# encrypt_round_sequencer_flat

==> encrypt_round_sequencer_flat/m1.png <==
Supply wires on this layer in gray. Cells faint in the background.
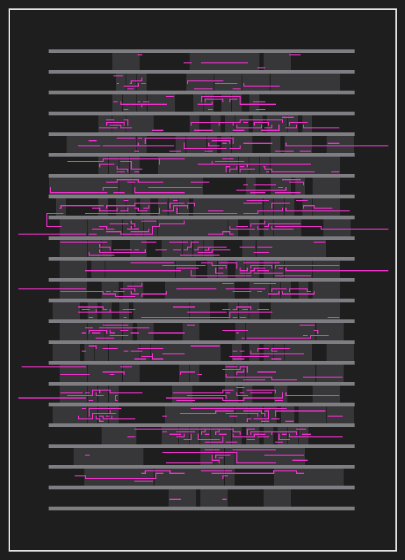

## src/rtl/encrypt_round_sequencer_if.sv

```systemverilog
// Byte-in / ciphertext-out handshake bundle for the round sequencer.
interface encrypt_round_sequencer_if;
  logic       in_valid;
  logic       in_ready;
  logic [7:0] number;
  logic [7:0] key;
  logic       out_valid;
  logic       out_ready;
  logic [7:0] enc_number;

  modport slave (input in_valid, number, key, out_ready,
                 output in_ready, out_valid, enc_number);
  modport master(output in_valid, number, key, out_ready,
                 input in_ready, out_valid, enc_number);
endinterface

```

## src/rtl/encrypt_round_sequencer.sv

```systemverilog
// Sequenced 8-bit round engine: capture in IDLE, one round per clock, hold the
// ciphertext in DONE until the sink takes it.
module encrypt_round_sequencer #(
  parameter int NUM_ROUNDS = 4
) (
  input  logic                       clk,
  input  logic                       rst_n,
  encrypt_round_sequencer_if.slave   bus,
  input  logic                       abort,
  output logic                       busy,
  output logic [3:0]                 round_idx
);
  generate
    if (NUM_ROUNDS < 1 || NUM_ROUNDS > 15) begin : g_bad_rounds
      $error("NUM_ROUNDS out of range 1..15");
    end
  endgenerate

  localparam logic [3:0] LAST = 4'(NUM_ROUNDS - 1);

  typedef enum logic [1:0] {IDLE, ROUND, DONE} st_t;

  st_t        st, st_nxt;
  logic [7:0] state_reg, key_reg;
  logic [3:0] rcnt;
  logic       last;

  assign last = (rcnt == LAST);

  function automatic logic [7:0] rnd(input logic [7:0] s, input logic [7:0] k);
    return {s[3:0] ^ {3'b000, s[3] ^ k[3]}, k[3:0]};
  endfunction

  always_ff @(posedge clk or negedge rst_n)
    if (!rst_n) st <= IDLE;
    else        st <= st_nxt;

  // abort outranks both handshakes, so it is checked before any transfer
  always_comb begin
    st_nxt = st;
    if (abort) st_nxt = IDLE;
    else begin
      case (st)
        IDLE:    if (bus.in_valid)  st_nxt = ROUND;
        ROUND:   if (last)          st_nxt = DONE;
        DONE:    if (bus.out_ready) st_nxt = IDLE;
        default:                    st_nxt = IDLE;
      endcase
    end
  end

  always_ff @(posedge clk or negedge rst_n)
    if (!rst_n) begin
      state_reg <= '0;
      key_reg   <= '0;
      rcnt      <= '0;
    end else if (abort) begin
      rcnt <= '0;
    end else begin
      case (st)
        IDLE: if (bus.in_valid) begin
          state_reg <= bus.number;
          key_reg   <= bus.key;
          rcnt      <= '0;
        end
        ROUND: begin
          state_reg <= rnd(state_reg, key_reg);
          key_reg   <= {key_reg[6:0], key_reg[7]};
          rcnt      <= last ? 4'd0 : rcnt + 4'd1;
        end
        default: rcnt <= '0;
      endcase
    end

  always_comb begin
    bus.in_ready   = (st == IDLE);
    bus.out_valid  = (st == DONE);
    bus.enc_number = state_reg;
    busy           = (st == ROUND) || (st == DONE);
    round_idx      = (st == ROUND) ? rcnt : 4'd0;
  end
endmodule

```

## src/flat_wrapper.sv

```systemverilog
// flat-port wrapper written by rule: the top's interface ports become plain ports
module encrypt_round_sequencer_flat 
#(
  parameter int NUM_ROUNDS = 4
)
  (clk, rst_n, abort, busy, round_idx, bus_in_valid, bus_number, bus_key, bus_out_ready, bus_in_ready, bus_out_valid, bus_enc_number);
  encrypt_round_sequencer_if bus_i ();
  input  logic clk;
  input  logic rst_n;
  input  logic abort;
  output logic busy;
  output logic [3:0] round_idx;
  input wire logic [$bits(bus_i.in_valid)-1:0] bus_in_valid;
  input wire logic [$bits(bus_i.number)-1:0] bus_number;
  input wire logic [$bits(bus_i.key)-1:0] bus_key;
  input wire logic [$bits(bus_i.out_ready)-1:0] bus_out_ready;
  output wire logic [$bits(bus_i.in_ready)-1:0] bus_in_ready;
  output wire logic [$bits(bus_i.out_valid)-1:0] bus_out_valid;
  output wire logic [$bits(bus_i.enc_number)-1:0] bus_enc_number;
  assign bus_i.in_valid = bus_in_valid;
  assign bus_i.number = bus_number;
  assign bus_i.key = bus_key;
  assign bus_i.out_ready = bus_out_ready;
  assign bus_in_ready = bus_i.in_ready;
  assign bus_out_valid = bus_i.out_valid;
  assign bus_enc_number = bus_i.enc_number;
  encrypt_round_sequencer #(.NUM_ROUNDS(NUM_ROUNDS)) u_core (.clk(clk), .rst_n(rst_n), .bus(bus_i), .abort(abort), .busy(busy), .round_idx(round_idx));
endmodule
```

## config.mk

```make
export PLATFORM = sky130hd
export DESIGN_NAME = encrypt_round_sequencer_flat
export DESIGN_NICKNAME = d
export VERILOG_FILES = /design/src/rtl/encrypt_round_sequencer_if.sv /design/src/rtl/encrypt_round_sequencer.sv /design/src/flat_wrapper.sv
export SDC_FILE = /design/constraint.sdc
export NUM_CORES = 1
export LEC_CHECK = 0
export ABC_AREA = 1
export CORE_ASPECT_RATIO = 1.5
export CORE_MARGIN = 5
export CORE_UTILIZATION = 50
export CTS_BUF_LIST = sky130_fd_sc_hd__clkbuf_2 sky130_fd_sc_hd__clkbuf_4 sky130_fd_sc_hd__clkbuf_8
export CTS_CLUSTER_SIZE = 25
export DETAILED_ROUTE_END_ITERATION = 12
export PLACE_DENSITY = 0.84
export SLEW_MARGIN = 20
export SYNTH_ARGS = -nofsm -noshare
export SYNTH_HDL_FRONTEND = slang
export SYNTH_SLANG_ARGS = --single-unit
```

## constraint.sdc

```tcl
create_clock -name clk -period 3.88 [get_ports clk]
set_clock_uncertainty 0.15 [all_clocks]
set_input_delay 0.776 -clock clk [delete_from_list [all_inputs] [get_ports clk]]
set_output_delay 0.776 -clock clk [all_outputs]
set_load 0.005 [all_outputs]
```

# fp32_divider

## src/rtl/fp32_pkg.sv

```systemverilog
// Shared IEEE-754 binary32 definitions for the floating-point datapath:
// field widths, special constants, divider state encoding and the
// unpack/classify helpers also used by the multiplier.
package fp32_pkg;

    localparam int EXP_W  = 8;
    localparam int FRAC_W = 23;
    localparam int MANT_W = 24;
    localparam int BIAS   = 127;

    localparam logic [31:0] QNAN    = 32'h7FC0_0000;
    localparam logic [31:0] INF_MAG = 32'h7F80_0000;

    typedef enum logic [2:0] {
        S_IDLE,
        S_PREP,
        S_DIV,
        S_PACK,
        S_DONE
    } state_t;

    typedef enum logic [2:0] {
        CLS_ZERO,
        CLS_SUB,
        CLS_NORM,
        CLS_INF,
        CLS_NAN
    } fp_class_t;

    typedef struct packed {
        logic              sign;
        logic [EXP_W-1:0]  exp_eff;
        logic [MANT_W-1:0] mant;
    } fp_unpacked_t;

    // Subnormals take exponent 1 with a zero hidden bit.
    function automatic fp_unpacked_t fp_unpack(input logic [31:0] x);
        fp_unpacked_t u;
        u.sign = x[31];
        if (x[30:23] == '0) begin
            u.exp_eff = 8'd1;
            u.mant    = {1'b0, x[22:0]};
        end else begin
            u.exp_eff = x[30:23];
            u.mant    = {1'b1, x[22:0]};
        end
        return u;
    endfunction

    function automatic fp_class_t fp_classify(input logic [31:0] x);
        fp_class_t c;
        if (x[30:23] == '1)
            c = (x[22:0] == '0) ? CLS_INF : CLS_NAN;
        else if (x[30:23] == '0)
            c = (x[22:0] == '0) ? CLS_ZERO : CLS_SUB;
        else
            c = CLS_NORM;
        return c;
    endfunction

endpackage

```

## src/rtl/fp32_lzc.sv

```systemverilog
// 24-bit leading-zero counter; an all-zero input reports 24.
module fp32_lzc
    import fp32_pkg::*;
(
    input  logic [MANT_W-1:0] value,
    output logic [4:0]        count
);

    // Scan from LSB upward so the most significant set bit wins.
    always_comb begin
        count = 5'd24;
        for (int i = 0; i < MANT_W; i++) begin
            if (value[i])
                count = 5'(MANT_W - 1 - i);
        end
    end

endmodule

```

## src/rtl/fp32_divider.sv

```systemverilog
// Iterative FP32 divider: unpack, 25-step restoring mantissa division,
// truncating pack. Subnormal results flush to signed zero.
module fp32_divider
    import fp32_pkg::*;
(
    input  logic        clk,
    input  logic        rst_n,
    input  logic        in_valid,
    output logic        in_ready,
    input  logic [31:0] in_a,
    input  logic [31:0] in_b,
    output logic        out_valid,
    input  logic        out_ready,
    output logic [31:0] out_result
);

    localparam logic signed [9:0] BIAS_S = 10'(BIAS);

    state_t             state;
    logic [31:0]        a_reg;
    logic [31:0]        b_reg;
    logic               sign_reg;
    logic signed [9:0]  exp_reg;
    logic [MANT_W-1:0]  mb_reg;
    logic [25:0]        rem_reg;
    logic [24:0]        q_reg;
    logic [4:0]         cnt;

    fp_unpacked_t       ua;
    fp_unpacked_t       ub;
    fp_class_t          ca;
    fp_class_t          cb;
    logic [4:0]         lz_a;
    logic [4:0]         lz_b;
    logic [MANT_W-1:0]  ma_norm;
    logic [MANT_W-1:0]  mb_norm;
    logic signed [9:0]  exp_calc;
    logic               rem_ge;
    logic [25:0]        rem_next;
    logic signed [9:0]  exp_adj;
    logic [FRAC_W-1:0]  frac;

    assign ua = fp_unpack(a_reg);
    assign ub = fp_unpack(b_reg);
    assign ca = fp_classify(a_reg);
    assign cb = fp_classify(b_reg);

    fp32_lzc u_lzc_a (.value(ua.mant), .count(lz_a));
    fp32_lzc u_lzc_b (.value(ub.mant), .count(lz_b));

    assign ma_norm  = ua.mant << lz_a;
    assign mb_norm  = ub.mant << lz_b;
    assign exp_calc = $signed({2'b00, ua.exp_eff}) - $signed({5'b0, lz_a})
                    - ($signed({2'b00, ub.exp_eff}) - $signed({5'b0, lz_b}))
                    + BIAS_S;

    assign rem_ge   = (rem_reg >= {2'b00, mb_reg});
    assign rem_next = (rem_ge ? (rem_reg - {2'b00, mb_reg}) : rem_reg) << 1;

    assign exp_adj  = q_reg[24] ? exp_reg : (exp_reg - 10'sd1);
    assign frac     = q_reg[24] ? q_reg[23:1] : q_reg[22:0];

    // Control FSM with registered handshake outputs and datapath state.
    always_ff @(posedge clk) begin
        if (!rst_n) begin
            state      <= S_IDLE;
            in_ready   <= 1'b1;
            out_valid  <= 1'b0;
            out_result <= '0;
            a_reg      <= '0;
            b_reg      <= '0;
            sign_reg   <= 1'b0;
            exp_reg    <= '0;
            mb_reg     <= '0;
            rem_reg    <= '0;
            q_reg      <= '0;
            cnt        <= '0;
        end else begin
            case (state)
                S_IDLE: begin
                    if (in_valid) begin
                        a_reg    <= in_a;
                        b_reg    <= in_b;
                        in_ready <= 1'b0;
                        state    <= S_PREP;
                    end
                end
                S_PREP: begin
                    sign_reg <= ua.sign ^ ub.sign;
                    exp_reg  <= exp_calc;
                    mb_reg   <= mb_norm;
                    rem_reg  <= {2'b00, ma_norm};
                    q_reg    <= '0;
                    cnt      <= '0;
                    if (ca == CLS_NAN || cb == CLS_NAN ||
                        (ca == CLS_ZERO && cb == CLS_ZERO) ||
                        (ca == CLS_INF && cb == CLS_INF)) begin
                        out_result <= QNAN;
                        out_valid  <= 1'b1;
                        state      <= S_DONE;
                    end else if (cb == CLS_ZERO || ca == CLS_INF) begin
                        out_result <= {ua.sign ^ ub.sign, INF_MAG[30:0]};
                        out_valid  <= 1'b1;
                        state      <= S_DONE;
                    end else if (ca == CLS_ZERO || cb == CLS_INF) begin
                        out_result <= {ua.sign ^ ub.sign, 31'b0};
                        out_valid  <= 1'b1;
                        state      <= S_DONE;
                    end else begin
                        state <= S_DIV;
                    end
                end
                S_DIV: begin
                    q_reg   <= {q_reg[23:0], rem_ge};
                    rem_reg <= rem_next;
                    cnt     <= cnt + 5'd1;
                    if (cnt == 5'd24)
                        state <= S_PACK;
                end
                S_PACK: begin
                    if (exp_adj >= 10'sd255)
                        out_result <= {sign_reg, INF_MAG[30:0]};
                    else if (exp_adj <= 10'sd0)
                        out_result <= {sign_reg, 31'b0};
                    else
                        out_result <= {sign_reg, exp_adj[7:0], frac};
                    out_valid <= 1'b1;
                    state     <= S_DONE;
                end
                S_DONE: begin
                    if (out_ready) begin
                        out_valid <= 1'b0;
                        in_ready  <= 1'b1;
                        state     <= S_IDLE;
                    end
                end
                default: begin
                    state     <= S_IDLE;
                    in_ready  <= 1'b1;
                    out_valid <= 1'b0;
                end
            endcase
        end
    end

endmodule

```

## config.mk

```make
export PLATFORM = sky130hd
export DESIGN_NAME = fp32_divider
export DESIGN_NICKNAME = d
export VERILOG_FILES = /design/src/rtl/fp32_pkg.sv /design/src/rtl/fp32_lzc.sv /design/src/rtl/fp32_divider.sv
export SDC_FILE = /design/constraint.sdc
export NUM_CORES = 1
export LEC_CHECK = 0
export ABC_AREA = 1
export CAP_MARGIN = 5
export CORE_ASPECT_RATIO = 1.2
export CORE_MARGIN = 1
export CORE_UTILIZATION = 40
export DETAILED_ROUTE_END_ITERATION = 10
export PLACE_DENSITY = 0.55
export SYNTH_ARGS = -nofsm -noshare
export SYNTH_HDL_FRONTEND = slang
export SYNTH_SLANG_ARGS = --single-unit
```

## constraint.sdc

```tcl
create_clock -name clk -period 12.8 [get_ports clk]
set_clock_uncertainty 0.1 [all_clocks]
set_input_delay 2.56 -clock clk [delete_from_list [all_inputs] [get_ports clk]]
set_output_delay 2.56 -clock clk [all_outputs]
set_load 0.05 [all_outputs]
```

# qq_host_ctrl_flat

### src/rtl/qq_host_ctrl_if.sv
// Host command/response channel plus queue head-block strobes for qq_host_ctrl.
// slave = controller view, master = host/queue environment view.
interface qq_host_ctrl_if #(
    parameter int unsigned W = 32
) ();
    logic         cmd_valid_i;
    logic         cmd_ready_o;
    logic         cmd_op_i;
    logic [W-1:0] cmd_key_i;
    logic         rsp_valid_o;
    logic         rsp_ready_i;
    logic         rsp_op_o;
    logic [W-1:0] rsp_key_o;
    logic         rsp_err_o;
    logic         q_rdy_i;
    logic         q_enq_o;
    logic         q_deq_o;
    logic [W-1:0] q_data_o;
    logic [W-1:0] q_data_i;

    modport slave (
        input  cmd_valid_i, cmd_op_i, cmd_key_i, rsp_ready_i, q_rdy_i, q_data_i,
        output cmd_ready_o, rsp_valid_o, rsp_op_o, rsp_key_o, rsp_err_o,
               q_enq_o, q_deq_o, q_data_o
    );

    modport master (
        output cmd_valid_i, cmd_op_i, cmd_key_i, rsp_ready_i, q_rdy_i, q_data_i,
        input  cmd_ready_o, rsp_valid_o, rsp_op_o, rsp_key_o, rsp_err_o,
               q_enq_o, q_deq_o, q_data_o
    );
endinterface

### src/rtl/qq_host_ctrl.sv
// Host-side controller for a min-priority queue: one outstanding ENQ/DEQ command,
// occupancy tracking, MAX_KEY/full/empty rejection and a sticky ready-timeout fault.
module qq_host_ctrl #(
    parameter int unsigned W   = 32,
    parameter int unsigned CAP = 16,
    parameter int unsigned TO  = 64
) (
    input  logic                       clk,
    input  logic                       rst,
    qq_host_ctrl_if.slave              bus,
    output logic [$clog2(CAP+1)-1:0]   count_o,
    output logic                       fault_o
);
    localparam int unsigned CW = $clog2(CAP + 1);
    localparam int unsigned TW = $clog2(TO + 1);

    typedef enum logic [2:0] {
        S_IDLE, S_CHECK, S_ISSUE, S_WAIT, S_RESP, S_FAULT
    } state_t;

    state_t         r_state;
    logic           r_op;
    logic [W-1:0]   r_key;
    logic           r_cmd_ready;
    logic           r_rsp_valid;
    logic           r_rsp_op;
    logic [W-1:0]   r_rsp_key;
    logic           r_rsp_err;
    logic [CW-1:0]  r_count;
    logic           r_fault;
    logic [TW-1:0]  r_tmo;
    logic           r_wait_first;

    logic           w_issue_go;
    logic           w_reject;
    logic           w_tmo_hit;

    // Strobe is gated by q_rdy_i in the same cycle so it can never fire into a busy queue.
    assign w_issue_go = (r_state == S_ISSUE) && bus.q_rdy_i;
    assign w_reject   = r_op ? (r_count == '0)
                             : ((r_count == CW'(CAP)) || (&r_key));
    assign w_tmo_hit  = (r_tmo >= TW'(TO - 1));

    assign bus.q_enq_o     = w_issue_go && !r_op;
    assign bus.q_deq_o     = w_issue_go &&  r_op;
    assign bus.q_data_o    = r_key;
    assign bus.cmd_ready_o = r_cmd_ready;
    assign bus.rsp_valid_o = r_rsp_valid;
    assign bus.rsp_op_o    = r_rsp_op;
    assign bus.rsp_key_o   = r_rsp_key;
    assign bus.rsp_err_o   = r_rsp_err;
    assign count_o         = r_count;
    assign fault_o         = r_fault;

    always_ff @(posedge clk) begin
        if (rst) begin
            r_state      <= S_IDLE;
            r_op         <= 1'b0;
            r_key        <= '0;
            r_cmd_ready  <= 1'b1;
            r_rsp_valid  <= 1'b0;
            r_rsp_op     <= 1'b0;
            r_rsp_key    <= '0;
            r_rsp_err    <= 1'b0;
            r_count      <= '0;
            r_fault      <= 1'b0;
            r_tmo        <= '0;
            r_wait_first <= 1'b0;
        end else begin
            case (r_state)
                S_IDLE: begin
                    if (bus.cmd_valid_i && r_cmd_ready) begin
                        r_op        <= bus.cmd_op_i;
                        r_key       <= bus.cmd_key_i;
                        r_rsp_op    <= bus.cmd_op_i;
                        r_rsp_key   <= bus.cmd_key_i;
                        r_cmd_ready <= 1'b0;
                        r_state     <= S_CHECK;
                    end
                end
                S_CHECK: begin
                    if (w_reject) begin
                        r_rsp_valid <= 1'b1;
                        r_rsp_err   <= 1'b1;
                        r_state     <= S_RESP;
                    end else begin
                        r_tmo   <= '0;
                        r_state <= S_ISSUE;
                    end
                end
                S_ISSUE: begin
                    if (bus.q_rdy_i) begin
                        if (!r_op && (r_count != CW'(CAP))) r_count <= r_count + CW'(1);
                        if ( r_op && (r_count != '0))       r_count <= r_count - CW'(1);
                        if (r_op) r_rsp_key <= bus.q_data_i;
                        r_tmo        <= r_tmo + TW'(1);
                        r_wait_first <= 1'b1;
                        r_state      <= S_WAIT;
                    end else if (w_tmo_hit) begin
                        r_fault     <= 1'b1;
                        r_rsp_valid <= 1'b1;
                        r_rsp_err   <= 1'b1;
                        r_state     <= S_RESP;
                    end else begin
                        r_tmo <= r_tmo + TW'(1);
                    end
                end
                S_WAIT: begin
                    // First WAIT cycle: queue has not yet dropped ready for our strobe.
                    r_wait_first <= 1'b0;
                    if (!r_wait_first && bus.q_rdy_i) begin
                        r_rsp_valid <= 1'b1;
                        r_rsp_err   <= 1'b0;
                        r_state     <= S_RESP;
                    end else if (w_tmo_hit) begin
                        r_fault     <= 1'b1;
                        r_rsp_valid <= 1'b1;
                        r_rsp_err   <= 1'b1;
                        r_state     <= S_RESP;
                    end else begin
                        r_tmo <= r_tmo + TW'(1);
                    end
                end
                S_RESP: begin
                    if (bus.rsp_ready_i) begin
                        r_rsp_valid <= 1'b0;
                        if (r_fault) begin
                            r_state <= S_FAULT;
                        end else begin
                            r_cmd_ready <= 1'b1;
                            r_state     <= S_IDLE;
                        end
                    end
                end
                S_FAULT: r_state <= S_FAULT;
                default: r_state <= S_IDLE;
            endcase
        end
    end
endmodule

### src/flat_wrapper.sv
// flat-port wrapper written by rule: the top's interface ports become plain ports
module qq_host_ctrl_flat 
#(
    parameter int unsigned W   = 32,
    parameter int unsigned CAP = 16,
    parameter int unsigned TO  = 64
)
  (clk, rst, count_o, fault_o, bus_cmd_valid_i, bus_cmd_op_i, bus_cmd_key_i, bus_rsp_ready_i, bus_q_rdy_i, bus_q_data_i, bus_cmd_ready_o, bus_rsp_valid_o, bus_rsp_op_o, bus_rsp_key_o, bus_rsp_err_o, bus_q_enq_o, bus_q_deq_o, bus_q_data_o);
  qq_host_ctrl_if #(.W(W)) bus_i ();
  input  logic clk;
  input  logic rst;
  output logic [$clog2(CAP+1)-1:0] count_o;
  output logic fault_o;
  input wire logic [$bits(bus_i.cmd_valid_i)-1:0] bus_cmd_valid_i;
  input wire logic [$bits(bus_i.cmd_op_i)-1:0] bus_cmd_op_i;
  input wire logic [$bits(bus_i.cmd_key_i)-1:0] bus_cmd_key_i;
  input wire logic [$bits(bus_i.rsp_ready_i)-1:0] bus_rsp_ready_i;
  input wire logic [$bits(bus_i.q_rdy_i)-1:0] bus_q_rdy_i;
  input wire logic [$bits(bus_i.q_data_i)-1:0] bus_q_data_i;
  output wire logic [$bits(bus_i.cmd_ready_o)-1:0] bus_cmd_ready_o;
  output wire logic [$bits(bus_i.rsp_valid_o)-1:0] bus_rsp_valid_o;
  output wire logic [$bits(bus_i.rsp_op_o)-1:0] bus_rsp_op_o;
  output wire logic [$bits(bus_i.rsp_key_o)-1:0] bus_rsp_key_o;
  output wire logic [$bits(bus_i.rsp_err_o)-1:0] bus_rsp_err_o;
  output wire logic [$bits(bus_i.q_enq_o)-1:0] bus_q_enq_o;
  output wire logic [$bits(bus_i.q_deq_o)-1:0] bus_q_deq_o;
  output wire logic [$bits(bus_i.q_data_o)-1:0] bus_q_data_o;
  assign bus_i.cmd_valid_i = bus_cmd_valid_i;
  assign bus_i.cmd_op_i = bus_cmd_op_i;
  assign bus_i.cmd_key_i = bus_cmd_key_i;
  assign bus_i.rsp_ready_i = bus_rsp_ready_i;
  assign bus_i.q_rdy_i = bus_q_rdy_i;
  assign bus_i.q_data_i = bus_q_data_i;
  assign bus_cmd_ready_o = bus_i.cmd_ready_o;
  assign bus_rsp_valid_o = bus_i.rsp_valid_o;
  assign bus_rsp_op_o = bus_i.rsp_op_o;
  assign bus_rsp_key_o = bus_i.rsp_key_o;
  assign bus_rsp_err_o = bus_i.rsp_err_o;
  assign bus_q_enq_o = bus_i.q_enq_o;
  assign bus_q_deq_o = bus_i.q_deq_o;
  assign bus_q_data_o = bus_i.q_data_o;
  qq_host_ctrl #(.W(W), .CAP(CAP), .TO(TO)) u_core (.clk(clk), .rst(rst), .bus(bus_i), .count_o(count_o), .fault_o(fault_o));
endmodule
### config.mk
export PLATFORM = sky130hd
export DESIGN_NAME = qq_host_ctrl_flat
export DESIGN_NICKNAME = d
export VERILOG_FILES = /design/src/rtl/qq_host_ctrl_if.sv /design/src/rtl/qq_host_ctrl.sv /design/src/flat_wrapper.sv
export SDC_FILE = /design/constraint.sdc
export NUM_CORES = 1
export LEC_CHECK = 0
export CAP_MARGIN = 20
export CORE_UTILIZATION = 50
export CTS_BUF_LIST = sky130_fd_sc_hd__clkbuf_2 sky130_fd_sc_hd__clkbuf_4 sky130_fd_sc_hd__clkbuf_8
export DETAILED_ROUTE_END_ITERATION = 16
export GPL_TIMING_DRIVEN = 1
export PLACE_DENSITY = 0.88
export SLEW_MARGIN = 40
export SYNTH_ARGS = -nofsm -noshare
export SYNTH_HDL_FRONTEND = slang
export SYNTH_SLANG_ARGS = --single-unit
### constraint.sdc
create_clock -name clk -period 5.8 [get_ports clk]
set_input_delay 1.45 -clock clk [delete_from_list [all_inputs] [get_ports clk]]
set_output_delay 1.45 -clock clk [all_outputs]
set_load 0.02 [all_outputs]
# load_store_unit

**src/rtl/load_store_unit_pkg.sv**
```systemverilog
// rtl/load_store_unit_pkg.sv - funct3 size codes, FSM states and size helpers for the load/store unit
package load_store_unit_pkg;

    localparam logic [2:0] MEM_B  = 3'b000;
    localparam logic [2:0] MEM_H  = 3'b001;
    localparam logic [2:0] MEM_W  = 3'b010;
    localparam logic [2:0] MEM_BU = 3'b100;
    localparam logic [2:0] MEM_HU = 3'b101;

    typedef enum logic [1:0] {
        ST_IDLE = 2'd0,
        ST_BUS  = 2'd1,
        ST_RESP = 2'd2
    } lsu_state_t;

    typedef enum logic [1:0] {
        SZ_BYTE = 2'd0,
        SZ_HALF = 2'd1,
        SZ_WORD = 2'd2
    } size_cls_t;

    // Unused funct3 encodings fall through to word.
    function automatic size_cls_t size_class(input logic [2:0] f3);
        case (f3)
            MEM_B, MEM_BU: size_class = SZ_BYTE;
            MEM_H, MEM_HU: size_class = SZ_HALF;
            default:       size_class = SZ_WORD;
        endcase
    endfunction

    function automatic logic [1:0] align_lo(input size_cls_t cls, input logic [1:0] lo);
        case (cls)
            SZ_BYTE: align_lo = lo;
            SZ_HALF: align_lo = {lo[1], 1'b0};
            default: align_lo = 2'b00;
        endcase
    endfunction

endpackage

```
**src/rtl/lsu_lane_align.sv**
```systemverilog
// rtl/lsu_lane_align.sv - store lane replication, byte-enable generation and load right-justification
module lsu_lane_align
    import load_store_unit_pkg::*;
(
    input  size_cls_t   size,
    input  logic [1:0]  st_lo,
    input  logic [31:0] st_data,
    output logic [31:0] lane_data,
    output logic [3:0]  lane_be,
    input  logic [1:0]  ld_lo,
    input  logic [31:0] ld_word,
    output logic [31:0] ld_data
);

    always_comb begin
        lane_data = st_data;
        lane_be   = 4'b1111;
        case (size)
            SZ_BYTE: begin
                lane_data = {4{st_data[7:0]}};
                lane_be   = 4'b0001 << st_lo;
            end
            SZ_HALF: begin
                lane_data = {2{st_data[15:0]}};
                lane_be   = 4'b0011 << st_lo;
            end
            default: begin
                lane_data = st_data;
                lane_be   = 4'b1111;
            end
        endcase
    end

    assign ld_data = ld_word >> {ld_lo, 3'b000};

endmodule

```
**src/rtl/load_store_unit.sv**
```systemverilog
// rtl/load_store_unit.sv - data-memory req/ack access stage; optional LSU_MISALIGN_TRAP_EN traps misaligned accesses
module load_store_unit
    import load_store_unit_pkg::*;
#(
    parameter int ADDR_WIDTH   = 32,
    parameter bit LOAD_BE_FULL = 1'b1
) (
    input  logic                  clk,
    input  logic                  rst,
    input  logic                  req_valid,
    output logic                  req_ready,
    input  logic                  req_we,
    input  logic [ADDR_WIDTH-1:0] req_addr,
    input  logic [31:0]           req_wdata,
    input  logic [2:0]            req_size,
    output logic                  resp_valid,
    output logic [31:0]           resp_rdata,
    output logic                  resp_err,
    output logic                  busy,
    output logic                  mem_req,
    output logic                  mem_we,
    output logic [ADDR_WIDTH-1:0] mem_addr,
    output logic [31:0]           mem_wdata,
    output logic [3:0]            mem_be,
    input  logic                  mem_ack,
    input  logic [31:0]           mem_rdata
);

    lsu_state_t            state_q, state_d;
    logic [1:0]            lo_q, lo_d;
    logic                  mem_req_d, mem_we_d, resp_valid_d, resp_err_d;
    logic [ADDR_WIDTH-1:0] mem_addr_d;
    logic [31:0]           mem_wdata_d, resp_rdata_d;
    logic [3:0]            mem_be_d;

    size_cls_t   cls;
    logic [1:0]  eff_lo;
    logic [31:0] lane_data, ld_data;
    logic [3:0]  lane_be;

    assign cls    = size_class(req_size);
    assign eff_lo = align_lo(cls, req_addr[1:0]);

`ifdef LSU_MISALIGN_TRAP_EN
    logic misaligned;
    assign misaligned = (cls == SZ_HALF && req_addr[0]) ||
                        (cls == SZ_WORD && req_addr[1:0] != 2'b00);
`endif

    lsu_lane_align u_lane_align (
        .size      (cls),
        .st_lo     (eff_lo),
        .st_data   (req_wdata),
        .lane_data (lane_data),
        .lane_be   (lane_be),
        .ld_lo     (lo_q),
        .ld_word   (mem_rdata),
        .ld_data   (ld_data)
    );

    assign req_ready = (state_q == ST_IDLE);
    assign busy      = (state_q != ST_IDLE);

    always_comb begin
        state_d      = state_q;
        lo_d         = lo_q;
        mem_req_d    = mem_req;
        mem_we_d     = mem_we;
        mem_addr_d   = mem_addr;
        mem_wdata_d  = mem_wdata;
        mem_be_d     = mem_be;
        resp_valid_d = 1'b0;
        resp_rdata_d = resp_rdata;
        resp_err_d   = resp_err;
        case (state_q)
            ST_IDLE: begin
                if (req_valid) begin
`ifdef LSU_MISALIGN_TRAP_EN
                    if (misaligned) begin
                        state_d      = ST_RESP;
                        resp_valid_d = 1'b1;
                        resp_err_d   = 1'b1;
                        resp_rdata_d = 32'h0;
                    end else
`endif
                    begin
                        state_d     = ST_BUS;
                        lo_d        = eff_lo;
                        mem_req_d   = 1'b1;
                        mem_we_d    = req_we;
                        mem_addr_d  = {req_addr[ADDR_WIDTH-1:2], 2'b00};
                        mem_wdata_d = lane_data;
                        mem_be_d    = (req_we || !LOAD_BE_FULL) ? lane_be : 4'b1111;
                        resp_err_d  = 1'b0;
                    end
                end
            end
            ST_BUS: begin
                if (mem_ack) begin
                    state_d      = ST_RESP;
                    mem_req_d    = 1'b0;
                    resp_valid_d = 1'b1;
                    resp_rdata_d = mem_we ? 32'h0 : ld_data;
                end
            end
            ST_RESP: state_d = ST_IDLE;
            default: state_d = ST_IDLE;
        endcase
    end

    // Async reset abandons any in-flight bus cycle without a response.
    always_ff @(posedge clk or posedge rst) begin
        if (rst) begin
            state_q    <= ST_IDLE;
            lo_q       <= 2'b00;
            mem_req    <= 1'b0;
            mem_we     <= 1'b0;
            mem_addr   <= '0;
            mem_wdata  <= 32'h0;
            mem_be     <= 4'h0;
            resp_valid <= 1'b0;
            resp_rdata <= 32'h0;
            resp_err   <= 1'b0;
        end else begin
            state_q    <= state_d;
            lo_q       <= lo_d;
            mem_req    <= mem_req_d;
            mem_we     <= mem_we_d;
            mem_addr   <= mem_addr_d;
            mem_wdata  <= mem_wdata_d;
            mem_be     <= mem_be_d;
            resp_valid <= resp_valid_d;
            resp_rdata <= resp_rdata_d;
            resp_err   <= resp_err_d;
        end
    end

endmodule

```
**config.mk**
```make
export PLATFORM = sky130hd
export DESIGN_NAME = load_store_unit
export DESIGN_NICKNAME = d
export VERILOG_FILES = /design/src/rtl/load_store_unit_pkg.sv /design/src/rtl/lsu_lane_align.sv /design/src/rtl/load_store_unit.sv
export SDC_FILE = /design/constraint.sdc
export NUM_CORES = 1
export LEC_CHECK = 0
export ABC_AREA = 1
export CAP_MARGIN = 20
export CORE_MARGIN = 4
export CORE_UTILIZATION = 45
export CTS_CLUSTER_SIZE = 40
export DETAILED_ROUTE_END_ITERATION = 8
export GPL_TIMING_DRIVEN = 0
export PLACE_DENSITY = 0.9
export SETUP_SLACK_MARGIN = 0.5
export SYNTH_ARGS = -nofsm -noshare
export SYNTH_HDL_FRONTEND = slang
export SYNTH_HIERARCHICAL = 1
export SYNTH_SLANG_ARGS = --single-unit
```
**constraint.sdc**
```tcl
create_clock -name clk -period 9.8 [get_ports clk]
set_input_delay 2.45 -clock clk [delete_from_list [all_inputs] [get_ports clk]]
set_output_delay 2.45 -clock clk [all_outputs]
set_load 0.1 [all_outputs]
```
==> qq_host_ctrl_flat/ff_map.png <==
Other sequential cells in the stronger gray, the rest of the logic in the fainter gray.
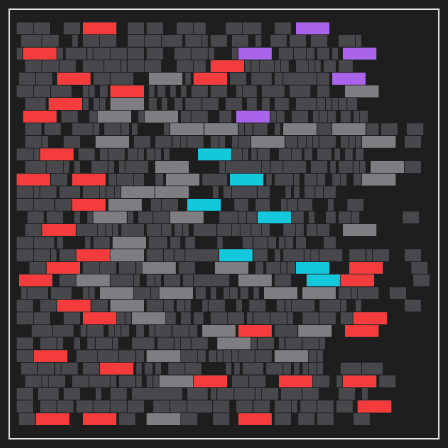
color	signal	sequential cells
purple	u_core.count_o	5
cyan	u_core.r_tmo	7
red	u_core.bus.rsp_key_o	32

==> impl_results.rst, qq_host_ctrl_flat <==
Flow metrics
------------

.. list-table::
   :header-rows: 1

   * - Metric
     - Value
   * - Num Clock Sinks
     - 85
   * - Number of logic inverters in the finished layout
     - 5
   * - Relative area of clock buffers and inverters in the final design
     - 3.451%
   * - Worst-path clk slew
     - around 0.080 ns
   * - Std-Cell Core Area
     - around 7800 sq um
   * - Total via count in the routed design
     - 3972
   * - Setup repair after global routing missed its margin
     - no
   * - Number of antenna violations at the first check in global routing
     - 0
   * - Total non-filler cell area in the finished layout
     - 5766 sq um
   * - Number of sequential storage elements
     - 85
   * - Seq/total area
     - 29.51%
   * - Final worst path period need
     - 4.901 ns
   * - Measured slew at the worst slew-check pin
     - roughly 0.75 ns
   * - Setup crit start kind
     - primary input
   * - Area-dominant class
     - multi-input combinational cells
   * - Share of layout cells above drive strength 1
     - 9.699%
   * - Number of pins exceeding their max-slew limit in the final report
     - 0
   * - Cell with the most instances after synthesis
     - sky130_fd_sc_hd__dfxtp_1
   * - Most frequent cells in the layout
     - sky130_fd_sc_hd__clkdlybuf4s50_1, sky130_fd_sc_hd__dfxtp_1, sky130_fd_sc_hd__nand2_1, sky130_fd_sc_hd__nor2_1, sky130_fd_sc_hd__a21oi_1
   * - Insertion delay of the later-clocked pin in the worst-skew pair
     - 0.36 ns
   * - Share of cell area taken by multi-input logic gates
     - 38.43%
   * - Number of optimization iterations in the first detailed-route pass
     - 6
   * - Least setup slack across all paths after layout
     - between 0.8 and 0.9 ns
   * - Global route overflow
     - 0
   * - Clock Tree Buf Depth
     - 2
   * - Count of inserted tapcells
     - around 100
   * - Largest stage delay on the critical path
     - roughly 0.61 ns
   * - Outcome
     - finished clean
-- qq_host_ctrl_flat: routing by layer --
metal	part of all wire (%)	track usage [%]
met3	9.2	8.867
met4	2.1	10.42
met2	47	43.83
met1	41	33.52
met5	0	0
-- qq_host_ctrl_flat: kinds of logic (layout without fill, tap and decap cells) --
family	Yosys count	count (layout)	share of synthesized area, %
multiplexers	32	32	7.846
buffers and inverters	35	169	4.198
XOR/XNOR	5	5	1.073
AND/OR/NAND/NOR	186	186	21.18
flip-flops	85	85	41.68
AND-OR/OR-AND	116	116	22.31
adder cells (fa/ha/maj)	5	5	1.716
-- qq_host_ctrl_flat: final timing paths --
kind | from | to | slack (ns)
max reg2reg | u_core.count_o[0] | u_core.count_o[4] | 3.10
max | bus_q_rdy_i | bus_q_enq_o | 0.90
min | u_core.bus.rsp_err_o | u_core.bus.rsp_err_o | 0.46
min reg2reg | u_core.bus.rsp_err_o | u_core.bus.rsp_err_o | 0.46
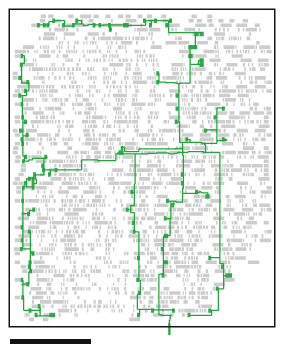
(fp32_divider/port_trees.png)
Bar = 50 microns.
color	port	bits	direction	edge	end cells	buffers	wire
green	rst_n	1	input	bottom	110	3	1230 microns

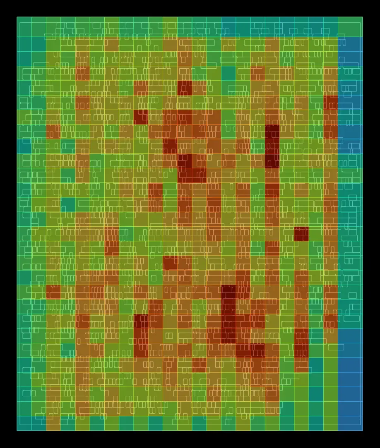
(fp32_divider/congestion_map.png)
combined global-route utilization of all metal layers: 22.73%
wire length per cell: 14.88 microns
Post-Route Utilization: 46.67%

==> impl_results.rst, fp32_divider <==
Flow metrics
------------

.. list-table::
   :header-rows: 1

   * - Metric
     - Value
   * - Outcome
     - finished clean
   * - Count of inserted tapcells
     - 396
   * - End of the worst register-to-register path
     - exp_reg[9]
   * - Buffering overhead
     - 7.662%
   * - # Cells Yosys
     - 1947
   * - Detail Route Antenna Nets
     - 0
   * - Number of top-level pins
     - 102
   * - Top comb family, area
     - simple AND/OR/NAND/NOR gates
   * - TritonCTS clock tree
     - built
   * - Number of cells on the worst hold path
     - 2
   * - Hold Path End
     - out_result[16]
   * - Netlist cell types
     - 51
   * - Comb area
     - 7388 sq um
   * - Syn. warnings
     - 0
   * - DRC violation count after routing
     - 0
   * - Horizontal die dimension
     - 163.4 microns
   * - Data required time of the worst path
     - 13.05 ns
   * - Path category of the worst min-delay check
     - reg2reg
   * - Kind of critical path
     - reg2reg
   * - Leading cell type in the layout, fill and taps excluded
     - sky130_fd_sc_hd__nand2_1
   * - Total non-filler cell area in the finished layout
     - 14310 sq um
   * - Multiplexer share
     - 0%
   * - Kind of end point of the critical path
     - flip-flop
   * - Number of gates resized after CTS
     - 0
   * - Least setup slack across all paths after layout
     - just over 7 ns
   * - Growth of design area from synthesis to finish
     - 14.34%
   * - Most frequent cells in the layout
     - sky130_fd_sc_hd__nand2_1, sky130_fd_sc_hd__a21oi_1, sky130_fd_sc_hd__inv_1, sky130_fd_sc_hd__dfxtp_1, sky130_fd_sc_hd__nand3_1
## fp32_divider: Yosys cell counts, drive strengths merged, types with 6 or more instances
cell	instances	area (sq um)
nand2	471	1795
a21oi	239	1230
inv	226	848.3
dfxtp	192	3844
nand3	185	935.9
o21ai	176	910.9
nor2	116	457.9
clkbuf	76	285.3
ha	48	600.6
o211ai	48	360.4
xor2	32	280.3
buf	26	153.9
a31oi	18	112.6
nand4	16	100.1
nor3	13	75.07
xnor2	13	113.9
nor4	11	68.82
o21bai	6	48.80
## fp32_divider: metal layers
metal / up-vias / share of wire, % / GRT usage, %
met1: 5692 / 47 / 29.77
met3: 36 / 3.0 / 2.854
met2: 206 / 48 / 38.59
met5: - / 0 / 0
li1: 6537 / - / -
met4: 0 / 1.7 / 6.750
## fp32_divider: tightest hold or removal path: stages, from the launching register on
cell,delay [ns]
sky130_fd_sc_hd__dfxtp_1,0.32
sky130_fd_sc_hd__nand2_1,0.06
sky130_fd_sc_hd__a21oi_1,0.05
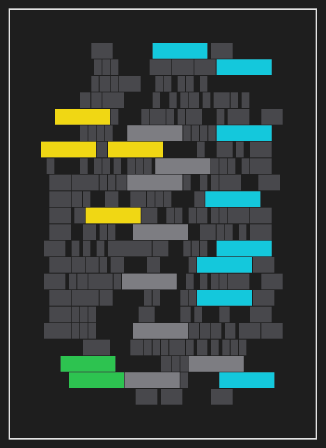
(encrypt_round_sequencer_flat/ff_map.png)
Other sequential cells in the stronger gray, the rest of the logic in the fainter gray.
color	signal	sequential cells
yellow	u_core.rcnt	4
cyan	u_core.bus.enc_number	8
green	u_core.st	2

About encrypt_round_sequencer_flat/m1.png:
longest straight run	14.7 microns
share of all routed wire	41%
wire length on this layer	1120 microns
nets with wire on the layer	192

==> impl_results.rst, encrypt_round_sequencer_flat <==
Flow metrics
------------

.. list-table::
   :header-rows: 1

   * - Metric
     - Value
   * - Outcome
     - finished clean
   * - Sum Neg Setup Slack
     - 0 ns
   * - Setup crit start kind
     - flip-flop
   * - # fillers
     - 203
   * - Measured slew at the worst slew-check pin
     - 0.9789 ns
   * - Cell with the biggest individual delay on the critical path
     - sky130_fd_sc_hd__clkdlybuf4s50_1
   * - Number of gates resized after CTS
     - 0
   * - Num Clock Sinks
     - 22
   * - Share of layout cells above drive strength 1
     - between 6 and 7%
   * - Total via count in the routed design
     - 1137
   * - Maximum number of pins on one net before global-route repair
     - 23
   * - Wire length of the first global-routing pass
     - approximately 4700 microns
   * - XOR/XNOR share of the synthesized area
     - 0%
   * - DRC violation count after routing
     - 0
   * - Number of gates on the worst path with buffers counted
     - 5
   * - Wire length per cell
     - between 10 and 15 microns
   * - Kind of critical path
     - reg2out
   * - Number of failing setup endpoints in the final timing report
     - 0
encrypt_round_sequencer_flat: per-stage QoR:
step	instances	hold slack (ns)	setup slack [ns]
2_1_floorplan	164	0.2917	1.866
3_3_place_gp	219	0.3057	1.372
3_5_place_dp	219	0.3075	1.311
4_1_cts	222	0.3392	0.9679
5_1_grt	222	0.3659	0.8427
6_report	222	0.3345	0.9773
encrypt_round_sequencer_flat: cells in the mapped netlist (all sizes together):
cell type / number / area (sq um)
a21oi: 4 / 20.02
dfrtp: 22 / 550.5
nor2: 12 / 71.32
clkbuf: 1 / 3.750
o211ai: 6 / 45.04
nand3: 8 / 40.04
inv: 18 / 67.56
or2: 2 / 12.52
ha: 4 / 50.05
nand2: 73 / 279.0
buf: 4 / 32.53
nand4: 3 / 18.77
o21ai: 7 / 35.03
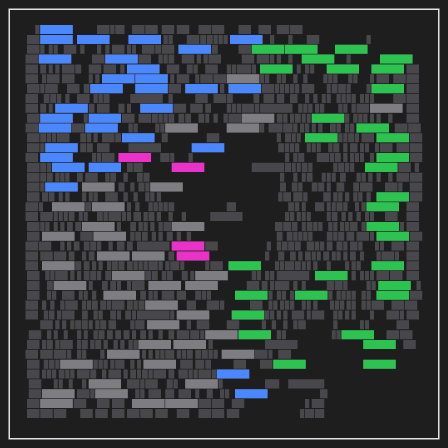
(load_store_unit/ff_map.png)
Other sequential cells in the stronger gray, the rest of the logic in the fainter gray.
color	signal	sequential cells
green	resp_rdata	32
magenta	mem_be	4
blue	mem_addr	30
not colored	39

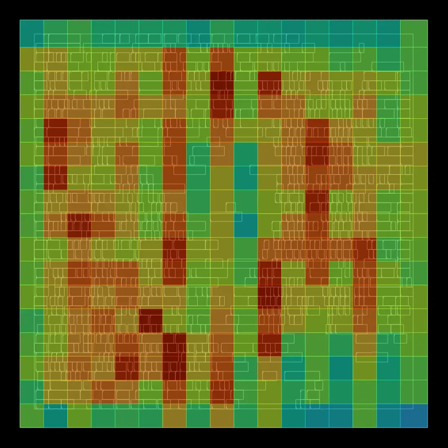
(load_store_unit/congestion_map.png)
combined global-route utilization of all metal layers: 24.79%
global routing usage on met2: 41.12%
Post-Route Utilization: 67.09%

==> impl_results.rst, load_store_unit <==
Flow metrics
------------

.. list-table::
   :header-rows: 1

   * - Metric
     - Value
   * - Outcome
     - finished clean
   * - Setup crit start kind
     - flip-flop
   * - Proportion of synthesized chip area in sequential cells
     - 48.00%
   * - Maximum clock skew at final layout
     - 0.006570 ns
   * - Growth of design area from synthesis to finish
     - 46.61%
   * - Data arrival time of the critical path
     - 2.44 ns
   * - Global route overflow
     - 0
   * - Number of failing setup endpoints in the final timing report
     - 0
   * - Path category of the worst min-delay check
     - reg2reg
   * - Via count of the first global-routing pass
     - 5688
   * - Pre-CTS setup slack
     - 5.266 ns
   * - Antenna cells
     - 0
   * - # fillers
     - slightly below 1000
   * - Depth of the most critical reg-to-reg path
     - 7
   * - Highest attainable clock frequency
     - 204.3 MHz
   * - Cells along the critical path
     - nor2_4, buf_2, clkdlybuf4s50_1
   * - Total non-filler cell area in the finished layout
     - 8025 sq um
   * - Final worst path period need
     - 4.895 ns
load_store_unit: worst paths after layout:
path                            start        endpoint
hold / removal              mem_be[1]       mem_be[1]
hold reg to reg             mem_be[1]       mem_be[1]
min in group asynchronous         rst    mem_wdata[2]
setup reg to reg              lo_q[0]  resp_rdata[17]
setup / recovery           state_q[0]       req_ready
max in group asynchronous         rst   mem_wdata[24]
load_store_unit: layer usage:
metal | vias to the layer above | track usage (%) | wire (microns)
met2 | 330 | 41.12 | 8473
met3 | 47 | 7.416 | 1790
met1 | 2649 | 30.32 | 6807
li1 | 2790 | - | -
met4 | 0 | 9.744 | 511
met5 | - | 0 | 0
load_store_unit: layout by cell type (no fill, tap or decap), drive strengths merged:
cell           netlist  layout
nand2              363     363
clkdlybuf4s50        0     204
dfrtp              105     105
nand3               93      93
inv                 66      69
buf                 49      50
nor2                47      47
o21ai               27      27
clkbuf              10      19
and2                 8       8
or2                  8       8
conb                 1       3
clkinvlp             0       2
clkinv               0       2
nand4                1       1
load_store_unit: area by class of cell:
cell class	count	area share (%)
clock buffers	9	2.806
clock inverters	7	0.7795
multi-input cells	550	28.38
inverters	66	3.118
well taps	147	2.292
repair buffers	205	25.79
flip-flops and latches	105	32.74
plain buffers	59	4.100

# cache_ram_port

==> cache_ram_port/m1.png <==
Supply wires on this layer in gray. Cells faint in the background.
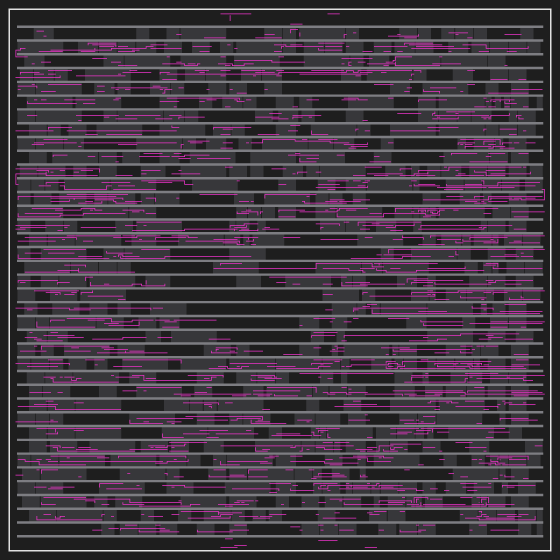

===== src/rtl/cache_ram_port.sv =====
// cache_ram_port: one-word-per-request req/ack bridge from cache_control to main RAM.
// Optional CACHE_RAM_TIMEOUT_EN adds a REQ wait counter, abort path and sticky err_out.
`default_nettype none

module cache_ram_port #(
  parameter int ADDR_W  = 32,
  parameter int DATA_W  = 32,
  parameter int OFS_W   = 5
`ifdef CACHE_RAM_TIMEOUT_EN
  ,
  parameter int TIMEOUT = 64
`endif
) (
  input  logic              clk,
  input  logic              rst_n,
  input  logic              ram_en_in,
  input  logic              ram_write_in,
  input  logic [1:0]        ram_addr_sel_in,
  input  logic [2:0]        word_sel_in,
  input  logic [ADDR_W-1:0] ic_addr_in,
  input  logic [ADDR_W-1:0] dc_addr_in,
  input  logic [ADDR_W-1:0] dc_wb_addr_in,
  input  logic [DATA_W-1:0] wdata_in,
  output logic [DATA_W-1:0] rdata_out,
  output logic              word_done_out,
  output logic              busy_out,
  output logic              mem_req_out,
  output logic              mem_we_out,
  output logic [ADDR_W-1:0] mem_addr_out,
  output logic [DATA_W-1:0] mem_wdata_out,
  input  logic              mem_ack_in,
  input  logic [DATA_W-1:0] mem_rdata_in,
  output logic              err_out
);

  typedef enum logic [1:0] {
    IDLE = 2'd0,
    REQ  = 2'd1,
    DONE = 2'd2
  } state_t;

  state_t            state, state_nxt;
  logic [ADDR_W-1:0] sel_addr;
  logic [ADDR_W-1:0] launch_addr;
  logic              launch;
  logic              timeout_hit;

  always_comb begin
    sel_addr = ic_addr_in;
    case (ram_addr_sel_in)
      2'b01:   sel_addr = dc_addr_in;
      2'b11:   sel_addr = dc_wb_addr_in;
      default: sel_addr = ic_addr_in;
    endcase
  end

  assign launch_addr = {sel_addr[ADDR_W-1:OFS_W], word_sel_in[OFS_W-3:0], 2'b00};
  // Selector 10 is reserved and never starts a transfer.
  assign launch      = (state == IDLE) && ram_en_in && (ram_addr_sel_in != 2'b10);

`ifdef CACHE_RAM_TIMEOUT_EN
  logic [7:0] wait_cnt;

  assign timeout_hit = (state == REQ) && (wait_cnt == 8'(TIMEOUT - 1));

  always_ff @(posedge clk or negedge rst_n) begin
    if (!rst_n) begin
      wait_cnt <= 8'd0;
      err_out  <= 1'b0;
    end else begin
      if (launch)
        wait_cnt <= 8'd0;
      else if (state == REQ)
        wait_cnt <= wait_cnt + 8'd1;
      // An ack arriving on the final wait cycle still wins over the abort.
      if (timeout_hit && !mem_ack_in)
        err_out <= 1'b1;
    end
  end
`else
  assign timeout_hit = 1'b0;
  assign err_out     = 1'b0;
`endif

  always_comb begin
    state_nxt = state;
    case (state)
      IDLE:    if (launch) state_nxt = REQ;
      REQ:     if (mem_ack_in || timeout_hit) state_nxt = DONE;
      DONE:    state_nxt = IDLE;
      default: state_nxt = IDLE;
    endcase
  end

  always_ff @(posedge clk or negedge rst_n) begin
    if (!rst_n) begin
      state         <= IDLE;
      mem_we_out    <= 1'b0;
      mem_addr_out  <= '0;
      mem_wdata_out <= '0;
      rdata_out     <= '0;
    end else begin
      state <= state_nxt;
      if (launch) begin
        mem_we_out    <= ram_write_in;
        mem_addr_out  <= launch_addr;
        mem_wdata_out <= wdata_in;
      end
      if ((state == REQ) && mem_ack_in && !mem_we_out)
        rdata_out <= mem_rdata_in;
    end
  end

  assign mem_req_out   = (state == REQ);
  assign word_done_out = (state == DONE);
  assign busy_out      = launch || (state == REQ);

endmodule

`default_nettype wire


===== config.mk =====
export PLATFORM = sky130hd
export DESIGN_NAME = cache_ram_port
export DESIGN_NICKNAME = d
export VERILOG_FILES = /design/src/rtl/cache_ram_port.sv
export SDC_FILE = /design/constraint.sdc
export NUM_CORES = 1
export LEC_CHECK = 0
export CORE_UTILIZATION = 40
export CTS_CLUSTER_DIAMETER = 100
export DETAILED_ROUTE_END_ITERATION = 12
export HOLD_SLACK_MARGIN = 0.15
export PLACE_DENSITY_LB_ADDON = 0.05
export SLEW_MARGIN = 20
export SYNTH_ARGS = -nofsm -noshare
export SYNTH_HDL_FRONTEND = slang
export SYNTH_SLANG_ARGS = --single-unit

===== constraint.sdc =====
create_clock -name clk -period 3.4 [get_ports clk]
set_input_delay 0.85 -clock clk [delete_from_list [all_inputs] [get_ports clk]]
set_output_delay 0.85 -clock clk [all_outputs]
set_load 0.1 [all_outputs]

# seq_symbol_feeder

===== config.mk =====
export PLATFORM = sky130hd
export DESIGN_NAME = seq_symbol_feeder
export DESIGN_NICKNAME = d
export VERILOG_FILES = /design/src/rtl/seq_symbol_feeder.sv
export SDC_FILE = /design/constraint.sdc
export NUM_CORES = 1
export LEC_CHECK = 0
export CORE_ASPECT_RATIO = 0.7
export CORE_MARGIN = 5
export CORE_UTILIZATION = 40
export CTS_BUF_LIST = sky130_fd_sc_hd__clkbuf_4 sky130_fd_sc_hd__clkbuf_8 sky130_fd_sc_hd__clkbuf_16
export DETAILED_ROUTE_END_ITERATION = 16
export PLACE_DENSITY_LB_ADDON = 0.12
export SKIP_CTS_REPAIR_TIMING = 1
export SYNTH_ARGS = -nofsm -noshare
export SYNTH_HDL_FRONTEND = slang
export SYNTH_SLANG_ARGS = --single-unit

===== constraint.sdc =====
create_clock -name CLK -period 2.6 [get_ports CLK]
set_input_delay 0.52 -clock CLK [delete_from_list [all_inputs] [get_ports CLK]]
set_output_delay 0.52 -clock CLK [all_outputs]
set_load 0.01 [all_outputs]

===== src/rtl/seq_symbol_feeder.sv =====
// Pulls packed 2-bit symbol words from a valid/ready source and emits one symbol per SYM_PERIOD.
// Optional feature macro REV_COMP_EN: adds rc_mode for LSB-first, complemented emission.
module seq_symbol_feeder #(
    parameter int unsigned WORD_W     = 32,
    parameter int unsigned SYM_PERIOD = 2,
    parameter int unsigned LEN_W      = 16
) (
    input  logic              CLK,
    input  logic              RST,
    input  logic              start,
    input  logic [LEN_W-1:0]  seq_len,
    input  logic [WORD_W-1:0] in_data,
    input  logic              in_valid,
`ifdef REV_COMP_EN
    input  logic              rc_mode,
`endif
    output logic              in_ready,
    output logic [1:0]        symbol,
    output logic              sym_valid,
    output logic              BC_mode,
    output logic              last,
    output logic              done,
    output logic              busy
);

    localparam int unsigned PairN = WORD_W / 2;
    localparam int unsigned PcW   = (SYM_PERIOD > 1) ? $clog2(SYM_PERIOD) : 1;
    localparam int unsigned IdxW  = $clog2(PairN);
    localparam logic [PcW-1:0]  PcLast  = PcW'(SYM_PERIOD - 1);
    localparam logic [IdxW-1:0] IdxLast = IdxW'(PairN - 1);

    typedef enum logic [1:0] {StIdle, StLoad, StEmit, StDone} state_e;

    state_e state_q, state_d;

    logic [WORD_W-1:0] sreg_q, sreg_d;
    logic [PcW-1:0]    pc_q, pc_d;
    logic [IdxW-1:0]   idx_q, idx_d;
    logic [LEN_W-1:0]  rem_q, rem_d;
    logic [1:0]        symbol_q, symbol_d;
    logic              sym_valid_q, sym_valid_d;
    logic              last_q, last_d;
    logic              done_q, done_d;
    logic              bc_mode_q, bc_mode_d;
    logic              rc_q;

    logic              take;
    logic              capture;
    logic              emit_now;
    logic              step_now;
    logic [LEN_W-1:0]  rem_after;

    assign take      = (state_q == StIdle) && start;
    assign capture   = (state_q == StLoad) && in_valid;
    assign emit_now  = (state_q == StEmit) && (pc_q == '0);
    assign step_now  = (state_q == StEmit) && (pc_q == PcLast);
    // Post-decrement count, so the run-end test also holds when both actions share a cycle.
    assign rem_after = emit_now ? (rem_q - LEN_W'(1)) : rem_q;

`ifdef REV_COMP_EN
    always_ff @(posedge CLK or posedge RST) begin
        if (RST) begin
            rc_q <= 1'b0;
        end else if (take) begin
            rc_q <= rc_mode;
        end
    end
`else
    assign rc_q = 1'b0;
`endif

    always_ff @(posedge CLK or posedge RST) begin
        if (RST) begin
            state_q <= StIdle;
        end else begin
            state_q <= state_d;
        end
    end

    always_comb begin
        state_d = state_q;
        unique case (state_q)
            StIdle: begin
                if (start) begin
                    state_d = (seq_len != '0) ? StLoad : StDone;
                end
            end
            StLoad: begin
                if (in_valid) begin
                    state_d = StEmit;
                end
            end
            StEmit: begin
                if (step_now) begin
                    if (rem_after == '0) begin
                        state_d = StDone;
                    end else if (idx_q == IdxLast) begin
                        state_d = StLoad;
                    end
                end
            end
            StDone: begin
                state_d = StIdle;
            end
            default: begin
                state_d = StIdle;
            end
        endcase
    end

    always_comb begin
        sreg_d      = sreg_q;
        pc_d        = pc_q;
        idx_d       = idx_q;
        rem_d       = rem_q;
        symbol_d    = symbol_q;
        sym_valid_d = 1'b0;
        last_d      = 1'b0;

        if (take) begin
            rem_d = seq_len;
        end
        if (capture) begin
            sreg_d = in_data;
            pc_d   = '0;
            idx_d  = '0;
        end
        if (emit_now) begin
            symbol_d    = rc_q ? ~sreg_q[1:0] : sreg_q[WORD_W-1 -: 2];
            sym_valid_d = 1'b1;
            last_d      = (rem_q == LEN_W'(1));
            rem_d       = rem_after;
        end
        if (state_q == StEmit) begin
            pc_d = step_now ? '0 : (pc_q + PcW'(1));
        end
        if (step_now) begin
            sreg_d = rc_q ? (sreg_q >> 2) : (sreg_q << 2);
            idx_d  = idx_q + IdxW'(1);
        end

        bc_mode_d = (state_d == StLoad) || (state_d == StEmit);
        done_d    = (state_d == StDone);
    end

    always_ff @(posedge CLK or posedge RST) begin
        if (RST) begin
            sreg_q      <= '0;
            pc_q        <= '0;
            idx_q       <= '0;
            rem_q       <= '0;
            symbol_q    <= 2'b00;
            sym_valid_q <= 1'b0;
            last_q      <= 1'b0;
            done_q      <= 1'b0;
            bc_mode_q   <= 1'b0;
        end else begin
            sreg_q      <= sreg_d;
            pc_q        <= pc_d;
            idx_q       <= idx_d;
            rem_q       <= rem_d;
            symbol_q    <= symbol_d;
            sym_valid_q <= sym_valid_d;
            last_q      <= last_d;
            done_q      <= done_d;
            bc_mode_q   <= bc_mode_d;
        end
    end

    assign in_ready  = (state_q == StLoad);
    assign busy      = (state_q != StIdle);
    assign symbol    = symbol_q;
    assign sym_valid = sym_valid_q;
    assign last      = last_q;
    assign done      = done_q;
    assign BC_mode   = bc_mode_q;

endmodule


# moxie_wb_sram_ctrl

$ cat src/rtl/moxie_wb_sram_ctrl_pkg.sv
// Shared types and default timing for the moxie Wishbone-to-async-SRAM bridge.
package moxie_wb_sram_ctrl_pkg;

  // Access sequencer states
  typedef enum logic [2:0] {
    ST_IDLE   = 3'd0,
    ST_SETUP  = 3'd1,
    ST_ACCESS = 3'd2,
    ST_HOLD   = 3'd3,
    ST_ACK    = 3'd4
  } state_e;

  // Default SRAM geometry and timing (cycles of clk_i)
  localparam int DEF_ADDR_WIDTH = 18;
  localparam int DEF_RD_WAIT    = 2;
  localparam int DEF_WR_WAIT    = 2;
  localparam int DEF_HOLD_CYC   = 1;

  // Largest of three timing constants; sizes the shared wait counter
  function automatic int max3(input int a, input int b, input int c);
    int m;
    m = (a > b) ? a : b;
    return (m > c) ? m : c;
  endfunction

endpackage

$ cat src/rtl/moxie_wb_sram_ctrl.sv
// Wishbone classic slave driving a 16-bit asynchronous SRAM with fixed
// setup / access / hold timing. All pad-facing controls are registered.
module moxie_wb_sram_ctrl
  import moxie_wb_sram_ctrl_pkg::*;
#(
  parameter int ADDR_WIDTH = DEF_ADDR_WIDTH,
  parameter int RD_WAIT    = DEF_RD_WAIT,
  parameter int WR_WAIT    = DEF_WR_WAIT,
  parameter int HOLD_CYC   = DEF_HOLD_CYC
) (
  input  logic                  clk_i,
  input  logic                  rst_i,
  input  logic                  wb_cyc_i,
  input  logic                  wb_stb_i,
  input  logic                  wb_we_i,
  input  logic [31:0]           wb_adr_i,
  input  logic [1:0]            wb_sel_i,
  input  logic [15:0]           wb_dat_i,
  output logic [15:0]           wb_dat_o,
  output logic                  wb_ack_o,
  output logic [ADDR_WIDTH-1:0] sram_addr_o,
  output logic [15:0]           sram_dq_o,
  input  logic [15:0]           sram_dq_i,
  output logic                  sram_dq_oe_o,
  output logic                  sram_ce_n_o,
  output logic                  sram_oe_n_o,
  output logic                  sram_we_n_o,
  output logic                  sram_ub_n_o,
  output logic                  sram_lb_n_o
);

  localparam int CNT_MAX = max3(RD_WAIT, WR_WAIT, HOLD_CYC);
  localparam int CNT_W   = (CNT_MAX < 1) ? 1 : $clog2(CNT_MAX + 1);

  // Counter load values: the counter runs N-1 .. 0, so a phase lasts N cycles
  localparam logic [CNT_W-1:0] RD_LOAD   = CNT_W'(RD_WAIT - 1);
  localparam logic [CNT_W-1:0] WR_LOAD   = CNT_W'(WR_WAIT - 1);
  localparam logic [CNT_W-1:0] HOLD_LOAD = CNT_W'((HOLD_CYC > 0) ? HOLD_CYC - 1 : 0);

  state_e                  state_q, state_d;
  logic [CNT_W-1:0]        cnt_q, cnt_d;
  logic                    we_q;
  logic [1:0]              sel_q;
  logic [ADDR_WIDTH-1:0]   addr_q;
  logic [15:0]             wdat_q, rdat_q;
  logic                    ce_n_q, oe_n_q, we_n_q, ub_n_q, lb_n_q, dq_oe_q;
  logic                    ce_n_d, oe_n_d, we_n_d, ub_n_d, lb_n_d, dq_oe_d;

  logic       accept;
  logic       we_d;
  logic [1:0] sel_d;
  logic       busy_d;
  logic       rd_capture;

  // Byte-address LSB and bits above the SRAM window are deliberately ignored
  logic unused_adr_bits;
  assign unused_adr_bits = ^{wb_adr_i[31:ADDR_WIDTH+1], wb_adr_i[0]};

  assign accept     = (state_q == ST_IDLE) && wb_cyc_i && wb_stb_i;
  // Request attributes as they will be after this edge
  assign we_d       = accept ? wb_we_i  : we_q;
  assign sel_d      = accept ? wb_sel_i : sel_q;
  assign rd_capture = (state_q == ST_ACCESS) && !we_q && (cnt_q == '0);

  // Next state and wait counter
  always_comb begin
    state_d = state_q;
    cnt_d   = (cnt_q != '0) ? cnt_q - CNT_W'(1) : cnt_q;
    case (state_q)
      ST_IDLE:   if (accept) state_d = ST_SETUP;
      ST_SETUP: begin
        state_d = ST_ACCESS;
        cnt_d   = we_q ? WR_LOAD : RD_LOAD;
      end
      ST_ACCESS: begin
        if (cnt_q == '0) begin
          if (we_q && (HOLD_CYC > 0)) begin
            state_d = ST_HOLD;
            cnt_d   = HOLD_LOAD;
          end else begin
            state_d = ST_ACK;
          end
        end
      end
      ST_HOLD:   if (cnt_q == '0) state_d = ST_ACK;
      ST_ACK:    state_d = ST_IDLE;
      default:   state_d = ST_IDLE;
    endcase
  end

  // Pad controls decoded from the upcoming state so they leave a flop clean
  always_comb begin
    busy_d  = (state_d == ST_SETUP) || (state_d == ST_ACCESS) || (state_d == ST_HOLD);
    ce_n_d  = !busy_d;
    oe_n_d  = !((state_d == ST_ACCESS) && !we_d);
    we_n_d  = !((state_d == ST_ACCESS) && we_d);
    ub_n_d  = busy_d ? (we_d ? !sel_d[1] : 1'b0) : 1'b1;
    lb_n_d  = busy_d ? (we_d ? !sel_d[0] : 1'b0) : 1'b1;
    dq_oe_d = busy_d && we_d;
  end

  // State, counter and pad-control registers
  always_ff @(posedge clk_i or posedge rst_i) begin
    if (rst_i) begin
      state_q <= ST_IDLE;
      cnt_q   <= '0;
      ce_n_q  <= 1'b1;
      oe_n_q  <= 1'b1;
      we_n_q  <= 1'b1;
      ub_n_q  <= 1'b1;
      lb_n_q  <= 1'b1;
      dq_oe_q <= 1'b0;
    end else begin
      state_q <= state_d;
      cnt_q   <= cnt_d;
      ce_n_q  <= ce_n_d;
      oe_n_q  <= oe_n_d;
      we_n_q  <= we_n_d;
      ub_n_q  <= ub_n_d;
      lb_n_q  <= lb_n_d;
      dq_oe_q <= dq_oe_d;
    end
  end

  // Request latch on accept; read data captured on the final ACCESS edge
  always_ff @(posedge clk_i or posedge rst_i) begin
    if (rst_i) begin
      we_q   <= 1'b0;
      sel_q  <= 2'b00;
      addr_q <= '0;
      wdat_q <= '0;
      rdat_q <= '0;
    end else begin
      if (accept) begin
        we_q   <= wb_we_i;
        sel_q  <= wb_sel_i;
        addr_q <= wb_adr_i[ADDR_WIDTH:1];
        wdat_q <= wb_dat_i;
      end
      if (rd_capture) rdat_q <= sram_dq_i;
    end
  end

  // Ack only while the master still holds the cycle; otherwise finish silently
  assign wb_ack_o     = (state_q == ST_ACK) && wb_cyc_i && wb_stb_i;
  assign wb_dat_o     = rdat_q;
  assign sram_addr_o  = addr_q;
  assign sram_dq_o    = wdat_q;
  assign sram_dq_oe_o = dq_oe_q;
  assign sram_ce_n_o  = ce_n_q;
  assign sram_oe_n_o  = oe_n_q;
  assign sram_we_n_o  = we_n_q;
  assign sram_ub_n_o  = ub_n_q;
  assign sram_lb_n_o  = lb_n_q;

endmodule

$ cat config.mk
export PLATFORM = sky130hd
export DESIGN_NAME = moxie_wb_sram_ctrl
export DESIGN_NICKNAME = d
export VERILOG_FILES = /design/src/rtl/moxie_wb_sram_ctrl_pkg.sv /design/src/rtl/moxie_wb_sram_ctrl.sv
export SDC_FILE = /design/constraint.sdc
export NUM_CORES = 1
export LEC_CHECK = 0
export CORE_MARGIN = 10
export CORE_UTILIZATION = 35
export DETAILED_ROUTE_END_ITERATION = 10
export PLACE_DENSITY_LB_ADDON = 0.3
export SYNTH_ARGS = -nofsm -noshare
export SYNTH_HDL_FRONTEND = slang
export SYNTH_SLANG_ARGS = --single-unit
$ cat constraint.sdc
create_clock -name clk_i -period 2.75 [get_ports clk_i]
set_input_delay 0.825 -clock clk_i [delete_from_list [all_inputs] [get_ports clk_i]]
set_output_delay 0.825 -clock clk_i [all_outputs]
set_load 0.1 [all_outputs]
# rv32i_gcd_ctrl

<file path="src/rtl/rv32i_gcd_ctrl.sv">
// rtl/rv32i_gcd_ctrl.sv - host-side GCD request sequencer
// Starts the core on a host request, snoops the x10 result write and returns it.
module rv32i_gcd_ctrl #(
   parameter int unsigned TIMEOUT_CYCLES = 65535,
   parameter int          CNT_W          = 16,
   parameter logic [4:0]  RESULT_REG     = 5'd10
) (
   input  logic             clk,
   input  logic             rst_n,
   input  logic             req_valid,
   output logic             req_ready,
   input  logic [31:0]      req_a,
   input  logic [31:0]      req_b,
   output logic             calc_start,
   output logic [31:0]      gcd_a,
   output logic [31:0]      gcd_b,
   input  logic             wb_we,
   input  logic [4:0]       wb_addr,
   input  logic [31:0]      wb_data,
   output logic             resp_valid,
   input  logic             resp_ready,
   output logic [31:0]      resp_result,
   output logic             resp_timeout,
   output logic             busy,
   output logic [CNT_W-1:0] cycle_count
);

   localparam logic [1:0] IDLE = 2'd0;
   localparam logic [1:0] RUN  = 2'd1;
   localparam logic [1:0] RESP = 2'd2;

   localparam logic [CNT_W-1:0] LAST_CNT = CNT_W'(TIMEOUT_CYCLES - 1);

   logic [1:0] state;
   logic       capture;

   // x0 is hard-wired in the core, so a write to it never completes a run
   assign capture = wb_we && (wb_addr == RESULT_REG) && (wb_addr != 5'd0);

   assign req_ready  = (state == IDLE);
   assign calc_start = (state == RUN);
   assign resp_valid = (state == RESP);
   assign busy       = (state != IDLE);

   always_ff @(posedge clk) begin
      if (!rst_n) begin
         state        <= IDLE;
         gcd_a        <= '0;
         gcd_b        <= '0;
         cycle_count  <= '0;
         resp_result  <= '0;
         resp_timeout <= 1'b0;
      end else begin
         case (state)
            IDLE: begin
               if (req_valid) begin
                  gcd_a       <= req_a;
                  gcd_b       <= req_b;
                  cycle_count <= '0;
                  if ((req_a == 32'd0) || (req_b == 32'd0)) begin
                     resp_result  <= req_a | req_b;
                     resp_timeout <= 1'b0;
                     state        <= RESP;
                  end else begin
                     state <= RUN;
                  end
               end
            end
            RUN: begin
               // the counter freezes on the exit cycle so it reports the last RUN index
               if (capture) begin
                  resp_result  <= wb_data;
                  resp_timeout <= 1'b0;
                  state        <= RESP;
               end else if (cycle_count == LAST_CNT) begin
                  resp_result  <= 32'd0;
                  resp_timeout <= 1'b1;
                  state        <= RESP;
               end else begin
                  cycle_count <= cycle_count + 1'b1;
               end
            end
            RESP: begin
               if (resp_ready) state <= IDLE;
            end
            default: state <= IDLE;
         endcase
      end
   end

endmodule
</file>
<file path="config.mk">
export PLATFORM = sky130hd
export DESIGN_NAME = rv32i_gcd_ctrl
export DESIGN_NICKNAME = d
export VERILOG_FILES = /design/src/rtl/rv32i_gcd_ctrl.sv
export SDC_FILE = /design/constraint.sdc
export NUM_CORES = 1
export LEC_CHECK = 0
export CORE_ASPECT_RATIO = 0.5
export CORE_MARGIN = 5
export CORE_UTILIZATION = 35
export CTS_BUF_LIST = sky130_fd_sc_hd__clkbuf_4 sky130_fd_sc_hd__clkbuf_8
export CTS_CLUSTER_SIZE = 14
export DETAILED_ROUTE_END_ITERATION = 8
export HOLD_SLACK_MARGIN = 0.06
export PLACE_DENSITY_LB_ADDON = 0.1
export SETUP_SLACK_MARGIN = 0.3
export SYNTH_ARGS = -nofsm -noshare
export SYNTH_HDL_FRONTEND = slang
export SYNTH_SLANG_ARGS = --single-unit
</file>
<file path="constraint.sdc">
create_clock -name clk -period 3.1 [get_ports clk]
set_clock_uncertainty 0.2 [all_clocks]
set_input_delay 0.62 -clock clk [delete_from_list [all_inputs] [get_ports clk]]
set_output_delay 0.62 -clock clk [all_outputs]
set_load 0.02 [all_outputs]
</file>
# mode_sequencer

--- config.mk ---
export PLATFORM = sky130hd
export DESIGN_NAME = mode_sequencer
export DESIGN_NICKNAME = d
export VERILOG_FILES = /design/src/rtl/mode_sequencer.sv
export SDC_FILE = /design/constraint.sdc
export NUM_CORES = 1
export LEC_CHECK = 0
export ABC_CLOCK_PERIOD_IN_PS = 3850
export CORE_ASPECT_RATIO = 2
export CORE_MARGIN = 2
export CORE_UTILIZATION = 55
export CTS_CLUSTER_DIAMETER = 80
export DETAILED_ROUTE_END_ITERATION = 10
export PLACE_DENSITY = 0.74
export SLEW_MARGIN = 20
export SYNTH_ARGS = -nofsm -noshare
export SYNTH_HDL_FRONTEND = slang
export SYNTH_SLANG_ARGS = --single-unit
--- constraint.sdc ---
create_clock -name clk -period 3.85 [get_ports clk]
set_input_delay 0.77 -clock clk [delete_from_list [all_inputs] [get_ports clk]]
set_output_delay 0.77 -clock clk [all_outputs]
set_load 0.05 [all_outputs]
--- src/rtl/mode_sequencer.sv ---
// Mode controller: debounces NEXT/PREV buttons, steps a wrapping mode register with optional
// auto-advance, and drives one-hot sub-block enables with a blanking gap after every change.
module mode_sequencer #(
  parameter int NUM_MODES    = 5,
  parameter int MODE_W       = 3,
  parameter int DEB_CYCLES   = 16,
  parameter int AUTO_CYCLES  = 50000000,
  parameter int BLANK_CYCLES = 2
) (
  input  logic                 clk,
  input  logic                 rst,
  input  logic                 btn_next,
  input  logic                 btn_prev,
  input  logic                 auto_en,
  output logic [MODE_W-1:0]    mode,
  output logic [NUM_MODES-1:0] enables,
  output logic                 blanking,
  output logic                 mode_change
);

  localparam int NB = 2;
  localparam int DW = (DEB_CYCLES > 1) ? $clog2(DEB_CYCLES) : 1;
  localparam int AW = (AUTO_CYCLES > 1) ? $clog2(AUTO_CYCLES) : 1;
  localparam int BW = (BLANK_CYCLES > 1) ? $clog2(BLANK_CYCLES) : 1;

  typedef enum logic {RUN, BLANK} state_t;

  // Button lanes: index 0 = NEXT, 1 = PREV.
  logic [NB-1:0]         raw, lvl, ev;
  logic [NB-1:0][1:0]    sync;
  logic [NB-1:0][DW-1:0] dcnt;

  assign raw = {btn_prev, btn_next};

  always_ff @(posedge clk or posedge rst) begin
    if (rst) begin
      sync <= '0;
      lvl  <= '0;
      ev   <= '0;
      dcnt <= '0;
    end else begin
      for (int i = 0; i < NB; i++) begin
        sync[i] <= {sync[i][0], raw[i]};
        ev[i]   <= 1'b0;
        if (sync[i][1] == lvl[i]) begin
          dcnt[i] <= '0;
        end else if (dcnt[i] == DW'(DEB_CYCLES - 1)) begin
          // Level accepted; only the rising flip produces an event.
          lvl[i]  <= sync[i][1];
          ev[i]   <= sync[i][1];
          dcnt[i] <= '0;
        end else begin
          dcnt[i] <= dcnt[i] + DW'(1);
        end
      end
    end
  end

  state_t                state;
  logic [AW-1:0]         acnt;
  logic [BW-1:0]         bcnt;
  logic                  tick;
  logic                  next_ev, prev_ev, step_fwd, step_back;
  logic [MODE_W-1:0]     mode_inc, mode_dec, target;
  logic [NUM_MODES-1:0]  onehot;

  assign next_ev = ev[0];
  assign prev_ev = ev[1];
  // A tick is absorbed by any button event, including a cancelling NEXT+PREV pair.
  assign step_fwd  = (next_ev & ~prev_ev) | (tick & auto_en & ~next_ev & ~prev_ev);
  assign step_back = prev_ev & ~next_ev;
  assign onehot    = NUM_MODES'(1) << mode;

  always_comb begin
    mode_inc = (mode == MODE_W'(NUM_MODES - 1)) ? '0 : mode + MODE_W'(1);
    mode_dec = (mode == '0) ? MODE_W'(NUM_MODES - 1) : mode - MODE_W'(1);
    target   = step_back ? mode_dec : mode_inc;
  end

  always_ff @(posedge clk or posedge rst) begin
    if (rst) begin
      state       <= RUN;
      mode        <= '0;
      enables     <= NUM_MODES'(1);
      blanking    <= 1'b0;
      mode_change <= 1'b0;
      acnt        <= '0;
      bcnt        <= '0;
      tick        <= 1'b0;
    end else begin
      mode_change <= 1'b0;
      tick        <= 1'b0;
      case (state)
        RUN: begin
          if (!auto_en) begin
            acnt <= '0;
          end else if (acnt == AW'(AUTO_CYCLES - 1)) begin
            acnt <= '0;
            tick <= 1'b1;
          end else begin
            acnt <= acnt + AW'(1);
          end
          if (step_fwd || step_back) begin
            mode     <= target;
            enables  <= '0;
            blanking <= 1'b1;
            bcnt     <= '0;
            acnt     <= '0;
            state    <= BLANK;
          end
        end
        BLANK: begin
          acnt <= '0;
          if (bcnt == BW'(BLANK_CYCLES - 1)) begin
            enables     <= onehot;
            blanking    <= 1'b0;
            mode_change <= 1'b1;
            state       <= RUN;
          end else begin
            bcnt <= bcnt + BW'(1);
          end
        end
        default: state <= RUN;
      endcase
    end
  end

endmodule
==> seq_symbol_feeder/m1.png <==
Supply wires on this layer in gray. Cells faint in the background.
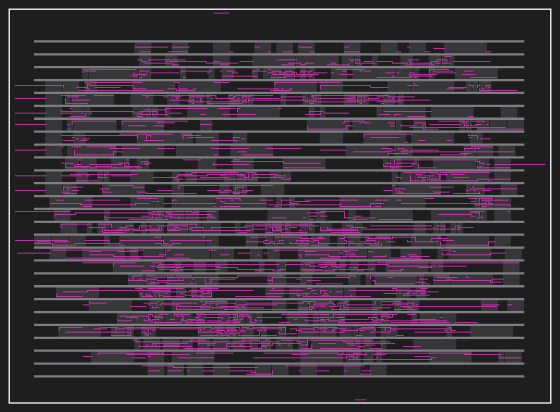
main direction	horizontal
nets with wire on the layer	407
longest straight run	29.9 microns
share of all routed wire	50%
wire length on this layer	3980 microns

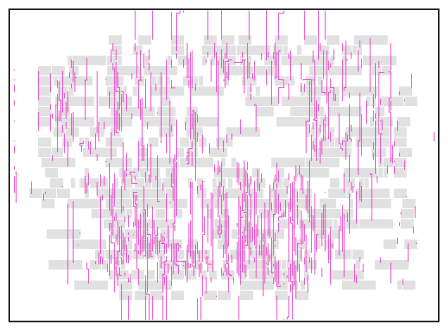
(seq_symbol_feeder/m2.png)
Cells faint in the background.
share of all routed wire	40%
wire length on this layer	3150 microns

==> impl_results.rst, seq_symbol_feeder <==
Flow metrics
------------

.. list-table::
   :header-rows: 1

   * - Metric
     - Value
   * - Outcome
     - finished clean
   * - Cell with the most instances after synthesis
     - sky130_fd_sc_hd__nand2_1
   * - Async SR Flop Fraction
     - 100.0%
   * - Pre-CTS setup slack
     - 0.05195 ns
   * - DRC violation count after routing
     - 0
   * - Relative area of clock buffers and inverters in the final design
     - under 10%
   * - Compound-Gate Fraction of Synth Area
     - 19.26%
   * - Netlist area before placement
     - 3028 sq um
   * - Stage-log warning count
     - 27
   * - Std-Cell Core Area
     - 7320 sq um
   * - Num Clock Sinks
     - 61
   * - Post-Route Utilization
     - 55.16%
   * - Final hold violation count
     - 0
   * - TritonCTS clock tree
     - built
   * - Top layer reached by signal wires
     - met4
   * - Detail Route Antenna Nets
     - 0
   * - Kind of end point of the critical path
     - flip-flop
   * - Syn. warnings
     - 0
   * - Yosys top cell by area
     - sky130_fd_sc_hd__dfrtp_1
   * - Detailed-routed wire length on met3
     - between 600 and 700 microns
   * - Highest attainable clock frequency
     - 398.6 MHz
   * - Number of logic inverters in the finished layout
     - 7
   * - Final hold slack
     - between 0.4 and 0.5 ns
   * - Final HPWL from detailed placement
     - 5584 microns
   * - Average vias per placed instance
     - 5.391
   * - Proportion of synthesized chip area in sequential cells
     - roughly half
   * - Chip area estimate from yosys synthesis
     - 3028 sq um
   * - CP max FO
     - 4
   * - Number of antenna violations at the first check in global routing
     - 0
   * - Remaining max-slew budget at the tightest pin
     - 72.11%
==> seq_symbol_feeder: worst max-delay path, cell delays in order (launching register included) <==
cell,delay (ns)
sky130_fd_sc_hd__dfrtp_1,0.40
sky130_fd_sc_hd__inv_1,0.10
sky130_fd_sc_hd__ha_1,0.23
sky130_fd_sc_hd__or4b_2,0.61
sky130_fd_sc_hd__nor4_2,0.19
sky130_fd_sc_hd__xnor2_1,0.16
sky130_fd_sc_hd__nand4_1,0.22
sky130_fd_sc_hd__o21ai_2,0.24
sky130_fd_sc_hd__ha_1,0.25
==> seq_symbol_feeder: sequential cells by signal, summed over array words and instances, names as in the netlist <==
signal and cells:
BC_mode 1, done 1, idx_q 4, last 1, pc_q 1, rem_q 16, sreg_q 32, state_q 2
sym_valid 1, symbol 2
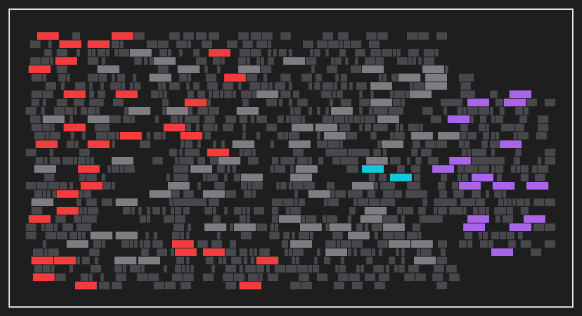
(rv32i_gcd_ctrl/ff_map.png)
Other sequential cells in the stronger gray, the rest of the logic in the fainter gray.
color	signal	sequential cells
cyan	state	2
red	gcd_a	32
purple	cycle_count	16
not colored	65

==> impl_results.rst, rv32i_gcd_ctrl <==
Flow metrics
------------

.. list-table::
   :header-rows: 1

   * - Metric
     - Value
   * - Outcome
     - finished clean
   * - End of the worst register-to-register path
     - cycle_count[11]
   * - Num Clock Sinks
     - 115
   * - Cells along the critical path
     - nor2_1, clkdlybuf4s50_1
   * - Cell family with most CP delay
     - buffers and inverters
   * - Comb area
     - approximately 2800 sq um
   * - Share of layout cells above drive strength 1
     - 5.962%
   * - Measured slew at the worst slew-check pin
     - 0.7325 ns
   * - Data arrival time of the critical path
     - around 1.8 ns
   * - Initial DRC Count
     - between 300 and 400
   * - Cell with the most instances after synthesis
     - sky130_fd_sc_hd__nand2_1
   * - Top area cell types
     - sky130_fd_sc_hd__dfxtp_1, sky130_fd_sc_hd__nand2_1, sky130_fd_sc_hd__a21boi_0
   * - Number of gates resized after CTS
     - 0
   * - Reg-to-reg slack, setup
     - between 0.5 and 0.6 ns
   * - Max-cap viol count
     - 0
   * - Largest stage delay on the critical path
     - 0.68 ns
   * - Path category of the worst min-delay check
     - reg2reg
   * - Kind of end point of the critical path
     - output pin
   * - Number of antenna violations at the first check in global routing
     - 0
   * - Worst-path clk slew
     - 0.07 ns
   * - Leading register cell type out of synthesis
     - sky130_fd_sc_hd__dfxtp_1
   * - Netlist area before placement
     - 5289 sq um
   * - Number of CTS-inserted buffers
     - 17
   * - Final hold slack
     - 0.2579 ns
   * - Maximum number of pins on one net before global-route repair
     - around 130
## rv32i_gcd_ctrl: per-stage QoR
stage | instance area, sq um
2_1_floorplan | 5289
3_3_place_gp | 7696
3_5_place_dp | 7696
4_1_cts | 8098
5_1_grt | 8098
6_report | 8098
## rv32i_gcd_ctrl: worst register-to-register path, delay by kind of cell, from the launching register on
family	cells	cell delay [ns]
compound gates	2	0.52
buf+inv	1	0.54
flops	1	0.43
simple gates	2	0.76
## rv32i_gcd_ctrl: cells by family (layout without fill, tap and decap cells)
kind of cell / after synthesis / after routing / synth area share (%)
compound gates: 131 / 131 / 18.03
fa+ha+maj: 2 / 2 / 0.4731
buf+inv: 53 / 270 / 4.377
flops: 115 / 115 / 43.53
mux: 34 / 34 / 6.435
simple gates: 337 / 337 / 27.16
## rv32i_gcd_ctrl: routing by layer
layer | GRT usage, % | share of wire, % | routed length [microns] | vias to the layer above
met5 | 0 | 0 | 0 | -
met4 | 5.451 | 1.5 | 286 | 0
met3 | 7.159 | 8.3 | 1608 | 20
met2 | 31.74 | 44 | 8584 | 160
met1 | 28.80 | 46 | 8831 | 2535
li1 | - | - | - | 2717
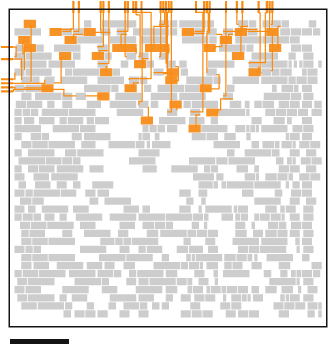
(cache_ram_port/port_trees.png)
Bar = 20 microns.
color	port	bits	direction	edge	end cells	buffers	wire
orange	wdata_in	32	input	26 top, 6 left	32	32	751 microns

## Picture notes: cache_ram_port/m1.png
nets with wire on the layer	576
wire length on this layer	4490 microns
longest straight run	33.1 microns
share of all routed wire	39%
main direction	horizontal

==> impl_results.rst, cache_ram_port <==
Flow metrics
------------

.. list-table::
   :header-rows: 1

   * - Metric
     - Value
   * - Final hold violation count
     - 0
   * - Number of top-level pins
     - about 270
   * - Total number of nets in the final design
     - between 700 and 800
   * - Total non-filler cell area in the finished layout
     - 6878 sq um
   * - Global Route met1 Usage
     - 23.31%
   * - Root buffer cell
     - sky130_fd_sc_hd__clkbuf_8
   * - Simple-gate share of the synthesized area
     - 3.854%
   * - Highest attainable clock frequency
     - 368.5 MHz
   * - Data arrival time of the critical path
     - 1.86 ns
   * - Number of pins exceeding their max-slew limit in the final report
     - 0
   * - Outcome
     - finished clean
   * - Post-synth top area share
     - 55.38%
   * - Combined global-route utilization of all metal layers
     - 19.99%
   * - Async SR Flop Fraction
     - 100.0%
   * - Sum Neg Setup Slack
     - 0 ns
   * - Maximum number of pins on one net before global-route repair
     - around 64
   * - Worst setup path startpoint
     - ram_en_in
   * - Number of failing setup endpoints in the final timing report
     - 0
   * - Cell with the most instances after synthesis
     - sky130_fd_sc_hd__dfrtp_1
   * - Quantity of I/O buffers inserted on ports
     - between 200 and 300
   * - Compound-Gate Fraction of Synth Area
     - under 10%
cache_ram_port: cell type report:
type | instances | share of cell area (%)
Antenna cell | 1 | 0.03638
Multi-Input combinational cell | 189 | 25.89
Tap cell | 136 | 2.474
Clock buffer | 9 | 1.801
Clock inverter | 5 | 0.6003
Timing Repair Buffer | 256 | 33.91
Sequential cell | 97 | 35.29
cache_ram_port: flip-flops by register name, summed over array words and instances (netlist names):
register       cells
rdata_out         32
mem_wdata_out     32
state              2
mem_addr_out      30
mem_we_out         1
cache_ram_port: critical path, stage by stage:
cell                              delay, ns
sky130_fd_sc_hd__clkdlybuf4s50_1       0.52
sky130_fd_sc_hd__a21oi_1               0.10
sky130_fd_sc_hd__nor2_1                0.18
sky130_fd_sc_hd__buf_12                0.21
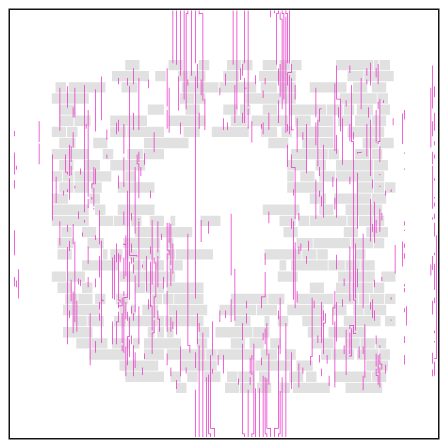
(moxie_wb_sram_ctrl/m2.png)
Cells faint in the background.
nets with wire on the layer	313
wire length on this layer	2750 microns
main direction	vertical

==> impl_results.rst, moxie_wb_sram_ctrl <==
Flow metrics
------------

.. list-table::
   :header-rows: 1

   * - Metric
     - Value
   * - Met2 WL post-DR
     - 2745 microns
   * - Outcome
     - finished clean
   * - Wire length of the first global-routing pass
     - between 10000 and 15000 microns
   * - Top area cell types
     - sky130_fd_sc_hd__dfrtp_1, sky130_fd_sc_hd__mux2_2, sky130_fd_sc_hd__mux2_4
   * - Kind of critical path
     - in2out
   * - Synthesized area per cell
     - roughly 16 sq um
   * - Worst-path clk slew
     - 0.06 ns
   * - Max-cap viol count
     - 0
   * - Yosys top cell by area
     - sky130_fd_sc_hd__dfrtp_1
   * - Largest stage delay on the critical path
     - about 0.47 ns
   * - Leading register cell type out of synthesis
     - sky130_fd_sc_hd__dfrtp_1
   * - Chip area estimate from yosys synthesis
     - 2504 sq um
   * - Top comb family, area
     - multiplexers
   * - DRC violation count after routing
     - 0
   * - DIE AREA
     - 10940 sq um
   * - # Cells Yosys
     - 157
   * - List of most frequent post-synthesis cells
     - sky130_fd_sc_hd__dfrtp_1, sky130_fd_sc_hd__mux2_2, sky130_fd_sc_hd__mux2_4, sky130_fd_sc_hd__dfstp_2, sky130_fd_sc_hd__inv_1
   * - Quantity of I/O buffers inserted on ports
     - 113
   * - Maximum clock skew at final layout
     - 0.009364 ns
   * - Maximum number of pins on one net before global-route repair
     - 65
   * - Worst setup path startpoint
     - wb_cyc_i
   * - Worst min-delay path startpoint
     - sel_q[1]
   * - XOR/XNOR share of the synthesized area
     - 0%
   * - M3 GR Usage
     - 5.774%
==> moxie_wb_sram_ctrl: area by class of cell <==
cell class / instances / share of cell area [%]
clock buffer: 10 / 3.348
clock inverter: 6 / 1.575
inverter: 5 / 0.4923
multi-input combinational: 81 / 21.56
sequential: 64 / 42.17
tap: 96 / 3.151
timing repair buffer: 117 / 27.70
==> moxie_wb_sram_ctrl: sequential cells by signal (all words and copies together), names as in the netlist <==
name          flops
sram_dq_oe_o      1
wb_dat_o         16
cnt_q             2
sram_lb_n_o       1
sram_ub_n_o       1
state_q           3
sram_ce_n_o       1
sram_we_n_o       1
we_q              1
sram_dq_o        16
sram_oe_n_o       1
sram_addr_o      18
sel_q             2
==> moxie_wb_sram_ctrl: what timing repair did <==
item                       CTS  global route
hold buffers                 0             0
setup endpoints to repair    0             1
hold endpoints to repair     0             0
gates resized                0             1
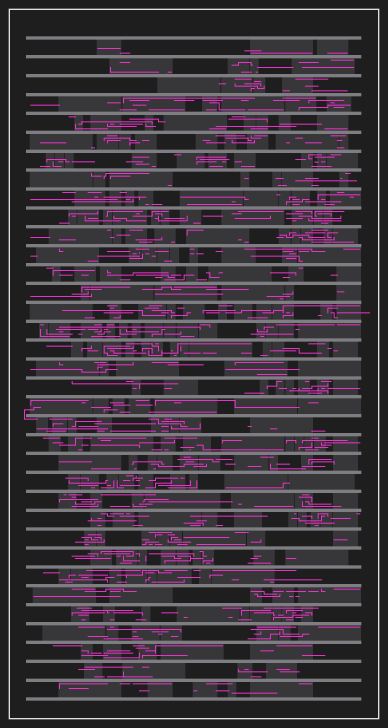
(mode_sequencer/m1.png)
Supply wires on this layer in gray. Cells faint in the background.
wire length on this layer	1940 microns
main direction	horizontal
nets with wire on the layer	270

==> impl_results.rst, mode_sequencer <==
Flow metrics
------------

.. list-table::
   :header-rows: 1

   * - Metric
     - Value
   * - Outcome
     - finished clean
   * - Depth of the most critical reg-to-reg path
     - 5
   * - Via count of the first global-routing pass
     - 1979
   * - Simple-gate share of the synthesized area
     - 22.49%
   * - Path category of the worst min-delay check
     - reg2reg
   * - Number of gates on the worst path with buffers counted
     - 1
   * - Number of H-tree branching levels
     - 2
   * - Detailed-routed wire length on met3
     - approximately 120 microns
   * - Row count
     - 35
   * - Flip-flop and latch area
     - 1378 sq um
   * - Final worst path period need
     - 2.402 ns
   * - Proportion of synthesized chip area in sequential cells
     - 52.23%
   * - Cell count after placement
     - 326
   * - Root buffer cell
     - sky130_fd_sc_hd__clkbuf_8
   * - Number of synthesized flops with an enable pin
     - 0
   * - Post-Route Utilization
     - 63.92%
   * - Share of cell area taken by multi-input logic gates
     - 39.72%
   * - Final HPWL from detailed placement
     - 3545 microns
   * - Stage-log warning count
     - 30
   * - Setup repair after global routing missed its margin
     - no
   * - Final hold slack
     - about 0.35 ns
   * - Final routed wirelength across all metal layers
     - 4967 microns
   * - Area-dominant class
     - sequential cells
   * - Worst setup path startpoint
     - enables[0]
   * - Syn. warnings
     - 0
   * - Largest stage delay on the critical path
     - 0.79 ns
## mode_sequencer: cell usage after synthesis, types with 6 or more instances
cell type                 count  area share [%]
sky130_fd_sc_hd__a21oi_1     15             2.8
sky130_fd_sc_hd__dfrtp_1     54              51
sky130_fd_sc_hd__ha_1        10             4.7
sky130_fd_sc_hd__inv_1       16             2.3
sky130_fd_sc_hd__nand2_1     28             4.0
sky130_fd_sc_hd__nand3_1     16             3.0
sky130_fd_sc_hd__nand4_1      8             1.9
sky130_fd_sc_hd__nor2_1      22             3.1
sky130_fd_sc_hd__nor3_1       6             1.1
sky130_fd_sc_hd__o21ai_0     12             2.3
sky130_fd_sc_hd__xnor2_1     11             3.7
## mode_sequencer: state kept, by name, summed over array words and instances (netlist names)
signal,count
sync,4
lvl,2
enables,5
acnt,26
ev,2
dcnt,8
mode_change,1
mode,3
tick,1
bcnt,1
state,1
blanking,1

# logic_unit_pipe

[config.mk]
export PLATFORM = sky130hd
export DESIGN_NAME = logic_unit_pipe
export DESIGN_NICKNAME = d
export VERILOG_FILES = /design/src/rtl/logic_unit_pipe.sv
export SDC_FILE = /design/constraint.sdc
export NUM_CORES = 1
export LEC_CHECK = 0
export CAP_MARGIN = 20
export CORE_AREA = 2 2 61 63
export CTS_BUF_LIST = sky130_fd_sc_hd__clkbuf_16
export DETAILED_ROUTE_END_ITERATION = 8
export DIE_AREA = 0 0 63 65
export GPL_ROUTABILITY_DRIVEN = 0
export PLACE_DENSITY_LB_ADDON = 0.3
export SYNTH_ARGS = -nofsm -noshare
export SYNTH_HDL_FRONTEND = slang
export SYNTH_SLANG_ARGS = --single-unit
export TNS_END_PERCENT = 20
[constraint.sdc]
create_clock -name clk -period 2.6 [get_ports clk]
set_clock_uncertainty 0.15 [all_clocks]
set_input_delay 0.39 -clock clk [delete_from_list [all_inputs] [get_ports clk]]
set_output_delay 0.39 -clock clk [all_outputs]
set_load 0.01 [all_outputs]
[src/rtl/logic_unit_pipe.sv]
// Two-stage pipelined bitwise logic unit (8 ops) with zero/parity flags and a wrapping op counter.
// Result registered 2 edges after input transfer; full valid/ready backpressure, 1 op/cycle sustained.
module logic_unit_pipe #(
    parameter int WIDTH = 4,
    parameter int CNT_W = 8
) (
    input  logic             clk,
    input  logic             rst_n,
    input  logic             in_valid,
    output logic             in_ready,
    input  logic [2:0]       op,
    input  logic [WIDTH-1:0] a,
    input  logic [WIDTH-1:0] b,
    output logic             out_valid,
    input  logic             out_ready,
    output logic [WIDTH-1:0] o,
    output logic             zero,
    output logic             parity,
    output logic [CNT_W-1:0] op_count
);
    typedef enum logic [2:0] {
        OP_NOT  = 3'b000,
        OP_AND  = 3'b001,
        OP_OR   = 3'b010,
        OP_XOR  = 3'b011,
        OP_NAND = 3'b100,
        OP_NOR  = 3'b101,
        OP_XNOR = 3'b110,
        OP_PASS = 3'b111
    } op_e;

    logic             s1_valid;
    op_e              s1_op;
    logic [WIDTH-1:0] s1_a;
    logic [WIDTH-1:0] s1_b;
    logic             s1_adv;
    logic             in_xfer;
    logic             out_xfer;
    logic [WIDTH-1:0] s2_res;

    // in_ready depends on out_ready only, never on in_valid; forced low during reset.
    assign s1_adv   = s1_valid && (!out_valid || out_ready);
    assign in_ready = rst_n && (!s1_valid || s1_adv);
    assign in_xfer  = in_valid && in_ready;
    assign out_xfer = out_valid && out_ready;

    always_comb begin
        s2_res = s1_a;
        case (s1_op)
            OP_NOT:  s2_res = ~s1_a;
            OP_AND:  s2_res = s1_a & s1_b;
            OP_OR:   s2_res = s1_a | s1_b;
            OP_XOR:  s2_res = s1_a ^ s1_b;
            OP_NAND: s2_res = ~(s1_a & s1_b);
            OP_NOR:  s2_res = ~(s1_a | s1_b);
            OP_XNOR: s2_res = ~(s1_a ^ s1_b);
            default: s2_res = s1_a;
        endcase
    end

    always_ff @(posedge clk or negedge rst_n) begin
        if (!rst_n) begin
            s1_valid <= 1'b0;
            s1_op    <= OP_NOT;
            s1_a     <= '0;
            s1_b     <= '0;
        end else if (in_xfer) begin
            s1_valid <= 1'b1;
            s1_op    <= op_e'(op);
            s1_a     <= a;
            s1_b     <= b;
        end else if (s1_adv) begin
            s1_valid <= 1'b0;
        end
    end

    // Flags and result hold their last values once the output drains.
    always_ff @(posedge clk or negedge rst_n) begin
        if (!rst_n) begin
            out_valid <= 1'b0;
            o         <= '0;
            zero      <= 1'b1;
            parity    <= 1'b0;
        end else if (s1_adv) begin
            out_valid <= 1'b1;
            o         <= s2_res;
            zero      <= (s2_res == '0);
            parity    <= ^s2_res;
        end else if (out_xfer) begin
            out_valid <= 1'b0;
        end
    end

    always_ff @(posedge clk or negedge rst_n) begin
        if (!rst_n) begin
            op_count <= '0;
        end else if (out_xfer) begin
            op_count <= op_count + CNT_W'(1);
        end
    end
endmodule

# dftprobe_chain

--- src/rtl/dftprobe_pkg.sv ---
// dftprobe_pkg: shared types and helpers for the dftprobe_chain scan probe.
// Build option: DFTPROBE_PARITY_EN appends one even-parity bit to the chain.
package dftprobe_pkg;

  typedef enum logic [1:0] {
    IDLE    = 2'd0,
    CAPTURE = 2'd1,
    SHIFT   = 2'd2,
    UPDATE  = 2'd3
  } state_e;

`ifdef DFTPROBE_PARITY_EN
  localparam bit PARITY_EN = 1'b1;
`else
  localparam bit PARITY_EN = 1'b0;
`endif

  // Serial chain length: one bit per channel plus the optional parity bit.
  function automatic int chain_len(input int nch);
    return nch + (PARITY_EN ? 1 : 0);
  endfunction

endpackage

--- src/rtl/dftprobe_cell.sv ---
// dftprobe_cell: one probe channel -- update flop with async reset value and
// the test-enable output mux. Supply pins are carried through with no logic.
module dftprobe_cell
  import dftprobe_pkg::*;
#(
  parameter logic RST_VAL = 1'b0
) (
  input  logic CELCLK,
  input  logic CELRSTN,
  input  logic ld,
  input  logic d,
  input  logic ten,
  input  logic i,
  input  logic CELG,
  input  logic CELSUB,
  input  logic CELV,
  output logic o
);

  logic upd_q;
  logic upd_d;
  logic unused_pwr;

  assign unused_pwr = CELG ^ CELSUB ^ CELV;

  // Hold the forced value unless the chain is committing a new one.
  always_comb begin
    upd_d = upd_q;
    if (ld) upd_d = d;
  end

  // Update latch; reset returns the channel to its configured default.
  always_ff @(posedge CELCLK or negedge CELRSTN) begin
    if (!CELRSTN) upd_q <= RST_VAL;
    else          upd_q <= upd_d;
  end

  assign o = ten ? upd_q : i;

endmodule

--- src/rtl/dftprobe_chain.sv ---
// dftprobe_chain: NCH probe channels behind one capture/shift/update scan
// segment (LSB first on tdo). Build option: DFTPROBE_PARITY_EN adds an
// even-parity bit as the last shifted bit and blocks updates that fail it.
module dftprobe_chain
  import dftprobe_pkg::*;
#(
  parameter int              NCH       = 8,
  parameter logic [NCH-1:0]  RESET_VAL = '0
) (
  input  logic           CELCLK,
  input  logic           CELRSTN,
  input  logic [NCH-1:0] i,
  output logic [NCH-1:0] o,
  input  logic           ten,
  input  logic           start,
  input  logic           tdi,
  output logic           tdo,
  output logic           busy,
  output logic           done,
  output logic           perr,
  input  logic           CELG,
  input  logic           CELSUB,
  input  logic           CELV
);

  localparam int CHL   = chain_len(NCH);
  localparam int CNT_W = $clog2(NCH + 1);
  localparam logic [CNT_W-1:0] CNT_LAST = CNT_W'(CHL - 1);

  state_e           state_q, state_d;
  logic [CHL-1:0]   shreg_q, shreg_d;
  logic [CNT_W-1:0] cnt_q, cnt_d;
  logic [CHL-1:0]   capture_vec;
  logic [CHL:0]     shift_cat;
  logic             par_ok;
  logic             upd_ld;

`ifdef DFTPROBE_PARITY_EN
  assign capture_vec = {^i, i};
  assign par_ok      = ~(^shreg_q);
`else
  assign capture_vec = i;
  assign par_ok      = 1'b1;
`endif

  // Concatenate so the right shift also works for a one-bit chain.
  assign shift_cat = {tdi, shreg_q};

  // Sequencer next state, shift register and bit counter.
  always_comb begin
    state_d = state_q;
    shreg_d = shreg_q;
    cnt_d   = cnt_q;
    case (state_q)
      IDLE:    if (start) state_d = CAPTURE;
      CAPTURE: begin
        shreg_d = capture_vec;
        cnt_d   = '0;
        state_d = SHIFT;
      end
      SHIFT: begin
        shreg_d = shift_cat[CHL:1];
        cnt_d   = cnt_q + 1'b1;
        if (cnt_q == CNT_LAST) state_d = UPDATE;
      end
      UPDATE:  state_d = IDLE;
      default: state_d = IDLE;
    endcase
  end

  // Sequencer state registers.
  always_ff @(posedge CELCLK or negedge CELRSTN) begin
    if (!CELRSTN) begin
      state_q <= IDLE;
      shreg_q <= '0;
      cnt_q   <= '0;
    end else begin
      state_q <= state_d;
      shreg_q <= shreg_d;
      cnt_q   <= cnt_d;
    end
  end

  assign busy   = (state_q != IDLE);
  assign done   = (state_q == UPDATE);
  assign tdo    = (state_q == SHIFT) & shreg_q[0];
  assign upd_ld = (state_q == UPDATE) & par_ok;

`ifdef DFTPROBE_PARITY_EN
  logic perr_q, perr_d;

  // Parity error is sticky until the next accepted start.
  always_comb begin
    perr_d = perr_q;
    if (state_q == IDLE && start)          perr_d = 1'b0;
    else if (state_q == UPDATE && !par_ok) perr_d = 1'b1;
  end

  // Parity error flag register.
  always_ff @(posedge CELCLK or negedge CELRSTN) begin
    if (!CELRSTN) perr_q <= 1'b0;
    else          perr_q <= perr_d;
  end

  assign perr = perr_q;
`else
  assign perr = 1'b0;
`endif

  for (genvar g = 0; g < NCH; g++) begin : g_cell
    dftprobe_cell #(
      .RST_VAL(RESET_VAL[g])
    ) u_cell (
      .CELCLK (CELCLK),
      .CELRSTN(CELRSTN),
      .ld     (upd_ld),
      .d      (shreg_q[g]),
      .ten    (ten),
      .i      (i[g]),
      .CELG   (CELG),
      .CELSUB (CELSUB),
      .CELV   (CELV),
      .o      (o[g])
    );
  end

endmodule
--- config.mk ---
export PLATFORM = sky130hd
export DESIGN_NAME = dftprobe_chain
export DESIGN_NICKNAME = d
export VERILOG_FILES = /design/src/rtl/dftprobe_pkg.sv /design/src/rtl/dftprobe_cell.sv /design/src/rtl/dftprobe_chain.sv
export SDC_FILE = /design/constraint.sdc
export NUM_CORES = 1
export LEC_CHECK = 0
export ABC_AREA = 1
export CORE_UTILIZATION = 48
export DETAILED_ROUTE_END_ITERATION = 10
export GPL_ROUTABILITY_DRIVEN = 0
export PLACE_DENSITY_LB_ADDON = 0.05
export SETUP_SLACK_MARGIN = 0.5
export SYNTH_ARGS = -nofsm -noshare
export SYNTH_HDL_FRONTEND = slang
export SYNTH_HIERARCHICAL = 1
export SYNTH_SLANG_ARGS = --single-unit
--- constraint.sdc ---
create_clock -name CELCLK -period 1.9 [get_ports CELCLK]
set_clock_uncertainty 0.1 [all_clocks]
set_input_delay 0.475 -clock CELCLK [delete_from_list [all_inputs] [get_ports CELCLK]]
set_output_delay 0.475 -clock CELCLK [all_outputs]
set_load 0.005 [all_outputs]
# prog_loader

### config.mk
export PLATFORM = sky130hd
export DESIGN_NAME = prog_loader
export DESIGN_NICKNAME = d
export VERILOG_FILES = /design/src/rtl/salamander_pkg.sv /design/src/rtl/ldr_checksum.sv /design/src/rtl/prog_loader.sv
export SDC_FILE = /design/constraint.sdc
export NUM_CORES = 1
export LEC_CHECK = 0
export ABC_AREA = 1
export CAP_MARGIN = 15
export CORE_UTILIZATION = 56
export CTS_BUF_LIST = sky130_fd_sc_hd__clkbuf_8
export DETAILED_ROUTE_END_ITERATION = 12
export GPL_TIMING_DRIVEN = 0
export PLACE_DENSITY = 0.82
export REMOVE_ABC_BUFFERS = 1
export SLEW_MARGIN = 20
export SYNTH_ARGS = -nofsm -noshare
export SYNTH_HDL_FRONTEND = slang
export SYNTH_SLANG_ARGS = --single-unit
export TNS_END_PERCENT = 50
### constraint.sdc
create_clock -name clk -period 2.34 [get_ports clk]
set_input_delay 0.234 -clock clk [delete_from_list [all_inputs] [get_ports clk]]
set_output_delay 0.234 -clock clk [all_outputs]
set_load 0.05 [all_outputs]
### src/rtl/salamander_pkg.sv
// Shared definitions for the Salamander boot path: loader FSM states and the
// default word/address widths used by the instruction memory.
package salamander_pkg;

  localparam int SIZE_DEF   = 8;
  localparam int ADDR_W_DEF = 4;

  typedef enum logic [2:0] {
    IDLE,
    LEN,
    DATA,
    CSUM,
    RUN,
    ERR
  } loader_state_e;

endpackage

### src/rtl/ldr_checksum.sv
// Modulo-2**SIZE running sum of payload beats, with a compare against a
// candidate checksum beat.
module ldr_checksum #(
  parameter int SIZE = salamander_pkg::SIZE_DEF
) (
  input  logic            clk,
  input  logic            rstn,
  input  logic            clr,
  input  logic            en,
  input  logic [SIZE-1:0] data,
  input  logic [SIZE-1:0] cmp,
  output logic [SIZE-1:0] sum,
  output logic            match
);

  logic [SIZE-1:0] sum_reg;

  // clr wins over en so a restart never folds a stray beat into the new sum
  always_ff @(posedge clk or negedge rstn) begin
    if (!rstn) begin
      sum_reg <= '0;
    end else if (clr) begin
      sum_reg <= '0;
    end else if (en) begin
      sum_reg <= sum_reg + data;
    end
  end

  assign sum   = sum_reg;
  assign match = (cmp == sum_reg);

endmodule

### src/rtl/prog_loader.sv
// Boot-time program writer: takes a length/payload/checksum byte stream,
// writes the payload to instruction memory and releases the CPU on success.
module prog_loader
  import salamander_pkg::*;
#(
  parameter int SIZE   = SIZE_DEF,
  parameter int ADDR_W = ADDR_W_DEF
) (
  input  logic              clk,
  input  logic              rstn,
  input  logic              start,
  input  logic              in_valid,
  input  logic [SIZE-1:0]   in_data,
  output logic              in_ready,
  output logic              mem_we,
  output logic [ADDR_W-1:0] mem_addr,
  output logic [SIZE-1:0]   mem_wdata,
  output logic              cpu_rstn,
  output logic              done,
  output logic              error
);

  localparam int DEPTH = 2 ** ADDR_W;

  loader_state_e     state_reg, state_next;
  logic [ADDR_W-1:0] count_reg, count_next;
  logic [ADDR_W:0]   len_reg, len_next;
  logic              in_ready_reg, in_ready_next;
  logic              mem_we_reg, mem_we_next;
  logic [ADDR_W-1:0] mem_addr_reg, mem_addr_next;
  logic [SIZE-1:0]   mem_wdata_reg, mem_wdata_next;
  logic              cpu_rstn_reg, cpu_rstn_next;
  logic              done_reg, done_next;
  logic              error_reg, error_next;
  logic              sum_clr, sum_en, sum_match;
  logic [SIZE-1:0]   sum_val;
  logic              xfer;

  // a beat offered in the same cycle as start is deliberately dropped
  assign xfer = in_valid & in_ready_reg & ~start;

  ldr_checksum #(.SIZE(SIZE)) u_csum (
    .clk   (clk),
    .rstn  (rstn),
    .clr   (sum_clr),
    .en    (sum_en),
    .data  (in_data),
    .cmp   (in_data),
    .sum   (sum_val),
    .match (sum_match)
  );

  always_comb begin
    state_next     = state_reg;
    count_next     = count_reg;
    len_next       = len_reg;
    sum_clr        = 1'b0;
    sum_en         = 1'b0;
    mem_we_next    = 1'b0;
    mem_addr_next  = mem_addr_reg;
    mem_wdata_next = mem_wdata_reg;
    if (start) begin
      state_next = LEN;
      count_next = '0;
      sum_clr    = 1'b1;
    end else begin
      case (state_reg)
        LEN: if (xfer) begin
          if (in_data == '0 || 32'(in_data) > DEPTH) begin
            state_next = ERR;
          end else begin
            len_next   = in_data[ADDR_W:0];
            count_next = '0;
            sum_clr    = 1'b1;
            state_next = DATA;
          end
        end
        DATA: if (xfer) begin
          mem_we_next    = 1'b1;
          mem_addr_next  = count_reg;
          mem_wdata_next = in_data;
          sum_en         = 1'b1;
          // count holds at the last address so mem_addr never wraps
          if ({1'b0, count_reg} == len_reg - 1'b1) begin
            state_next = CSUM;
          end else begin
            count_next = count_reg + 1'b1;
          end
        end
        CSUM: if (xfer) begin
          state_next = sum_match ? RUN : ERR;
        end
        default: ;
      endcase
    end
    in_ready_next = (state_next == LEN) || (state_next == DATA) || (state_next == CSUM);
    cpu_rstn_next = (state_next == RUN);
    done_next     = (state_next == RUN);
    error_next    = (state_next == ERR);
  end

  always_ff @(posedge clk or negedge rstn) begin
    if (!rstn) begin
      state_reg     <= IDLE;
      count_reg     <= '0;
      len_reg       <= '0;
      in_ready_reg  <= 1'b0;
      mem_we_reg    <= 1'b0;
      mem_addr_reg  <= '0;
      mem_wdata_reg <= '0;
      cpu_rstn_reg  <= 1'b0;
      done_reg      <= 1'b0;
      error_reg     <= 1'b0;
    end else begin
      state_reg     <= state_next;
      count_reg     <= count_next;
      len_reg       <= len_next;
      in_ready_reg  <= in_ready_next;
      mem_we_reg    <= mem_we_next;
      mem_addr_reg  <= mem_addr_next;
      mem_wdata_reg <= mem_wdata_next;
      cpu_rstn_reg  <= cpu_rstn_next;
      done_reg      <= done_next;
      error_reg     <= error_next;
    end
  end

  assign in_ready  = in_ready_reg;
  assign mem_we    = mem_we_reg;
  assign mem_addr  = mem_addr_reg;
  assign mem_wdata = mem_wdata_reg;
  assign cpu_rstn  = cpu_rstn_reg;
  assign done      = done_reg;
  assign error     = error_reg;

endmodule

# inst_encoder_loader

File: src/rtl/inst_encoder_loader_pkg.sv
// Shared definitions for the instruction encoder/loader: opcode constants,
// instruction format and loader state encodings, field bit positions and
// the opcode legality table used when INST_LOADER_OPCODE_CHECK_EN is defined.
package inst_encoder_loader_pkg;

  localparam logic [5:0] OP_RTYPE    = 6'h00;
  localparam logic [5:0] OP_REGIMM   = 6'h01;
  localparam logic [5:0] OP_J        = 6'h02;
  localparam logic [5:0] OP_JAL      = 6'h03;
  localparam logic [5:0] OP_BEQ      = 6'h04;
  localparam logic [5:0] OP_BNE      = 6'h05;
  localparam logic [5:0] OP_BLEZ     = 6'h06;
  localparam logic [5:0] OP_BGTZ     = 6'h07;
  localparam logic [5:0] OP_ADDI     = 6'h08;
  localparam logic [5:0] OP_ADDIU    = 6'h09;
  localparam logic [5:0] OP_SLTI     = 6'h0a;
  localparam logic [5:0] OP_SLTIU    = 6'h0b;
  localparam logic [5:0] OP_ANDI     = 6'h0c;
  localparam logic [5:0] OP_ORI      = 6'h0d;
  localparam logic [5:0] OP_XORI     = 6'h0e;
  localparam logic [5:0] OP_LUI      = 6'h0f;
  localparam logic [5:0] OP_OP1C     = 6'h1c;  // legacy multiply group, I-format
  localparam logic [5:0] OP_SPECIAL2 = 6'h1f;  // R-format extension group
  localparam logic [5:0] OP_LB       = 6'h20;
  localparam logic [5:0] OP_LH       = 6'h21;
  localparam logic [5:0] OP_LW       = 6'h23;
  localparam logic [5:0] OP_SB       = 6'h28;
  localparam logic [5:0] OP_SH       = 6'h29;
  localparam logic [5:0] OP_SW       = 6'h2b;

  localparam int unsigned OP_LSB    = 26;
  localparam int unsigned RS_LSB    = 21;
  localparam int unsigned RT_LSB    = 16;
  localparam int unsigned RD_LSB    = 11;
  localparam int unsigned SHAMT_LSB = 6;

  typedef enum logic [1:0] {FMT_R, FMT_I, FMT_J} fmt_t;

  typedef enum logic [1:0] {ST_IDLE, ST_LOAD, ST_WRITE, ST_DONE} state_t;

  function automatic logic opcode_legal(input logic [5:0] op);
    case (op)
      OP_RTYPE, OP_REGIMM, OP_J, OP_JAL, OP_BEQ, OP_BNE, OP_BLEZ, OP_BGTZ,
      OP_ADDI, OP_ADDIU, OP_SLTI, OP_SLTIU, OP_ANDI, OP_ORI, OP_XORI, OP_LUI,
      OP_OP1C, OP_SPECIAL2, OP_LB, OP_LH, OP_LW, OP_SB, OP_SH, OP_SW:
        return 1'b1;
      default:
        return 1'b0;
    endcase
  endfunction

endpackage

File: src/rtl/inst_encoder_loader_word_pack.sv
// Combinational field packer: selects R/I/J format from the opcode and builds
// the 32-bit MIPS word. With INST_LOADER_OPCODE_CHECK_EN defined, legal
// reflects the supported-opcode table; otherwise every opcode is legal.
import inst_encoder_loader_pkg::*;

module inst_word_pack (
  input  logic [5:0]  opcode,
  input  logic [4:0]  rs,
  input  logic [4:0]  rt,
  input  logic [4:0]  rd,
  input  logic [4:0]  shamt,
  input  logic [5:0]  funct,
  input  logic [15:0] imm,
  input  logic [25:0] target,
  output logic [31:0] word,
  output logic        legal
);

  fmt_t fmt;

  // Format selection and word assembly
  always_comb begin
    case (opcode)
      OP_RTYPE, OP_SPECIAL2: fmt = FMT_R;
      OP_J, OP_JAL:          fmt = FMT_J;
      default:               fmt = FMT_I;
    endcase

    word = 32'(opcode) << OP_LSB;
    case (fmt)
      FMT_R: word = word | (32'(rs) << RS_LSB) | (32'(rt) << RT_LSB)
                         | (32'(rd) << RD_LSB) | (32'(shamt) << SHAMT_LSB)
                         | 32'(funct);
      FMT_J: word = word | 32'(target);
      default: word = word | (32'(rs) << RS_LSB) | (32'(rt) << RT_LSB)
                           | 32'(imm);
    endcase
  end

`ifdef INST_LOADER_OPCODE_CHECK_EN
  assign legal = opcode_legal(opcode);
`else
  assign legal = 1'b1;
`endif

endmodule

File: src/rtl/inst_encoder_loader.sv
// Sequential instruction encoder/loader: accepts field bundles over a
// valid/ready handshake, packs them into MIPS words and writes them to
// consecutive word addresses from BASE_ADDR, at most DEPTH per session.
// Optional opcode screening: INST_LOADER_OPCODE_CHECK_EN (see inst_word_pack).
import inst_encoder_loader_pkg::*;

module inst_encoder_loader #(
  parameter logic [31:0] BASE_ADDR = 32'h0000_0000,
  parameter int unsigned DEPTH     = 256
) (
  input  logic        Clk,
  input  logic        Rst,
  input  logic        Start,
  input  logic        InValid,
  output logic        InReady,
  input  logic [5:0]  InOpcode,
  input  logic [4:0]  InRs,
  input  logic [4:0]  InRt,
  input  logic [4:0]  InRd,
  input  logic [4:0]  InShamt,
  input  logic [5:0]  InFunct,
  input  logic [15:0] InImm,
  input  logic [25:0] InTarget,
  input  logic        InLast,
  output logic        WrEn,
  output logic [31:0] WrAddr,
  output logic [31:0] WrData,
  output logic        Busy,
  output logic        Done,
  output logic [15:0] Count,
  output logic        Overflow,
  output logic        ErrIllegal
);

  localparam logic [15:0] DEPTH_W = 16'(DEPTH);

  state_t      state;
  logic [31:0] addr;
  logic [31:0] data_q;
  logic        last_q;
  logic [15:0] count;
  logic        overflow;
  logic        err;
  logic        full;
  logic [31:0] packed_word;
  logic        packed_legal;

  inst_word_pack u_pack (
    .opcode (InOpcode),
    .rs     (InRs),
    .rt     (InRt),
    .rd     (InRd),
    .shamt  (InShamt),
    .funct  (InFunct),
    .imm    (InImm),
    .target (InTarget),
    .word   (packed_word),
    .legal  (packed_legal)
  );

  assign full = (count == DEPTH_W);

  // Session FSM: handshake, write strobe, address/count and sticky flags
  always_ff @(posedge Clk) begin
    if (Rst) begin
      state    <= ST_IDLE;
      addr     <= BASE_ADDR;
      data_q   <= '0;
      last_q   <= 1'b0;
      count    <= '0;
      overflow <= 1'b0;
      err      <= 1'b0;
    end else begin
      case (state)
        ST_IDLE, ST_DONE: begin
          if (Start) begin
            state    <= ST_LOAD;
            addr     <= BASE_ADDR;
            count    <= '0;
            overflow <= 1'b0;
            err      <= 1'b0;
          end
        end
        ST_LOAD: begin
          if (InValid) begin
            if (full) begin
              overflow <= 1'b1;
              state    <= ST_DONE;
            end else if (packed_legal) begin
              data_q <= packed_word;
              last_q <= InLast;
              state  <= ST_WRITE;
            end else begin
              err   <= 1'b1;
              state <= InLast ? ST_DONE : ST_LOAD;
            end
          end else if (full) begin
            state <= ST_DONE;
          end
        end
        ST_WRITE: begin
          addr  <= addr + 32'd4;
          count <= count + 16'd1;
          // A full session without InLast passes through LOAD for one cycle
          // with InReady low, so a bundle still being offered is flagged as
          // Overflow; with nothing offered it settles in DONE right after.
          state <= last_q ? ST_DONE : ST_LOAD;
        end
        default: state <= ST_IDLE;
      endcase
    end
  end

  assign InReady    = (state == ST_LOAD) && !full;
  assign WrEn       = (state == ST_WRITE);
  assign WrAddr     = addr;
  assign WrData     = data_q;
  assign Busy       = (state == ST_LOAD) || (state == ST_WRITE);
  assign Done       = (state == ST_DONE);
  assign Count      = count;
  assign Overflow   = overflow;
  assign ErrIllegal = err;

endmodule

File: config.mk
export PLATFORM = sky130hd
export DESIGN_NAME = inst_encoder_loader
export DESIGN_NICKNAME = d
export VERILOG_FILES = /design/src/rtl/inst_encoder_loader_pkg.sv /design/src/rtl/inst_encoder_loader_word_pack.sv /design/src/rtl/inst_encoder_loader.sv
export SDC_FILE = /design/constraint.sdc
export NUM_CORES = 1
export LEC_CHECK = 0
export CORE_ASPECT_RATIO = 1.75
export CORE_MARGIN = 2
export CORE_UTILIZATION = 64
export CTS_CLUSTER_SIZE = 24
export DETAILED_ROUTE_END_ITERATION = 8
export DONT_BUFFER_PORTS = 1
export PLACE_DENSITY = 0.78
export SLEW_MARGIN = 20
export SYNTH_ARGS = -nofsm -noshare
export SYNTH_HDL_FRONTEND = slang
export SYNTH_SLANG_ARGS = --single-unit
export TNS_END_PERCENT = 5
File: constraint.sdc
create_clock -name Clk -period 3.1 [get_ports Clk]
set_clock_uncertainty 0.2 [all_clocks]
set_input_delay 0.775 -clock Clk [delete_from_list [all_inputs] [get_ports Clk]]
set_output_delay 0.775 -clock Clk [all_outputs]
set_load 0.005 [all_outputs]
# xbar_out_fifo

`src/rtl/xbar_out_fifo.sv`:
```
// ----------------------------------------------------------------------------
// xbar_out_fifo
//
// Per-output-port request FIFO that sits on one output of the n-to-4 request
// crossbar. It holds the arbitrated request stream for the downstream cache
// bank pipeline. Bank backpressure therefore never reaches crossbar
// arbitration combinationally: in_rdy depends only on registered occupancy.
//
// Parameters
//   PLD_WIDTH  payload width in bits (must match the crossbar)
//   DEPTH      number of entries, power of two, >= 2
//   AFULL_TH   occupancy at or above which almost_full asserts (1..DEPTH)
//
// Ports
//   clk          clock, all state updates on the rising edge
//   rst          synchronous active-high reset (priority over flush)
//   flush        synchronous clear of all entries (pipeline kill)
//   in_vld       crossbar output valid
//   in_pld       crossbar output payload
//   in_rdy       FIFO can accept; drives the crossbar out_rdy for this port
//   out_vld      head entry valid toward the bank
//   out_pld      head entry payload
//   out_rdy      bank accepts the head entry
//   count        current occupancy
//   almost_full  count >= AFULL_TH
// ----------------------------------------------------------------------------
module xbar_out_fifo #(
    parameter int PLD_WIDTH = 32,
    parameter int DEPTH     = 4,
    parameter int AFULL_TH  = DEPTH - 1
) (
    input  logic                         clk,
    input  logic                         rst,
    input  logic                         flush,
    input  logic                         in_vld,
    input  logic [PLD_WIDTH-1:0]         in_pld,
    output logic                         in_rdy,
    output logic                         out_vld,
    output logic [PLD_WIDTH-1:0]         out_pld,
    input  logic                         out_rdy,
    output logic [$clog2(DEPTH+1)-1:0]   count,
    output logic                         almost_full
);

    localparam int PTR_W = $clog2(DEPTH);
    localparam int CNT_W = $clog2(DEPTH + 1);

    localparam logic [CNT_W-1:0] FULL_CNT  = CNT_W'(DEPTH);
    localparam logic [CNT_W-1:0] AFULL_CNT = CNT_W'(AFULL_TH);
    localparam logic [CNT_W-1:0] ONE_CNT   = CNT_W'(1);
    localparam logic [PTR_W-1:0] ONE_PTR   = PTR_W'(1);

    logic [PLD_WIDTH-1:0] mem_q [DEPTH];

    logic [PTR_W-1:0] wr_ptr_q, wr_ptr_d;
    logic [PTR_W-1:0] rd_ptr_q, rd_ptr_d;
    logic [CNT_W-1:0] count_q,  count_d;

    logic push;
    logic pop;

    // Handshake flags come from registered occupancy only, so there is no
    // combinational path from out_rdy to in_rdy and no fall-through on full.
    assign in_rdy      = (count_q != FULL_CNT);
    assign out_vld     = (count_q != '0);
    assign out_pld     = mem_q[rd_ptr_q];
    assign count       = count_q;
    assign almost_full = (count_q >= AFULL_CNT);

    assign push = in_vld  && in_rdy;
    assign pop  = out_vld && out_rdy;

    // Next-state logic. DEPTH is a power of two, so the pointers wrap
    // naturally from DEPTH-1 back to 0.
    always_comb begin
        // NOTE: every output of this block is given a default first so no
        // path leaves a variable unassigned, which would infer a latch.
        wr_ptr_d = wr_ptr_q;
        rd_ptr_d = rd_ptr_q;
        count_d  = count_q;

        if (push) begin
            wr_ptr_d = wr_ptr_q + ONE_PTR;
        end
        if (pop) begin
            rd_ptr_d = rd_ptr_q + ONE_PTR;
        end

        unique case ({push, pop})
            2'b10:   count_d = count_q + ONE_CNT;
            2'b01:   count_d = count_q - ONE_CNT;
            default: count_d = count_q;
        endcase
    end

    // Control state. rst and flush both clear; any push or pop presented in
    // the clearing cycle is discarded.
    always_ff @(posedge clk) begin
        // NOTE: sequential state uses non-blocking assignments so every
        // register samples its inputs from before the edge.
        if (rst) begin
            wr_ptr_q <= '0;
            rd_ptr_q <= '0;
            count_q  <= '0;
        end else if (flush) begin
            wr_ptr_q <= '0;
            rd_ptr_q <= '0;
            count_q  <= '0;
        end else begin
            wr_ptr_q <= wr_ptr_d;
            rd_ptr_q <= rd_ptr_d;
            count_q  <= count_d;
        end
    end

    // Payload storage.
    // NOTE: the memory has no reset; entries are only ever read while the
    // occupancy says they were written, so clearing them would buy nothing.
    always_ff @(posedge clk) begin
        if (push && !rst && !flush) begin
            mem_q[wr_ptr_q] <= in_pld;
        end
    end

endmodule

```
`config.mk`:
```
export PLATFORM = sky130hd
export DESIGN_NAME = xbar_out_fifo
export DESIGN_NICKNAME = d
export VERILOG_FILES = /design/src/rtl/xbar_out_fifo.sv
export SDC_FILE = /design/constraint.sdc
export NUM_CORES = 1
export LEC_CHECK = 0
export CAP_MARGIN = 20
export CELL_PAD_IN_SITES_DETAIL_PLACEMENT = 1
export CELL_PAD_IN_SITES_GLOBAL_PLACEMENT = 1
export CORE_ASPECT_RATIO = 1.2
export CORE_MARGIN = 3
export CORE_UTILIZATION = 30
export DETAILED_ROUTE_END_ITERATION = 10
export PLACE_DENSITY = 0.61
export SYNTH_ARGS = -nofsm -noshare
export SYNTH_HDL_FRONTEND = slang
export SYNTH_SLANG_ARGS = --single-unit
```
`constraint.sdc`:
```
create_clock -name clk -period 2.6 [get_ports clk]
set_input_delay 0.52 -clock clk [delete_from_list [all_inputs] [get_ports clk]]
set_output_delay 0.52 -clock clk [all_outputs]
set_load 0.02 [all_outputs]
```

==> gallery <==
Metal 2.
Cells faint in the background.
Plate I
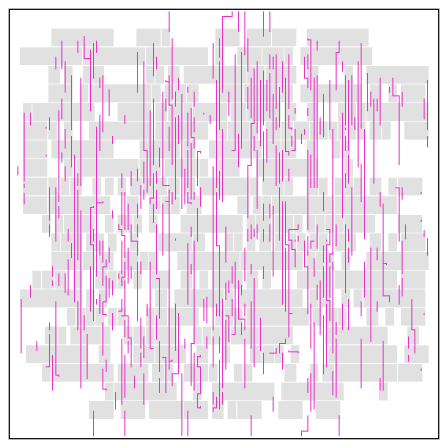
Plate II
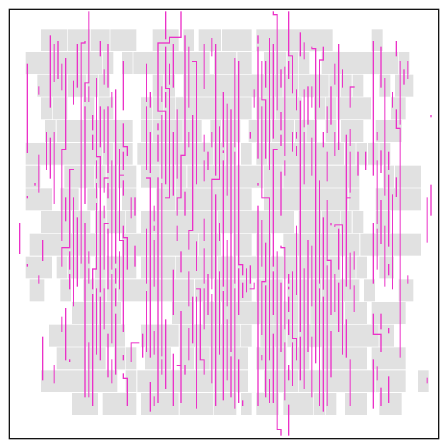
Plate III
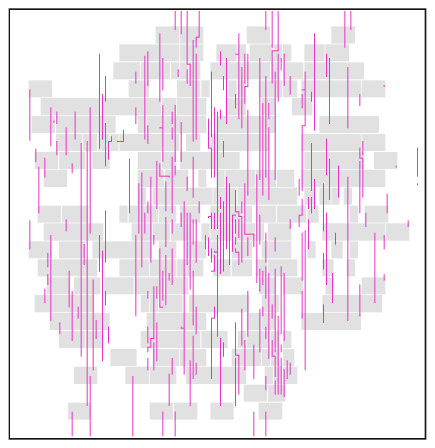
Plate IV
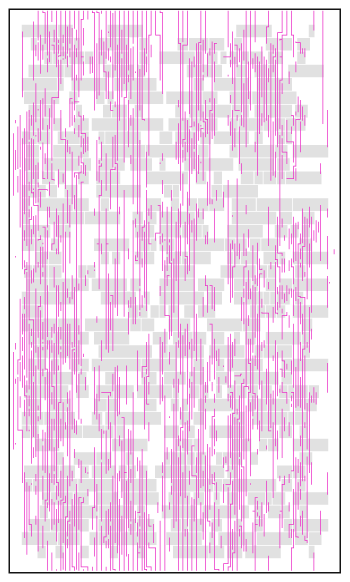
Plate V
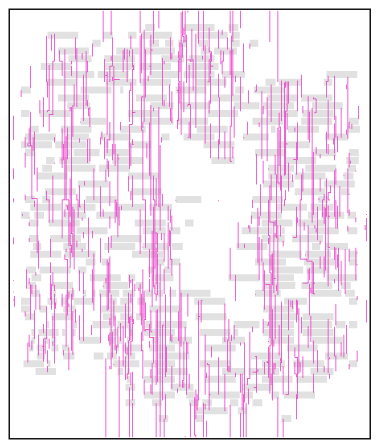
dftprobe_chain is Plate II.
logic_unit_pipe is Plate III.
inst_encoder_loader is Plate IV.
xbar_out_fifo is Plate V.
prog_loader is Plate I.

Key to Plate II:
nets with wire on the layer	197
share of all routed wire	55%
main direction	vertical
longest straight run	37.6 microns

==> prog_loader/congestion_map.png <==
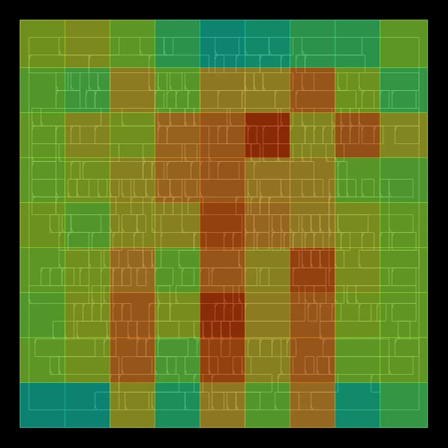
Post-Route Utilization: 73.00%
global routing usage on met2: 37.77%
Most Crowded Layer GR: met2

==> impl_results.rst, prog_loader <==
Flow metrics
------------

.. list-table::
   :header-rows: 1

   * - Metric
     - Value
   * - Clock Tree Buf Depth
     - 2
   * - Wire length of the first global-routing pass
     - 7107 microns
   * - Data required time of the worst path
     - between 2 and 2.5 ns
   * - Relative area of clock buffers and inverters in the final design
     - 3.864%
   * - Via count of the first global-routing pass
     - 1631
   * - Outcome
     - finished clean
   * - Cell count after synthesis
     - 263
   * - Cells along the critical path
     - clkdlybuf4s50_1, inv_2, nand3_4, inv_2, nand4_1, nand3_1, inv_2, nand2_1, o21ai_0
   * - Floorplan die height
     - roughly 62 microns
   * - Number of H-tree branching levels
     - 2
   * - End point of the critical path
     - u_csum.sum[2]
   * - Proportion of synthesized chip area in sequential cells
     - between 40% and 50%
   * - Number of failing setup endpoints in the final timing report
     - 0
   * - Number of pins exceeding their max-slew limit in the final report
     - 0
   * - Combined global-route utilization of all metal layers
     - 22.83%
   * - Number of setup buffers added after CTS
     - 0
   * - Root buffer cell
     - sky130_fd_sc_hd__clkbuf_8
   * - Synthesized area per cell
     - 7.793 sq um
   * - Worst-path clk slew
     - 0.07 ns
   * - Measured slew at the worst slew-check pin
     - 0.5211 ns
   * - WP buf/inv
     - 4
   * - Final hold slack
     - 0.3850 ns
## prog_loader: worst min-delay path by stage
stage | depth (start not counted) | endpoint
after floorplan | 0 | count_reg[0]
after global placement | 2 | mem_wdata[6]
after detailed placement | 1 | mem_wdata[0]
after CTS | 2 | mem_wdata[0]
after global routing | 2 | mem_wdata[0]
final | 2 | mem_wdata[0]
## prog_loader: cells by family (layout without fill, tap and decap cells)
family / count (synthesis) / count (layout)
buf+inv: 38 / 71
compound gates: 35 / 35
fa+ha+maj: 10 / 10
xor+xnor: 4 / 4
simple gates: 140 / 140
flops: 36 / 36
## prog_loader: layer usage
metal  track usage, %  part of all wire, %  routed length (microns)
met5                0                    0                        0
met4            5.523                 0.63                       25
met3            4.927                  3.2                      128
met2            37.77                   49                     1931
met1            30.44                   48                     1886
## prog_loader: repair_timing
item                      CTS  global route
gates resized               0             0
hold buffers                1             0
hold endpoints to repair   12             0
## prog_loader: power by group through the flow
stage / clock (mW) / sequential [mW] / combinational, mW
final: 0.472 / 0.725 / 0.537
after global routing: 0.510 / 0.734 / 0.600
after CTS: 0.485 / 0.725 / 0.540
after detailed placement: 0 / 0.737 / 0.535
after global placement: 0 / 0.735 / 0.518
after floorplan: 0 / 0.800 / 0.324
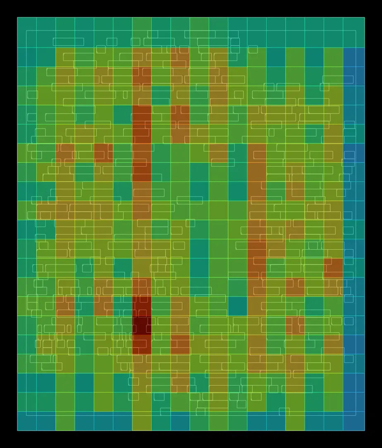
(xbar_out_fifo/congestion_map.png)
combined global-route utilization of all metal layers: 11.91%
Post-Route Utilization: 41.46%
wire length per cell: 18.92 microns
Global Route met1 Usage: 13.71%
Most Crowded Layer GR: met2

==> impl_results.rst, xbar_out_fifo <==
Flow metrics
------------

.. list-table::
   :header-rows: 1

   * - Metric
     - Value
   * - Outcome
     - finished clean
   * - Async SR Flop Fraction
     - 0%
   * - Static Leakage
     - 2.281 nW
   * - Sequential power share
     - 45.5%
   * - Least setup slack across all paths after layout
     - ~0.16 ns
   * - Most frequent cells in the layout
     - sky130_fd_sc_hd__edfxtp_1, sky130_fd_sc_hd__clkdlybuf4s50_1, sky130_fd_sc_hd__mux4_2, sky130_fd_sc_hd__dlygate4sd2_1, sky130_fd_sc_hd__clkbuf_16
   * - Leading register cell type out of synthesis
     - sky130_fd_sc_hd__edfxtp_1
   * - Cell count after placement
     - just over 500
   * - Clock Tree Buf Depth
     - 2
   * - CP max FO
     - 7
   * - Maximum clock skew at final layout
     - 0.004979 ns
   * - Number of optimization iterations in the first detailed-route pass
     - 4
   * - Internal power
     - 4.355 mW
   * - # fillers
     - approximately 1600
   * - Final hold slack
     - 0.5251 ns
   * - Syn. warnings
     - 0
   * - Cell with the most instances after synthesis
     - sky130_fd_sc_hd__edfxtp_1
   * - Number of top-level pins
     - 75
   * - Power drawn by the clock network
     - 2.69 mW
   * - Depth of the most critical reg-to-reg path
     - 9
   * - Quantity of I/O buffers inserted on ports
     - 74
   * - Worst IR Drop VDD
     - 0.3936 mV
   * - Maximum number of pins on one net before global-route repair
     - 33
   * - Floorplan die height
     - about 150 microns
   * - Growth of design area from synthesis to finish
     - 33.70%
xbar_out_fifo: metal layers:
metal / wire length [microns] / track usage [%] / share of wire, %
met5: 0 / 0 / 0
met4: 167 / 4.555 / 1.6
met3: 453 / 4.405 / 4.4
met2: 5491 / 20.34 / 53
met1: 4177 / 13.71 / 41
xbar_out_fifo: critical path, delay by kind of cell (launching register included):
kind                   cells  cell delay (ns)
buffers and inverters      2             0.72
AND/OR/NAND/NOR            1             0.47
flip-flops                 1             0.31
xbar_out_fifo: area by class of cell:
cell class / count / area [sq um] / area share (%)
clock inverter: 12 / 221.5 / 3.245
multi-input combinational: 69 / 1015 / 14.87
clock buffer: 20 / 436.7 / 6.398
timing repair buffer: 88 / 837.1 / 12.26
tap: 212 / 265.3 / 3.886
inverter: 6 / 22.52 / 0.3300
sequential: 137 / 4028 / 59.01
xbar_out_fifo: logic make-up after synthesis:
family / Yosys count / share of synthesized area, %
flip-flops: 137 / 78.82
multiplexers: 33 / 14.31
AND/OR/NAND/NOR: 19 / 2.132
buffers and inverters: 15 / 1.348
AND-OR/OR-AND: 7 / 1.078
adder cells (fa/ha/maj): 6 / 1.618
XOR/XNOR: 4 / 0.6864
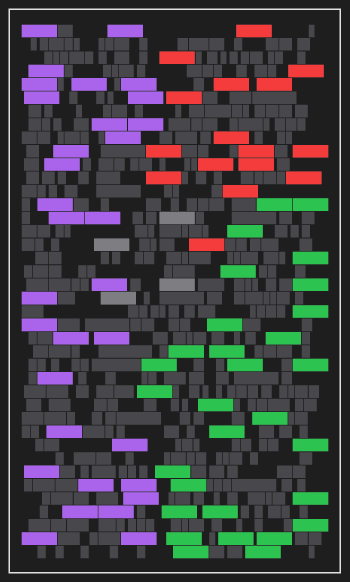
(inst_encoder_loader/ff_map.png)
Other sequential cells in the stronger gray, the rest of the logic in the fainter gray.
color	signal	sequential cells
red	Count	16
purple	WrData	32
green	WrAddr	30
not colored	4

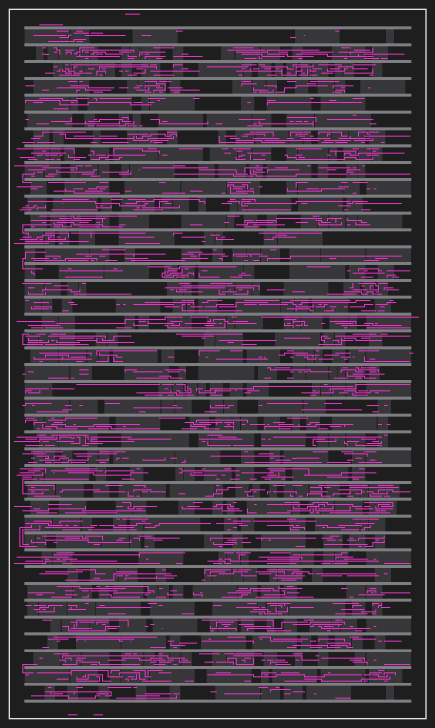
(inst_encoder_loader/m1.png)
Supply wires on this layer in gray. Cells faint in the background.
share of all routed wire	37%
wire length on this layer	4340 microns
main direction	horizontal

==> impl_results.rst, inst_encoder_loader <==
Flow metrics
------------

.. list-table::
   :header-rows: 1

   * - Metric
     - Value
   * - Wire length per cell
     - 20.10 microns
   * - Number of setup buffers added after CTS
     - 0
   * - Worst IR Drop VDD
     - 0.4675 mV
   * - Total number of nets in the final design
     - 577
   * - Netlist cell types
     - 56
   * - List of most frequent post-synthesis cells
     - sky130_fd_sc_hd__dfxtp_1, sky130_fd_sc_hd__a21oi_1, sky130_fd_sc_hd__nand3_1, sky130_fd_sc_hd__nand2_1, sky130_fd_sc_hd__o21ai_0
   * - Top area cell types
     - sky130_fd_sc_hd__dfxtp_1, sky130_fd_sc_hd__a21oi_1, sky130_fd_sc_hd__nand3_1
   * - Total number of multi-input combinational cells
     - approximately 380
   * - Share of cell area taken by multi-input logic gates
     - 54.37%
   * - Post-Route Utilization
     - 69.01%
   * - Total non-filler cell area in the finished layout
     - about 4700 sq um
   * - Outcome
     - finished clean
   * - Top comb family, area
     - simple AND/OR/NAND/NOR gates
   * - Number of sequential storage elements
     - 82
   * - Fraction of power spent switching nets
     - 28.48%
   * - Most frequent cells in the layout
     - sky130_fd_sc_hd__dfxtp_1, sky130_fd_sc_hd__a21oi_1, sky130_fd_sc_hd__nand3_1, sky130_fd_sc_hd__nand2_1, sky130_fd_sc_hd__o21ai_0
[inst_encoder_loader: worst register-to-register path: cells and delay by family, from the launching register on]
family          cells  cell delay, ns
compound gates      1            0.15
simple gates        2            0.87
fa+ha+maj           1            0.48
buf+inv             1            0.10
mux                 1            0.37
flops               1            0.34
[inst_encoder_loader: metal layers]
metal,track usage (%),part of all wire (%)
met1,32.50,37
met2,52.87,53
met3,7.375,7.2
met4,15.37,2.4
met5,0,0
[inst_encoder_loader: metrics by stage]
step	worst slack, ns	power [mW]
after CTS	0.4001	2.888
after global placement	0.4175	1.761
after floorplan	0.6146	1.694
after global routing	0.2493	3.003
after detailed placement	0.3490	1.784
final	0.4305	2.885
[inst_encoder_loader: worst max-delay path by stage]
stage / startpoint / endpoint / slack, ns / cells after the start
4_1_cts: Count[0] / InReady / 0.40 / 5
6_report: Count[0] / InReady / 0.43 / 5
5_1_grt: Count[0] / InReady / 0.25 / 5
2_1_floorplan: Count[0] / InReady / 0.61 / 6
3_3_place_gp: InOpcode[2] / WrData[12] / 0.42 / 4
3_5_place_dp: InOpcode[2] / WrData[17] / 0.35 / 4
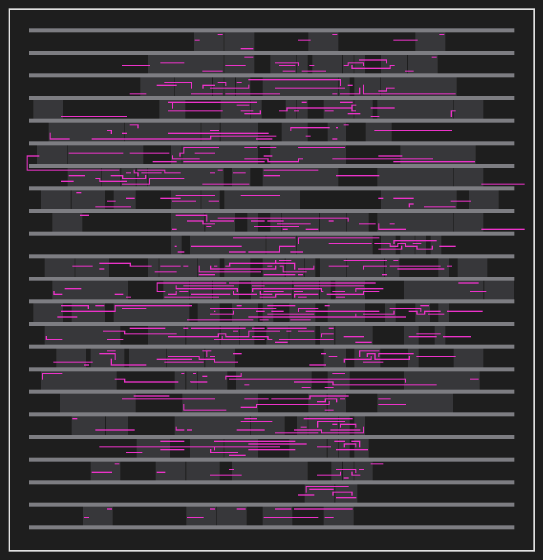
(logic_unit_pipe/m1.png)
Supply wires on this layer in gray. Cells faint in the background.
longest straight run	21.6 microns
nets with wire on the layer	176

==> impl_results.rst, logic_unit_pipe <==
Flow metrics
------------

.. list-table::
   :header-rows: 1

   * - Metric
     - Value
   * - Post-synth top area share
     - 42.14%
   * - Number of ordinary and repair buffers in the finished layout
     - 33
   * - Measured slew at the worst slew-check pin
     - approximately 0.68 ns
   * - Outcome
     - finished clean
   * - Cell family with most CP delay
     - adder cells
   * - Maximum number of pins on one net before global-route repair
     - 21
   * - Global route overflow
     - 0
   * - Final hold violation count
     - 0
   * - Power drawn by the clock network
     - 0.347 mW
   * - Sequential power share
     - 40.2%
   * - Share of cell area taken by multi-input logic gates
     - 40.32%
   * - Flip-flop and latch area
     - 676.9 sq um
   * - Row count
     - 22
   * - Count of inserted tapcells
     - about 48
   * - Horizontal die dimension
     - 63 microns
   * - Leading register cell type out of synthesis
     - sky130_fd_sc_hd__dfrtp_1
   * - Switching power total
     - between 0.5 and 0.6 mW
   * - Worst reg2reg path startpoint
     - s1_a[3]
   * - Highest attainable clock frequency
     - 425.1 MHz
   * - Final non-filler cell total
     - between 200 and 250
   * - Share of layout cells above drive strength 1
     - 12.99%
   * - Global routing usage on met2
     - 27.93%
   * - Depth of the most critical reg-to-reg path
     - 9
   * - Global Route met1 Usage
     - 19.40%
   * - Sum Neg Setup Slack
     - 0 ns
   * - # Cells Yosys
     - 146
   * - Wl on met1
     - about 1200 microns
   * - Data arrival time of the critical path
     - ~2.4 ns
   * - Number of optimization iterations in the first detailed-route pass
     - 4
   * - Wire length per cell
     - about 12 microns
   * - Number of setup buffers added after CTS
     - 0
   * - Met2 WL post-DR
     - 1454 microns
-- logic_unit_pipe: flip-flops by register name, indices dropped and copies added (netlist names) --
| signal | flops |
|---|---|
| parity | 1 |
| op_count | 8 |
| out_valid | 1 |
| zero | 1 |
| s1_b | 4 |
| s1_op | 3 |
| s1_valid | 1 |
| o | 4 |
| s1_a | 4 |
-- logic_unit_pipe: cell families (layout without fill, tap and decap cells) --
| logic type | count (synthesis) | after routing | share of synthesized area [%] |
|---|---|---|---|
| DFF | 27 | 27 | 43.84 |
| AOI/OAI and AO/OA | 19 | 19 | 9.239 |
| and+or+nand+nor | 46 | 46 | 14.67 |
| adders and majority gates | 11 | 11 | 8.914 |
| xor gates and xnor gates | 8 | 8 | 4.538 |
| muxes | 20 | 20 | 14.10 |
| buffers and inverters | 15 | 46 | 4.700 |
-- logic_unit_pipe: worst max-delay path by stage --
stage,end,slack (ns),cells past startpoint
after floorplan,parity,0.43,9
after CTS,parity,0.22,9
after detailed placement,parity,0.24,9
after global routing,parity,0.08,6
final,parity,0.25,9
after global placement,in_ready,0.31,5
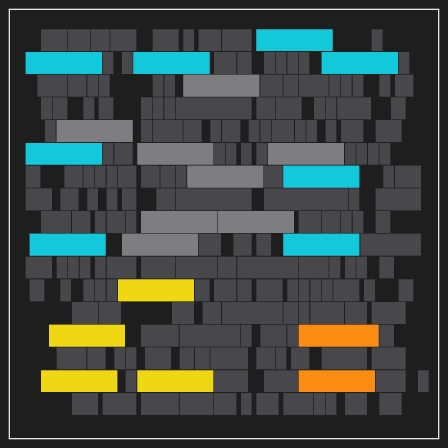
(dftprobe_chain/ff_map.png)
Other sequential cells in the stronger gray, the rest of the logic in the fainter gray.
color	signal	sequential cells
cyan	g_cell.u_cell/upd_q	8
yellow	cnt_q	4
orange	state_q	2

==> impl_results.rst, dftprobe_chain <==
Flow metrics
------------

.. list-table::
   :header-rows: 1

   * - Metric
     - Value
   * - Outcome
     - finished clean
   * - Chip area estimate from yosys synthesis
     - approximately 1200 sq um
   * - Worst reg2reg path startpoint
     - state_q[1]
   * - Growth of design area from synthesis to finish
     - 55.11%
   * - Sequential power
     - 0.848 mW
   * - Wire length of the first global-routing pass
     - just under 5000 microns
   * - Maximum number of pins on one net before global-route repair
     - 23
   * - Row count
     - 17
   * - Final worst path period need
     - 1.836 ns
   * - Horizontal die dimension
     - 51.21 microns
   * - Portion of total power attributed to the clock network
     - between 8 and 9%
   * - Internal power
     - 1.694 mW
   * - Proportion of synthesized chip area in sequential cells
     - a little under half
   * - Top area cell types
     - sky130_fd_sc_hd__dfrtp_1, sky130_fd_sc_hd__nand2_1, sky130_fd_sc_hd__inv_1
   * - Final HPWL from detailed placement
     - 1753 microns
   * - Leading cell type in the layout, fill and taps excluded
     - sky130_fd_sc_hd__nand2_1
   * - Worst IR Drop VDD
     - 1.127 mV
   * - Switching power total
     - 1.377 mW
   * - Initial Utilization
     - between 50% and 60%
   * - Number of pins exceeding their max-slew limit in the final report
     - 0
   * - Number of H-tree branching levels
     - 1
   * - Initial DRC Count
     - 39
   * - Cell count after synthesis
     - between 150 and 200
   * - Netlist area before placement
     - 1162 sq um
   * - Combined global-route utilization of all metal layers
     - 25.89%
   * - Syn. warnings
     - 6
   * - Number of optimization iterations in the first detailed-route pass
     - 4
   * - Quantity of I/O buffers inserted on ports
     - 23
   * - Sum of internal, switching and leakage power
     - between 3 and 4 mW
   * - Root buffer cell
     - sky130_fd_sc_hd__clkbuf_4
   * - Reg-to-reg slack, setup
     - 0.36 ns
   * - Least setup slack across all paths after layout
     - 0.06440 ns
   * - Relative area of clock buffers and inverters in the final design
     - 2.012%
==> dftprobe_chain: critical path: stages (launching register included) <==
cell and delay (ns):
sky130_fd_sc_hd__dfrtp_2 0.44, sky130_fd_sc_hd__buf_6 0.13, sky130_fd_sc_hd__inv_4 0.06, sky130_fd_sc_hd__ha_4 0.13, sky130_fd_sc_hd__inv_1 0.05, sky130_fd_sc_hd__buf_2 0.13
==> dftprobe_chain: sequential cells by signal, indices dropped and copies added, names as in the netlist <==
| signal | count |
|---|---|
| g_cell.u_cell/upd_q | 8 |
| shreg_q | 8 |
| cnt_q | 4 |
| state_q | 2 |
==> dftprobe_chain: metal layers <==
layer	GRT usage (%)	vias to the layer above	wire (microns)
met5	0	-	0
met4	10.36	0	104
met3	3.869	10	154
met2	42.11	43	1941
met1	34.77	598	1324
li1	-	573	-
==> dftprobe_chain: what timing repair did <==
action | 4_1_cts | 5_1_grt
setup endpoints to repair | 24 | 25
gates cloned | 2 | 1
setup buffers | 6 | 3
gates resized | 81 | 47
pin swaps | 3 | 18

# clk_div_meter

==> clk_div_meter/m2.png <==
Cells faint in the background.
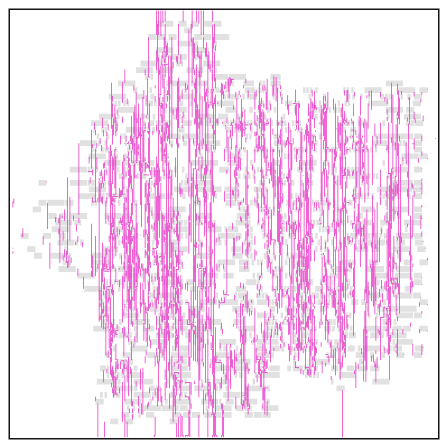

## config.mk

```make
export PLATFORM = sky130hd
export DESIGN_NAME = clk_div_meter
export DESIGN_NICKNAME = d
export VERILOG_FILES = /design/src/rtl/clk_pkg.sv /design/src/rtl/sync_edge_det.sv /design/src/rtl/clk_div_meter.sv
export SDC_FILE = /design/constraint.sdc
export NUM_CORES = 1
export LEC_CHECK = 0
export ABC_AREA = 1
export ABC_CLOCK_PERIOD_IN_PS = 4000
export CORE_MARGIN = 4
export CORE_UTILIZATION = 30
export CTS_BUF_LIST = sky130_fd_sc_hd__clkbuf_4
export DETAILED_ROUTE_END_ITERATION = 16
export GPL_TIMING_DRIVEN = 0
export PLACE_DENSITY = 0.55
export SLEW_MARGIN = 10
export SYNTH_ARGS = -nofsm -noshare
export SYNTH_HDL_FRONTEND = slang
export SYNTH_SLANG_ARGS = --single-unit
export TNS_END_PERCENT = 30
```

## constraint.sdc

```tcl
create_clock -name clk -period 4 [get_ports clk]
set_clock_uncertainty 0.15 [all_clocks]
set_input_delay 0.8 -clock clk [delete_from_list [all_inputs] [get_ports clk]]
set_output_delay 0.8 -clock clk [all_outputs]
set_load 0.02 [all_outputs]
```

## src/rtl/clk_pkg.sv

```systemverilog
// Shared types and helpers for the divided-clock meter: FSM state encoding,
// default sizing constants and a saturating adder.
package clk_pkg;

    typedef enum logic [1:0] {
        IDLE    = 2'd0,
        ARMED   = 2'd1,
        MEASURE = 2'd2,
        LOCKED  = 2'd3
    } meter_state_t;

    localparam int          DEF_CNT_W   = 32;
    localparam logic [31:0] DEF_TIMEOUT = 32'd1_000_000;

    // Adds two values that fit in w bits and clamps the result to 2**w-1.
    function automatic logic [63:0] sat_add(input logic [63:0] a,
                                            input logic [63:0] b,
                                            input int unsigned w);
        logic [64:0] sum;
        logic [64:0] max_val;
        sum     = {1'b0, a} + {1'b0, b};
        max_val = (65'd1 << w) - 65'd1;
        return (sum > max_val) ? max_val[63:0] : sum[63:0];
    endfunction

endpackage

```

## src/rtl/sync_edge_det.sv

```systemverilog
// Multi-stage synchronizer for an asynchronous level followed by an edge detector;
// also suitable for buttons and UART lines.
module sync_edge_det #(
    parameter int SYNC_STAGES = 2
) (
    input  logic clk,
    input  logic reset,
    input  logic sig_in,
    output logic rise,
    output logic fall,
    output logic any_edge
);

    logic [SYNC_STAGES-1:0] sync_reg;
    logic                   prev_reg;
    logic                   sync_out;

    assign sync_out = sync_reg[SYNC_STAGES-1];

    always_ff @(posedge clk) begin
        if (reset) begin
            sync_reg <= '0;
            prev_reg <= 1'b0;
        end else begin
            sync_reg <= {sync_reg[SYNC_STAGES-2:0], sig_in};
            prev_reg <= sync_out;
        end
    end

    assign rise     = sync_out & ~prev_reg;
    assign fall     = ~sync_out & prev_reg;
    assign any_edge = sync_out ^ prev_reg;

endmodule

```

## src/rtl/clk_div_meter.sv

```systemverilog
// Recovers the half-period / period of a slow square wave sampled in clk, with lock
// and loss-of-signal detection. Define CLK_DIV_METER_DUTY_EN to add duty-cycle outputs.
module clk_div_meter
    import clk_pkg::*;
#(
    parameter int               CNT_W       = DEF_CNT_W,
    parameter int               SYNC_STAGES = 2,
    parameter logic [CNT_W-1:0] TIMEOUT     = CNT_W'(DEF_TIMEOUT)
) (
    input  logic             clk,
    input  logic             reset,
    input  logic             sig_in,
    input  logic             meas_en,
    output logic [CNT_W-1:0] half_period,
    output logic [CNT_W-1:0] period,
    output logic             meas_valid,
`ifdef CLK_DIV_METER_DUTY_EN
    output logic [CNT_W-1:0] high_cnt,
    output logic [CNT_W-1:0] low_cnt,
    output logic             duty_err,
`endif
    output logic             locked,
    output logic             timeout
);

    meter_state_t     state_reg, state_next;
    logic [CNT_W-1:0] cnt_reg, prev_half_reg, half_reg, period_reg;
    logic [CNT_W-1:0] cnt_plus;
    logic             meas_valid_reg, timeout_reg;
    logic             rise, fall, sig_edge;
    logic             measuring, do_update, hit_timeout, match, duty_ok;

    sync_edge_det #(.SYNC_STAGES(SYNC_STAGES)) u_sync (
        .clk      (clk),
        .reset    (reset),
        .sig_in   (sig_in),
        .rise     (rise),
        .fall     (fall),
        .any_edge (sig_edge)
    );

    assign cnt_plus  = cnt_reg + CNT_W'(1);
    assign measuring = (state_reg == MEASURE) || (state_reg == LOCKED);
    // An edge that coincides with meas_en falling is dropped.
    assign do_update = meas_en && sig_edge && measuring;
    // Fires on the cycle the counter steps onto TIMEOUT, so it triggers once per loss.
    assign hit_timeout = meas_en && !sig_edge && (state_reg != IDLE) &&
                         (cnt_reg == TIMEOUT - CNT_W'(1));
    assign match = (cnt_plus == prev_half_reg) && duty_ok;

    always_ff @(posedge clk) begin
        if (reset) begin
            state_reg <= IDLE;
        end else begin
            state_reg <= state_next;
        end
    end

    always_comb begin
        state_next = state_reg;
        if (!meas_en) begin
            state_next = IDLE;
        end else begin
            case (state_reg)
                IDLE:    state_next = ARMED;
                ARMED:   if (sig_edge) state_next = MEASURE;
                MEASURE: begin
                    if (hit_timeout)            state_next = ARMED;
                    else if (sig_edge && match) state_next = LOCKED;
                end
                LOCKED: begin
                    if (hit_timeout)             state_next = ARMED;
                    else if (sig_edge && !match) state_next = MEASURE;
                end
                default: state_next = IDLE;
            endcase
        end
    end

    always_comb begin
        locked = (state_reg == LOCKED);
    end

    always_ff @(posedge clk) begin
        if (reset) begin
            cnt_reg        <= '0;
            prev_half_reg  <= '0;
            half_reg       <= '0;
            period_reg     <= '0;
            meas_valid_reg <= 1'b0;
            timeout_reg    <= 1'b0;
        end else begin
            meas_valid_reg <= do_update;

            if (state_reg == IDLE || !meas_en) begin
                cnt_reg <= '0;
            end else if (sig_edge) begin
                cnt_reg <= '0;
            end else if (cnt_reg < TIMEOUT) begin
                cnt_reg <= cnt_plus;
            end

            // A fresh arm starts with no history, so the first period is half+0.
            if (!measuring || hit_timeout) begin
                prev_half_reg <= '0;
            end else if (do_update) begin
                prev_half_reg <= cnt_plus;
            end

            if (do_update) begin
                half_reg   <= cnt_plus;
                period_reg <= CNT_W'(sat_add(64'(cnt_plus), 64'(prev_half_reg), CNT_W));
            end

            if (hit_timeout) begin
                timeout_reg <= 1'b1;
            end else if (meas_en && sig_edge) begin
                timeout_reg <= 1'b0;
            end
        end
    end

`ifdef CLK_DIV_METER_DUTY_EN
    logic [CNT_W-1:0] high_reg, low_reg, duty_diff;
    logic             seen_high_reg, seen_low_reg, duty_err_int;

    // The interval ending on a falling edge was high time, on a rising edge low time.
    always_ff @(posedge clk) begin
        if (reset) begin
            high_reg      <= '0;
            low_reg       <= '0;
            seen_high_reg <= 1'b0;
            seen_low_reg  <= 1'b0;
        end else if (do_update) begin
            if (fall) begin
                high_reg      <= cnt_plus;
                seen_high_reg <= 1'b1;
            end
            if (rise) begin
                low_reg      <= cnt_plus;
                seen_low_reg <= 1'b1;
            end
        end
    end

    assign duty_diff    = (high_reg > low_reg) ? (high_reg - low_reg) : (low_reg - high_reg);
    assign duty_err_int = seen_high_reg && seen_low_reg && (duty_diff > CNT_W'(1));
    assign duty_ok      = !duty_err_int;
    assign high_cnt     = high_reg;
    assign low_cnt      = low_reg;
    assign duty_err     = duty_err_int;
`else
    logic duty_unused;
    assign duty_unused = rise ^ fall;
    assign duty_ok     = 1'b1;
`endif

    assign half_period = half_reg;
    assign period      = period_reg;
    assign meas_valid  = meas_valid_reg;
    assign timeout     = timeout_reg;

endmodule

```

# screen_scanout

[config.mk]
export PLATFORM = sky130hd
export DESIGN_NAME = screen_scanout
export DESIGN_NICKNAME = d
export VERILOG_FILES = /design/src/rtl/screen_pkg.sv /design/src/rtl/scanout_timing.sv /design/src/rtl/screen_scanout.sv
export SDC_FILE = /design/constraint.sdc
export NUM_CORES = 1
export LEC_CHECK = 0
export ABC_AREA = 1
export CORE_MARGIN = 1.5
export CORE_UTILIZATION = 45
export DETAILED_ROUTE_END_ITERATION = 10
export PLACE_DENSITY = 0.7
export SLEW_MARGIN = 20
export SYNTH_ARGS = -nofsm -noshare
export SYNTH_HDL_FRONTEND = slang
export SYNTH_SLANG_ARGS = --single-unit
[constraint.sdc]
create_clock -name clk -period 3.1 [get_ports clk]
set_clock_uncertainty 0.1 [all_clocks]
set_input_delay 0.62 -clock clk [delete_from_list [all_inputs] [get_ports clk]]
set_output_delay 0.62 -clock clk [all_outputs]
set_load 0.1 [all_outputs]
[src/rtl/screen_pkg.sv]
// Shared constants for the 512x256 monochrome screen scan-out path.
// SCREEN_SCANOUT_LINE_DOUBLE_EN selects line doubling (512 visible lines, each row shown twice).
package screen_pkg;

    localparam int unsigned SCREEN_WIDTH  = 512;
    localparam int unsigned SCREEN_HEIGHT = 256;
    localparam int unsigned WORDS_PER_ROW = 32;
    localparam int unsigned FB_WORDS      = 8192;
    localparam int unsigned FB_ADDR_W     = 13;
    localparam int unsigned WORD_W        = 16;

    localparam int unsigned H_FP_DEF   = 16;
    localparam int unsigned H_SYNC_DEF = 96;
    localparam int unsigned H_BP_DEF   = 48;
    localparam int unsigned V_FP_DEF   = 10;
    localparam int unsigned V_SYNC_DEF = 2;
    localparam int unsigned V_BP_DEF   = 33;

    // Wide enough for any sensible porch setting on either axis.
    localparam int unsigned CNT_W = 11;

`ifdef SCREEN_SCANOUT_LINE_DOUBLE_EN
    localparam int unsigned V_ACT = 2 * SCREEN_HEIGHT;
`else
    localparam int unsigned V_ACT = SCREEN_HEIGHT;
`endif

    function automatic int unsigned line_total(input int unsigned act, input int unsigned fp,
                                               input int unsigned sync, input int unsigned bp);
        return act + fp + sync + bp;
    endfunction

endpackage

[src/rtl/scanout_timing.sv]
// Raster counters, active-area flag and raw (undelayed) sync generation.
// V_ACT depends on SCREEN_SCANOUT_LINE_DOUBLE_EN through screen_pkg.
module scanout_timing
    import screen_pkg::*;
#(
    parameter int unsigned H_FP   = H_FP_DEF,
    parameter int unsigned H_SYNC = H_SYNC_DEF,
    parameter int unsigned H_BP   = H_BP_DEF,
    parameter int unsigned V_FP   = V_FP_DEF,
    parameter int unsigned V_SYNC = V_SYNC_DEF,
    parameter int unsigned V_BP   = V_BP_DEF
) (
    input  logic             clk,
    input  logic             reset,
    output logic [CNT_W-1:0] hc,
    output logic [CNT_W-1:0] vc,
    output logic             active,
    output logic             hsync_raw,
    output logic             vsync_raw,
    output logic             first_pixel
);

    localparam int unsigned H_TOTAL  = line_total(SCREEN_WIDTH, H_FP, H_SYNC, H_BP);
    localparam int unsigned V_TOTAL  = line_total(V_ACT, V_FP, V_SYNC, V_BP);
    localparam int unsigned HS_START = SCREEN_WIDTH + H_FP;
    localparam int unsigned HS_END   = HS_START + H_SYNC;
    localparam int unsigned VS_START = V_ACT + V_FP;
    localparam int unsigned VS_END   = VS_START + V_SYNC;

    logic [CNT_W-1:0] hc_q, hc_d;
    logic [CNT_W-1:0] vc_q, vc_d;

    always_comb begin
        hc_d = hc_q + 1'b1;
        vc_d = vc_q;
        if (hc_q == CNT_W'(H_TOTAL - 1)) begin
            hc_d = '0;
            vc_d = (vc_q == CNT_W'(V_TOTAL - 1)) ? '0 : vc_q + 1'b1;
        end
    end

    always_ff @(posedge clk) begin
        if (!reset) begin
            hc_q <= '0;
            vc_q <= '0;
        end else begin
            hc_q <= hc_d;
            vc_q <= vc_d;
        end
    end

    assign hc          = hc_q;
    assign vc          = vc_q;
    assign active      = (hc_q < CNT_W'(SCREEN_WIDTH)) && (vc_q < CNT_W'(V_ACT));
    assign hsync_raw   = !((hc_q >= CNT_W'(HS_START)) && (hc_q < CNT_W'(HS_END)));
    assign vsync_raw   = !((vc_q >= CNT_W'(VS_START)) && (vc_q < CNT_W'(VS_END)));
    assign first_pixel = (hc_q == '0) && (vc_q == '0);

endmodule

[src/rtl/screen_scanout.sv]
// Framebuffer scan-out: word fetch, pixel shift register and 2-cycle output alignment.
// SCREEN_SCANOUT_LINE_DOUBLE_EN fetches each framebuffer row on two consecutive lines.
module screen_scanout
    import screen_pkg::*;
#(
    parameter int unsigned H_FP   = H_FP_DEF,
    parameter int unsigned H_SYNC = H_SYNC_DEF,
    parameter int unsigned H_BP   = H_BP_DEF,
    parameter int unsigned V_FP   = V_FP_DEF,
    parameter int unsigned V_SYNC = V_SYNC_DEF,
    parameter int unsigned V_BP   = V_BP_DEF
) (
    input  logic                 clk,
    input  logic                 reset,
    output logic                 fb_rd,
    output logic [FB_ADDR_W-1:0] fb_addr,
    input  logic [WORD_W-1:0]    fb_data,
    output logic                 video_color,
    output logic                 video_hsync,
    output logic                 video_vsync,
    output logic                 video_de,
    output logic                 frame_start
);

    logic [CNT_W-1:0] hc, vc;
    logic             active, hsync_raw, vsync_raw, first_pixel;

    scanout_timing #(
        .H_FP   (H_FP),
        .H_SYNC (H_SYNC),
        .H_BP   (H_BP),
        .V_FP   (V_FP),
        .V_SYNC (V_SYNC),
        .V_BP   (V_BP)
    ) u_timing (
        .clk         (clk),
        .reset       (reset),
        .hc          (hc),
        .vc          (vc),
        .active      (active),
        .hsync_raw   (hsync_raw),
        .vsync_raw   (vsync_raw),
        .first_pixel (first_pixel)
    );

    logic [7:0] row;
`ifdef SCREEN_SCANOUT_LINE_DOUBLE_EN
    assign row = vc[8:1];
`else
    assign row = vc[7:0];
`endif

    logic unused_cnt;
    assign unused_cnt = ^{hc, vc};

    // Gated by reset so no read is issued while reset is held.
    logic fetch;
    assign fetch   = reset && active && (hc[3:0] == 4'd0);
    assign fb_rd   = fetch;
    assign fb_addr = fetch ? {row, hc[8:4]} : '0;

    // Stage 1: counter-derived flags delayed one cycle, aligned with returning fb_data.
    logic              rd_q, de_q, hs_q, vs_q, fs_q;
    logic [WORD_W-1:0] shreg_q, shreg_d;
    logic              pix_d;

    always_comb begin
        shreg_d = {1'b0, shreg_q[WORD_W-1:1]};
        pix_d   = shreg_q[0];
        if (rd_q) begin
            shreg_d = {1'b0, fb_data[WORD_W-1:1]};
            pix_d   = fb_data[0];
        end
    end

    always_ff @(posedge clk) begin
        if (!reset) begin
            rd_q        <= 1'b0;
            de_q        <= 1'b0;
            hs_q        <= 1'b1;
            vs_q        <= 1'b1;
            fs_q        <= 1'b0;
            shreg_q     <= '0;
            video_color <= 1'b0;
            video_de    <= 1'b0;
            video_hsync <= 1'b1;
            video_vsync <= 1'b1;
            frame_start <= 1'b0;
        end else begin
            rd_q        <= fetch;
            de_q        <= active;
            hs_q        <= hsync_raw;
            vs_q        <= vsync_raw;
            fs_q        <= first_pixel;
            shreg_q     <= shreg_d;
            video_color <= de_q & pix_d;
            video_de    <= de_q;
            video_hsync <= hs_q;
            video_vsync <= vs_q;
            frame_start <= fs_q;
        end
    end

endmodule
# ram_sequencer_flat

$ cat src/rtl/ram_sequencer_if.sv
// rtl/ram_sequencer_if.sv - request/response port bundle of the SRAM register sequencer
//
// Purpose: groups the single-word valid/ready request channel and the
// one-cycle response pulse that connect a bus master to ram_sequencer.
// Signals:
//   req_valid  master->seq  request present
//   req_ready  seq->master  request accepted on an edge with req_valid
//   req_write  master->seq  1=write, 0=read
//   req_addr   master->seq  16-bit word address
//   req_wdata  master->seq  16-bit write data
//   req_be     master->seq  byte enables {ub,lb}, ignored for reads
//   rsp_valid  seq->master  one-cycle completion pulse
//   rsp_rdata  seq->master  read data (16'h0000 for writes)
interface ram_sequencer_if;
  logic        req_valid;
  logic        req_ready;
  logic        req_write;
  logic [15:0] req_addr;
  logic [15:0] req_wdata;
  logic [1:0]  req_be;
  logic        rsp_valid;
  logic [15:0] rsp_rdata;

  modport master (
    output req_valid, req_write, req_addr, req_wdata, req_be,
    input  req_ready, rsp_valid, rsp_rdata
  );

  modport slave (
    input  req_valid, req_write, req_addr, req_wdata, req_be,
    output req_ready, rsp_valid, rsp_rdata
  );
endinterface

$ cat src/rtl/ram_sequencer.sv
// rtl/ram_sequencer.sv - expands single-word requests into SRAM MAR/MDR/strobe sequences
//
// Purpose: bus-side initiator for an SRAM block exposing a MAR/MDR register
// pair plus read/write strobes. Each accepted request becomes the
// MAR-load / MDR-load / strobe sequence; byte-masked writes are done as
// read-modify-write because the SRAM byte lanes are always enabled.
// Ports:
//   clk, rst      clock and asynchronous active-high reset
//   bus           request/response channel (ram_sequencer_if.slave)
//   reg_load_ub   load upper byte of the selected register
//   reg_load_lb   load lower byte of the selected register
//   reg_sel       1=MAR, 0=MDR
//   read          SRAM read strobe (MDR captures SRAM data each edge)
//   write         SRAM write strobe (MDR driven onto SRAM)
//   reg_d         data to the selected register
//   reg_q         contents of the selected register
module ram_sequencer #(
  parameter int WAIT_CYCLES = 1
) (
  input  logic              clk,
  input  logic              rst,
  ram_sequencer_if.slave    bus,
  output logic              reg_load_ub,
  output logic              reg_load_lb,
  output logic              reg_sel,
  output logic              read,
  output logic              write,
  output logic [15:0]       reg_d,
  input  logic [15:0]       reg_q
);

  localparam logic [2:0] IDLE   = 3'd0;
  localparam logic [2:0] LD_MAR = 3'd1;
  localparam logic [2:0] RD_ACC = 3'd2;
  localparam logic [2:0] RD_CAP = 3'd3;
  localparam logic [2:0] LD_MDR = 3'd4;
  localparam logic [2:0] WR_ACC = 3'd5;
  localparam logic [2:0] WR_REC = 3'd6;
  localparam logic [2:0] RESP   = 3'd7;

  localparam int CW = (WAIT_CYCLES > 1) ? $clog2(WAIT_CYCLES) : 1;
  localparam logic [CW-1:0] CNT_LOAD = CW'(WAIT_CYCLES - 1);

  logic [2:0]    state, state_nx;
  logic [CW-1:0] cnt, cnt_nx;

  // Latched request fields; the address lives in MAR after LD_MAR, so it
  // never needs a private copy.
  logic          cap_write;
  logic [15:0]   cap_wdata;
  logic [1:0]    cap_be;

  logic          accept;
  assign accept = bus.req_valid & bus.req_ready;

  always_comb begin
    state_nx = state;
    cnt_nx   = cnt;
    case (state)
      IDLE: begin
        if (accept) begin
          // A write with no lanes enabled has nothing to touch in the SRAM.
          if (bus.req_write && bus.req_be == 2'b00) state_nx = RESP;
          else                                      state_nx = LD_MAR;
        end
      end
      LD_MAR: begin
        if (cap_write && cap_be == 2'b11) begin
          state_nx = LD_MDR;
        end else begin
          state_nx = RD_ACC;
          cnt_nx   = CNT_LOAD;
        end
      end
      RD_ACC: begin
        if (cnt == '0) state_nx = cap_write ? LD_MDR : RD_CAP;
        else           cnt_nx   = cnt - 1'b1;
      end
      RD_CAP: state_nx = RESP;
      LD_MDR: begin
        state_nx = WR_ACC;
        cnt_nx   = CNT_LOAD;
      end
      WR_ACC: begin
        if (cnt == '0) state_nx = WR_REC;
        else           cnt_nx   = cnt - 1'b1;
      end
      WR_REC: state_nx = RESP;
      RESP:   state_nx = IDLE;
      default: state_nx = IDLE;
    endcase
  end

  // Every SRAM-side control is a flop decoded from the next state, so the
  // outputs seen during a cycle belong to the state of that cycle and are
  // free of decode glitches.
  always_ff @(posedge clk or posedge rst) begin
    if (rst) begin
      state         <= IDLE;
      cnt           <= '0;
      cap_write     <= 1'b0;
      cap_wdata     <= 16'h0000;
      cap_be        <= 2'b00;
      bus.req_ready <= 1'b1;
      bus.rsp_valid <= 1'b0;
      bus.rsp_rdata <= 16'h0000;
      reg_load_ub   <= 1'b0;
      reg_load_lb   <= 1'b0;
      reg_sel       <= 1'b0;
      read          <= 1'b0;
      write         <= 1'b0;
      reg_d         <= 16'h0000;
    end else begin
      state <= state_nx;
      cnt   <= cnt_nx;

      if (accept) begin
        cap_write <= bus.req_write;
        cap_wdata <= bus.req_wdata;
        cap_be    <= bus.req_be;
      end

      bus.req_ready <= (state_nx == IDLE);
      bus.rsp_valid <= (state_nx == RESP);

      reg_sel     <= (state_nx == LD_MAR);
      reg_load_ub <= (state_nx == LD_MAR) || (state_nx == LD_MDR && cap_be[1]);
      reg_load_lb <= (state_nx == LD_MAR) || (state_nx == LD_MDR && cap_be[0]);
      read        <= (state_nx == RD_ACC);
      write       <= (state_nx == WR_ACC);

      // LD_MAR is only ever entered from IDLE, so the address is still on
      // the request port at that edge.
      if (state_nx == LD_MAR)      reg_d <= bus.req_addr;
      else if (state_nx == LD_MDR) reg_d <= cap_wdata;
      else                         reg_d <= 16'h0000;

      // MDR is selected during RD_CAP and holds the word captured by the
      // last read edge.
      if (state == RD_CAP) bus.rsp_rdata <= reg_q;
      else if (accept)     bus.rsp_rdata <= 16'h0000;
    end
  end

endmodule
$ cat src/flat_wrapper.sv
// flat-port wrapper written by rule: the top's interface ports become plain ports
module ram_sequencer_flat 
#(
  parameter int WAIT_CYCLES = 1
)
  (clk, rst, reg_load_ub, reg_load_lb, reg_sel, read, write, reg_d, reg_q, bus_req_valid, bus_req_write, bus_req_addr, bus_req_wdata, bus_req_be, bus_req_ready, bus_rsp_valid, bus_rsp_rdata);
  ram_sequencer_if bus_i ();
  input  logic clk;
  input  logic rst;
  output logic reg_load_ub;
  output logic reg_load_lb;
  output logic reg_sel;
  output logic read;
  output logic write;
  output logic [15:0] reg_d;
  input  logic [15:0] reg_q;
  input wire logic [$bits(bus_i.req_valid)-1:0] bus_req_valid;
  input wire logic [$bits(bus_i.req_write)-1:0] bus_req_write;
  input wire logic [$bits(bus_i.req_addr)-1:0] bus_req_addr;
  input wire logic [$bits(bus_i.req_wdata)-1:0] bus_req_wdata;
  input wire logic [$bits(bus_i.req_be)-1:0] bus_req_be;
  output wire logic [$bits(bus_i.req_ready)-1:0] bus_req_ready;
  output wire logic [$bits(bus_i.rsp_valid)-1:0] bus_rsp_valid;
  output wire logic [$bits(bus_i.rsp_rdata)-1:0] bus_rsp_rdata;
  assign bus_i.req_valid = bus_req_valid;
  assign bus_i.req_write = bus_req_write;
  assign bus_i.req_addr = bus_req_addr;
  assign bus_i.req_wdata = bus_req_wdata;
  assign bus_i.req_be = bus_req_be;
  assign bus_req_ready = bus_i.req_ready;
  assign bus_rsp_valid = bus_i.rsp_valid;
  assign bus_rsp_rdata = bus_i.rsp_rdata;
  ram_sequencer #(.WAIT_CYCLES(WAIT_CYCLES)) u_core (.clk(clk), .rst(rst), .bus(bus_i), .reg_load_ub(reg_load_ub), .reg_load_lb(reg_load_lb), .reg_sel(reg_sel), .read(read), .write(write), .reg_d(reg_d), .reg_q(reg_q));
endmodule
$ cat config.mk
export PLATFORM = sky130hd
export DESIGN_NAME = ram_sequencer_flat
export DESIGN_NICKNAME = d
export VERILOG_FILES = /design/src/rtl/ram_sequencer_if.sv /design/src/rtl/ram_sequencer.sv /design/src/flat_wrapper.sv
export SDC_FILE = /design/constraint.sdc
export NUM_CORES = 1
export LEC_CHECK = 0
export CORE_ASPECT_RATIO = 0.9
export CORE_MARGIN = 4
export CORE_UTILIZATION = 40
export CTS_BUF_LIST = sky130_fd_sc_hd__clkbuf_8
export DETAILED_ROUTE_END_ITERATION = 6
export PLACE_DENSITY = 0.87
export SYNTH_ARGS = -nofsm -noshare
export SYNTH_HDL_FRONTEND = slang
export SYNTH_SLANG_ARGS = --single-unit
export TNS_END_PERCENT = 30
$ cat constraint.sdc
create_clock -name clk -period 1.7 [get_ports clk]
set_input_delay 0.34 -clock clk [delete_from_list [all_inputs] [get_ports clk]]
set_output_delay 0.34 -clock clk [all_outputs]
set_load 0.03 [all_outputs]
==> ram_sequencer_flat/congestion_map.png <==
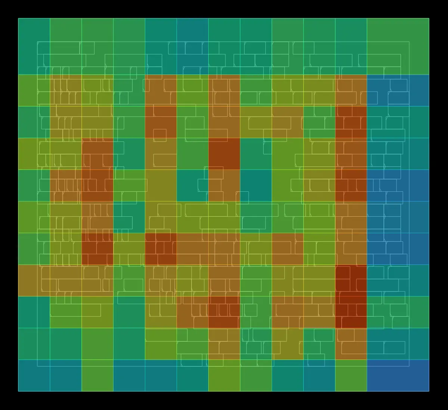
wire length per cell: 15.37 microns
Global Route met1 Usage: 19.25%
combined global-route utilization of all metal layers: 16.37%
global routing usage on met2: 25.55%
Post-Route Utilization: 63.70%

==> impl_results.rst, ram_sequencer_flat <==
Flow metrics
------------

.. list-table::
   :header-rows: 1

   * - Metric
     - Value
   * - Outcome
     - finished clean
   * - Worst reg2reg path startpoint
     - u_core.bus.req_ready
   * - Root buffer cell
     - sky130_fd_sc_hd__clkbuf_8
   * - End point of the critical path
     - reg_d[2]
   * - Number of top-level pins
     - 93
   * - Kind of critical path
     - reg2out
   * - Initial DRC Count
     - 73
   * - Setup repair after global routing missed its margin
     - no
   * - Last weighted congestion value of the routability-driven placer
     - 0.8023
   * - Num Clock Sinks
     - 61
   * - Top area cell types
     - sky130_fd_sc_hd__dfrtp_1, sky130_fd_sc_hd__mux2_2, sky130_fd_sc_hd__a22o_1
   * - Setup crit start kind
     - flip-flop
   * - Number of synthesized register bits
     - 61
   * - Final hold violation count
     - 0
   * - Cell with the biggest individual delay on the critical path
     - sky130_fd_sc_hd__clkdlybuf4s50_1
   * - Number of pins exceeding their max-slew limit in the final report
     - 0
   * - Stage-log warning count
     - 26
   * - Netlist cell types
     - 34
   * - Quantity of I/O buffers inserted on ports
     - 92
   * - Remaining max-slew budget at the tightest pin
     - 76.09%
   * - Cells along the critical path
     - clkdlybuf4s50_1
   * - Max-cap viol count
     - 0
   * - Insertion delay of the later-clocked pin in the worst-skew pair
     - 0.33 ns
   * - Global route overflow
     - 0
   * - Horizontal die dimension
     - around 89 microns
   * - Number of gates on the worst path with buffers counted
     - 1
   * - Worst-path clk slew
     - 0.07 ns
   * - Post-synth top area share
     - roughly 63%
   * - Async SR Flop Fraction
     - 100.0%
   * - Flip-flop and latch area
     - 1528 sq um
   * - Syn. warnings
     - 0
   * - Number of failing setup endpoints in the final timing report
     - 0
   * - Cell family with most CP delay
     - buffers and inverters
==> ram_sequencer_flat: per-layer routing <==
layer  up-vias  part of all wire [%]  wire (microns)  GRT usage (%)
met5         -                     0               0              0
met4         0                  0.68              38          5.208
met3         4                    12             653          9.026
met2        86                    47            2632          25.55
met1       890                    41            2271          19.25
li1        864                     -               -              -
==> ram_sequencer_flat: where the power goes <==
part           leakage, nW  switching (mW)  internal, mW
sequential           0.780           0.286          2.03
combinational         1.01            1.36          1.03
clock                0.101           0.531         0.743
==> ram_sequencer_flat: area by class of cell <==
cell class	instances	share of cell area, %
repair buffers	103	28.54
flip-flops and latches	61	41.89
inverters	3	0.4117
clock buffers	11	4.151
clock inverters	4	1.304
well taps	70	2.401
multi-input cells	112	21.30
==> ram_sequencer_flat: logic make-up after synthesis <==
group / Yosys count / share of synthesized area [%]
compound gates: 45 / 13.42
xor+xnor: 1 / 0.3671
buf+inv: 16 / 3.408
flops: 61 / 64.03
mux: 19 / 8.967
simple gates: 47 / 9.807
==> ram_sequencer_flat: worst min-delay path: stages <==
cell                              delay, ns
sky130_fd_sc_hd__clkdlybuf4s50_1       0.44
sky130_fd_sc_hd__clkinvlp_4            0.10
sky130_fd_sc_hd__buf_12                0.29
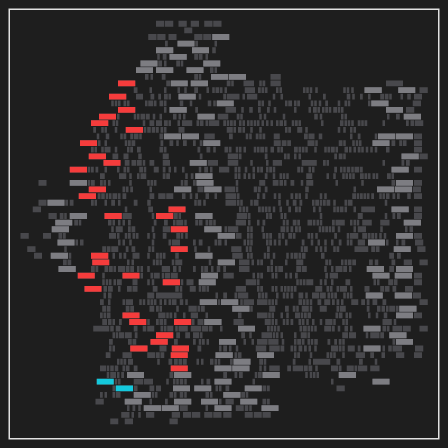
(clk_div_meter/ff_map.png)
Other sequential cells in the stronger gray, the rest of the logic in the fainter gray.
color	signal	sequential cells
red	cnt_reg	32
cyan	state_reg	2
not colored	101

Notes on clk_div_meter/m2.png above:
wire length on this layer	12000 microns
nets with wire on the layer	1123

==> impl_results.rst, clk_div_meter <==
Flow metrics
------------

.. list-table::
   :header-rows: 1

   * - Metric
     - Value
   * - Top area cell types
     - sky130_fd_sc_hd__dfxtp_1, sky130_fd_sc_hd__nand2_1, sky130_fd_sc_hd__inv_1
   * - Worst min-delay path startpoint
     - u_sync.sync_reg[0]
   * - Cell count after placement
     - 1783
   * - Average vias per placed instance
     - between 4 and 5
   * - Num Clock Sinks
     - 135
   * - Worst reg2reg path startpoint
     - cnt_reg[1]
   * - Setup crit start kind
     - flip-flop
   * - Final routed wirelength across all metal layers
     - 27040 microns
   * - Most Crowded Layer GR
     - met2
   * - Wire length per cell
     - 14.89 microns
   * - Top layer reached by signal wires
     - met4
   * - Hold Path End
     - u_sync.sync_reg[1]
   * - Initial Utilization
     - 30.35%
   * - Top comb family, area
     - simple AND/OR/NAND/NOR gates
   * - Final hold slack
     - 0.2676 ns
   * - Met2 WL post-DR
     - about 12000 microns
   * - Adder share
     - 6.321%
   * - Last weighted congestion value of the routability-driven placer
     - 0.9339
   * - TritonCTS clock tree
     - built
   * - # Cells Yosys
     - 1335
   * - Final hold violation count
     - 0
   * - Highest attainable clock frequency
     - 269.8 MHz
   * - Cell count after synthesis
     - 1335
   * - Outcome
     - finished clean
   * - Post-CTS Hold Fix Bufs
     - 0
   * - Horizontal die dimension
     - 175.7 microns
==> clk_div_meter: power by group <==
part           switching [mW]  internal, mW  total, mW
sequential            0.00288          1.35       1.35
clock                   0.612         0.322      0.934
combinational          0.0399        0.0177     0.0576
==> clk_div_meter: final cells by class <==
class | count | area (sq um) | share of cell area (%)
plain buffers | 34 | 172.7 | 1.748
flip-flops and latches | 135 | 2703 | 27.36
clock buffers | 17 | 127.6 | 1.292
repair buffers | 70 | 700.7 | 7.093
clock inverters | 15 | 137.6 | 1.393
well taps | 378 | 473.0 | 4.788
multi-input cells | 956 | 4773 | 48.32
diodes | 1 | 2.502 | 0.02533
inverters | 210 | 788.3 | 7.980
==> clk_div_meter: through the flow <==
step	worst slack, ns	power (mW)
5_1_grt	0.01734	2.430
3_5_place_dp	0.2696	1.440
4_1_cts	0.2128	2.370
3_3_place_gp	0.3224	1.440
2_1_floorplan	1.072	1.415
6_report	0.2941	2.344
==> clk_div_meter: repair_timing <==
action                                 4_1_cts  5_1_grt
resized                                      0        2
endpoints found under the hold margin        0        0
setup endpoints to repair                    0        8
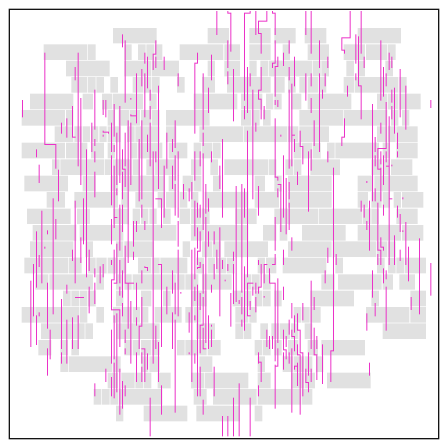
(screen_scanout/m2.png)
Cells faint in the background.
share of all routed wire	45%
wire length on this layer	1990 microns

==> impl_results.rst, screen_scanout <==
Flow metrics
------------

.. list-table::
   :header-rows: 1

   * - Metric
     - Value
   * - Largest register FFs
     - 15
   * - Detailed-routed wire length on met3
     - between 200 and 300 microns
   * - Hold Path End
     - video_vsync
   * - Power per cell area
     - 414.3 nW/um^2
   * - Number of pins exceeding their max-slew limit in the final report
     - 0
   * - DRC violation count after routing
     - 0
   * - Number of antenna violations at the first check in global routing
     - 0
   * - Share of layout cells above drive strength 1
     - 17.42%
   * - Share of the clock period used by the worst path after layout
     - 92.37%
   * - # fillers
     - 427
   * - Setup repair after global routing missed its margin
     - no
   * - Sum Neg Setup Slack
     - 0 ns
   * - Top layer reached by signal wires
     - met4
   * - Largest stage delay on the critical path
     - between 0.4 and 0.5 ns
   * - Total via count in the routed design
     - around 1900
   * - Growth of design area from synthesis to finish
     - 30.94%
   * - Outcome
     - finished clean
   * - Most frequent cells in the layout
     - sky130_fd_sc_hd__nor2_1, sky130_fd_sc_hd__nand2_1, sky130_fd_sc_hd__dfxtp_1, sky130_fd_sc_hd__inv_1, sky130_fd_sc_hd__o21ai_0
   * - Chip area estimate from yosys synthesis
     - 2074 sq um
   * - Comb area
     - 998.5 sq um
-- screen_scanout: layer usage --
metal / track usage, % / vias up
met5: 0 / -
met3: 5.840 / 6
met1: 24.42 / 822
met2: 29.08 / 46
li1: - / 988
met4: 7.966 / 0
-- screen_scanout: kinds of logic after synthesis --
| group | share of synthesized area [%] |
|---|---|
| compound gates | 6.755 |
| fa+ha+maj | 2.413 |
| buf+inv | 8.323 |
| simple gates | 35.46 |
| flops | 45.36 |
| xor+xnor | 1.689 |
-- screen_scanout: area by class of cell --
class                           instances  area share [%]
Clock inverter                          2          0.4606
Sequential cell                        47           34.64
Multi-Input combinational cell        207           36.76
Inverter                               34           4.836
Clock buffer                            6           2.672
Tap cell                               52           2.395
Timing Repair Buffer                   37           18.24
-- screen_scanout: repair_timing --
| item | 4_1_cts | 5_1_grt |
|---|---|---|
| hold endpoints to repair | 0 | 0 |
| endpoints found under the setup margin | 0 | 11 |
| gates resized | 0 | 2 |
-- screen_scanout: worst max-delay path by stage --
stage	from	to	depth (start not counted)
floorplan	reset	fb_addr[10]	7
global placement	reset	fb_addr[1]	8
detailed placement	reset	fb_addr[2]	8
CTS	reset	fb_addr[0]	8
global route	reset	fb_addr[0]	8
finish	reset	fb_addr[0]	8

# math_adder_carry_save_accum

==> math_adder_carry_save_accum/congestion_map.png <==
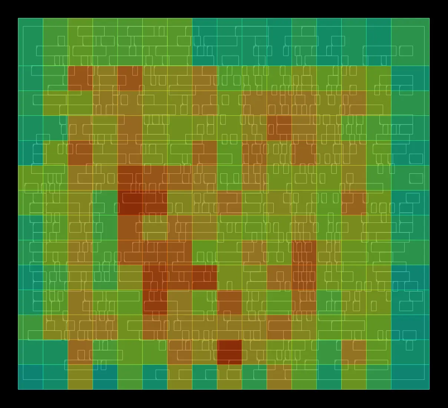

===== config.mk =====
export PLATFORM = sky130hd
export DESIGN_NAME = math_adder_carry_save_accum
export DESIGN_NICKNAME = d
export VERILOG_FILES = /design/src/rtl/math_adder_carry_save_accum.sv
export SDC_FILE = /design/constraint.sdc
export NUM_CORES = 1
export LEC_CHECK = 0
export ABC_AREA = 1
export CAP_MARGIN = 20
export CELL_PAD_IN_SITES_DETAIL_PLACEMENT = 1
export CELL_PAD_IN_SITES_GLOBAL_PLACEMENT = 1
export CORE_ASPECT_RATIO = 0.9
export CORE_UTILIZATION = 35
export DETAILED_ROUTE_END_ITERATION = 8
export GPL_TIMING_DRIVEN = 0
export PLACE_DENSITY_LB_ADDON = 0.1
export RECOVER_POWER = 50
export SYNTH_ARGS = -nofsm -noshare
export SYNTH_HDL_FRONTEND = slang
export SYNTH_SLANG_ARGS = --single-unit

===== constraint.sdc =====
create_clock -name i_clk -period 5.2 [get_ports i_clk]
set_input_delay 1.04 -clock i_clk [delete_from_list [all_inputs] [get_ports i_clk]]
set_output_delay 1.04 -clock i_clk [all_outputs]
set_load 0.01 [all_outputs]

===== src/rtl/math_adder_carry_save_accum.sv =====
// -----------------------------------------------------------------------------
// math_adder_carry_save_accum
//
// Purpose:
//   Streaming multi-operand accumulator. A run is opened with i_start, which
//   fixes how many unsigned N-bit operands will be summed. Each accepted
//   operand is folded into a redundant (sum, carry) pair by one 3:2
//   compressor, so the per-operand path has no carry chain. When the last
//   operand has been taken, a single carry-propagate add in RESOLVE produces
//   the binary result, which is then held on o_result until the downstream
//   side takes it.
//
// Handshakes (both channels use the same rule):
//   A transfer happens on the rising edge where valid and ready are both
//   high. The producer holds valid and data stable until that edge; ready may
//   change freely and does not depend combinationally on valid.
//     operand channel: i_valid / o_ready / i_data    (into this block)
//     result channel : o_valid / i_ready / o_result  (out of this block)
//
// Ports:
//   i_clk        clock, all state updates on the rising edge
//   i_rst        asynchronous reset, active-high
//   i_start      open a run (only looked at while idle)
//   i_num_terms  operand count for the run, captured with i_start
//   i_valid      operand valid
//   o_ready      operand ready (registered)
//   i_data       operand, zero-extended to ACC_W
//   o_valid      result valid
//   i_ready      result ready from downstream
//   o_result     final sum, ACC_W bits
//   o_busy       high whenever a run is in progress
//   o_err        sticky: last accepted start asked for more than MAX_TERMS
//   o_dbg_state  current FSM state (IDLE=0, ACCUM=1, RESOLVE=2, DONE=3)
// -----------------------------------------------------------------------------
module math_adder_carry_save_accum #(
    parameter int N         = 16,
    parameter int MAX_TERMS = 8,
    parameter int CW        = $clog2(MAX_TERMS + 1),
    parameter int ACC_W     = N + $clog2(MAX_TERMS)
) (
    input  logic             i_clk,
    input  logic             i_rst,
    input  logic             i_start,
    input  logic [CW-1:0]    i_num_terms,
    input  logic             i_valid,
    output logic             o_ready,
    input  logic [N-1:0]     i_data,
    output logic             o_valid,
    input  logic             i_ready,
    output logic [ACC_W-1:0] o_result,
    output logic             o_busy,
    output logic             o_err,
    output logic [1:0]       o_dbg_state
);

    typedef enum logic [1:0] {
        ST_IDLE    = 2'd0,
        ST_ACCUM   = 2'd1,
        ST_RESOLVE = 2'd2,
        ST_DONE    = 2'd3
    } state_t;

    localparam logic [CW-1:0] MAX_CNT = CW'(MAX_TERMS);
    localparam logic [CW-1:0] ONE_CNT = CW'(1);

    // ---------------------------------------------------------------------
    // State
    // ---------------------------------------------------------------------
    state_t             state_q,  state_d;
    logic [ACC_W-1:0]   sum_q,    sum_d;
    logic [ACC_W-1:0]   carry_q,  carry_d;
    logic [CW-1:0]      cnt_q,    cnt_d;
    logic [ACC_W-1:0]   result_q, result_d;
    logic               ready_q,  ready_d;
    logic               valid_q,  valid_d;
    logic               err_q,    err_d;

    // ---------------------------------------------------------------------
    // 3:2 compressor
    // The operand is zero-extended. The majority term is shifted up one
    // place to form the new carry word; its top bit falls off. Because
    // ACC_W is wide enough for MAX_TERMS full-scale operands, the true
    // running sum never reaches 2^ACC_W, so the discarded bit is always 0
    // and sum+carry stays exact.
    // ---------------------------------------------------------------------
    logic [ACC_W-1:0] data_ext;
    logic [ACC_W-1:0] csa_sum;
    logic [ACC_W-2:0] csa_maj;
    logic [ACC_W-1:0] csa_carry;

    always_comb begin
        data_ext  = {{(ACC_W - N){1'b0}}, i_data};
        csa_sum   = sum_q ^ carry_q ^ data_ext;
        csa_maj   = (sum_q[ACC_W-2:0]   & carry_q[ACC_W-2:0])
                  | (sum_q[ACC_W-2:0]   & data_ext[ACC_W-2:0])
                  | (carry_q[ACC_W-2:0] & data_ext[ACC_W-2:0]);
        csa_carry = {csa_maj, 1'b0};
    end

    // Operand transfer. ready_q is only ever high in ACCUM.
    logic accept;
    assign accept = i_valid & ready_q;

    // ---------------------------------------------------------------------
    // Next-state and datapath
    // ---------------------------------------------------------------------
    always_comb begin
        state_d  = state_q;
        sum_d    = sum_q;
        carry_d  = carry_q;
        cnt_d    = cnt_q;
        result_d = result_q;
        err_d    = err_q;

        case (state_q)
            ST_IDLE: begin
                if (i_start) begin
                    sum_d   = '0;
                    carry_d = '0;
                    // Over-range requests are clamped and flagged; the run
                    // still proceeds with MAX_TERMS operands.
                    if (i_num_terms > MAX_CNT) begin
                        cnt_d = MAX_CNT;
                        err_d = 1'b1;
                    end else begin
                        cnt_d = i_num_terms;
                        err_d = 1'b0;
                    end
                    // An empty run goes straight to the final add (of 0+0).
                    if (i_num_terms == '0) begin
                        state_d = ST_RESOLVE;
                    end else begin
                        state_d = ST_ACCUM;
                    end
                end
            end

            ST_ACCUM: begin
                if (accept) begin
                    sum_d   = csa_sum;
                    carry_d = csa_carry;
                    cnt_d   = cnt_q - ONE_CNT;
                    if (cnt_q == ONE_CNT) begin
                        state_d = ST_RESOLVE;
                    end
                end
            end

            ST_RESOLVE: begin
                // The only carry-propagate adder in the block.
                result_d = sum_q + carry_q;
                state_d  = ST_DONE;
            end

            ST_DONE: begin
                if (valid_q && i_ready) begin
                    state_d = ST_IDLE;
                end
            end

            default: begin
                state_d = ST_IDLE;
            end
        endcase

        // Handshake flags follow the state being entered, so o_ready falls on
        // the same edge that takes the last operand and o_valid rises on the
        // edge that loads o_result.
        ready_d = (state_d == ST_ACCUM);
        valid_d = (state_d == ST_DONE);
    end

    // ---------------------------------------------------------------------
    // Registers
    // ---------------------------------------------------------------------
    always_ff @(posedge i_clk or posedge i_rst) begin
        if (i_rst) begin
            state_q  <= ST_IDLE;
            sum_q    <= '0;
            carry_q  <= '0;
            cnt_q    <= '0;
            result_q <= '0;
            ready_q  <= 1'b0;
            valid_q  <= 1'b0;
            err_q    <= 1'b0;
        end else begin
            state_q  <= state_d;
            sum_q    <= sum_d;
            carry_q  <= carry_d;
            cnt_q    <= cnt_d;
            result_q <= result_d;
            ready_q  <= ready_d;
            valid_q  <= valid_d;
            err_q    <= err_d;
        end
    end

    // ---------------------------------------------------------------------
    // Outputs
    // ---------------------------------------------------------------------
    assign o_ready     = ready_q;
    assign o_valid     = valid_q;
    assign o_result    = result_q;
    assign o_err       = err_q;
    assign o_busy      = (state_q != ST_IDLE);
    assign o_dbg_state = state_q;

endmodule


# data_load_sequencer_flat

### src/rtl/data_load_sequencer_if.sv
// data_load_sequencer_if: request/completion bundle between the load sequencer
// and the DMA/BRAM writer. The sequencer holds the master modport.
interface data_load_sequencer_if #(
    parameter int ADDR_W = 16,
    parameter int LEN_W  = 12
);
    logic              dma_req_valid;
    logic              dma_req_ready;
    logic              dma_req_type;   // 0 = weight, 1 = ifmap
    logic [ADDR_W-1:0] dma_req_addr;
    logic [LEN_W-1:0]  dma_req_len;
    logic              dma_done;       // 1-cycle pulse per accepted request

    modport master (
        output dma_req_valid, dma_req_type, dma_req_addr, dma_req_len,
        input  dma_req_ready, dma_done
    );

    modport slave (
        input  dma_req_valid, dma_req_type, dma_req_addr, dma_req_len,
        output dma_req_ready, dma_done
    );
endinterface

### src/rtl/data_load_sequencer.sv
// data_load_sequencer: walks the fixed 4-layer transposed-conv load schedule
// (ifmap + weight for batch 0 of a layer, weight only for later batches),
// issues DMA load requests and emits ifmap/weight write-done pulses, paced by
// the scheduler's start and batch-complete pulses.
// Optional macro LOAD_PREFETCH_EN: fetch the next batch's weights while the
// current batch runs (states PF_REQ/PF_WAIT plus pending flags).
module data_load_sequencer #(
    parameter int                ADDR_W             = 16,
    parameter int                LEN_W              = 12,
    parameter logic [ADDR_W-1:0] IFMAP_BASE         = ADDR_W'('h0000),
    parameter int                IFMAP_LAYER_WORDS  = 512,
    parameter logic [ADDR_W-1:0] WEIGHT_BASE        = ADDR_W'('h4000),
    parameter int                WEIGHT_BATCH_WORDS = 256
) (
    input  logic                  clk,
    input  logic                  rst,
    input  logic                  seq_start,
    input  logic                  sched_start,
    input  logic                  sched_batch_complete,
    data_load_sequencer_if.master dma,
    output logic                  ifmap_write_done,
    output logic                  weight_write_done,
    output logic [1:0]            load_layer_id,
    output logic [2:0]            load_batch_id,
    output logic                  busy,
    output logic                  seq_done,
    output logic                  protocol_err
);

    typedef enum logic [3:0] {
        S_IDLE,
        S_REQ_IFMAP,
        S_WAIT_IFMAP,
        S_REQ_WEIGHT,
        S_WAIT_WEIGHT,
        S_WAIT_START,
        S_WAIT_COMPLETE,
        S_FINISHED
`ifdef LOAD_PREFETCH_EN
        , S_PF_REQ,
        S_PF_WAIT
`endif
    } state_t;

    state_t     state, state_nx;
    logic [1:0] layer_nx;
    logic [2:0] batch_nx;
    logic       ifmap_done_nx, weight_done_nx, err_nx;
    logic       dma_ok, cmp_ok;
`ifdef LOAD_PREFETCH_EN
    logic       dma_pend, cmp_pend, dma_pend_nx, cmp_pend_nx;
`endif

    // Last batch index of each layer in the fixed schedule.
    function automatic logic [2:0] max_batch(input logic [1:0] layer);
        case (layer)
            2'd0:    max_batch = 3'd7;
            2'd1:    max_batch = 3'd3;
            default: max_batch = 3'd0;
        endcase
    endfunction

    // Weight blocks are packed back to back across layers (flat index 0..13).
    function automatic logic [ADDR_W-1:0] weight_addr(input logic [1:0] layer,
                                                      input logic [2:0] batch);
        logic [3:0]  flat_base;
        logic [31:0] offset;
        case (layer)
            2'd0:    flat_base = 4'd0;
            2'd1:    flat_base = 4'd8;
            2'd2:    flat_base = 4'd12;
            default: flat_base = 4'd13;
        endcase
        offset = 32'(flat_base + 4'(batch)) * 32'(WEIGHT_BATCH_WORDS);
        weight_addr = ADDR_W'(32'(WEIGHT_BASE) + offset);
    endfunction

    function automatic logic [ADDR_W-1:0] ifmap_addr(input logic [1:0] layer);
        ifmap_addr = ADDR_W'(32'(IFMAP_BASE) + 32'(layer) * 32'(IFMAP_LAYER_WORDS));
    endfunction

    assign busy             = (state != S_IDLE) && (state != S_FINISHED);
    assign seq_done         = (state == S_FINISHED);

    // State, layer/batch counters, done pulses and the sticky error flag.
    always_ff @(posedge clk) begin
        if (rst) begin
            state             <= S_IDLE;
            load_layer_id     <= 2'd0;
            load_batch_id     <= 3'd0;
            ifmap_write_done  <= 1'b0;
            weight_write_done <= 1'b0;
            protocol_err      <= 1'b0;
`ifdef LOAD_PREFETCH_EN
            dma_pend          <= 1'b0;
            cmp_pend          <= 1'b0;
`endif
        end else begin
            state             <= state_nx;
            load_layer_id     <= layer_nx;
            load_batch_id     <= batch_nx;
            ifmap_write_done  <= ifmap_done_nx;
            weight_write_done <= weight_done_nx;
            protocol_err      <= err_nx;
`ifdef LOAD_PREFETCH_EN
            dma_pend          <= dma_pend_nx;
            cmp_pend          <= cmp_pend_nx;
`endif
        end
    end

    // Next-state, request fields and protocol checking; request fields are a
    // pure function of state/layer/batch so they hold steady during a stall.
    always_comb begin
        state_nx          = state;
        layer_nx          = load_layer_id;
        batch_nx          = load_batch_id;
        ifmap_done_nx     = 1'b0;
        weight_done_nx    = 1'b0;
        dma_ok            = 1'b0;
        cmp_ok            = 1'b0;
        dma.dma_req_valid = 1'b0;
        dma.dma_req_type  = 1'b0;
        dma.dma_req_addr  = '0;
        dma.dma_req_len   = '0;
`ifdef LOAD_PREFETCH_EN
        dma_pend_nx       = dma_pend;
        cmp_pend_nx       = cmp_pend;
`endif
        case (state)
            S_IDLE, S_FINISHED: begin
                if (seq_start) begin
                    state_nx = S_REQ_IFMAP;
                    layer_nx = 2'd0;
                    batch_nx = 3'd0;
                end
            end
            S_REQ_IFMAP: begin
                dma.dma_req_valid = 1'b1;
                dma.dma_req_type  = 1'b1;
                dma.dma_req_addr  = ifmap_addr(load_layer_id);
                dma.dma_req_len   = LEN_W'(IFMAP_LAYER_WORDS);
                if (dma.dma_req_ready) state_nx = S_WAIT_IFMAP;
            end
            S_WAIT_IFMAP: begin
                dma_ok = 1'b1;
                if (dma.dma_done) begin
                    ifmap_done_nx = 1'b1;
                    state_nx      = S_REQ_WEIGHT;
                end
            end
            S_REQ_WEIGHT: begin
                dma.dma_req_valid = 1'b1;
                dma.dma_req_addr  = weight_addr(load_layer_id, load_batch_id);
                dma.dma_req_len   = LEN_W'(WEIGHT_BATCH_WORDS);
                if (dma.dma_req_ready) state_nx = S_WAIT_WEIGHT;
            end
            S_WAIT_WEIGHT: begin
                dma_ok = 1'b1;
                if (dma.dma_done) begin
                    weight_done_nx = 1'b1;
                    state_nx       = S_WAIT_START;
                end
            end
            S_WAIT_START: begin
                if (sched_start) begin
`ifdef LOAD_PREFETCH_EN
                    if (load_batch_id != max_batch(load_layer_id)) begin
                        state_nx    = S_PF_REQ;
                        dma_pend_nx = 1'b0;
                        cmp_pend_nx = 1'b0;
                    end else begin
                        state_nx = S_WAIT_COMPLETE;
                    end
`else
                    state_nx = S_WAIT_COMPLETE;
`endif
                end
            end
            S_WAIT_COMPLETE: begin
                cmp_ok = 1'b1;
                if (sched_batch_complete) begin
                    if (load_batch_id != max_batch(load_layer_id)) begin
                        batch_nx = load_batch_id + 3'd1;
                        state_nx = S_REQ_WEIGHT;
                    end else if (load_layer_id != 2'd3) begin
                        layer_nx = load_layer_id + 2'd1;
                        batch_nx = 3'd0;
                        state_nx = S_REQ_IFMAP;
                    end else begin
                        state_nx = S_FINISHED;
                    end
                end
            end
`ifdef LOAD_PREFETCH_EN
            S_PF_REQ: begin
                cmp_ok            = 1'b1;
                dma.dma_req_valid = 1'b1;
                dma.dma_req_addr  = weight_addr(load_layer_id, load_batch_id + 3'd1);
                dma.dma_req_len   = LEN_W'(WEIGHT_BATCH_WORDS);
                if (sched_batch_complete) cmp_pend_nx = 1'b1;
                if (dma.dma_req_ready) state_nx = S_PF_WAIT;
            end
            S_PF_WAIT: begin
                dma_ok = 1'b1;
                cmp_ok = 1'b1;
                if ((dma_pend || dma.dma_done) && (cmp_pend || sched_batch_complete)) begin
                    weight_done_nx = 1'b1;
                    batch_nx       = load_batch_id + 3'd1;
                    state_nx       = S_WAIT_START;
                    dma_pend_nx    = 1'b0;
                    cmp_pend_nx    = 1'b0;
                end else begin
                    dma_pend_nx = dma_pend || dma.dma_done;
                    cmp_pend_nx = cmp_pend || sched_batch_complete;
                end
            end
`endif
            default: state_nx = S_IDLE;
        endcase

        err_nx = protocol_err;
        if (seq_start && !busy) err_nx = 1'b0;
        if ((seq_start && busy) ||
            (dma.dma_done && !dma_ok) ||
            (sched_batch_complete && !cmp_ok) ||
            (sched_start && (state != S_WAIT_START)))
            err_nx = 1'b1;
    end

endmodule

### src/flat_wrapper.sv
// flat-port wrapper written by rule: the top's interface ports become plain ports
module data_load_sequencer_flat 
#(
    parameter int                ADDR_W             = 16,
    parameter int                LEN_W              = 12,
    parameter logic [ADDR_W-1:0] IFMAP_BASE         = ADDR_W'('h0000),
    parameter int                IFMAP_LAYER_WORDS  = 512,
    parameter logic [ADDR_W-1:0] WEIGHT_BASE        = ADDR_W'('h4000),
    parameter int                WEIGHT_BATCH_WORDS = 256
)
  (clk, rst, seq_start, sched_start, sched_batch_complete, ifmap_write_done, weight_write_done, load_layer_id, load_batch_id, busy, seq_done, protocol_err, dma_dma_req_valid, dma_dma_req_type, dma_dma_req_addr, dma_dma_req_len, dma_dma_req_ready, dma_dma_done);
  data_load_sequencer_if #(.ADDR_W(ADDR_W), .LEN_W(LEN_W)) dma_i ();
  input  logic clk;
  input  logic rst;
  input  logic seq_start;
  input  logic sched_start;
  input  logic sched_batch_complete;
  output logic ifmap_write_done;
  output logic weight_write_done;
  output logic [1:0] load_layer_id;
  output logic [2:0] load_batch_id;
  output logic busy;
  output logic seq_done;
  output logic protocol_err;
  output wire logic [$bits(dma_i.dma_req_valid)-1:0] dma_dma_req_valid;
  output wire logic [$bits(dma_i.dma_req_type)-1:0] dma_dma_req_type;
  output wire logic [$bits(dma_i.dma_req_addr)-1:0] dma_dma_req_addr;
  output wire logic [$bits(dma_i.dma_req_len)-1:0] dma_dma_req_len;
  input wire logic [$bits(dma_i.dma_req_ready)-1:0] dma_dma_req_ready;
  input wire logic [$bits(dma_i.dma_done)-1:0] dma_dma_done;
  assign dma_dma_req_valid = dma_i.dma_req_valid;
  assign dma_dma_req_type = dma_i.dma_req_type;
  assign dma_dma_req_addr = dma_i.dma_req_addr;
  assign dma_dma_req_len = dma_i.dma_req_len;
  assign dma_i.dma_req_ready = dma_dma_req_ready;
  assign dma_i.dma_done = dma_dma_done;
  data_load_sequencer #(.ADDR_W(ADDR_W), .LEN_W(LEN_W), .IFMAP_BASE(IFMAP_BASE), .IFMAP_LAYER_WORDS(IFMAP_LAYER_WORDS), .WEIGHT_BASE(WEIGHT_BASE), .WEIGHT_BATCH_WORDS(WEIGHT_BATCH_WORDS)) u_core (.clk(clk), .rst(rst), .seq_start(seq_start), .sched_start(sched_start), .sched_batch_complete(sched_batch_complete), .dma(dma_i), .ifmap_write_done(ifmap_write_done), .weight_write_done(weight_write_done), .load_layer_id(load_layer_id), .load_batch_id(load_batch_id), .busy(busy), .seq_done(seq_done), .protocol_err(protocol_err));
endmodule
### config.mk
export PLATFORM = sky130hd
export DESIGN_NAME = data_load_sequencer_flat
export DESIGN_NICKNAME = d
export VERILOG_FILES = /design/src/rtl/data_load_sequencer_if.sv /design/src/rtl/data_load_sequencer.sv /design/src/flat_wrapper.sv
export SDC_FILE = /design/constraint.sdc
export NUM_CORES = 1
export LEC_CHECK = 0
export ABC_AREA = 1
export CAP_MARGIN = 30
export CORE_MARGIN = 2
export CORE_UTILIZATION = 43
export DETAILED_ROUTE_END_ITERATION = 8
export PLACE_DENSITY = 0.78
export SKIP_LAST_GASP = 1
export SLEW_MARGIN = 20
export SYNTH_ARGS = -nofsm -noshare
export SYNTH_HDL_FRONTEND = slang
export SYNTH_SLANG_ARGS = --single-unit
### constraint.sdc
create_clock -name clk -period 2.1 [get_ports clk]
set_input_delay 0.21 -clock clk [delete_from_list [all_inputs] [get_ports clk]]
set_output_delay 0.21 -clock clk [all_outputs]
set_load 0.01 [all_outputs]
# serial_add_ctrl

===== src/rtl/serial_add_pkg.sv =====
// Shared definitions for the bit-serial adder sequencer: FSM state encoding.
package serial_add_pkg;

  typedef enum logic [1:0] {
    ST_IDLE = 2'd0,
    ST_RUN  = 2'd1,
    ST_DONE = 2'd2
  } state_t;

endpackage


===== src/rtl/full_adder.sv =====
// Single-bit full adder cell; the only arithmetic element of the serial adder.
module full_adder (
  input  logic a,
  input  logic b,
  input  logic c,
  output logic sum,
  output logic carry
);

  assign sum   = a ^ b ^ c;
  assign carry = (a & b) | (c & (a ^ b));

endmodule


===== src/rtl/serial_add_ctrl.sv =====
// Bit-serial W-bit adder: one shared full_adder, one bit per clock, LSB first.
// Define SERIAL_ADD_SUB_EN to add the sub port (a - b via ~b and carry-in 1).
module serial_add_ctrl
  import serial_add_pkg::*;
#(
  parameter int W = 8
) (
  input  logic         clk,
  input  logic         rst,
  input  logic         start,
  input  logic [W-1:0] a,
  input  logic [W-1:0] b,
  input  logic         cin,
`ifdef SERIAL_ADD_SUB_EN
  input  logic         sub,
`endif
  output logic         ready,
  output logic         busy,
  output logic         done,
  output logic [W-1:0] sum,
  output logic         cout
);

  localparam int CW = (W > 1) ? $clog2(W) : 1;

  state_t         state, state_nxt;
  logic [W-1:0]   op_a, op_b, sum_q, sum_shift;
  logic [CW-1:0]  count;
  logic           carry, cout_q;
  logic           accept, last_bit, do_sub;
  logic           fa_sum, fa_carry;

`ifdef SERIAL_ADD_SUB_EN
  assign do_sub = sub;
`else
  assign do_sub = 1'b0;
`endif

  assign ready    = (state == ST_IDLE) || (state == ST_DONE);
  assign busy     = (state == ST_RUN);
  assign done     = (state == ST_DONE);
  assign sum      = sum_q;
  assign cout     = cout_q;
  assign accept   = start && ready;
  assign last_bit = (count == CW'(W - 1));

  full_adder u_fa (
    .a     (op_a[0]),
    .b     (op_b[0]),
    .c     (carry),
    .sum   (fa_sum),
    .carry (fa_carry)
  );

  // New result bit enters at the MSB so that after W shifts bit 0 sits at sum[0].
  generate
    if (W == 1) begin : g_shift_w1
      assign sum_shift = fa_sum;
    end else begin : g_shift_wn
      assign sum_shift = {fa_sum, sum_q[W-1:1]};
    end
  endgenerate

  // NOTE: every signal written in always_comb gets a default first, so no path
  // leaves it unassigned and no latch is inferred.
  always_comb begin
    state_nxt = state;
    case (state)
      ST_IDLE: if (accept) state_nxt = ST_RUN;
      ST_RUN:  if (last_bit) state_nxt = ST_DONE;
      ST_DONE: state_nxt = accept ? ST_RUN : ST_IDLE;
      default: state_nxt = ST_IDLE;
    endcase
  end

  // NOTE: sequential state uses non-blocking assignments so every register
  // samples pre-edge values, independent of statement order.
  always_ff @(posedge clk) begin
    if (rst) begin
      state  <= ST_IDLE;
      op_a   <= '0;
      op_b   <= '0;
      carry  <= 1'b0;
      count  <= '0;
      sum_q  <= '0;
      cout_q <= 1'b0;
    end else begin
      state <= state_nxt;
      if (accept) begin
        op_a   <= a;
        op_b   <= do_sub ? ~b : b;
        carry  <= do_sub | cin;
        count  <= '0;
        sum_q  <= '0;
        cout_q <= 1'b0;
      end else if (state == ST_RUN) begin
        sum_q <= sum_shift;
        carry <= fa_carry;
        op_a  <= op_a >> 1;
        op_b  <= op_b >> 1;
        count <= count + CW'(1);
        if (last_bit) cout_q <= fa_carry;
      end
    end
  end

endmodule


===== config.mk =====
export PLATFORM = sky130hd
export DESIGN_NAME = serial_add_ctrl
export DESIGN_NICKNAME = d
export VERILOG_FILES = /design/src/rtl/serial_add_pkg.sv /design/src/rtl/full_adder.sv /design/src/rtl/serial_add_ctrl.sv
export SDC_FILE = /design/constraint.sdc
export NUM_CORES = 1
export LEC_CHECK = 0
export CAP_MARGIN = 30
export CORE_MARGIN = 1.5
export CORE_UTILIZATION = 43
export DETAILED_ROUTE_END_ITERATION = 12
export PLACE_DENSITY = 0.74
export RECOVER_POWER = 50
export SLEW_MARGIN = 10
export SYNTH_ARGS = -nofsm -noshare
export SYNTH_HDL_FRONTEND = slang
export SYNTH_SLANG_ARGS = --single-unit

===== constraint.sdc =====
create_clock -name clk -period 1.3 [get_ports clk]
set_clock_uncertainty 0.15 [all_clocks]
set_input_delay 0.13 -clock clk [delete_from_list [all_inputs] [get_ports clk]]
set_output_delay 0.13 -clock clk [all_outputs]
set_load 0.005 [all_outputs]

# n3_b2_sorter

<file path="config.mk">
export PLATFORM = sky130hd
export DESIGN_NAME = n3_b2_sorter
export DESIGN_NICKNAME = d
export VERILOG_FILES = /design/src/rtl/n3_sort_pkg.sv /design/src/rtl/n3_b2_comparator.sv /design/src/rtl/n3_b2_sorter.sv
export SDC_FILE = /design/constraint.sdc
export NUM_CORES = 1
export LEC_CHECK = 0
export CORE_MARGIN = 2
export CORE_UTILIZATION = 52
export CTS_CLUSTER_DIAMETER = 50
export DETAILED_ROUTE_END_ITERATION = 16
export PLACE_DENSITY = 0.8
export SYNTH_ARGS = -nofsm -noshare
export SYNTH_HDL_FRONTEND = slang
export SYNTH_SLANG_ARGS = --single-unit
</file>
<file path="constraint.sdc">
create_clock -name clock -period 3.1 [get_ports clock]
set_clock_uncertainty 0.15 [all_clocks]
set_input_delay 0.62 -clock clock [delete_from_list [all_inputs] [get_ports clock]]
set_output_delay 0.62 -clock clock [all_outputs]
set_load 0.03 [all_outputs]
</file>
<file path="src/rtl/n3_sort_pkg.sv">
// n3_sort_pkg
// Shared definitions for the 4-element, 3-bit bubble sorter and its comparator:
// element geometry, the pass/index limits of the bubble sweep and the FSM
// state encoding.
// Optional feature macro used by the sorter: N3_B2_SORTER_EARLY_EXIT_EN.
package n3_sort_pkg;

  localparam int ELEM_W = 3;
  localparam int ELEM_N = 4;
  localparam int DATA_W = ELEM_W * ELEM_N;

  // Three passes (p = 0..2), three adjacent compares per pass (j = 0..2).
  localparam logic [1:0] LAST_PASS = 2'd2;
  localparam logic [1:0] LAST_IDX  = 2'd2;

  typedef logic [ELEM_W-1:0] elem_t;

  typedef enum logic [1:0] {
    IDLE = 2'd0,
    SORT = 2'd1,
    DONE = 2'd2
  } state_t;

endpackage

</file>
<file path="src/rtl/n3_b2_comparator.sv">
// n3_b2_comparator
// Purely combinational 3-bit unsigned magnitude comparator.
// Ports:
//   a, b     in   operands (unsigned)
//   flag_gr  out  a > b
//   flag_lr  out  a < b
module n3_b2_comparator
  import n3_sort_pkg::*;
(
  input  logic [ELEM_W-1:0] a,
  input  logic [ELEM_W-1:0] b,
  output logic              flag_gr,
  output logic              flag_lr
);

  assign flag_gr = (a > b);
  assign flag_lr = (a < b);

endmodule

</file>
<file path="src/rtl/n3_b2_sorter.sv">
// n3_b2_sorter
// Sequential bubble sort of four 3-bit unsigned elements, one compare/swap
// per clock through a single shared comparator.
// Ports:
//   clock  in   rising-edge clock
//   reset  in   asynchronous active-high reset
//   start  in   load din and begin sorting (accepted in IDLE or DONE only)
//   din    in   element i at din[3i+2:3i]
//   busy   out  high while in SORT
//   done   out  one-cycle pulse when dout is updated
//   dout   out  sorted result, element 0 = min (max when DESCENDING=1)
// Parameter DESCENDING: 0 ascending, 1 descending.
// Macro N3_B2_SORTER_EARLY_EXIT_EN: finish as soon as a full pass makes no swap.
module n3_b2_sorter
  import n3_sort_pkg::*;
#(
  parameter bit DESCENDING = 1'b0
) (
  input  logic              clock,
  input  logic              reset,
  input  logic              start,
  input  logic [DATA_W-1:0] din,
  output logic              busy,
  output logic              done,
  output logic [DATA_W-1:0] dout
);

  state_t            state_q, state_d;
  elem_t             r_q [ELEM_N];
  elem_t             r_d [ELEM_N];
  logic [1:0]        p_q, p_d;
  logic [1:0]        j_q, j_d;
  logic [DATA_W-1:0] dout_q, dout_d;

  elem_t cmp_a, cmp_b;
  logic  flag_gr, flag_lr;
  logic  do_swap;
  logic  last_pass_hit;

`ifdef N3_B2_SORTER_EARLY_EXIT_EN
  logic swapped_q, swapped_d;
`endif

  // Route the adjacent pair selected by j to the single comparator.
  always_comb begin
    cmp_a = r_q[0];
    cmp_b = r_q[1];
    unique case (j_q)
      2'd0:    begin cmp_a = r_q[0]; cmp_b = r_q[1]; end
      2'd1:    begin cmp_a = r_q[1]; cmp_b = r_q[2]; end
      2'd2:    begin cmp_a = r_q[2]; cmp_b = r_q[3]; end
      default: begin cmp_a = r_q[2]; cmp_b = r_q[3]; end
    endcase
  end

  n3_b2_comparator u_cmp (
    .a       (cmp_a),
    .b       (cmp_b),
    .flag_gr (flag_gr),
    .flag_lr (flag_lr)
  );

  // Strict comparison in both directions, so equal elements never swap.
  assign do_swap = DESCENDING ? flag_lr : flag_gr;

  // The sweep ends after the last pass, or earlier when a whole pass was clean.
`ifdef N3_B2_SORTER_EARLY_EXIT_EN
  assign last_pass_hit = (p_q == LAST_PASS) || !(swapped_q || do_swap);
`else
  assign last_pass_hit = (p_q == LAST_PASS);
`endif

  always_comb begin
    state_d = state_q;
    r_d     = r_q;
    p_d     = p_q;
    j_d     = j_q;
    dout_d  = dout_q;
`ifdef N3_B2_SORTER_EARLY_EXIT_EN
    swapped_d = swapped_q;
`endif

    unique case (state_q)
      IDLE, DONE: begin
        if (start) begin
          for (int i = 0; i < ELEM_N; i++) begin
            r_d[i] = din[i*ELEM_W +: ELEM_W];
          end
          p_d     = 2'd0;
          j_d     = 2'd0;
          state_d = SORT;
`ifdef N3_B2_SORTER_EARLY_EXIT_EN
          swapped_d = 1'b0;
`endif
        end else begin
          state_d = IDLE;
        end
      end

      SORT: begin
        if (do_swap) begin
          unique case (j_q)
            2'd0:    begin r_d[0] = r_q[1]; r_d[1] = r_q[0]; end
            2'd1:    begin r_d[1] = r_q[2]; r_d[2] = r_q[1]; end
            default: begin r_d[2] = r_q[3]; r_d[3] = r_q[2]; end
          endcase
        end
`ifdef N3_B2_SORTER_EARLY_EXIT_EN
        swapped_d = swapped_q | do_swap;
`endif
        if (j_q == LAST_IDX) begin
          j_d = 2'd0;
`ifdef N3_B2_SORTER_EARLY_EXIT_EN
          swapped_d = 1'b0;
`endif
          if (last_pass_hit) begin
            // Capture the post-swap contents so the final compare is included.
            state_d = DONE;
            for (int i = 0; i < ELEM_N; i++) begin
              dout_d[i*ELEM_W +: ELEM_W] = r_d[i];
            end
          end else begin
            p_d = p_q + 2'd1;
          end
        end else begin
          j_d = j_q + 2'd1;
        end
      end

      default: state_d = IDLE;
    endcase
  end

  always_ff @(posedge clock or posedge reset) begin
    if (reset) begin
      state_q <= IDLE;
      r_q     <= '{default: '0};
      p_q     <= 2'd0;
      j_q     <= 2'd0;
      dout_q  <= '0;
    end else begin
      state_q <= state_d;
      r_q     <= r_d;
      p_q     <= p_d;
      j_q     <= j_d;
      dout_q  <= dout_d;
    end
  end

`ifdef N3_B2_SORTER_EARLY_EXIT_EN
  always_ff @(posedge clock or posedge reset) begin
    if (reset) swapped_q <= 1'b0;
    else       swapped_q <= swapped_d;
  end
`endif

  assign busy = (state_q == SORT);
  assign done = (state_q == DONE);
  assign dout = dout_q;

endmodule
</file>
==> math_adder_carry_save_accum/ff_map.png <==
Other sequential cells in the stronger gray, the rest of the logic in the fainter gray.
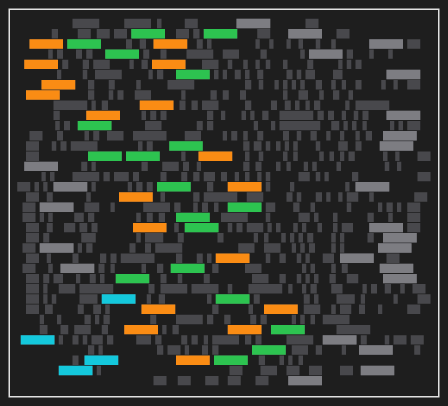
color	signal	sequential cells
orange	carry_q	18
green	sum_q	19
cyan	cnt_q	4
not colored	24

Notes on math_adder_carry_save_accum/congestion_map.png above:
M3 GR Usage: 4.527%
Post-Route Utilization: 45.20%

==> impl_results.rst, math_adder_carry_save_accum <==
Flow metrics
------------

.. list-table::
   :header-rows: 1

   * - Metric
     - Value
   * - Outcome
     - finished, violations left
   * - Violated checks
     - max-capacitance violations, max-slew violations
   * - Number of pins exceeding their max-slew limit in the final report
     - 66
   * - Final routed wirelength across all metal layers
     - approximately 11000 microns
   * - Quantity of I/O buffers inserted on ports
     - 49
   * - WP buf/inv
     - 2
   * - Netlist cell types
     - 32
   * - Worst-path clk slew
     - 0.05 ns
   * - Power drawn by the clock network
     - 0.634 mW
   * - Combined global-route utilization of all metal layers
     - 20.97%
   * - Count of inserted tapcells
     - 152
   * - Number of antenna violations at the first check in global routing
     - 0
   * - Post-CTS Hold Fix Bufs
     - 0
   * - Internal power
     - between 1.5 and 2 mW
   * - Number of synthesized register bits
     - 65
   * - Depth of the most critical reg-to-reg path
     - 11
   * - Number of gates resized after CTS
     - 0
   * - Adder share
     - 14.41%
   * - Final-layout clock buffer total
     - 14
   * - Setup repair after global routing missed its margin
     - no
   * - Sequential power
     - 0.886 mW
   * - Static Leakage
     - 2.519 nW
   * - Max-cap viol count
     - 1
   * - Fraction of power spent switching nets
     - 42.15%
   * - Number of failing setup endpoints in the final timing report
     - 0
==> math_adder_carry_save_accum: synthesized netlist by cell type, types with 4 or more instances <==
| cell type | count | area share (%) |
|---|---|---|
| sky130_fd_sc_hd__o21ai_0 | 23 | 2.9 |
| sky130_fd_sc_hd__buf_2 | 9 | 1.1 |
| sky130_fd_sc_hd__dfrtp_1 | 65 | 41 |
| sky130_fd_sc_hd__nor2_1 | 11 | 1.0 |
| sky130_fd_sc_hd__nand3_1 | 96 | 12 |
| sky130_fd_sc_hd__fa_1 | 16 | 8.1 |
| sky130_fd_sc_hd__xnor2_1 | 8 | 1.8 |
| sky130_fd_sc_hd__nand2_1 | 139 | 13 |
| sky130_fd_sc_hd__inv_1 | 41 | 3.9 |
| sky130_fd_sc_hd__ha_1 | 20 | 6.3 |
| sky130_fd_sc_hd__nor3_1 | 4 | 0.51 |
| sky130_fd_sc_hd__a21oi_1 | 16 | 2.0 |
==> math_adder_carry_save_accum: layer usage <==
layer  up-vias  global-route usage (%)  share of wire, %
met5         -                       0                 0
met4         0                   6.893               1.4
met3        11                   4.527               3.6
met2        61                   34.31                46
met1      1686                   27.86                49
li1       1695                       -                 -
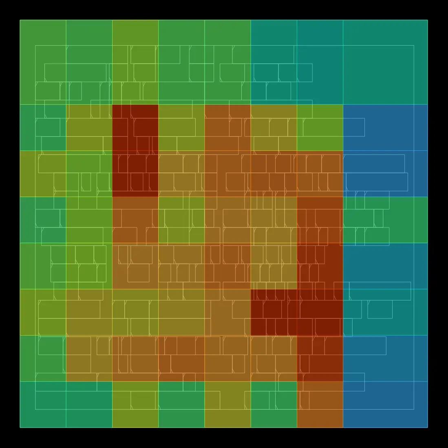
(n3_b2_sorter/congestion_map.png)
Most Crowded Layer GR: met2
Global Route met1 Usage: 36.30%

==> impl_results.rst, n3_b2_sorter <==
Flow metrics
------------

.. list-table::
   :header-rows: 1

   * - Metric
     - Value
   * - Top area cell types
     - sky130_fd_sc_hd__dfrtp_1, sky130_fd_sc_hd__mux2i_1, sky130_fd_sc_hd__nand2_1
   * - Number of nets at floorplan
     - 193
   * - Top comb family, area
     - AND-OR/OR-AND gates
   * - Power per cell area
     - about 1300 nW/um^2
   * - Multiplexer share
     - 15.89%
   * - Data arrival time of the critical path
     - 2.98 ns
   * - Number of pins exceeding their max-slew limit in the final report
     - 0
   * - Outcome
     - finished clean
   * - Buffering overhead
     - 15.38%
   * - Leading register cell type out of synthesis
     - sky130_fd_sc_hd__dfrtp_1
   * - Remaining max-slew budget at the tightest pin
     - 56.07%
   * - Share of layout cells above drive strength 1
     - about 8.8%
   * - Comb area
     - around 850 sq um
   * - Largest power group
     - combinational logic
   * - DIE AREA
     - about 3700 sq um
   * - Maximum number of pins on one net before global-route repair
     - 31
   * - Max-cap viol count
     - 0
   * - Number of sequential storage elements
     - 30
   * - Cell with the most instances on the worst path
     - sky130_fd_sc_hd__nand2_1
## n3_b2_sorter: placed cells by master (no fill, tap or decap), types with 2 or more instances in the layout
master / count
sky130_fd_sc_hd__nand2_1: 19
sky130_fd_sc_hd__inv_1: 6
sky130_fd_sc_hd__nor4_1: 2
sky130_fd_sc_hd__ha_1: 4
sky130_fd_sc_hd__a2bb2oi_1: 4
sky130_fd_sc_hd__clkbuf_4: 5
sky130_fd_sc_hd__o221ai_1: 4
sky130_fd_sc_hd__nor2_1: 12
sky130_fd_sc_hd__nor2b_1: 2
sky130_fd_sc_hd__o21ai_0: 9
sky130_fd_sc_hd__mux2i_1: 20
sky130_fd_sc_hd__and3_1: 2
sky130_fd_sc_hd__nand3_1: 5
sky130_fd_sc_hd__dfrtp_1: 30
sky130_fd_sc_hd__o21ai_1: 3
sky130_fd_sc_hd__inv_2: 2
sky130_fd_sc_hd__nand2b_1: 3
sky130_fd_sc_hd__a21oi_1: 13
sky130_fd_sc_hd__a21o_1: 3
sky130_fd_sc_hd__a22oi_1: 2
sky130_fd_sc_hd__clkdlybuf4s50_1: 28
sky130_fd_sc_hd__o22ai_1: 3
sky130_fd_sc_hd__buf_4: 5
sky130_fd_sc_hd__mux2_1: 6
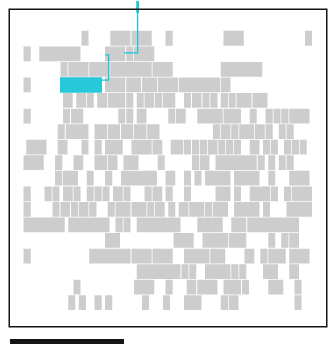
(data_load_sequencer_flat/port_trees.png)
Bar = 20 microns.
color	port	bits	direction	edge	end cells	buffers	wire
cyan	weight_write_done	1	output	top	1	1	15.8 microns

==> impl_results.rst, data_load_sequencer_flat <==
Flow metrics
------------

.. list-table::
   :header-rows: 1

   * - Metric
     - Value
   * - Chip area estimate from yosys synthesis
     - around 1100 sq um
   * - End of the worst register-to-register path
     - u_core.load_batch_id[2]
   * - Std-Cell Core Area
     - 2477 sq um
   * - Global route overflow
     - 0
   * - Largest stage delay on the critical path
     - 0.34 ns
   * - Maximum number of pins on one net before global-route repair
     - 10
   * - Final routed wirelength across all metal layers
     - 2293 microns
   * - Number of pins exceeding their max-slew limit in the final report
     - 0
   * - Outcome
     - finished clean
   * - Setup crit start kind
     - flip-flop
   * - DRC violation count after routing
     - 0
   * - Cells along the critical path
     - ha_1, buf_4, ha_1, ha_1, nand2_1, inv_1, o32ai_1, buf_2
   * - Leading register cell type out of synthesis
     - sky130_fd_sc_hd__dfxtp_1
   * - Syn. warnings
     - 0
   * - Flip-flop and latch area
     - 222.7 sq um
   * - Initial DRC Count
     - 44
   * - Number of gates resized after CTS
     - 13
   * - Area-dominant class
     - multi-input combinational cells
   * - Cell count after synthesis
     - between 150 and 200
   * - Static Leakage
     - 0.7584 nW
   * - Wire length of the first global-routing pass
     - 3781 microns
   * - Power per cell area
     - around 1300 nW/um^2
   * - WP buf/inv
     - 3
   * - Antenna cells
     - 0
## data_load_sequencer_flat: layout by cell type, fill, tap and decap left out, drive strengths merged, types with 2 or more instances in the layout
cell,instances
inv,26
nand3,14
dfxtp,11
a21oi,7
nand2,38
nor2,26
conb,20
ha,9
nor3,3
buf,15
o21ai,6
clkdlybuf4s50,21
clkbuf,4
xor2,2
## data_load_sequencer_flat: metrics by stage
stage	instances	total power, mW	cell area [sq um]	setup slack [ns]
finish	241	1.796	1435	0.03935
global route	241	1.979	1435	-0.06222
CTS	241	1.814	1435	-0.1135
detailed placement	237	1.648	1405	-0.2380
global placement	237	1.626	1405	-0.2118
floorplan	193	1.249	1201	0.09813
## data_load_sequencer_flat: metal layers
| layer | global-route usage (%) | up-vias | share of wire (%) |
|---|---|---|---|
| met5 | 0 | - | 0 |
| met4 | 6.272 | 0 | 1.8 |
| met3 | 2.342 | 5 | 4.4 |
| met2 | 25.85 | 28 | 50 |
| met1 | 18.85 | 465 | 44 |
| li1 | - | 573 | - |
## data_load_sequencer_flat: power by group
group | total (mW) | internal (mW) | switching, mW
Combinational | 1.33 | 0.575 | 0.751
Sequential | 0.325 | 0.277 | 0.0478
Clock | 0.146 | 0.0736 | 0.0723
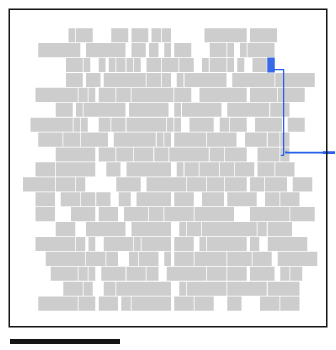
(serial_add_ctrl/port_trees.png)
Bar = 20 microns.
color	port	bits	direction	edge	end cells	buffers	wire
blue	ready	1	output	right	1	1	25.2 microns

==> impl_results.rst, serial_add_ctrl <==
Flow metrics
------------

.. list-table::
   :header-rows: 1

   * - Metric
     - Value
   * - Outcome
     - finished, violations left
   * - Violated checks
     - negative setup slack
   * - Least setup slack across all paths after layout
     - -0.1363 ns
   * - Post-Route Utilization
     - 76.90%
   * - WP buf/inv
     - 3
   * - Number of gates on the worst path with buffers counted
     - 6
   * - Most frequent cells in the layout
     - sky130_fd_sc_hd__nand2_1, sky130_fd_sc_hd__dfxtp_1, sky130_fd_sc_hd__clkdlybuf4s50_1, sky130_fd_sc_hd__buf_4, sky130_fd_sc_hd__dfxtp_2
   * - CP max FO
     - 7
   * - Pre-CTS setup slack
     - -0.1763 ns
   * - Number of CTS-inserted buffers
     - 5
   * - Last weighted congestion value of the routability-driven placer
     - 0.7172
   * - Via count of the first global-routing pass
     - 1244
   * - Maximum number of pins on one net before global-route repair
     - 17
   * - Number of failing setup endpoints in the final timing report
     - 18
   * - Average vias per placed instance
     - 5.772
-- serial_add_ctrl: where the power goes --
part,switching (mW),internal [mW]
combinational,0.266,0.301
sequential,0.0504,1.01
clock,0.321,0.318
-- serial_add_ctrl: layer usage --
metal	global-route usage (%)	part of all wire, %	up-vias
met5	0	0	-
li1	-	-	604
met1	26.32	41	635
met3	5.357	7.2	13
met2	32.95	49	64
met4	11.30	2.8	0
-- serial_add_ctrl: logic make-up after synthesis --
logic type | after synthesis | synth area share (%)
and+or+nand+nor | 62 | 22.03
adders and majority gates | 3 | 3.509
DFF | 31 | 48.34
AOI/OAI and AO/OA | 31 | 16.18
buffers and inverters | 15 | 7.699
xor gates and xnor gates | 1 | 0.6824
muxes | 2 | 1.560
-- serial_add_ctrl: registers in the layout, indices dropped and copies added (netlist names) --
| register | cells |
|---|---|
| cout | 1 |
| count | 3 |
| carry | 1 |
| op_a | 8 |
| state | 2 |
| op_b | 8 |
| sum | 8 |
-- serial_add_ctrl: cell type report --
class / count / share of cell area (%)
well taps: 31 / 1.798
repair buffers: 56 / 26.86
flip-flops and latches: 31 / 29.58
multi-input cells: 100 / 37.99
inverters: 2 / 0.5800
clock buffers: 8 / 3.190


==> notes/layouts.md <==
Pictures saved along the way, in no particular order.

Met1 routing.
Supply wires on this layer in gray. Cells faint in the background.
picture 1
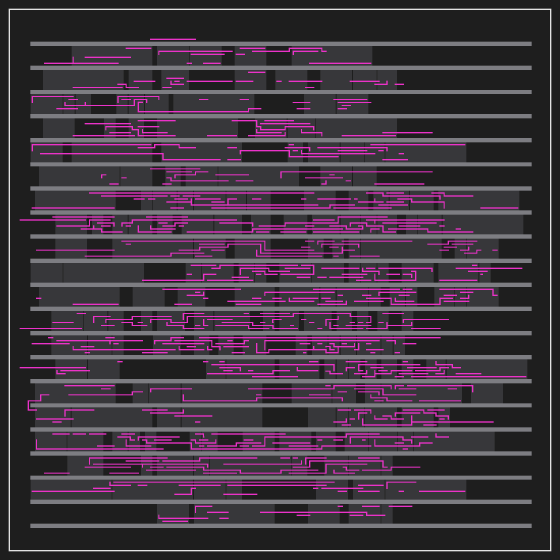
picture 2
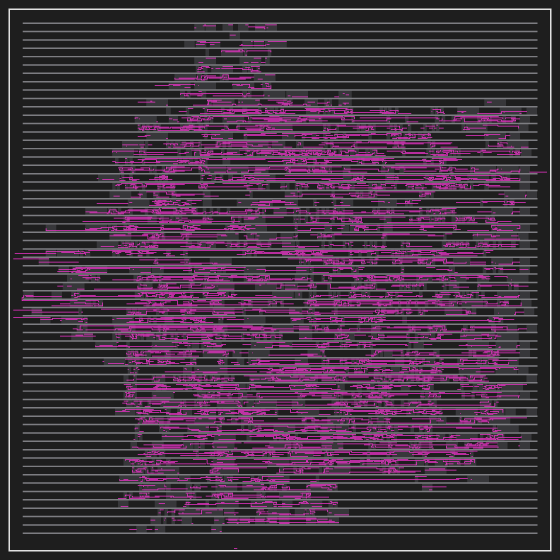
picture 3
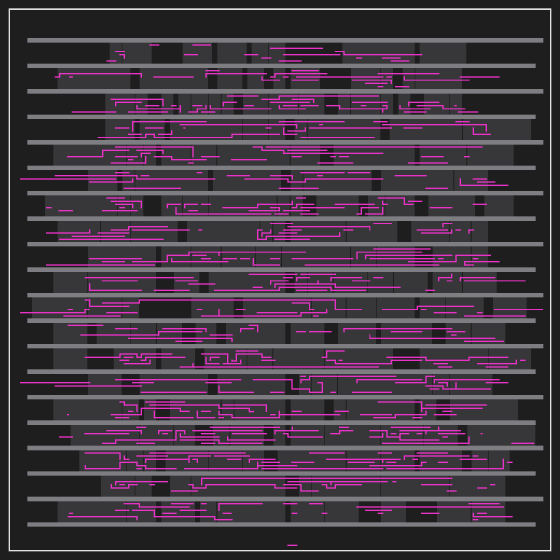
picture 4
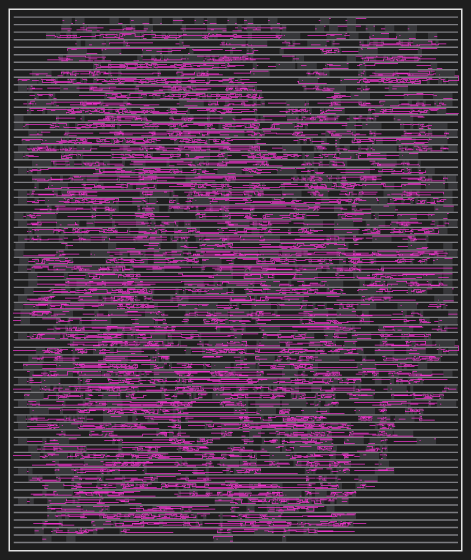
picture 5
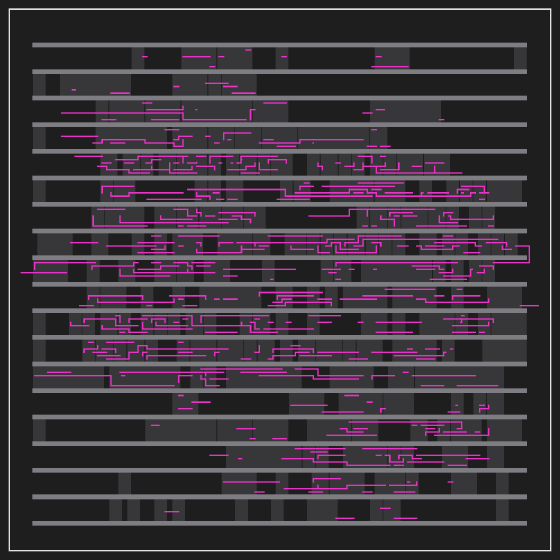
picture 6
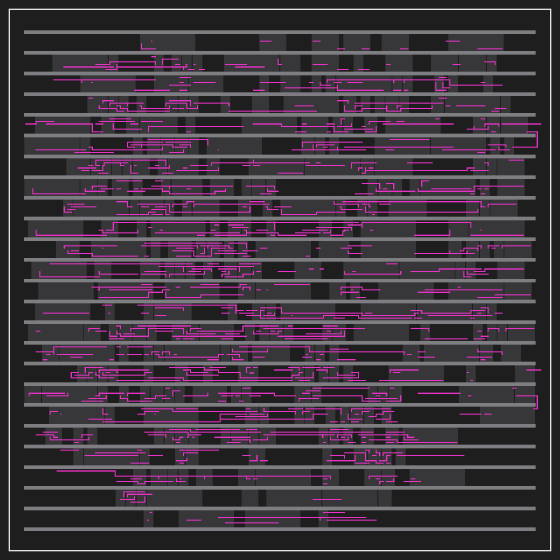
Picture 6 comes from screen_scanout.
Picture 3 comes from serial_add_ctrl.
Picture 2 comes from clk_div_meter.
Picture 5 comes from data_load_sequencer_flat.
Picture 1 comes from n3_b2_sorter.
Picture 4 comes from fp32_divider.

Key to picture 4:
share of all routed wire	47%
longest straight run	60.3 microns
main direction	horizontal
nets with wire on the layer	1962
wire length on this layer	16700 microns


==> notes/layouts.md <==
Pictures saved along the way, in no particular order.

Track usage over the die.
image #1
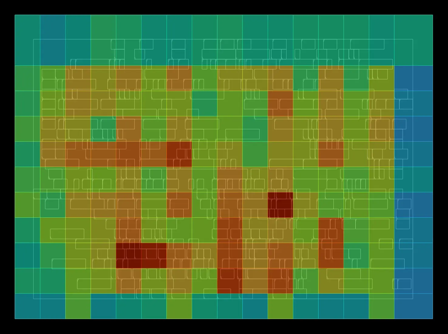
image #2
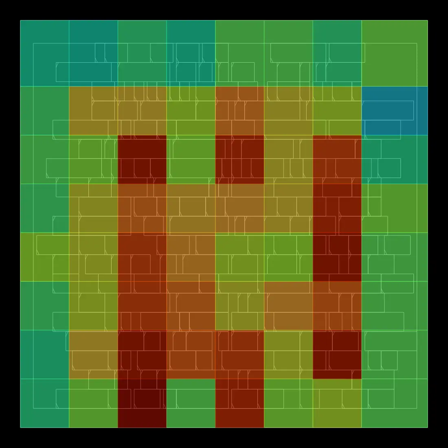
image #3
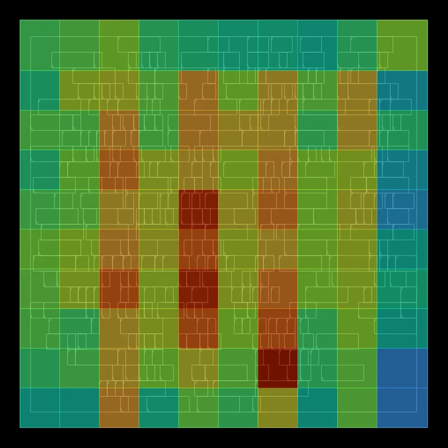
image #4
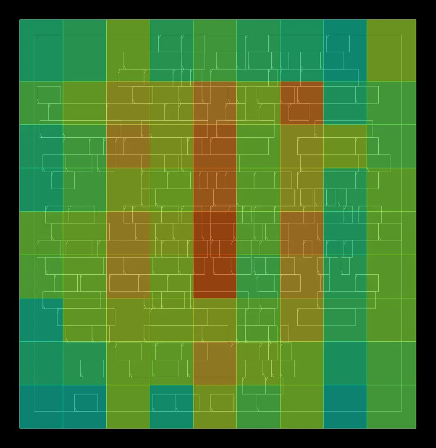
image #5
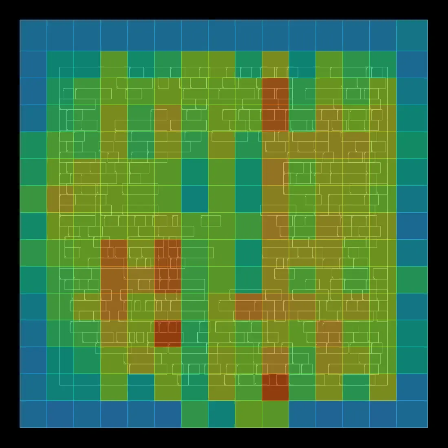
image #6
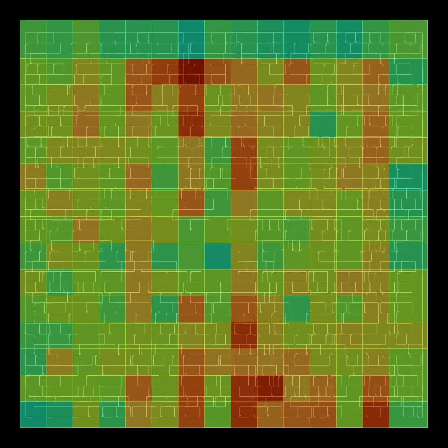
For seq_symbol_feeder, see image #1.
For logic_unit_pipe, see image #4.
For moxie_wb_sram_ctrl, see image #5.
For screen_scanout, see image #3.
For serial_add_ctrl, see image #2.
For cache_ram_port, see image #6.
The one with the highest utilization is image #2.

Power and IR drop assume default switching activity.
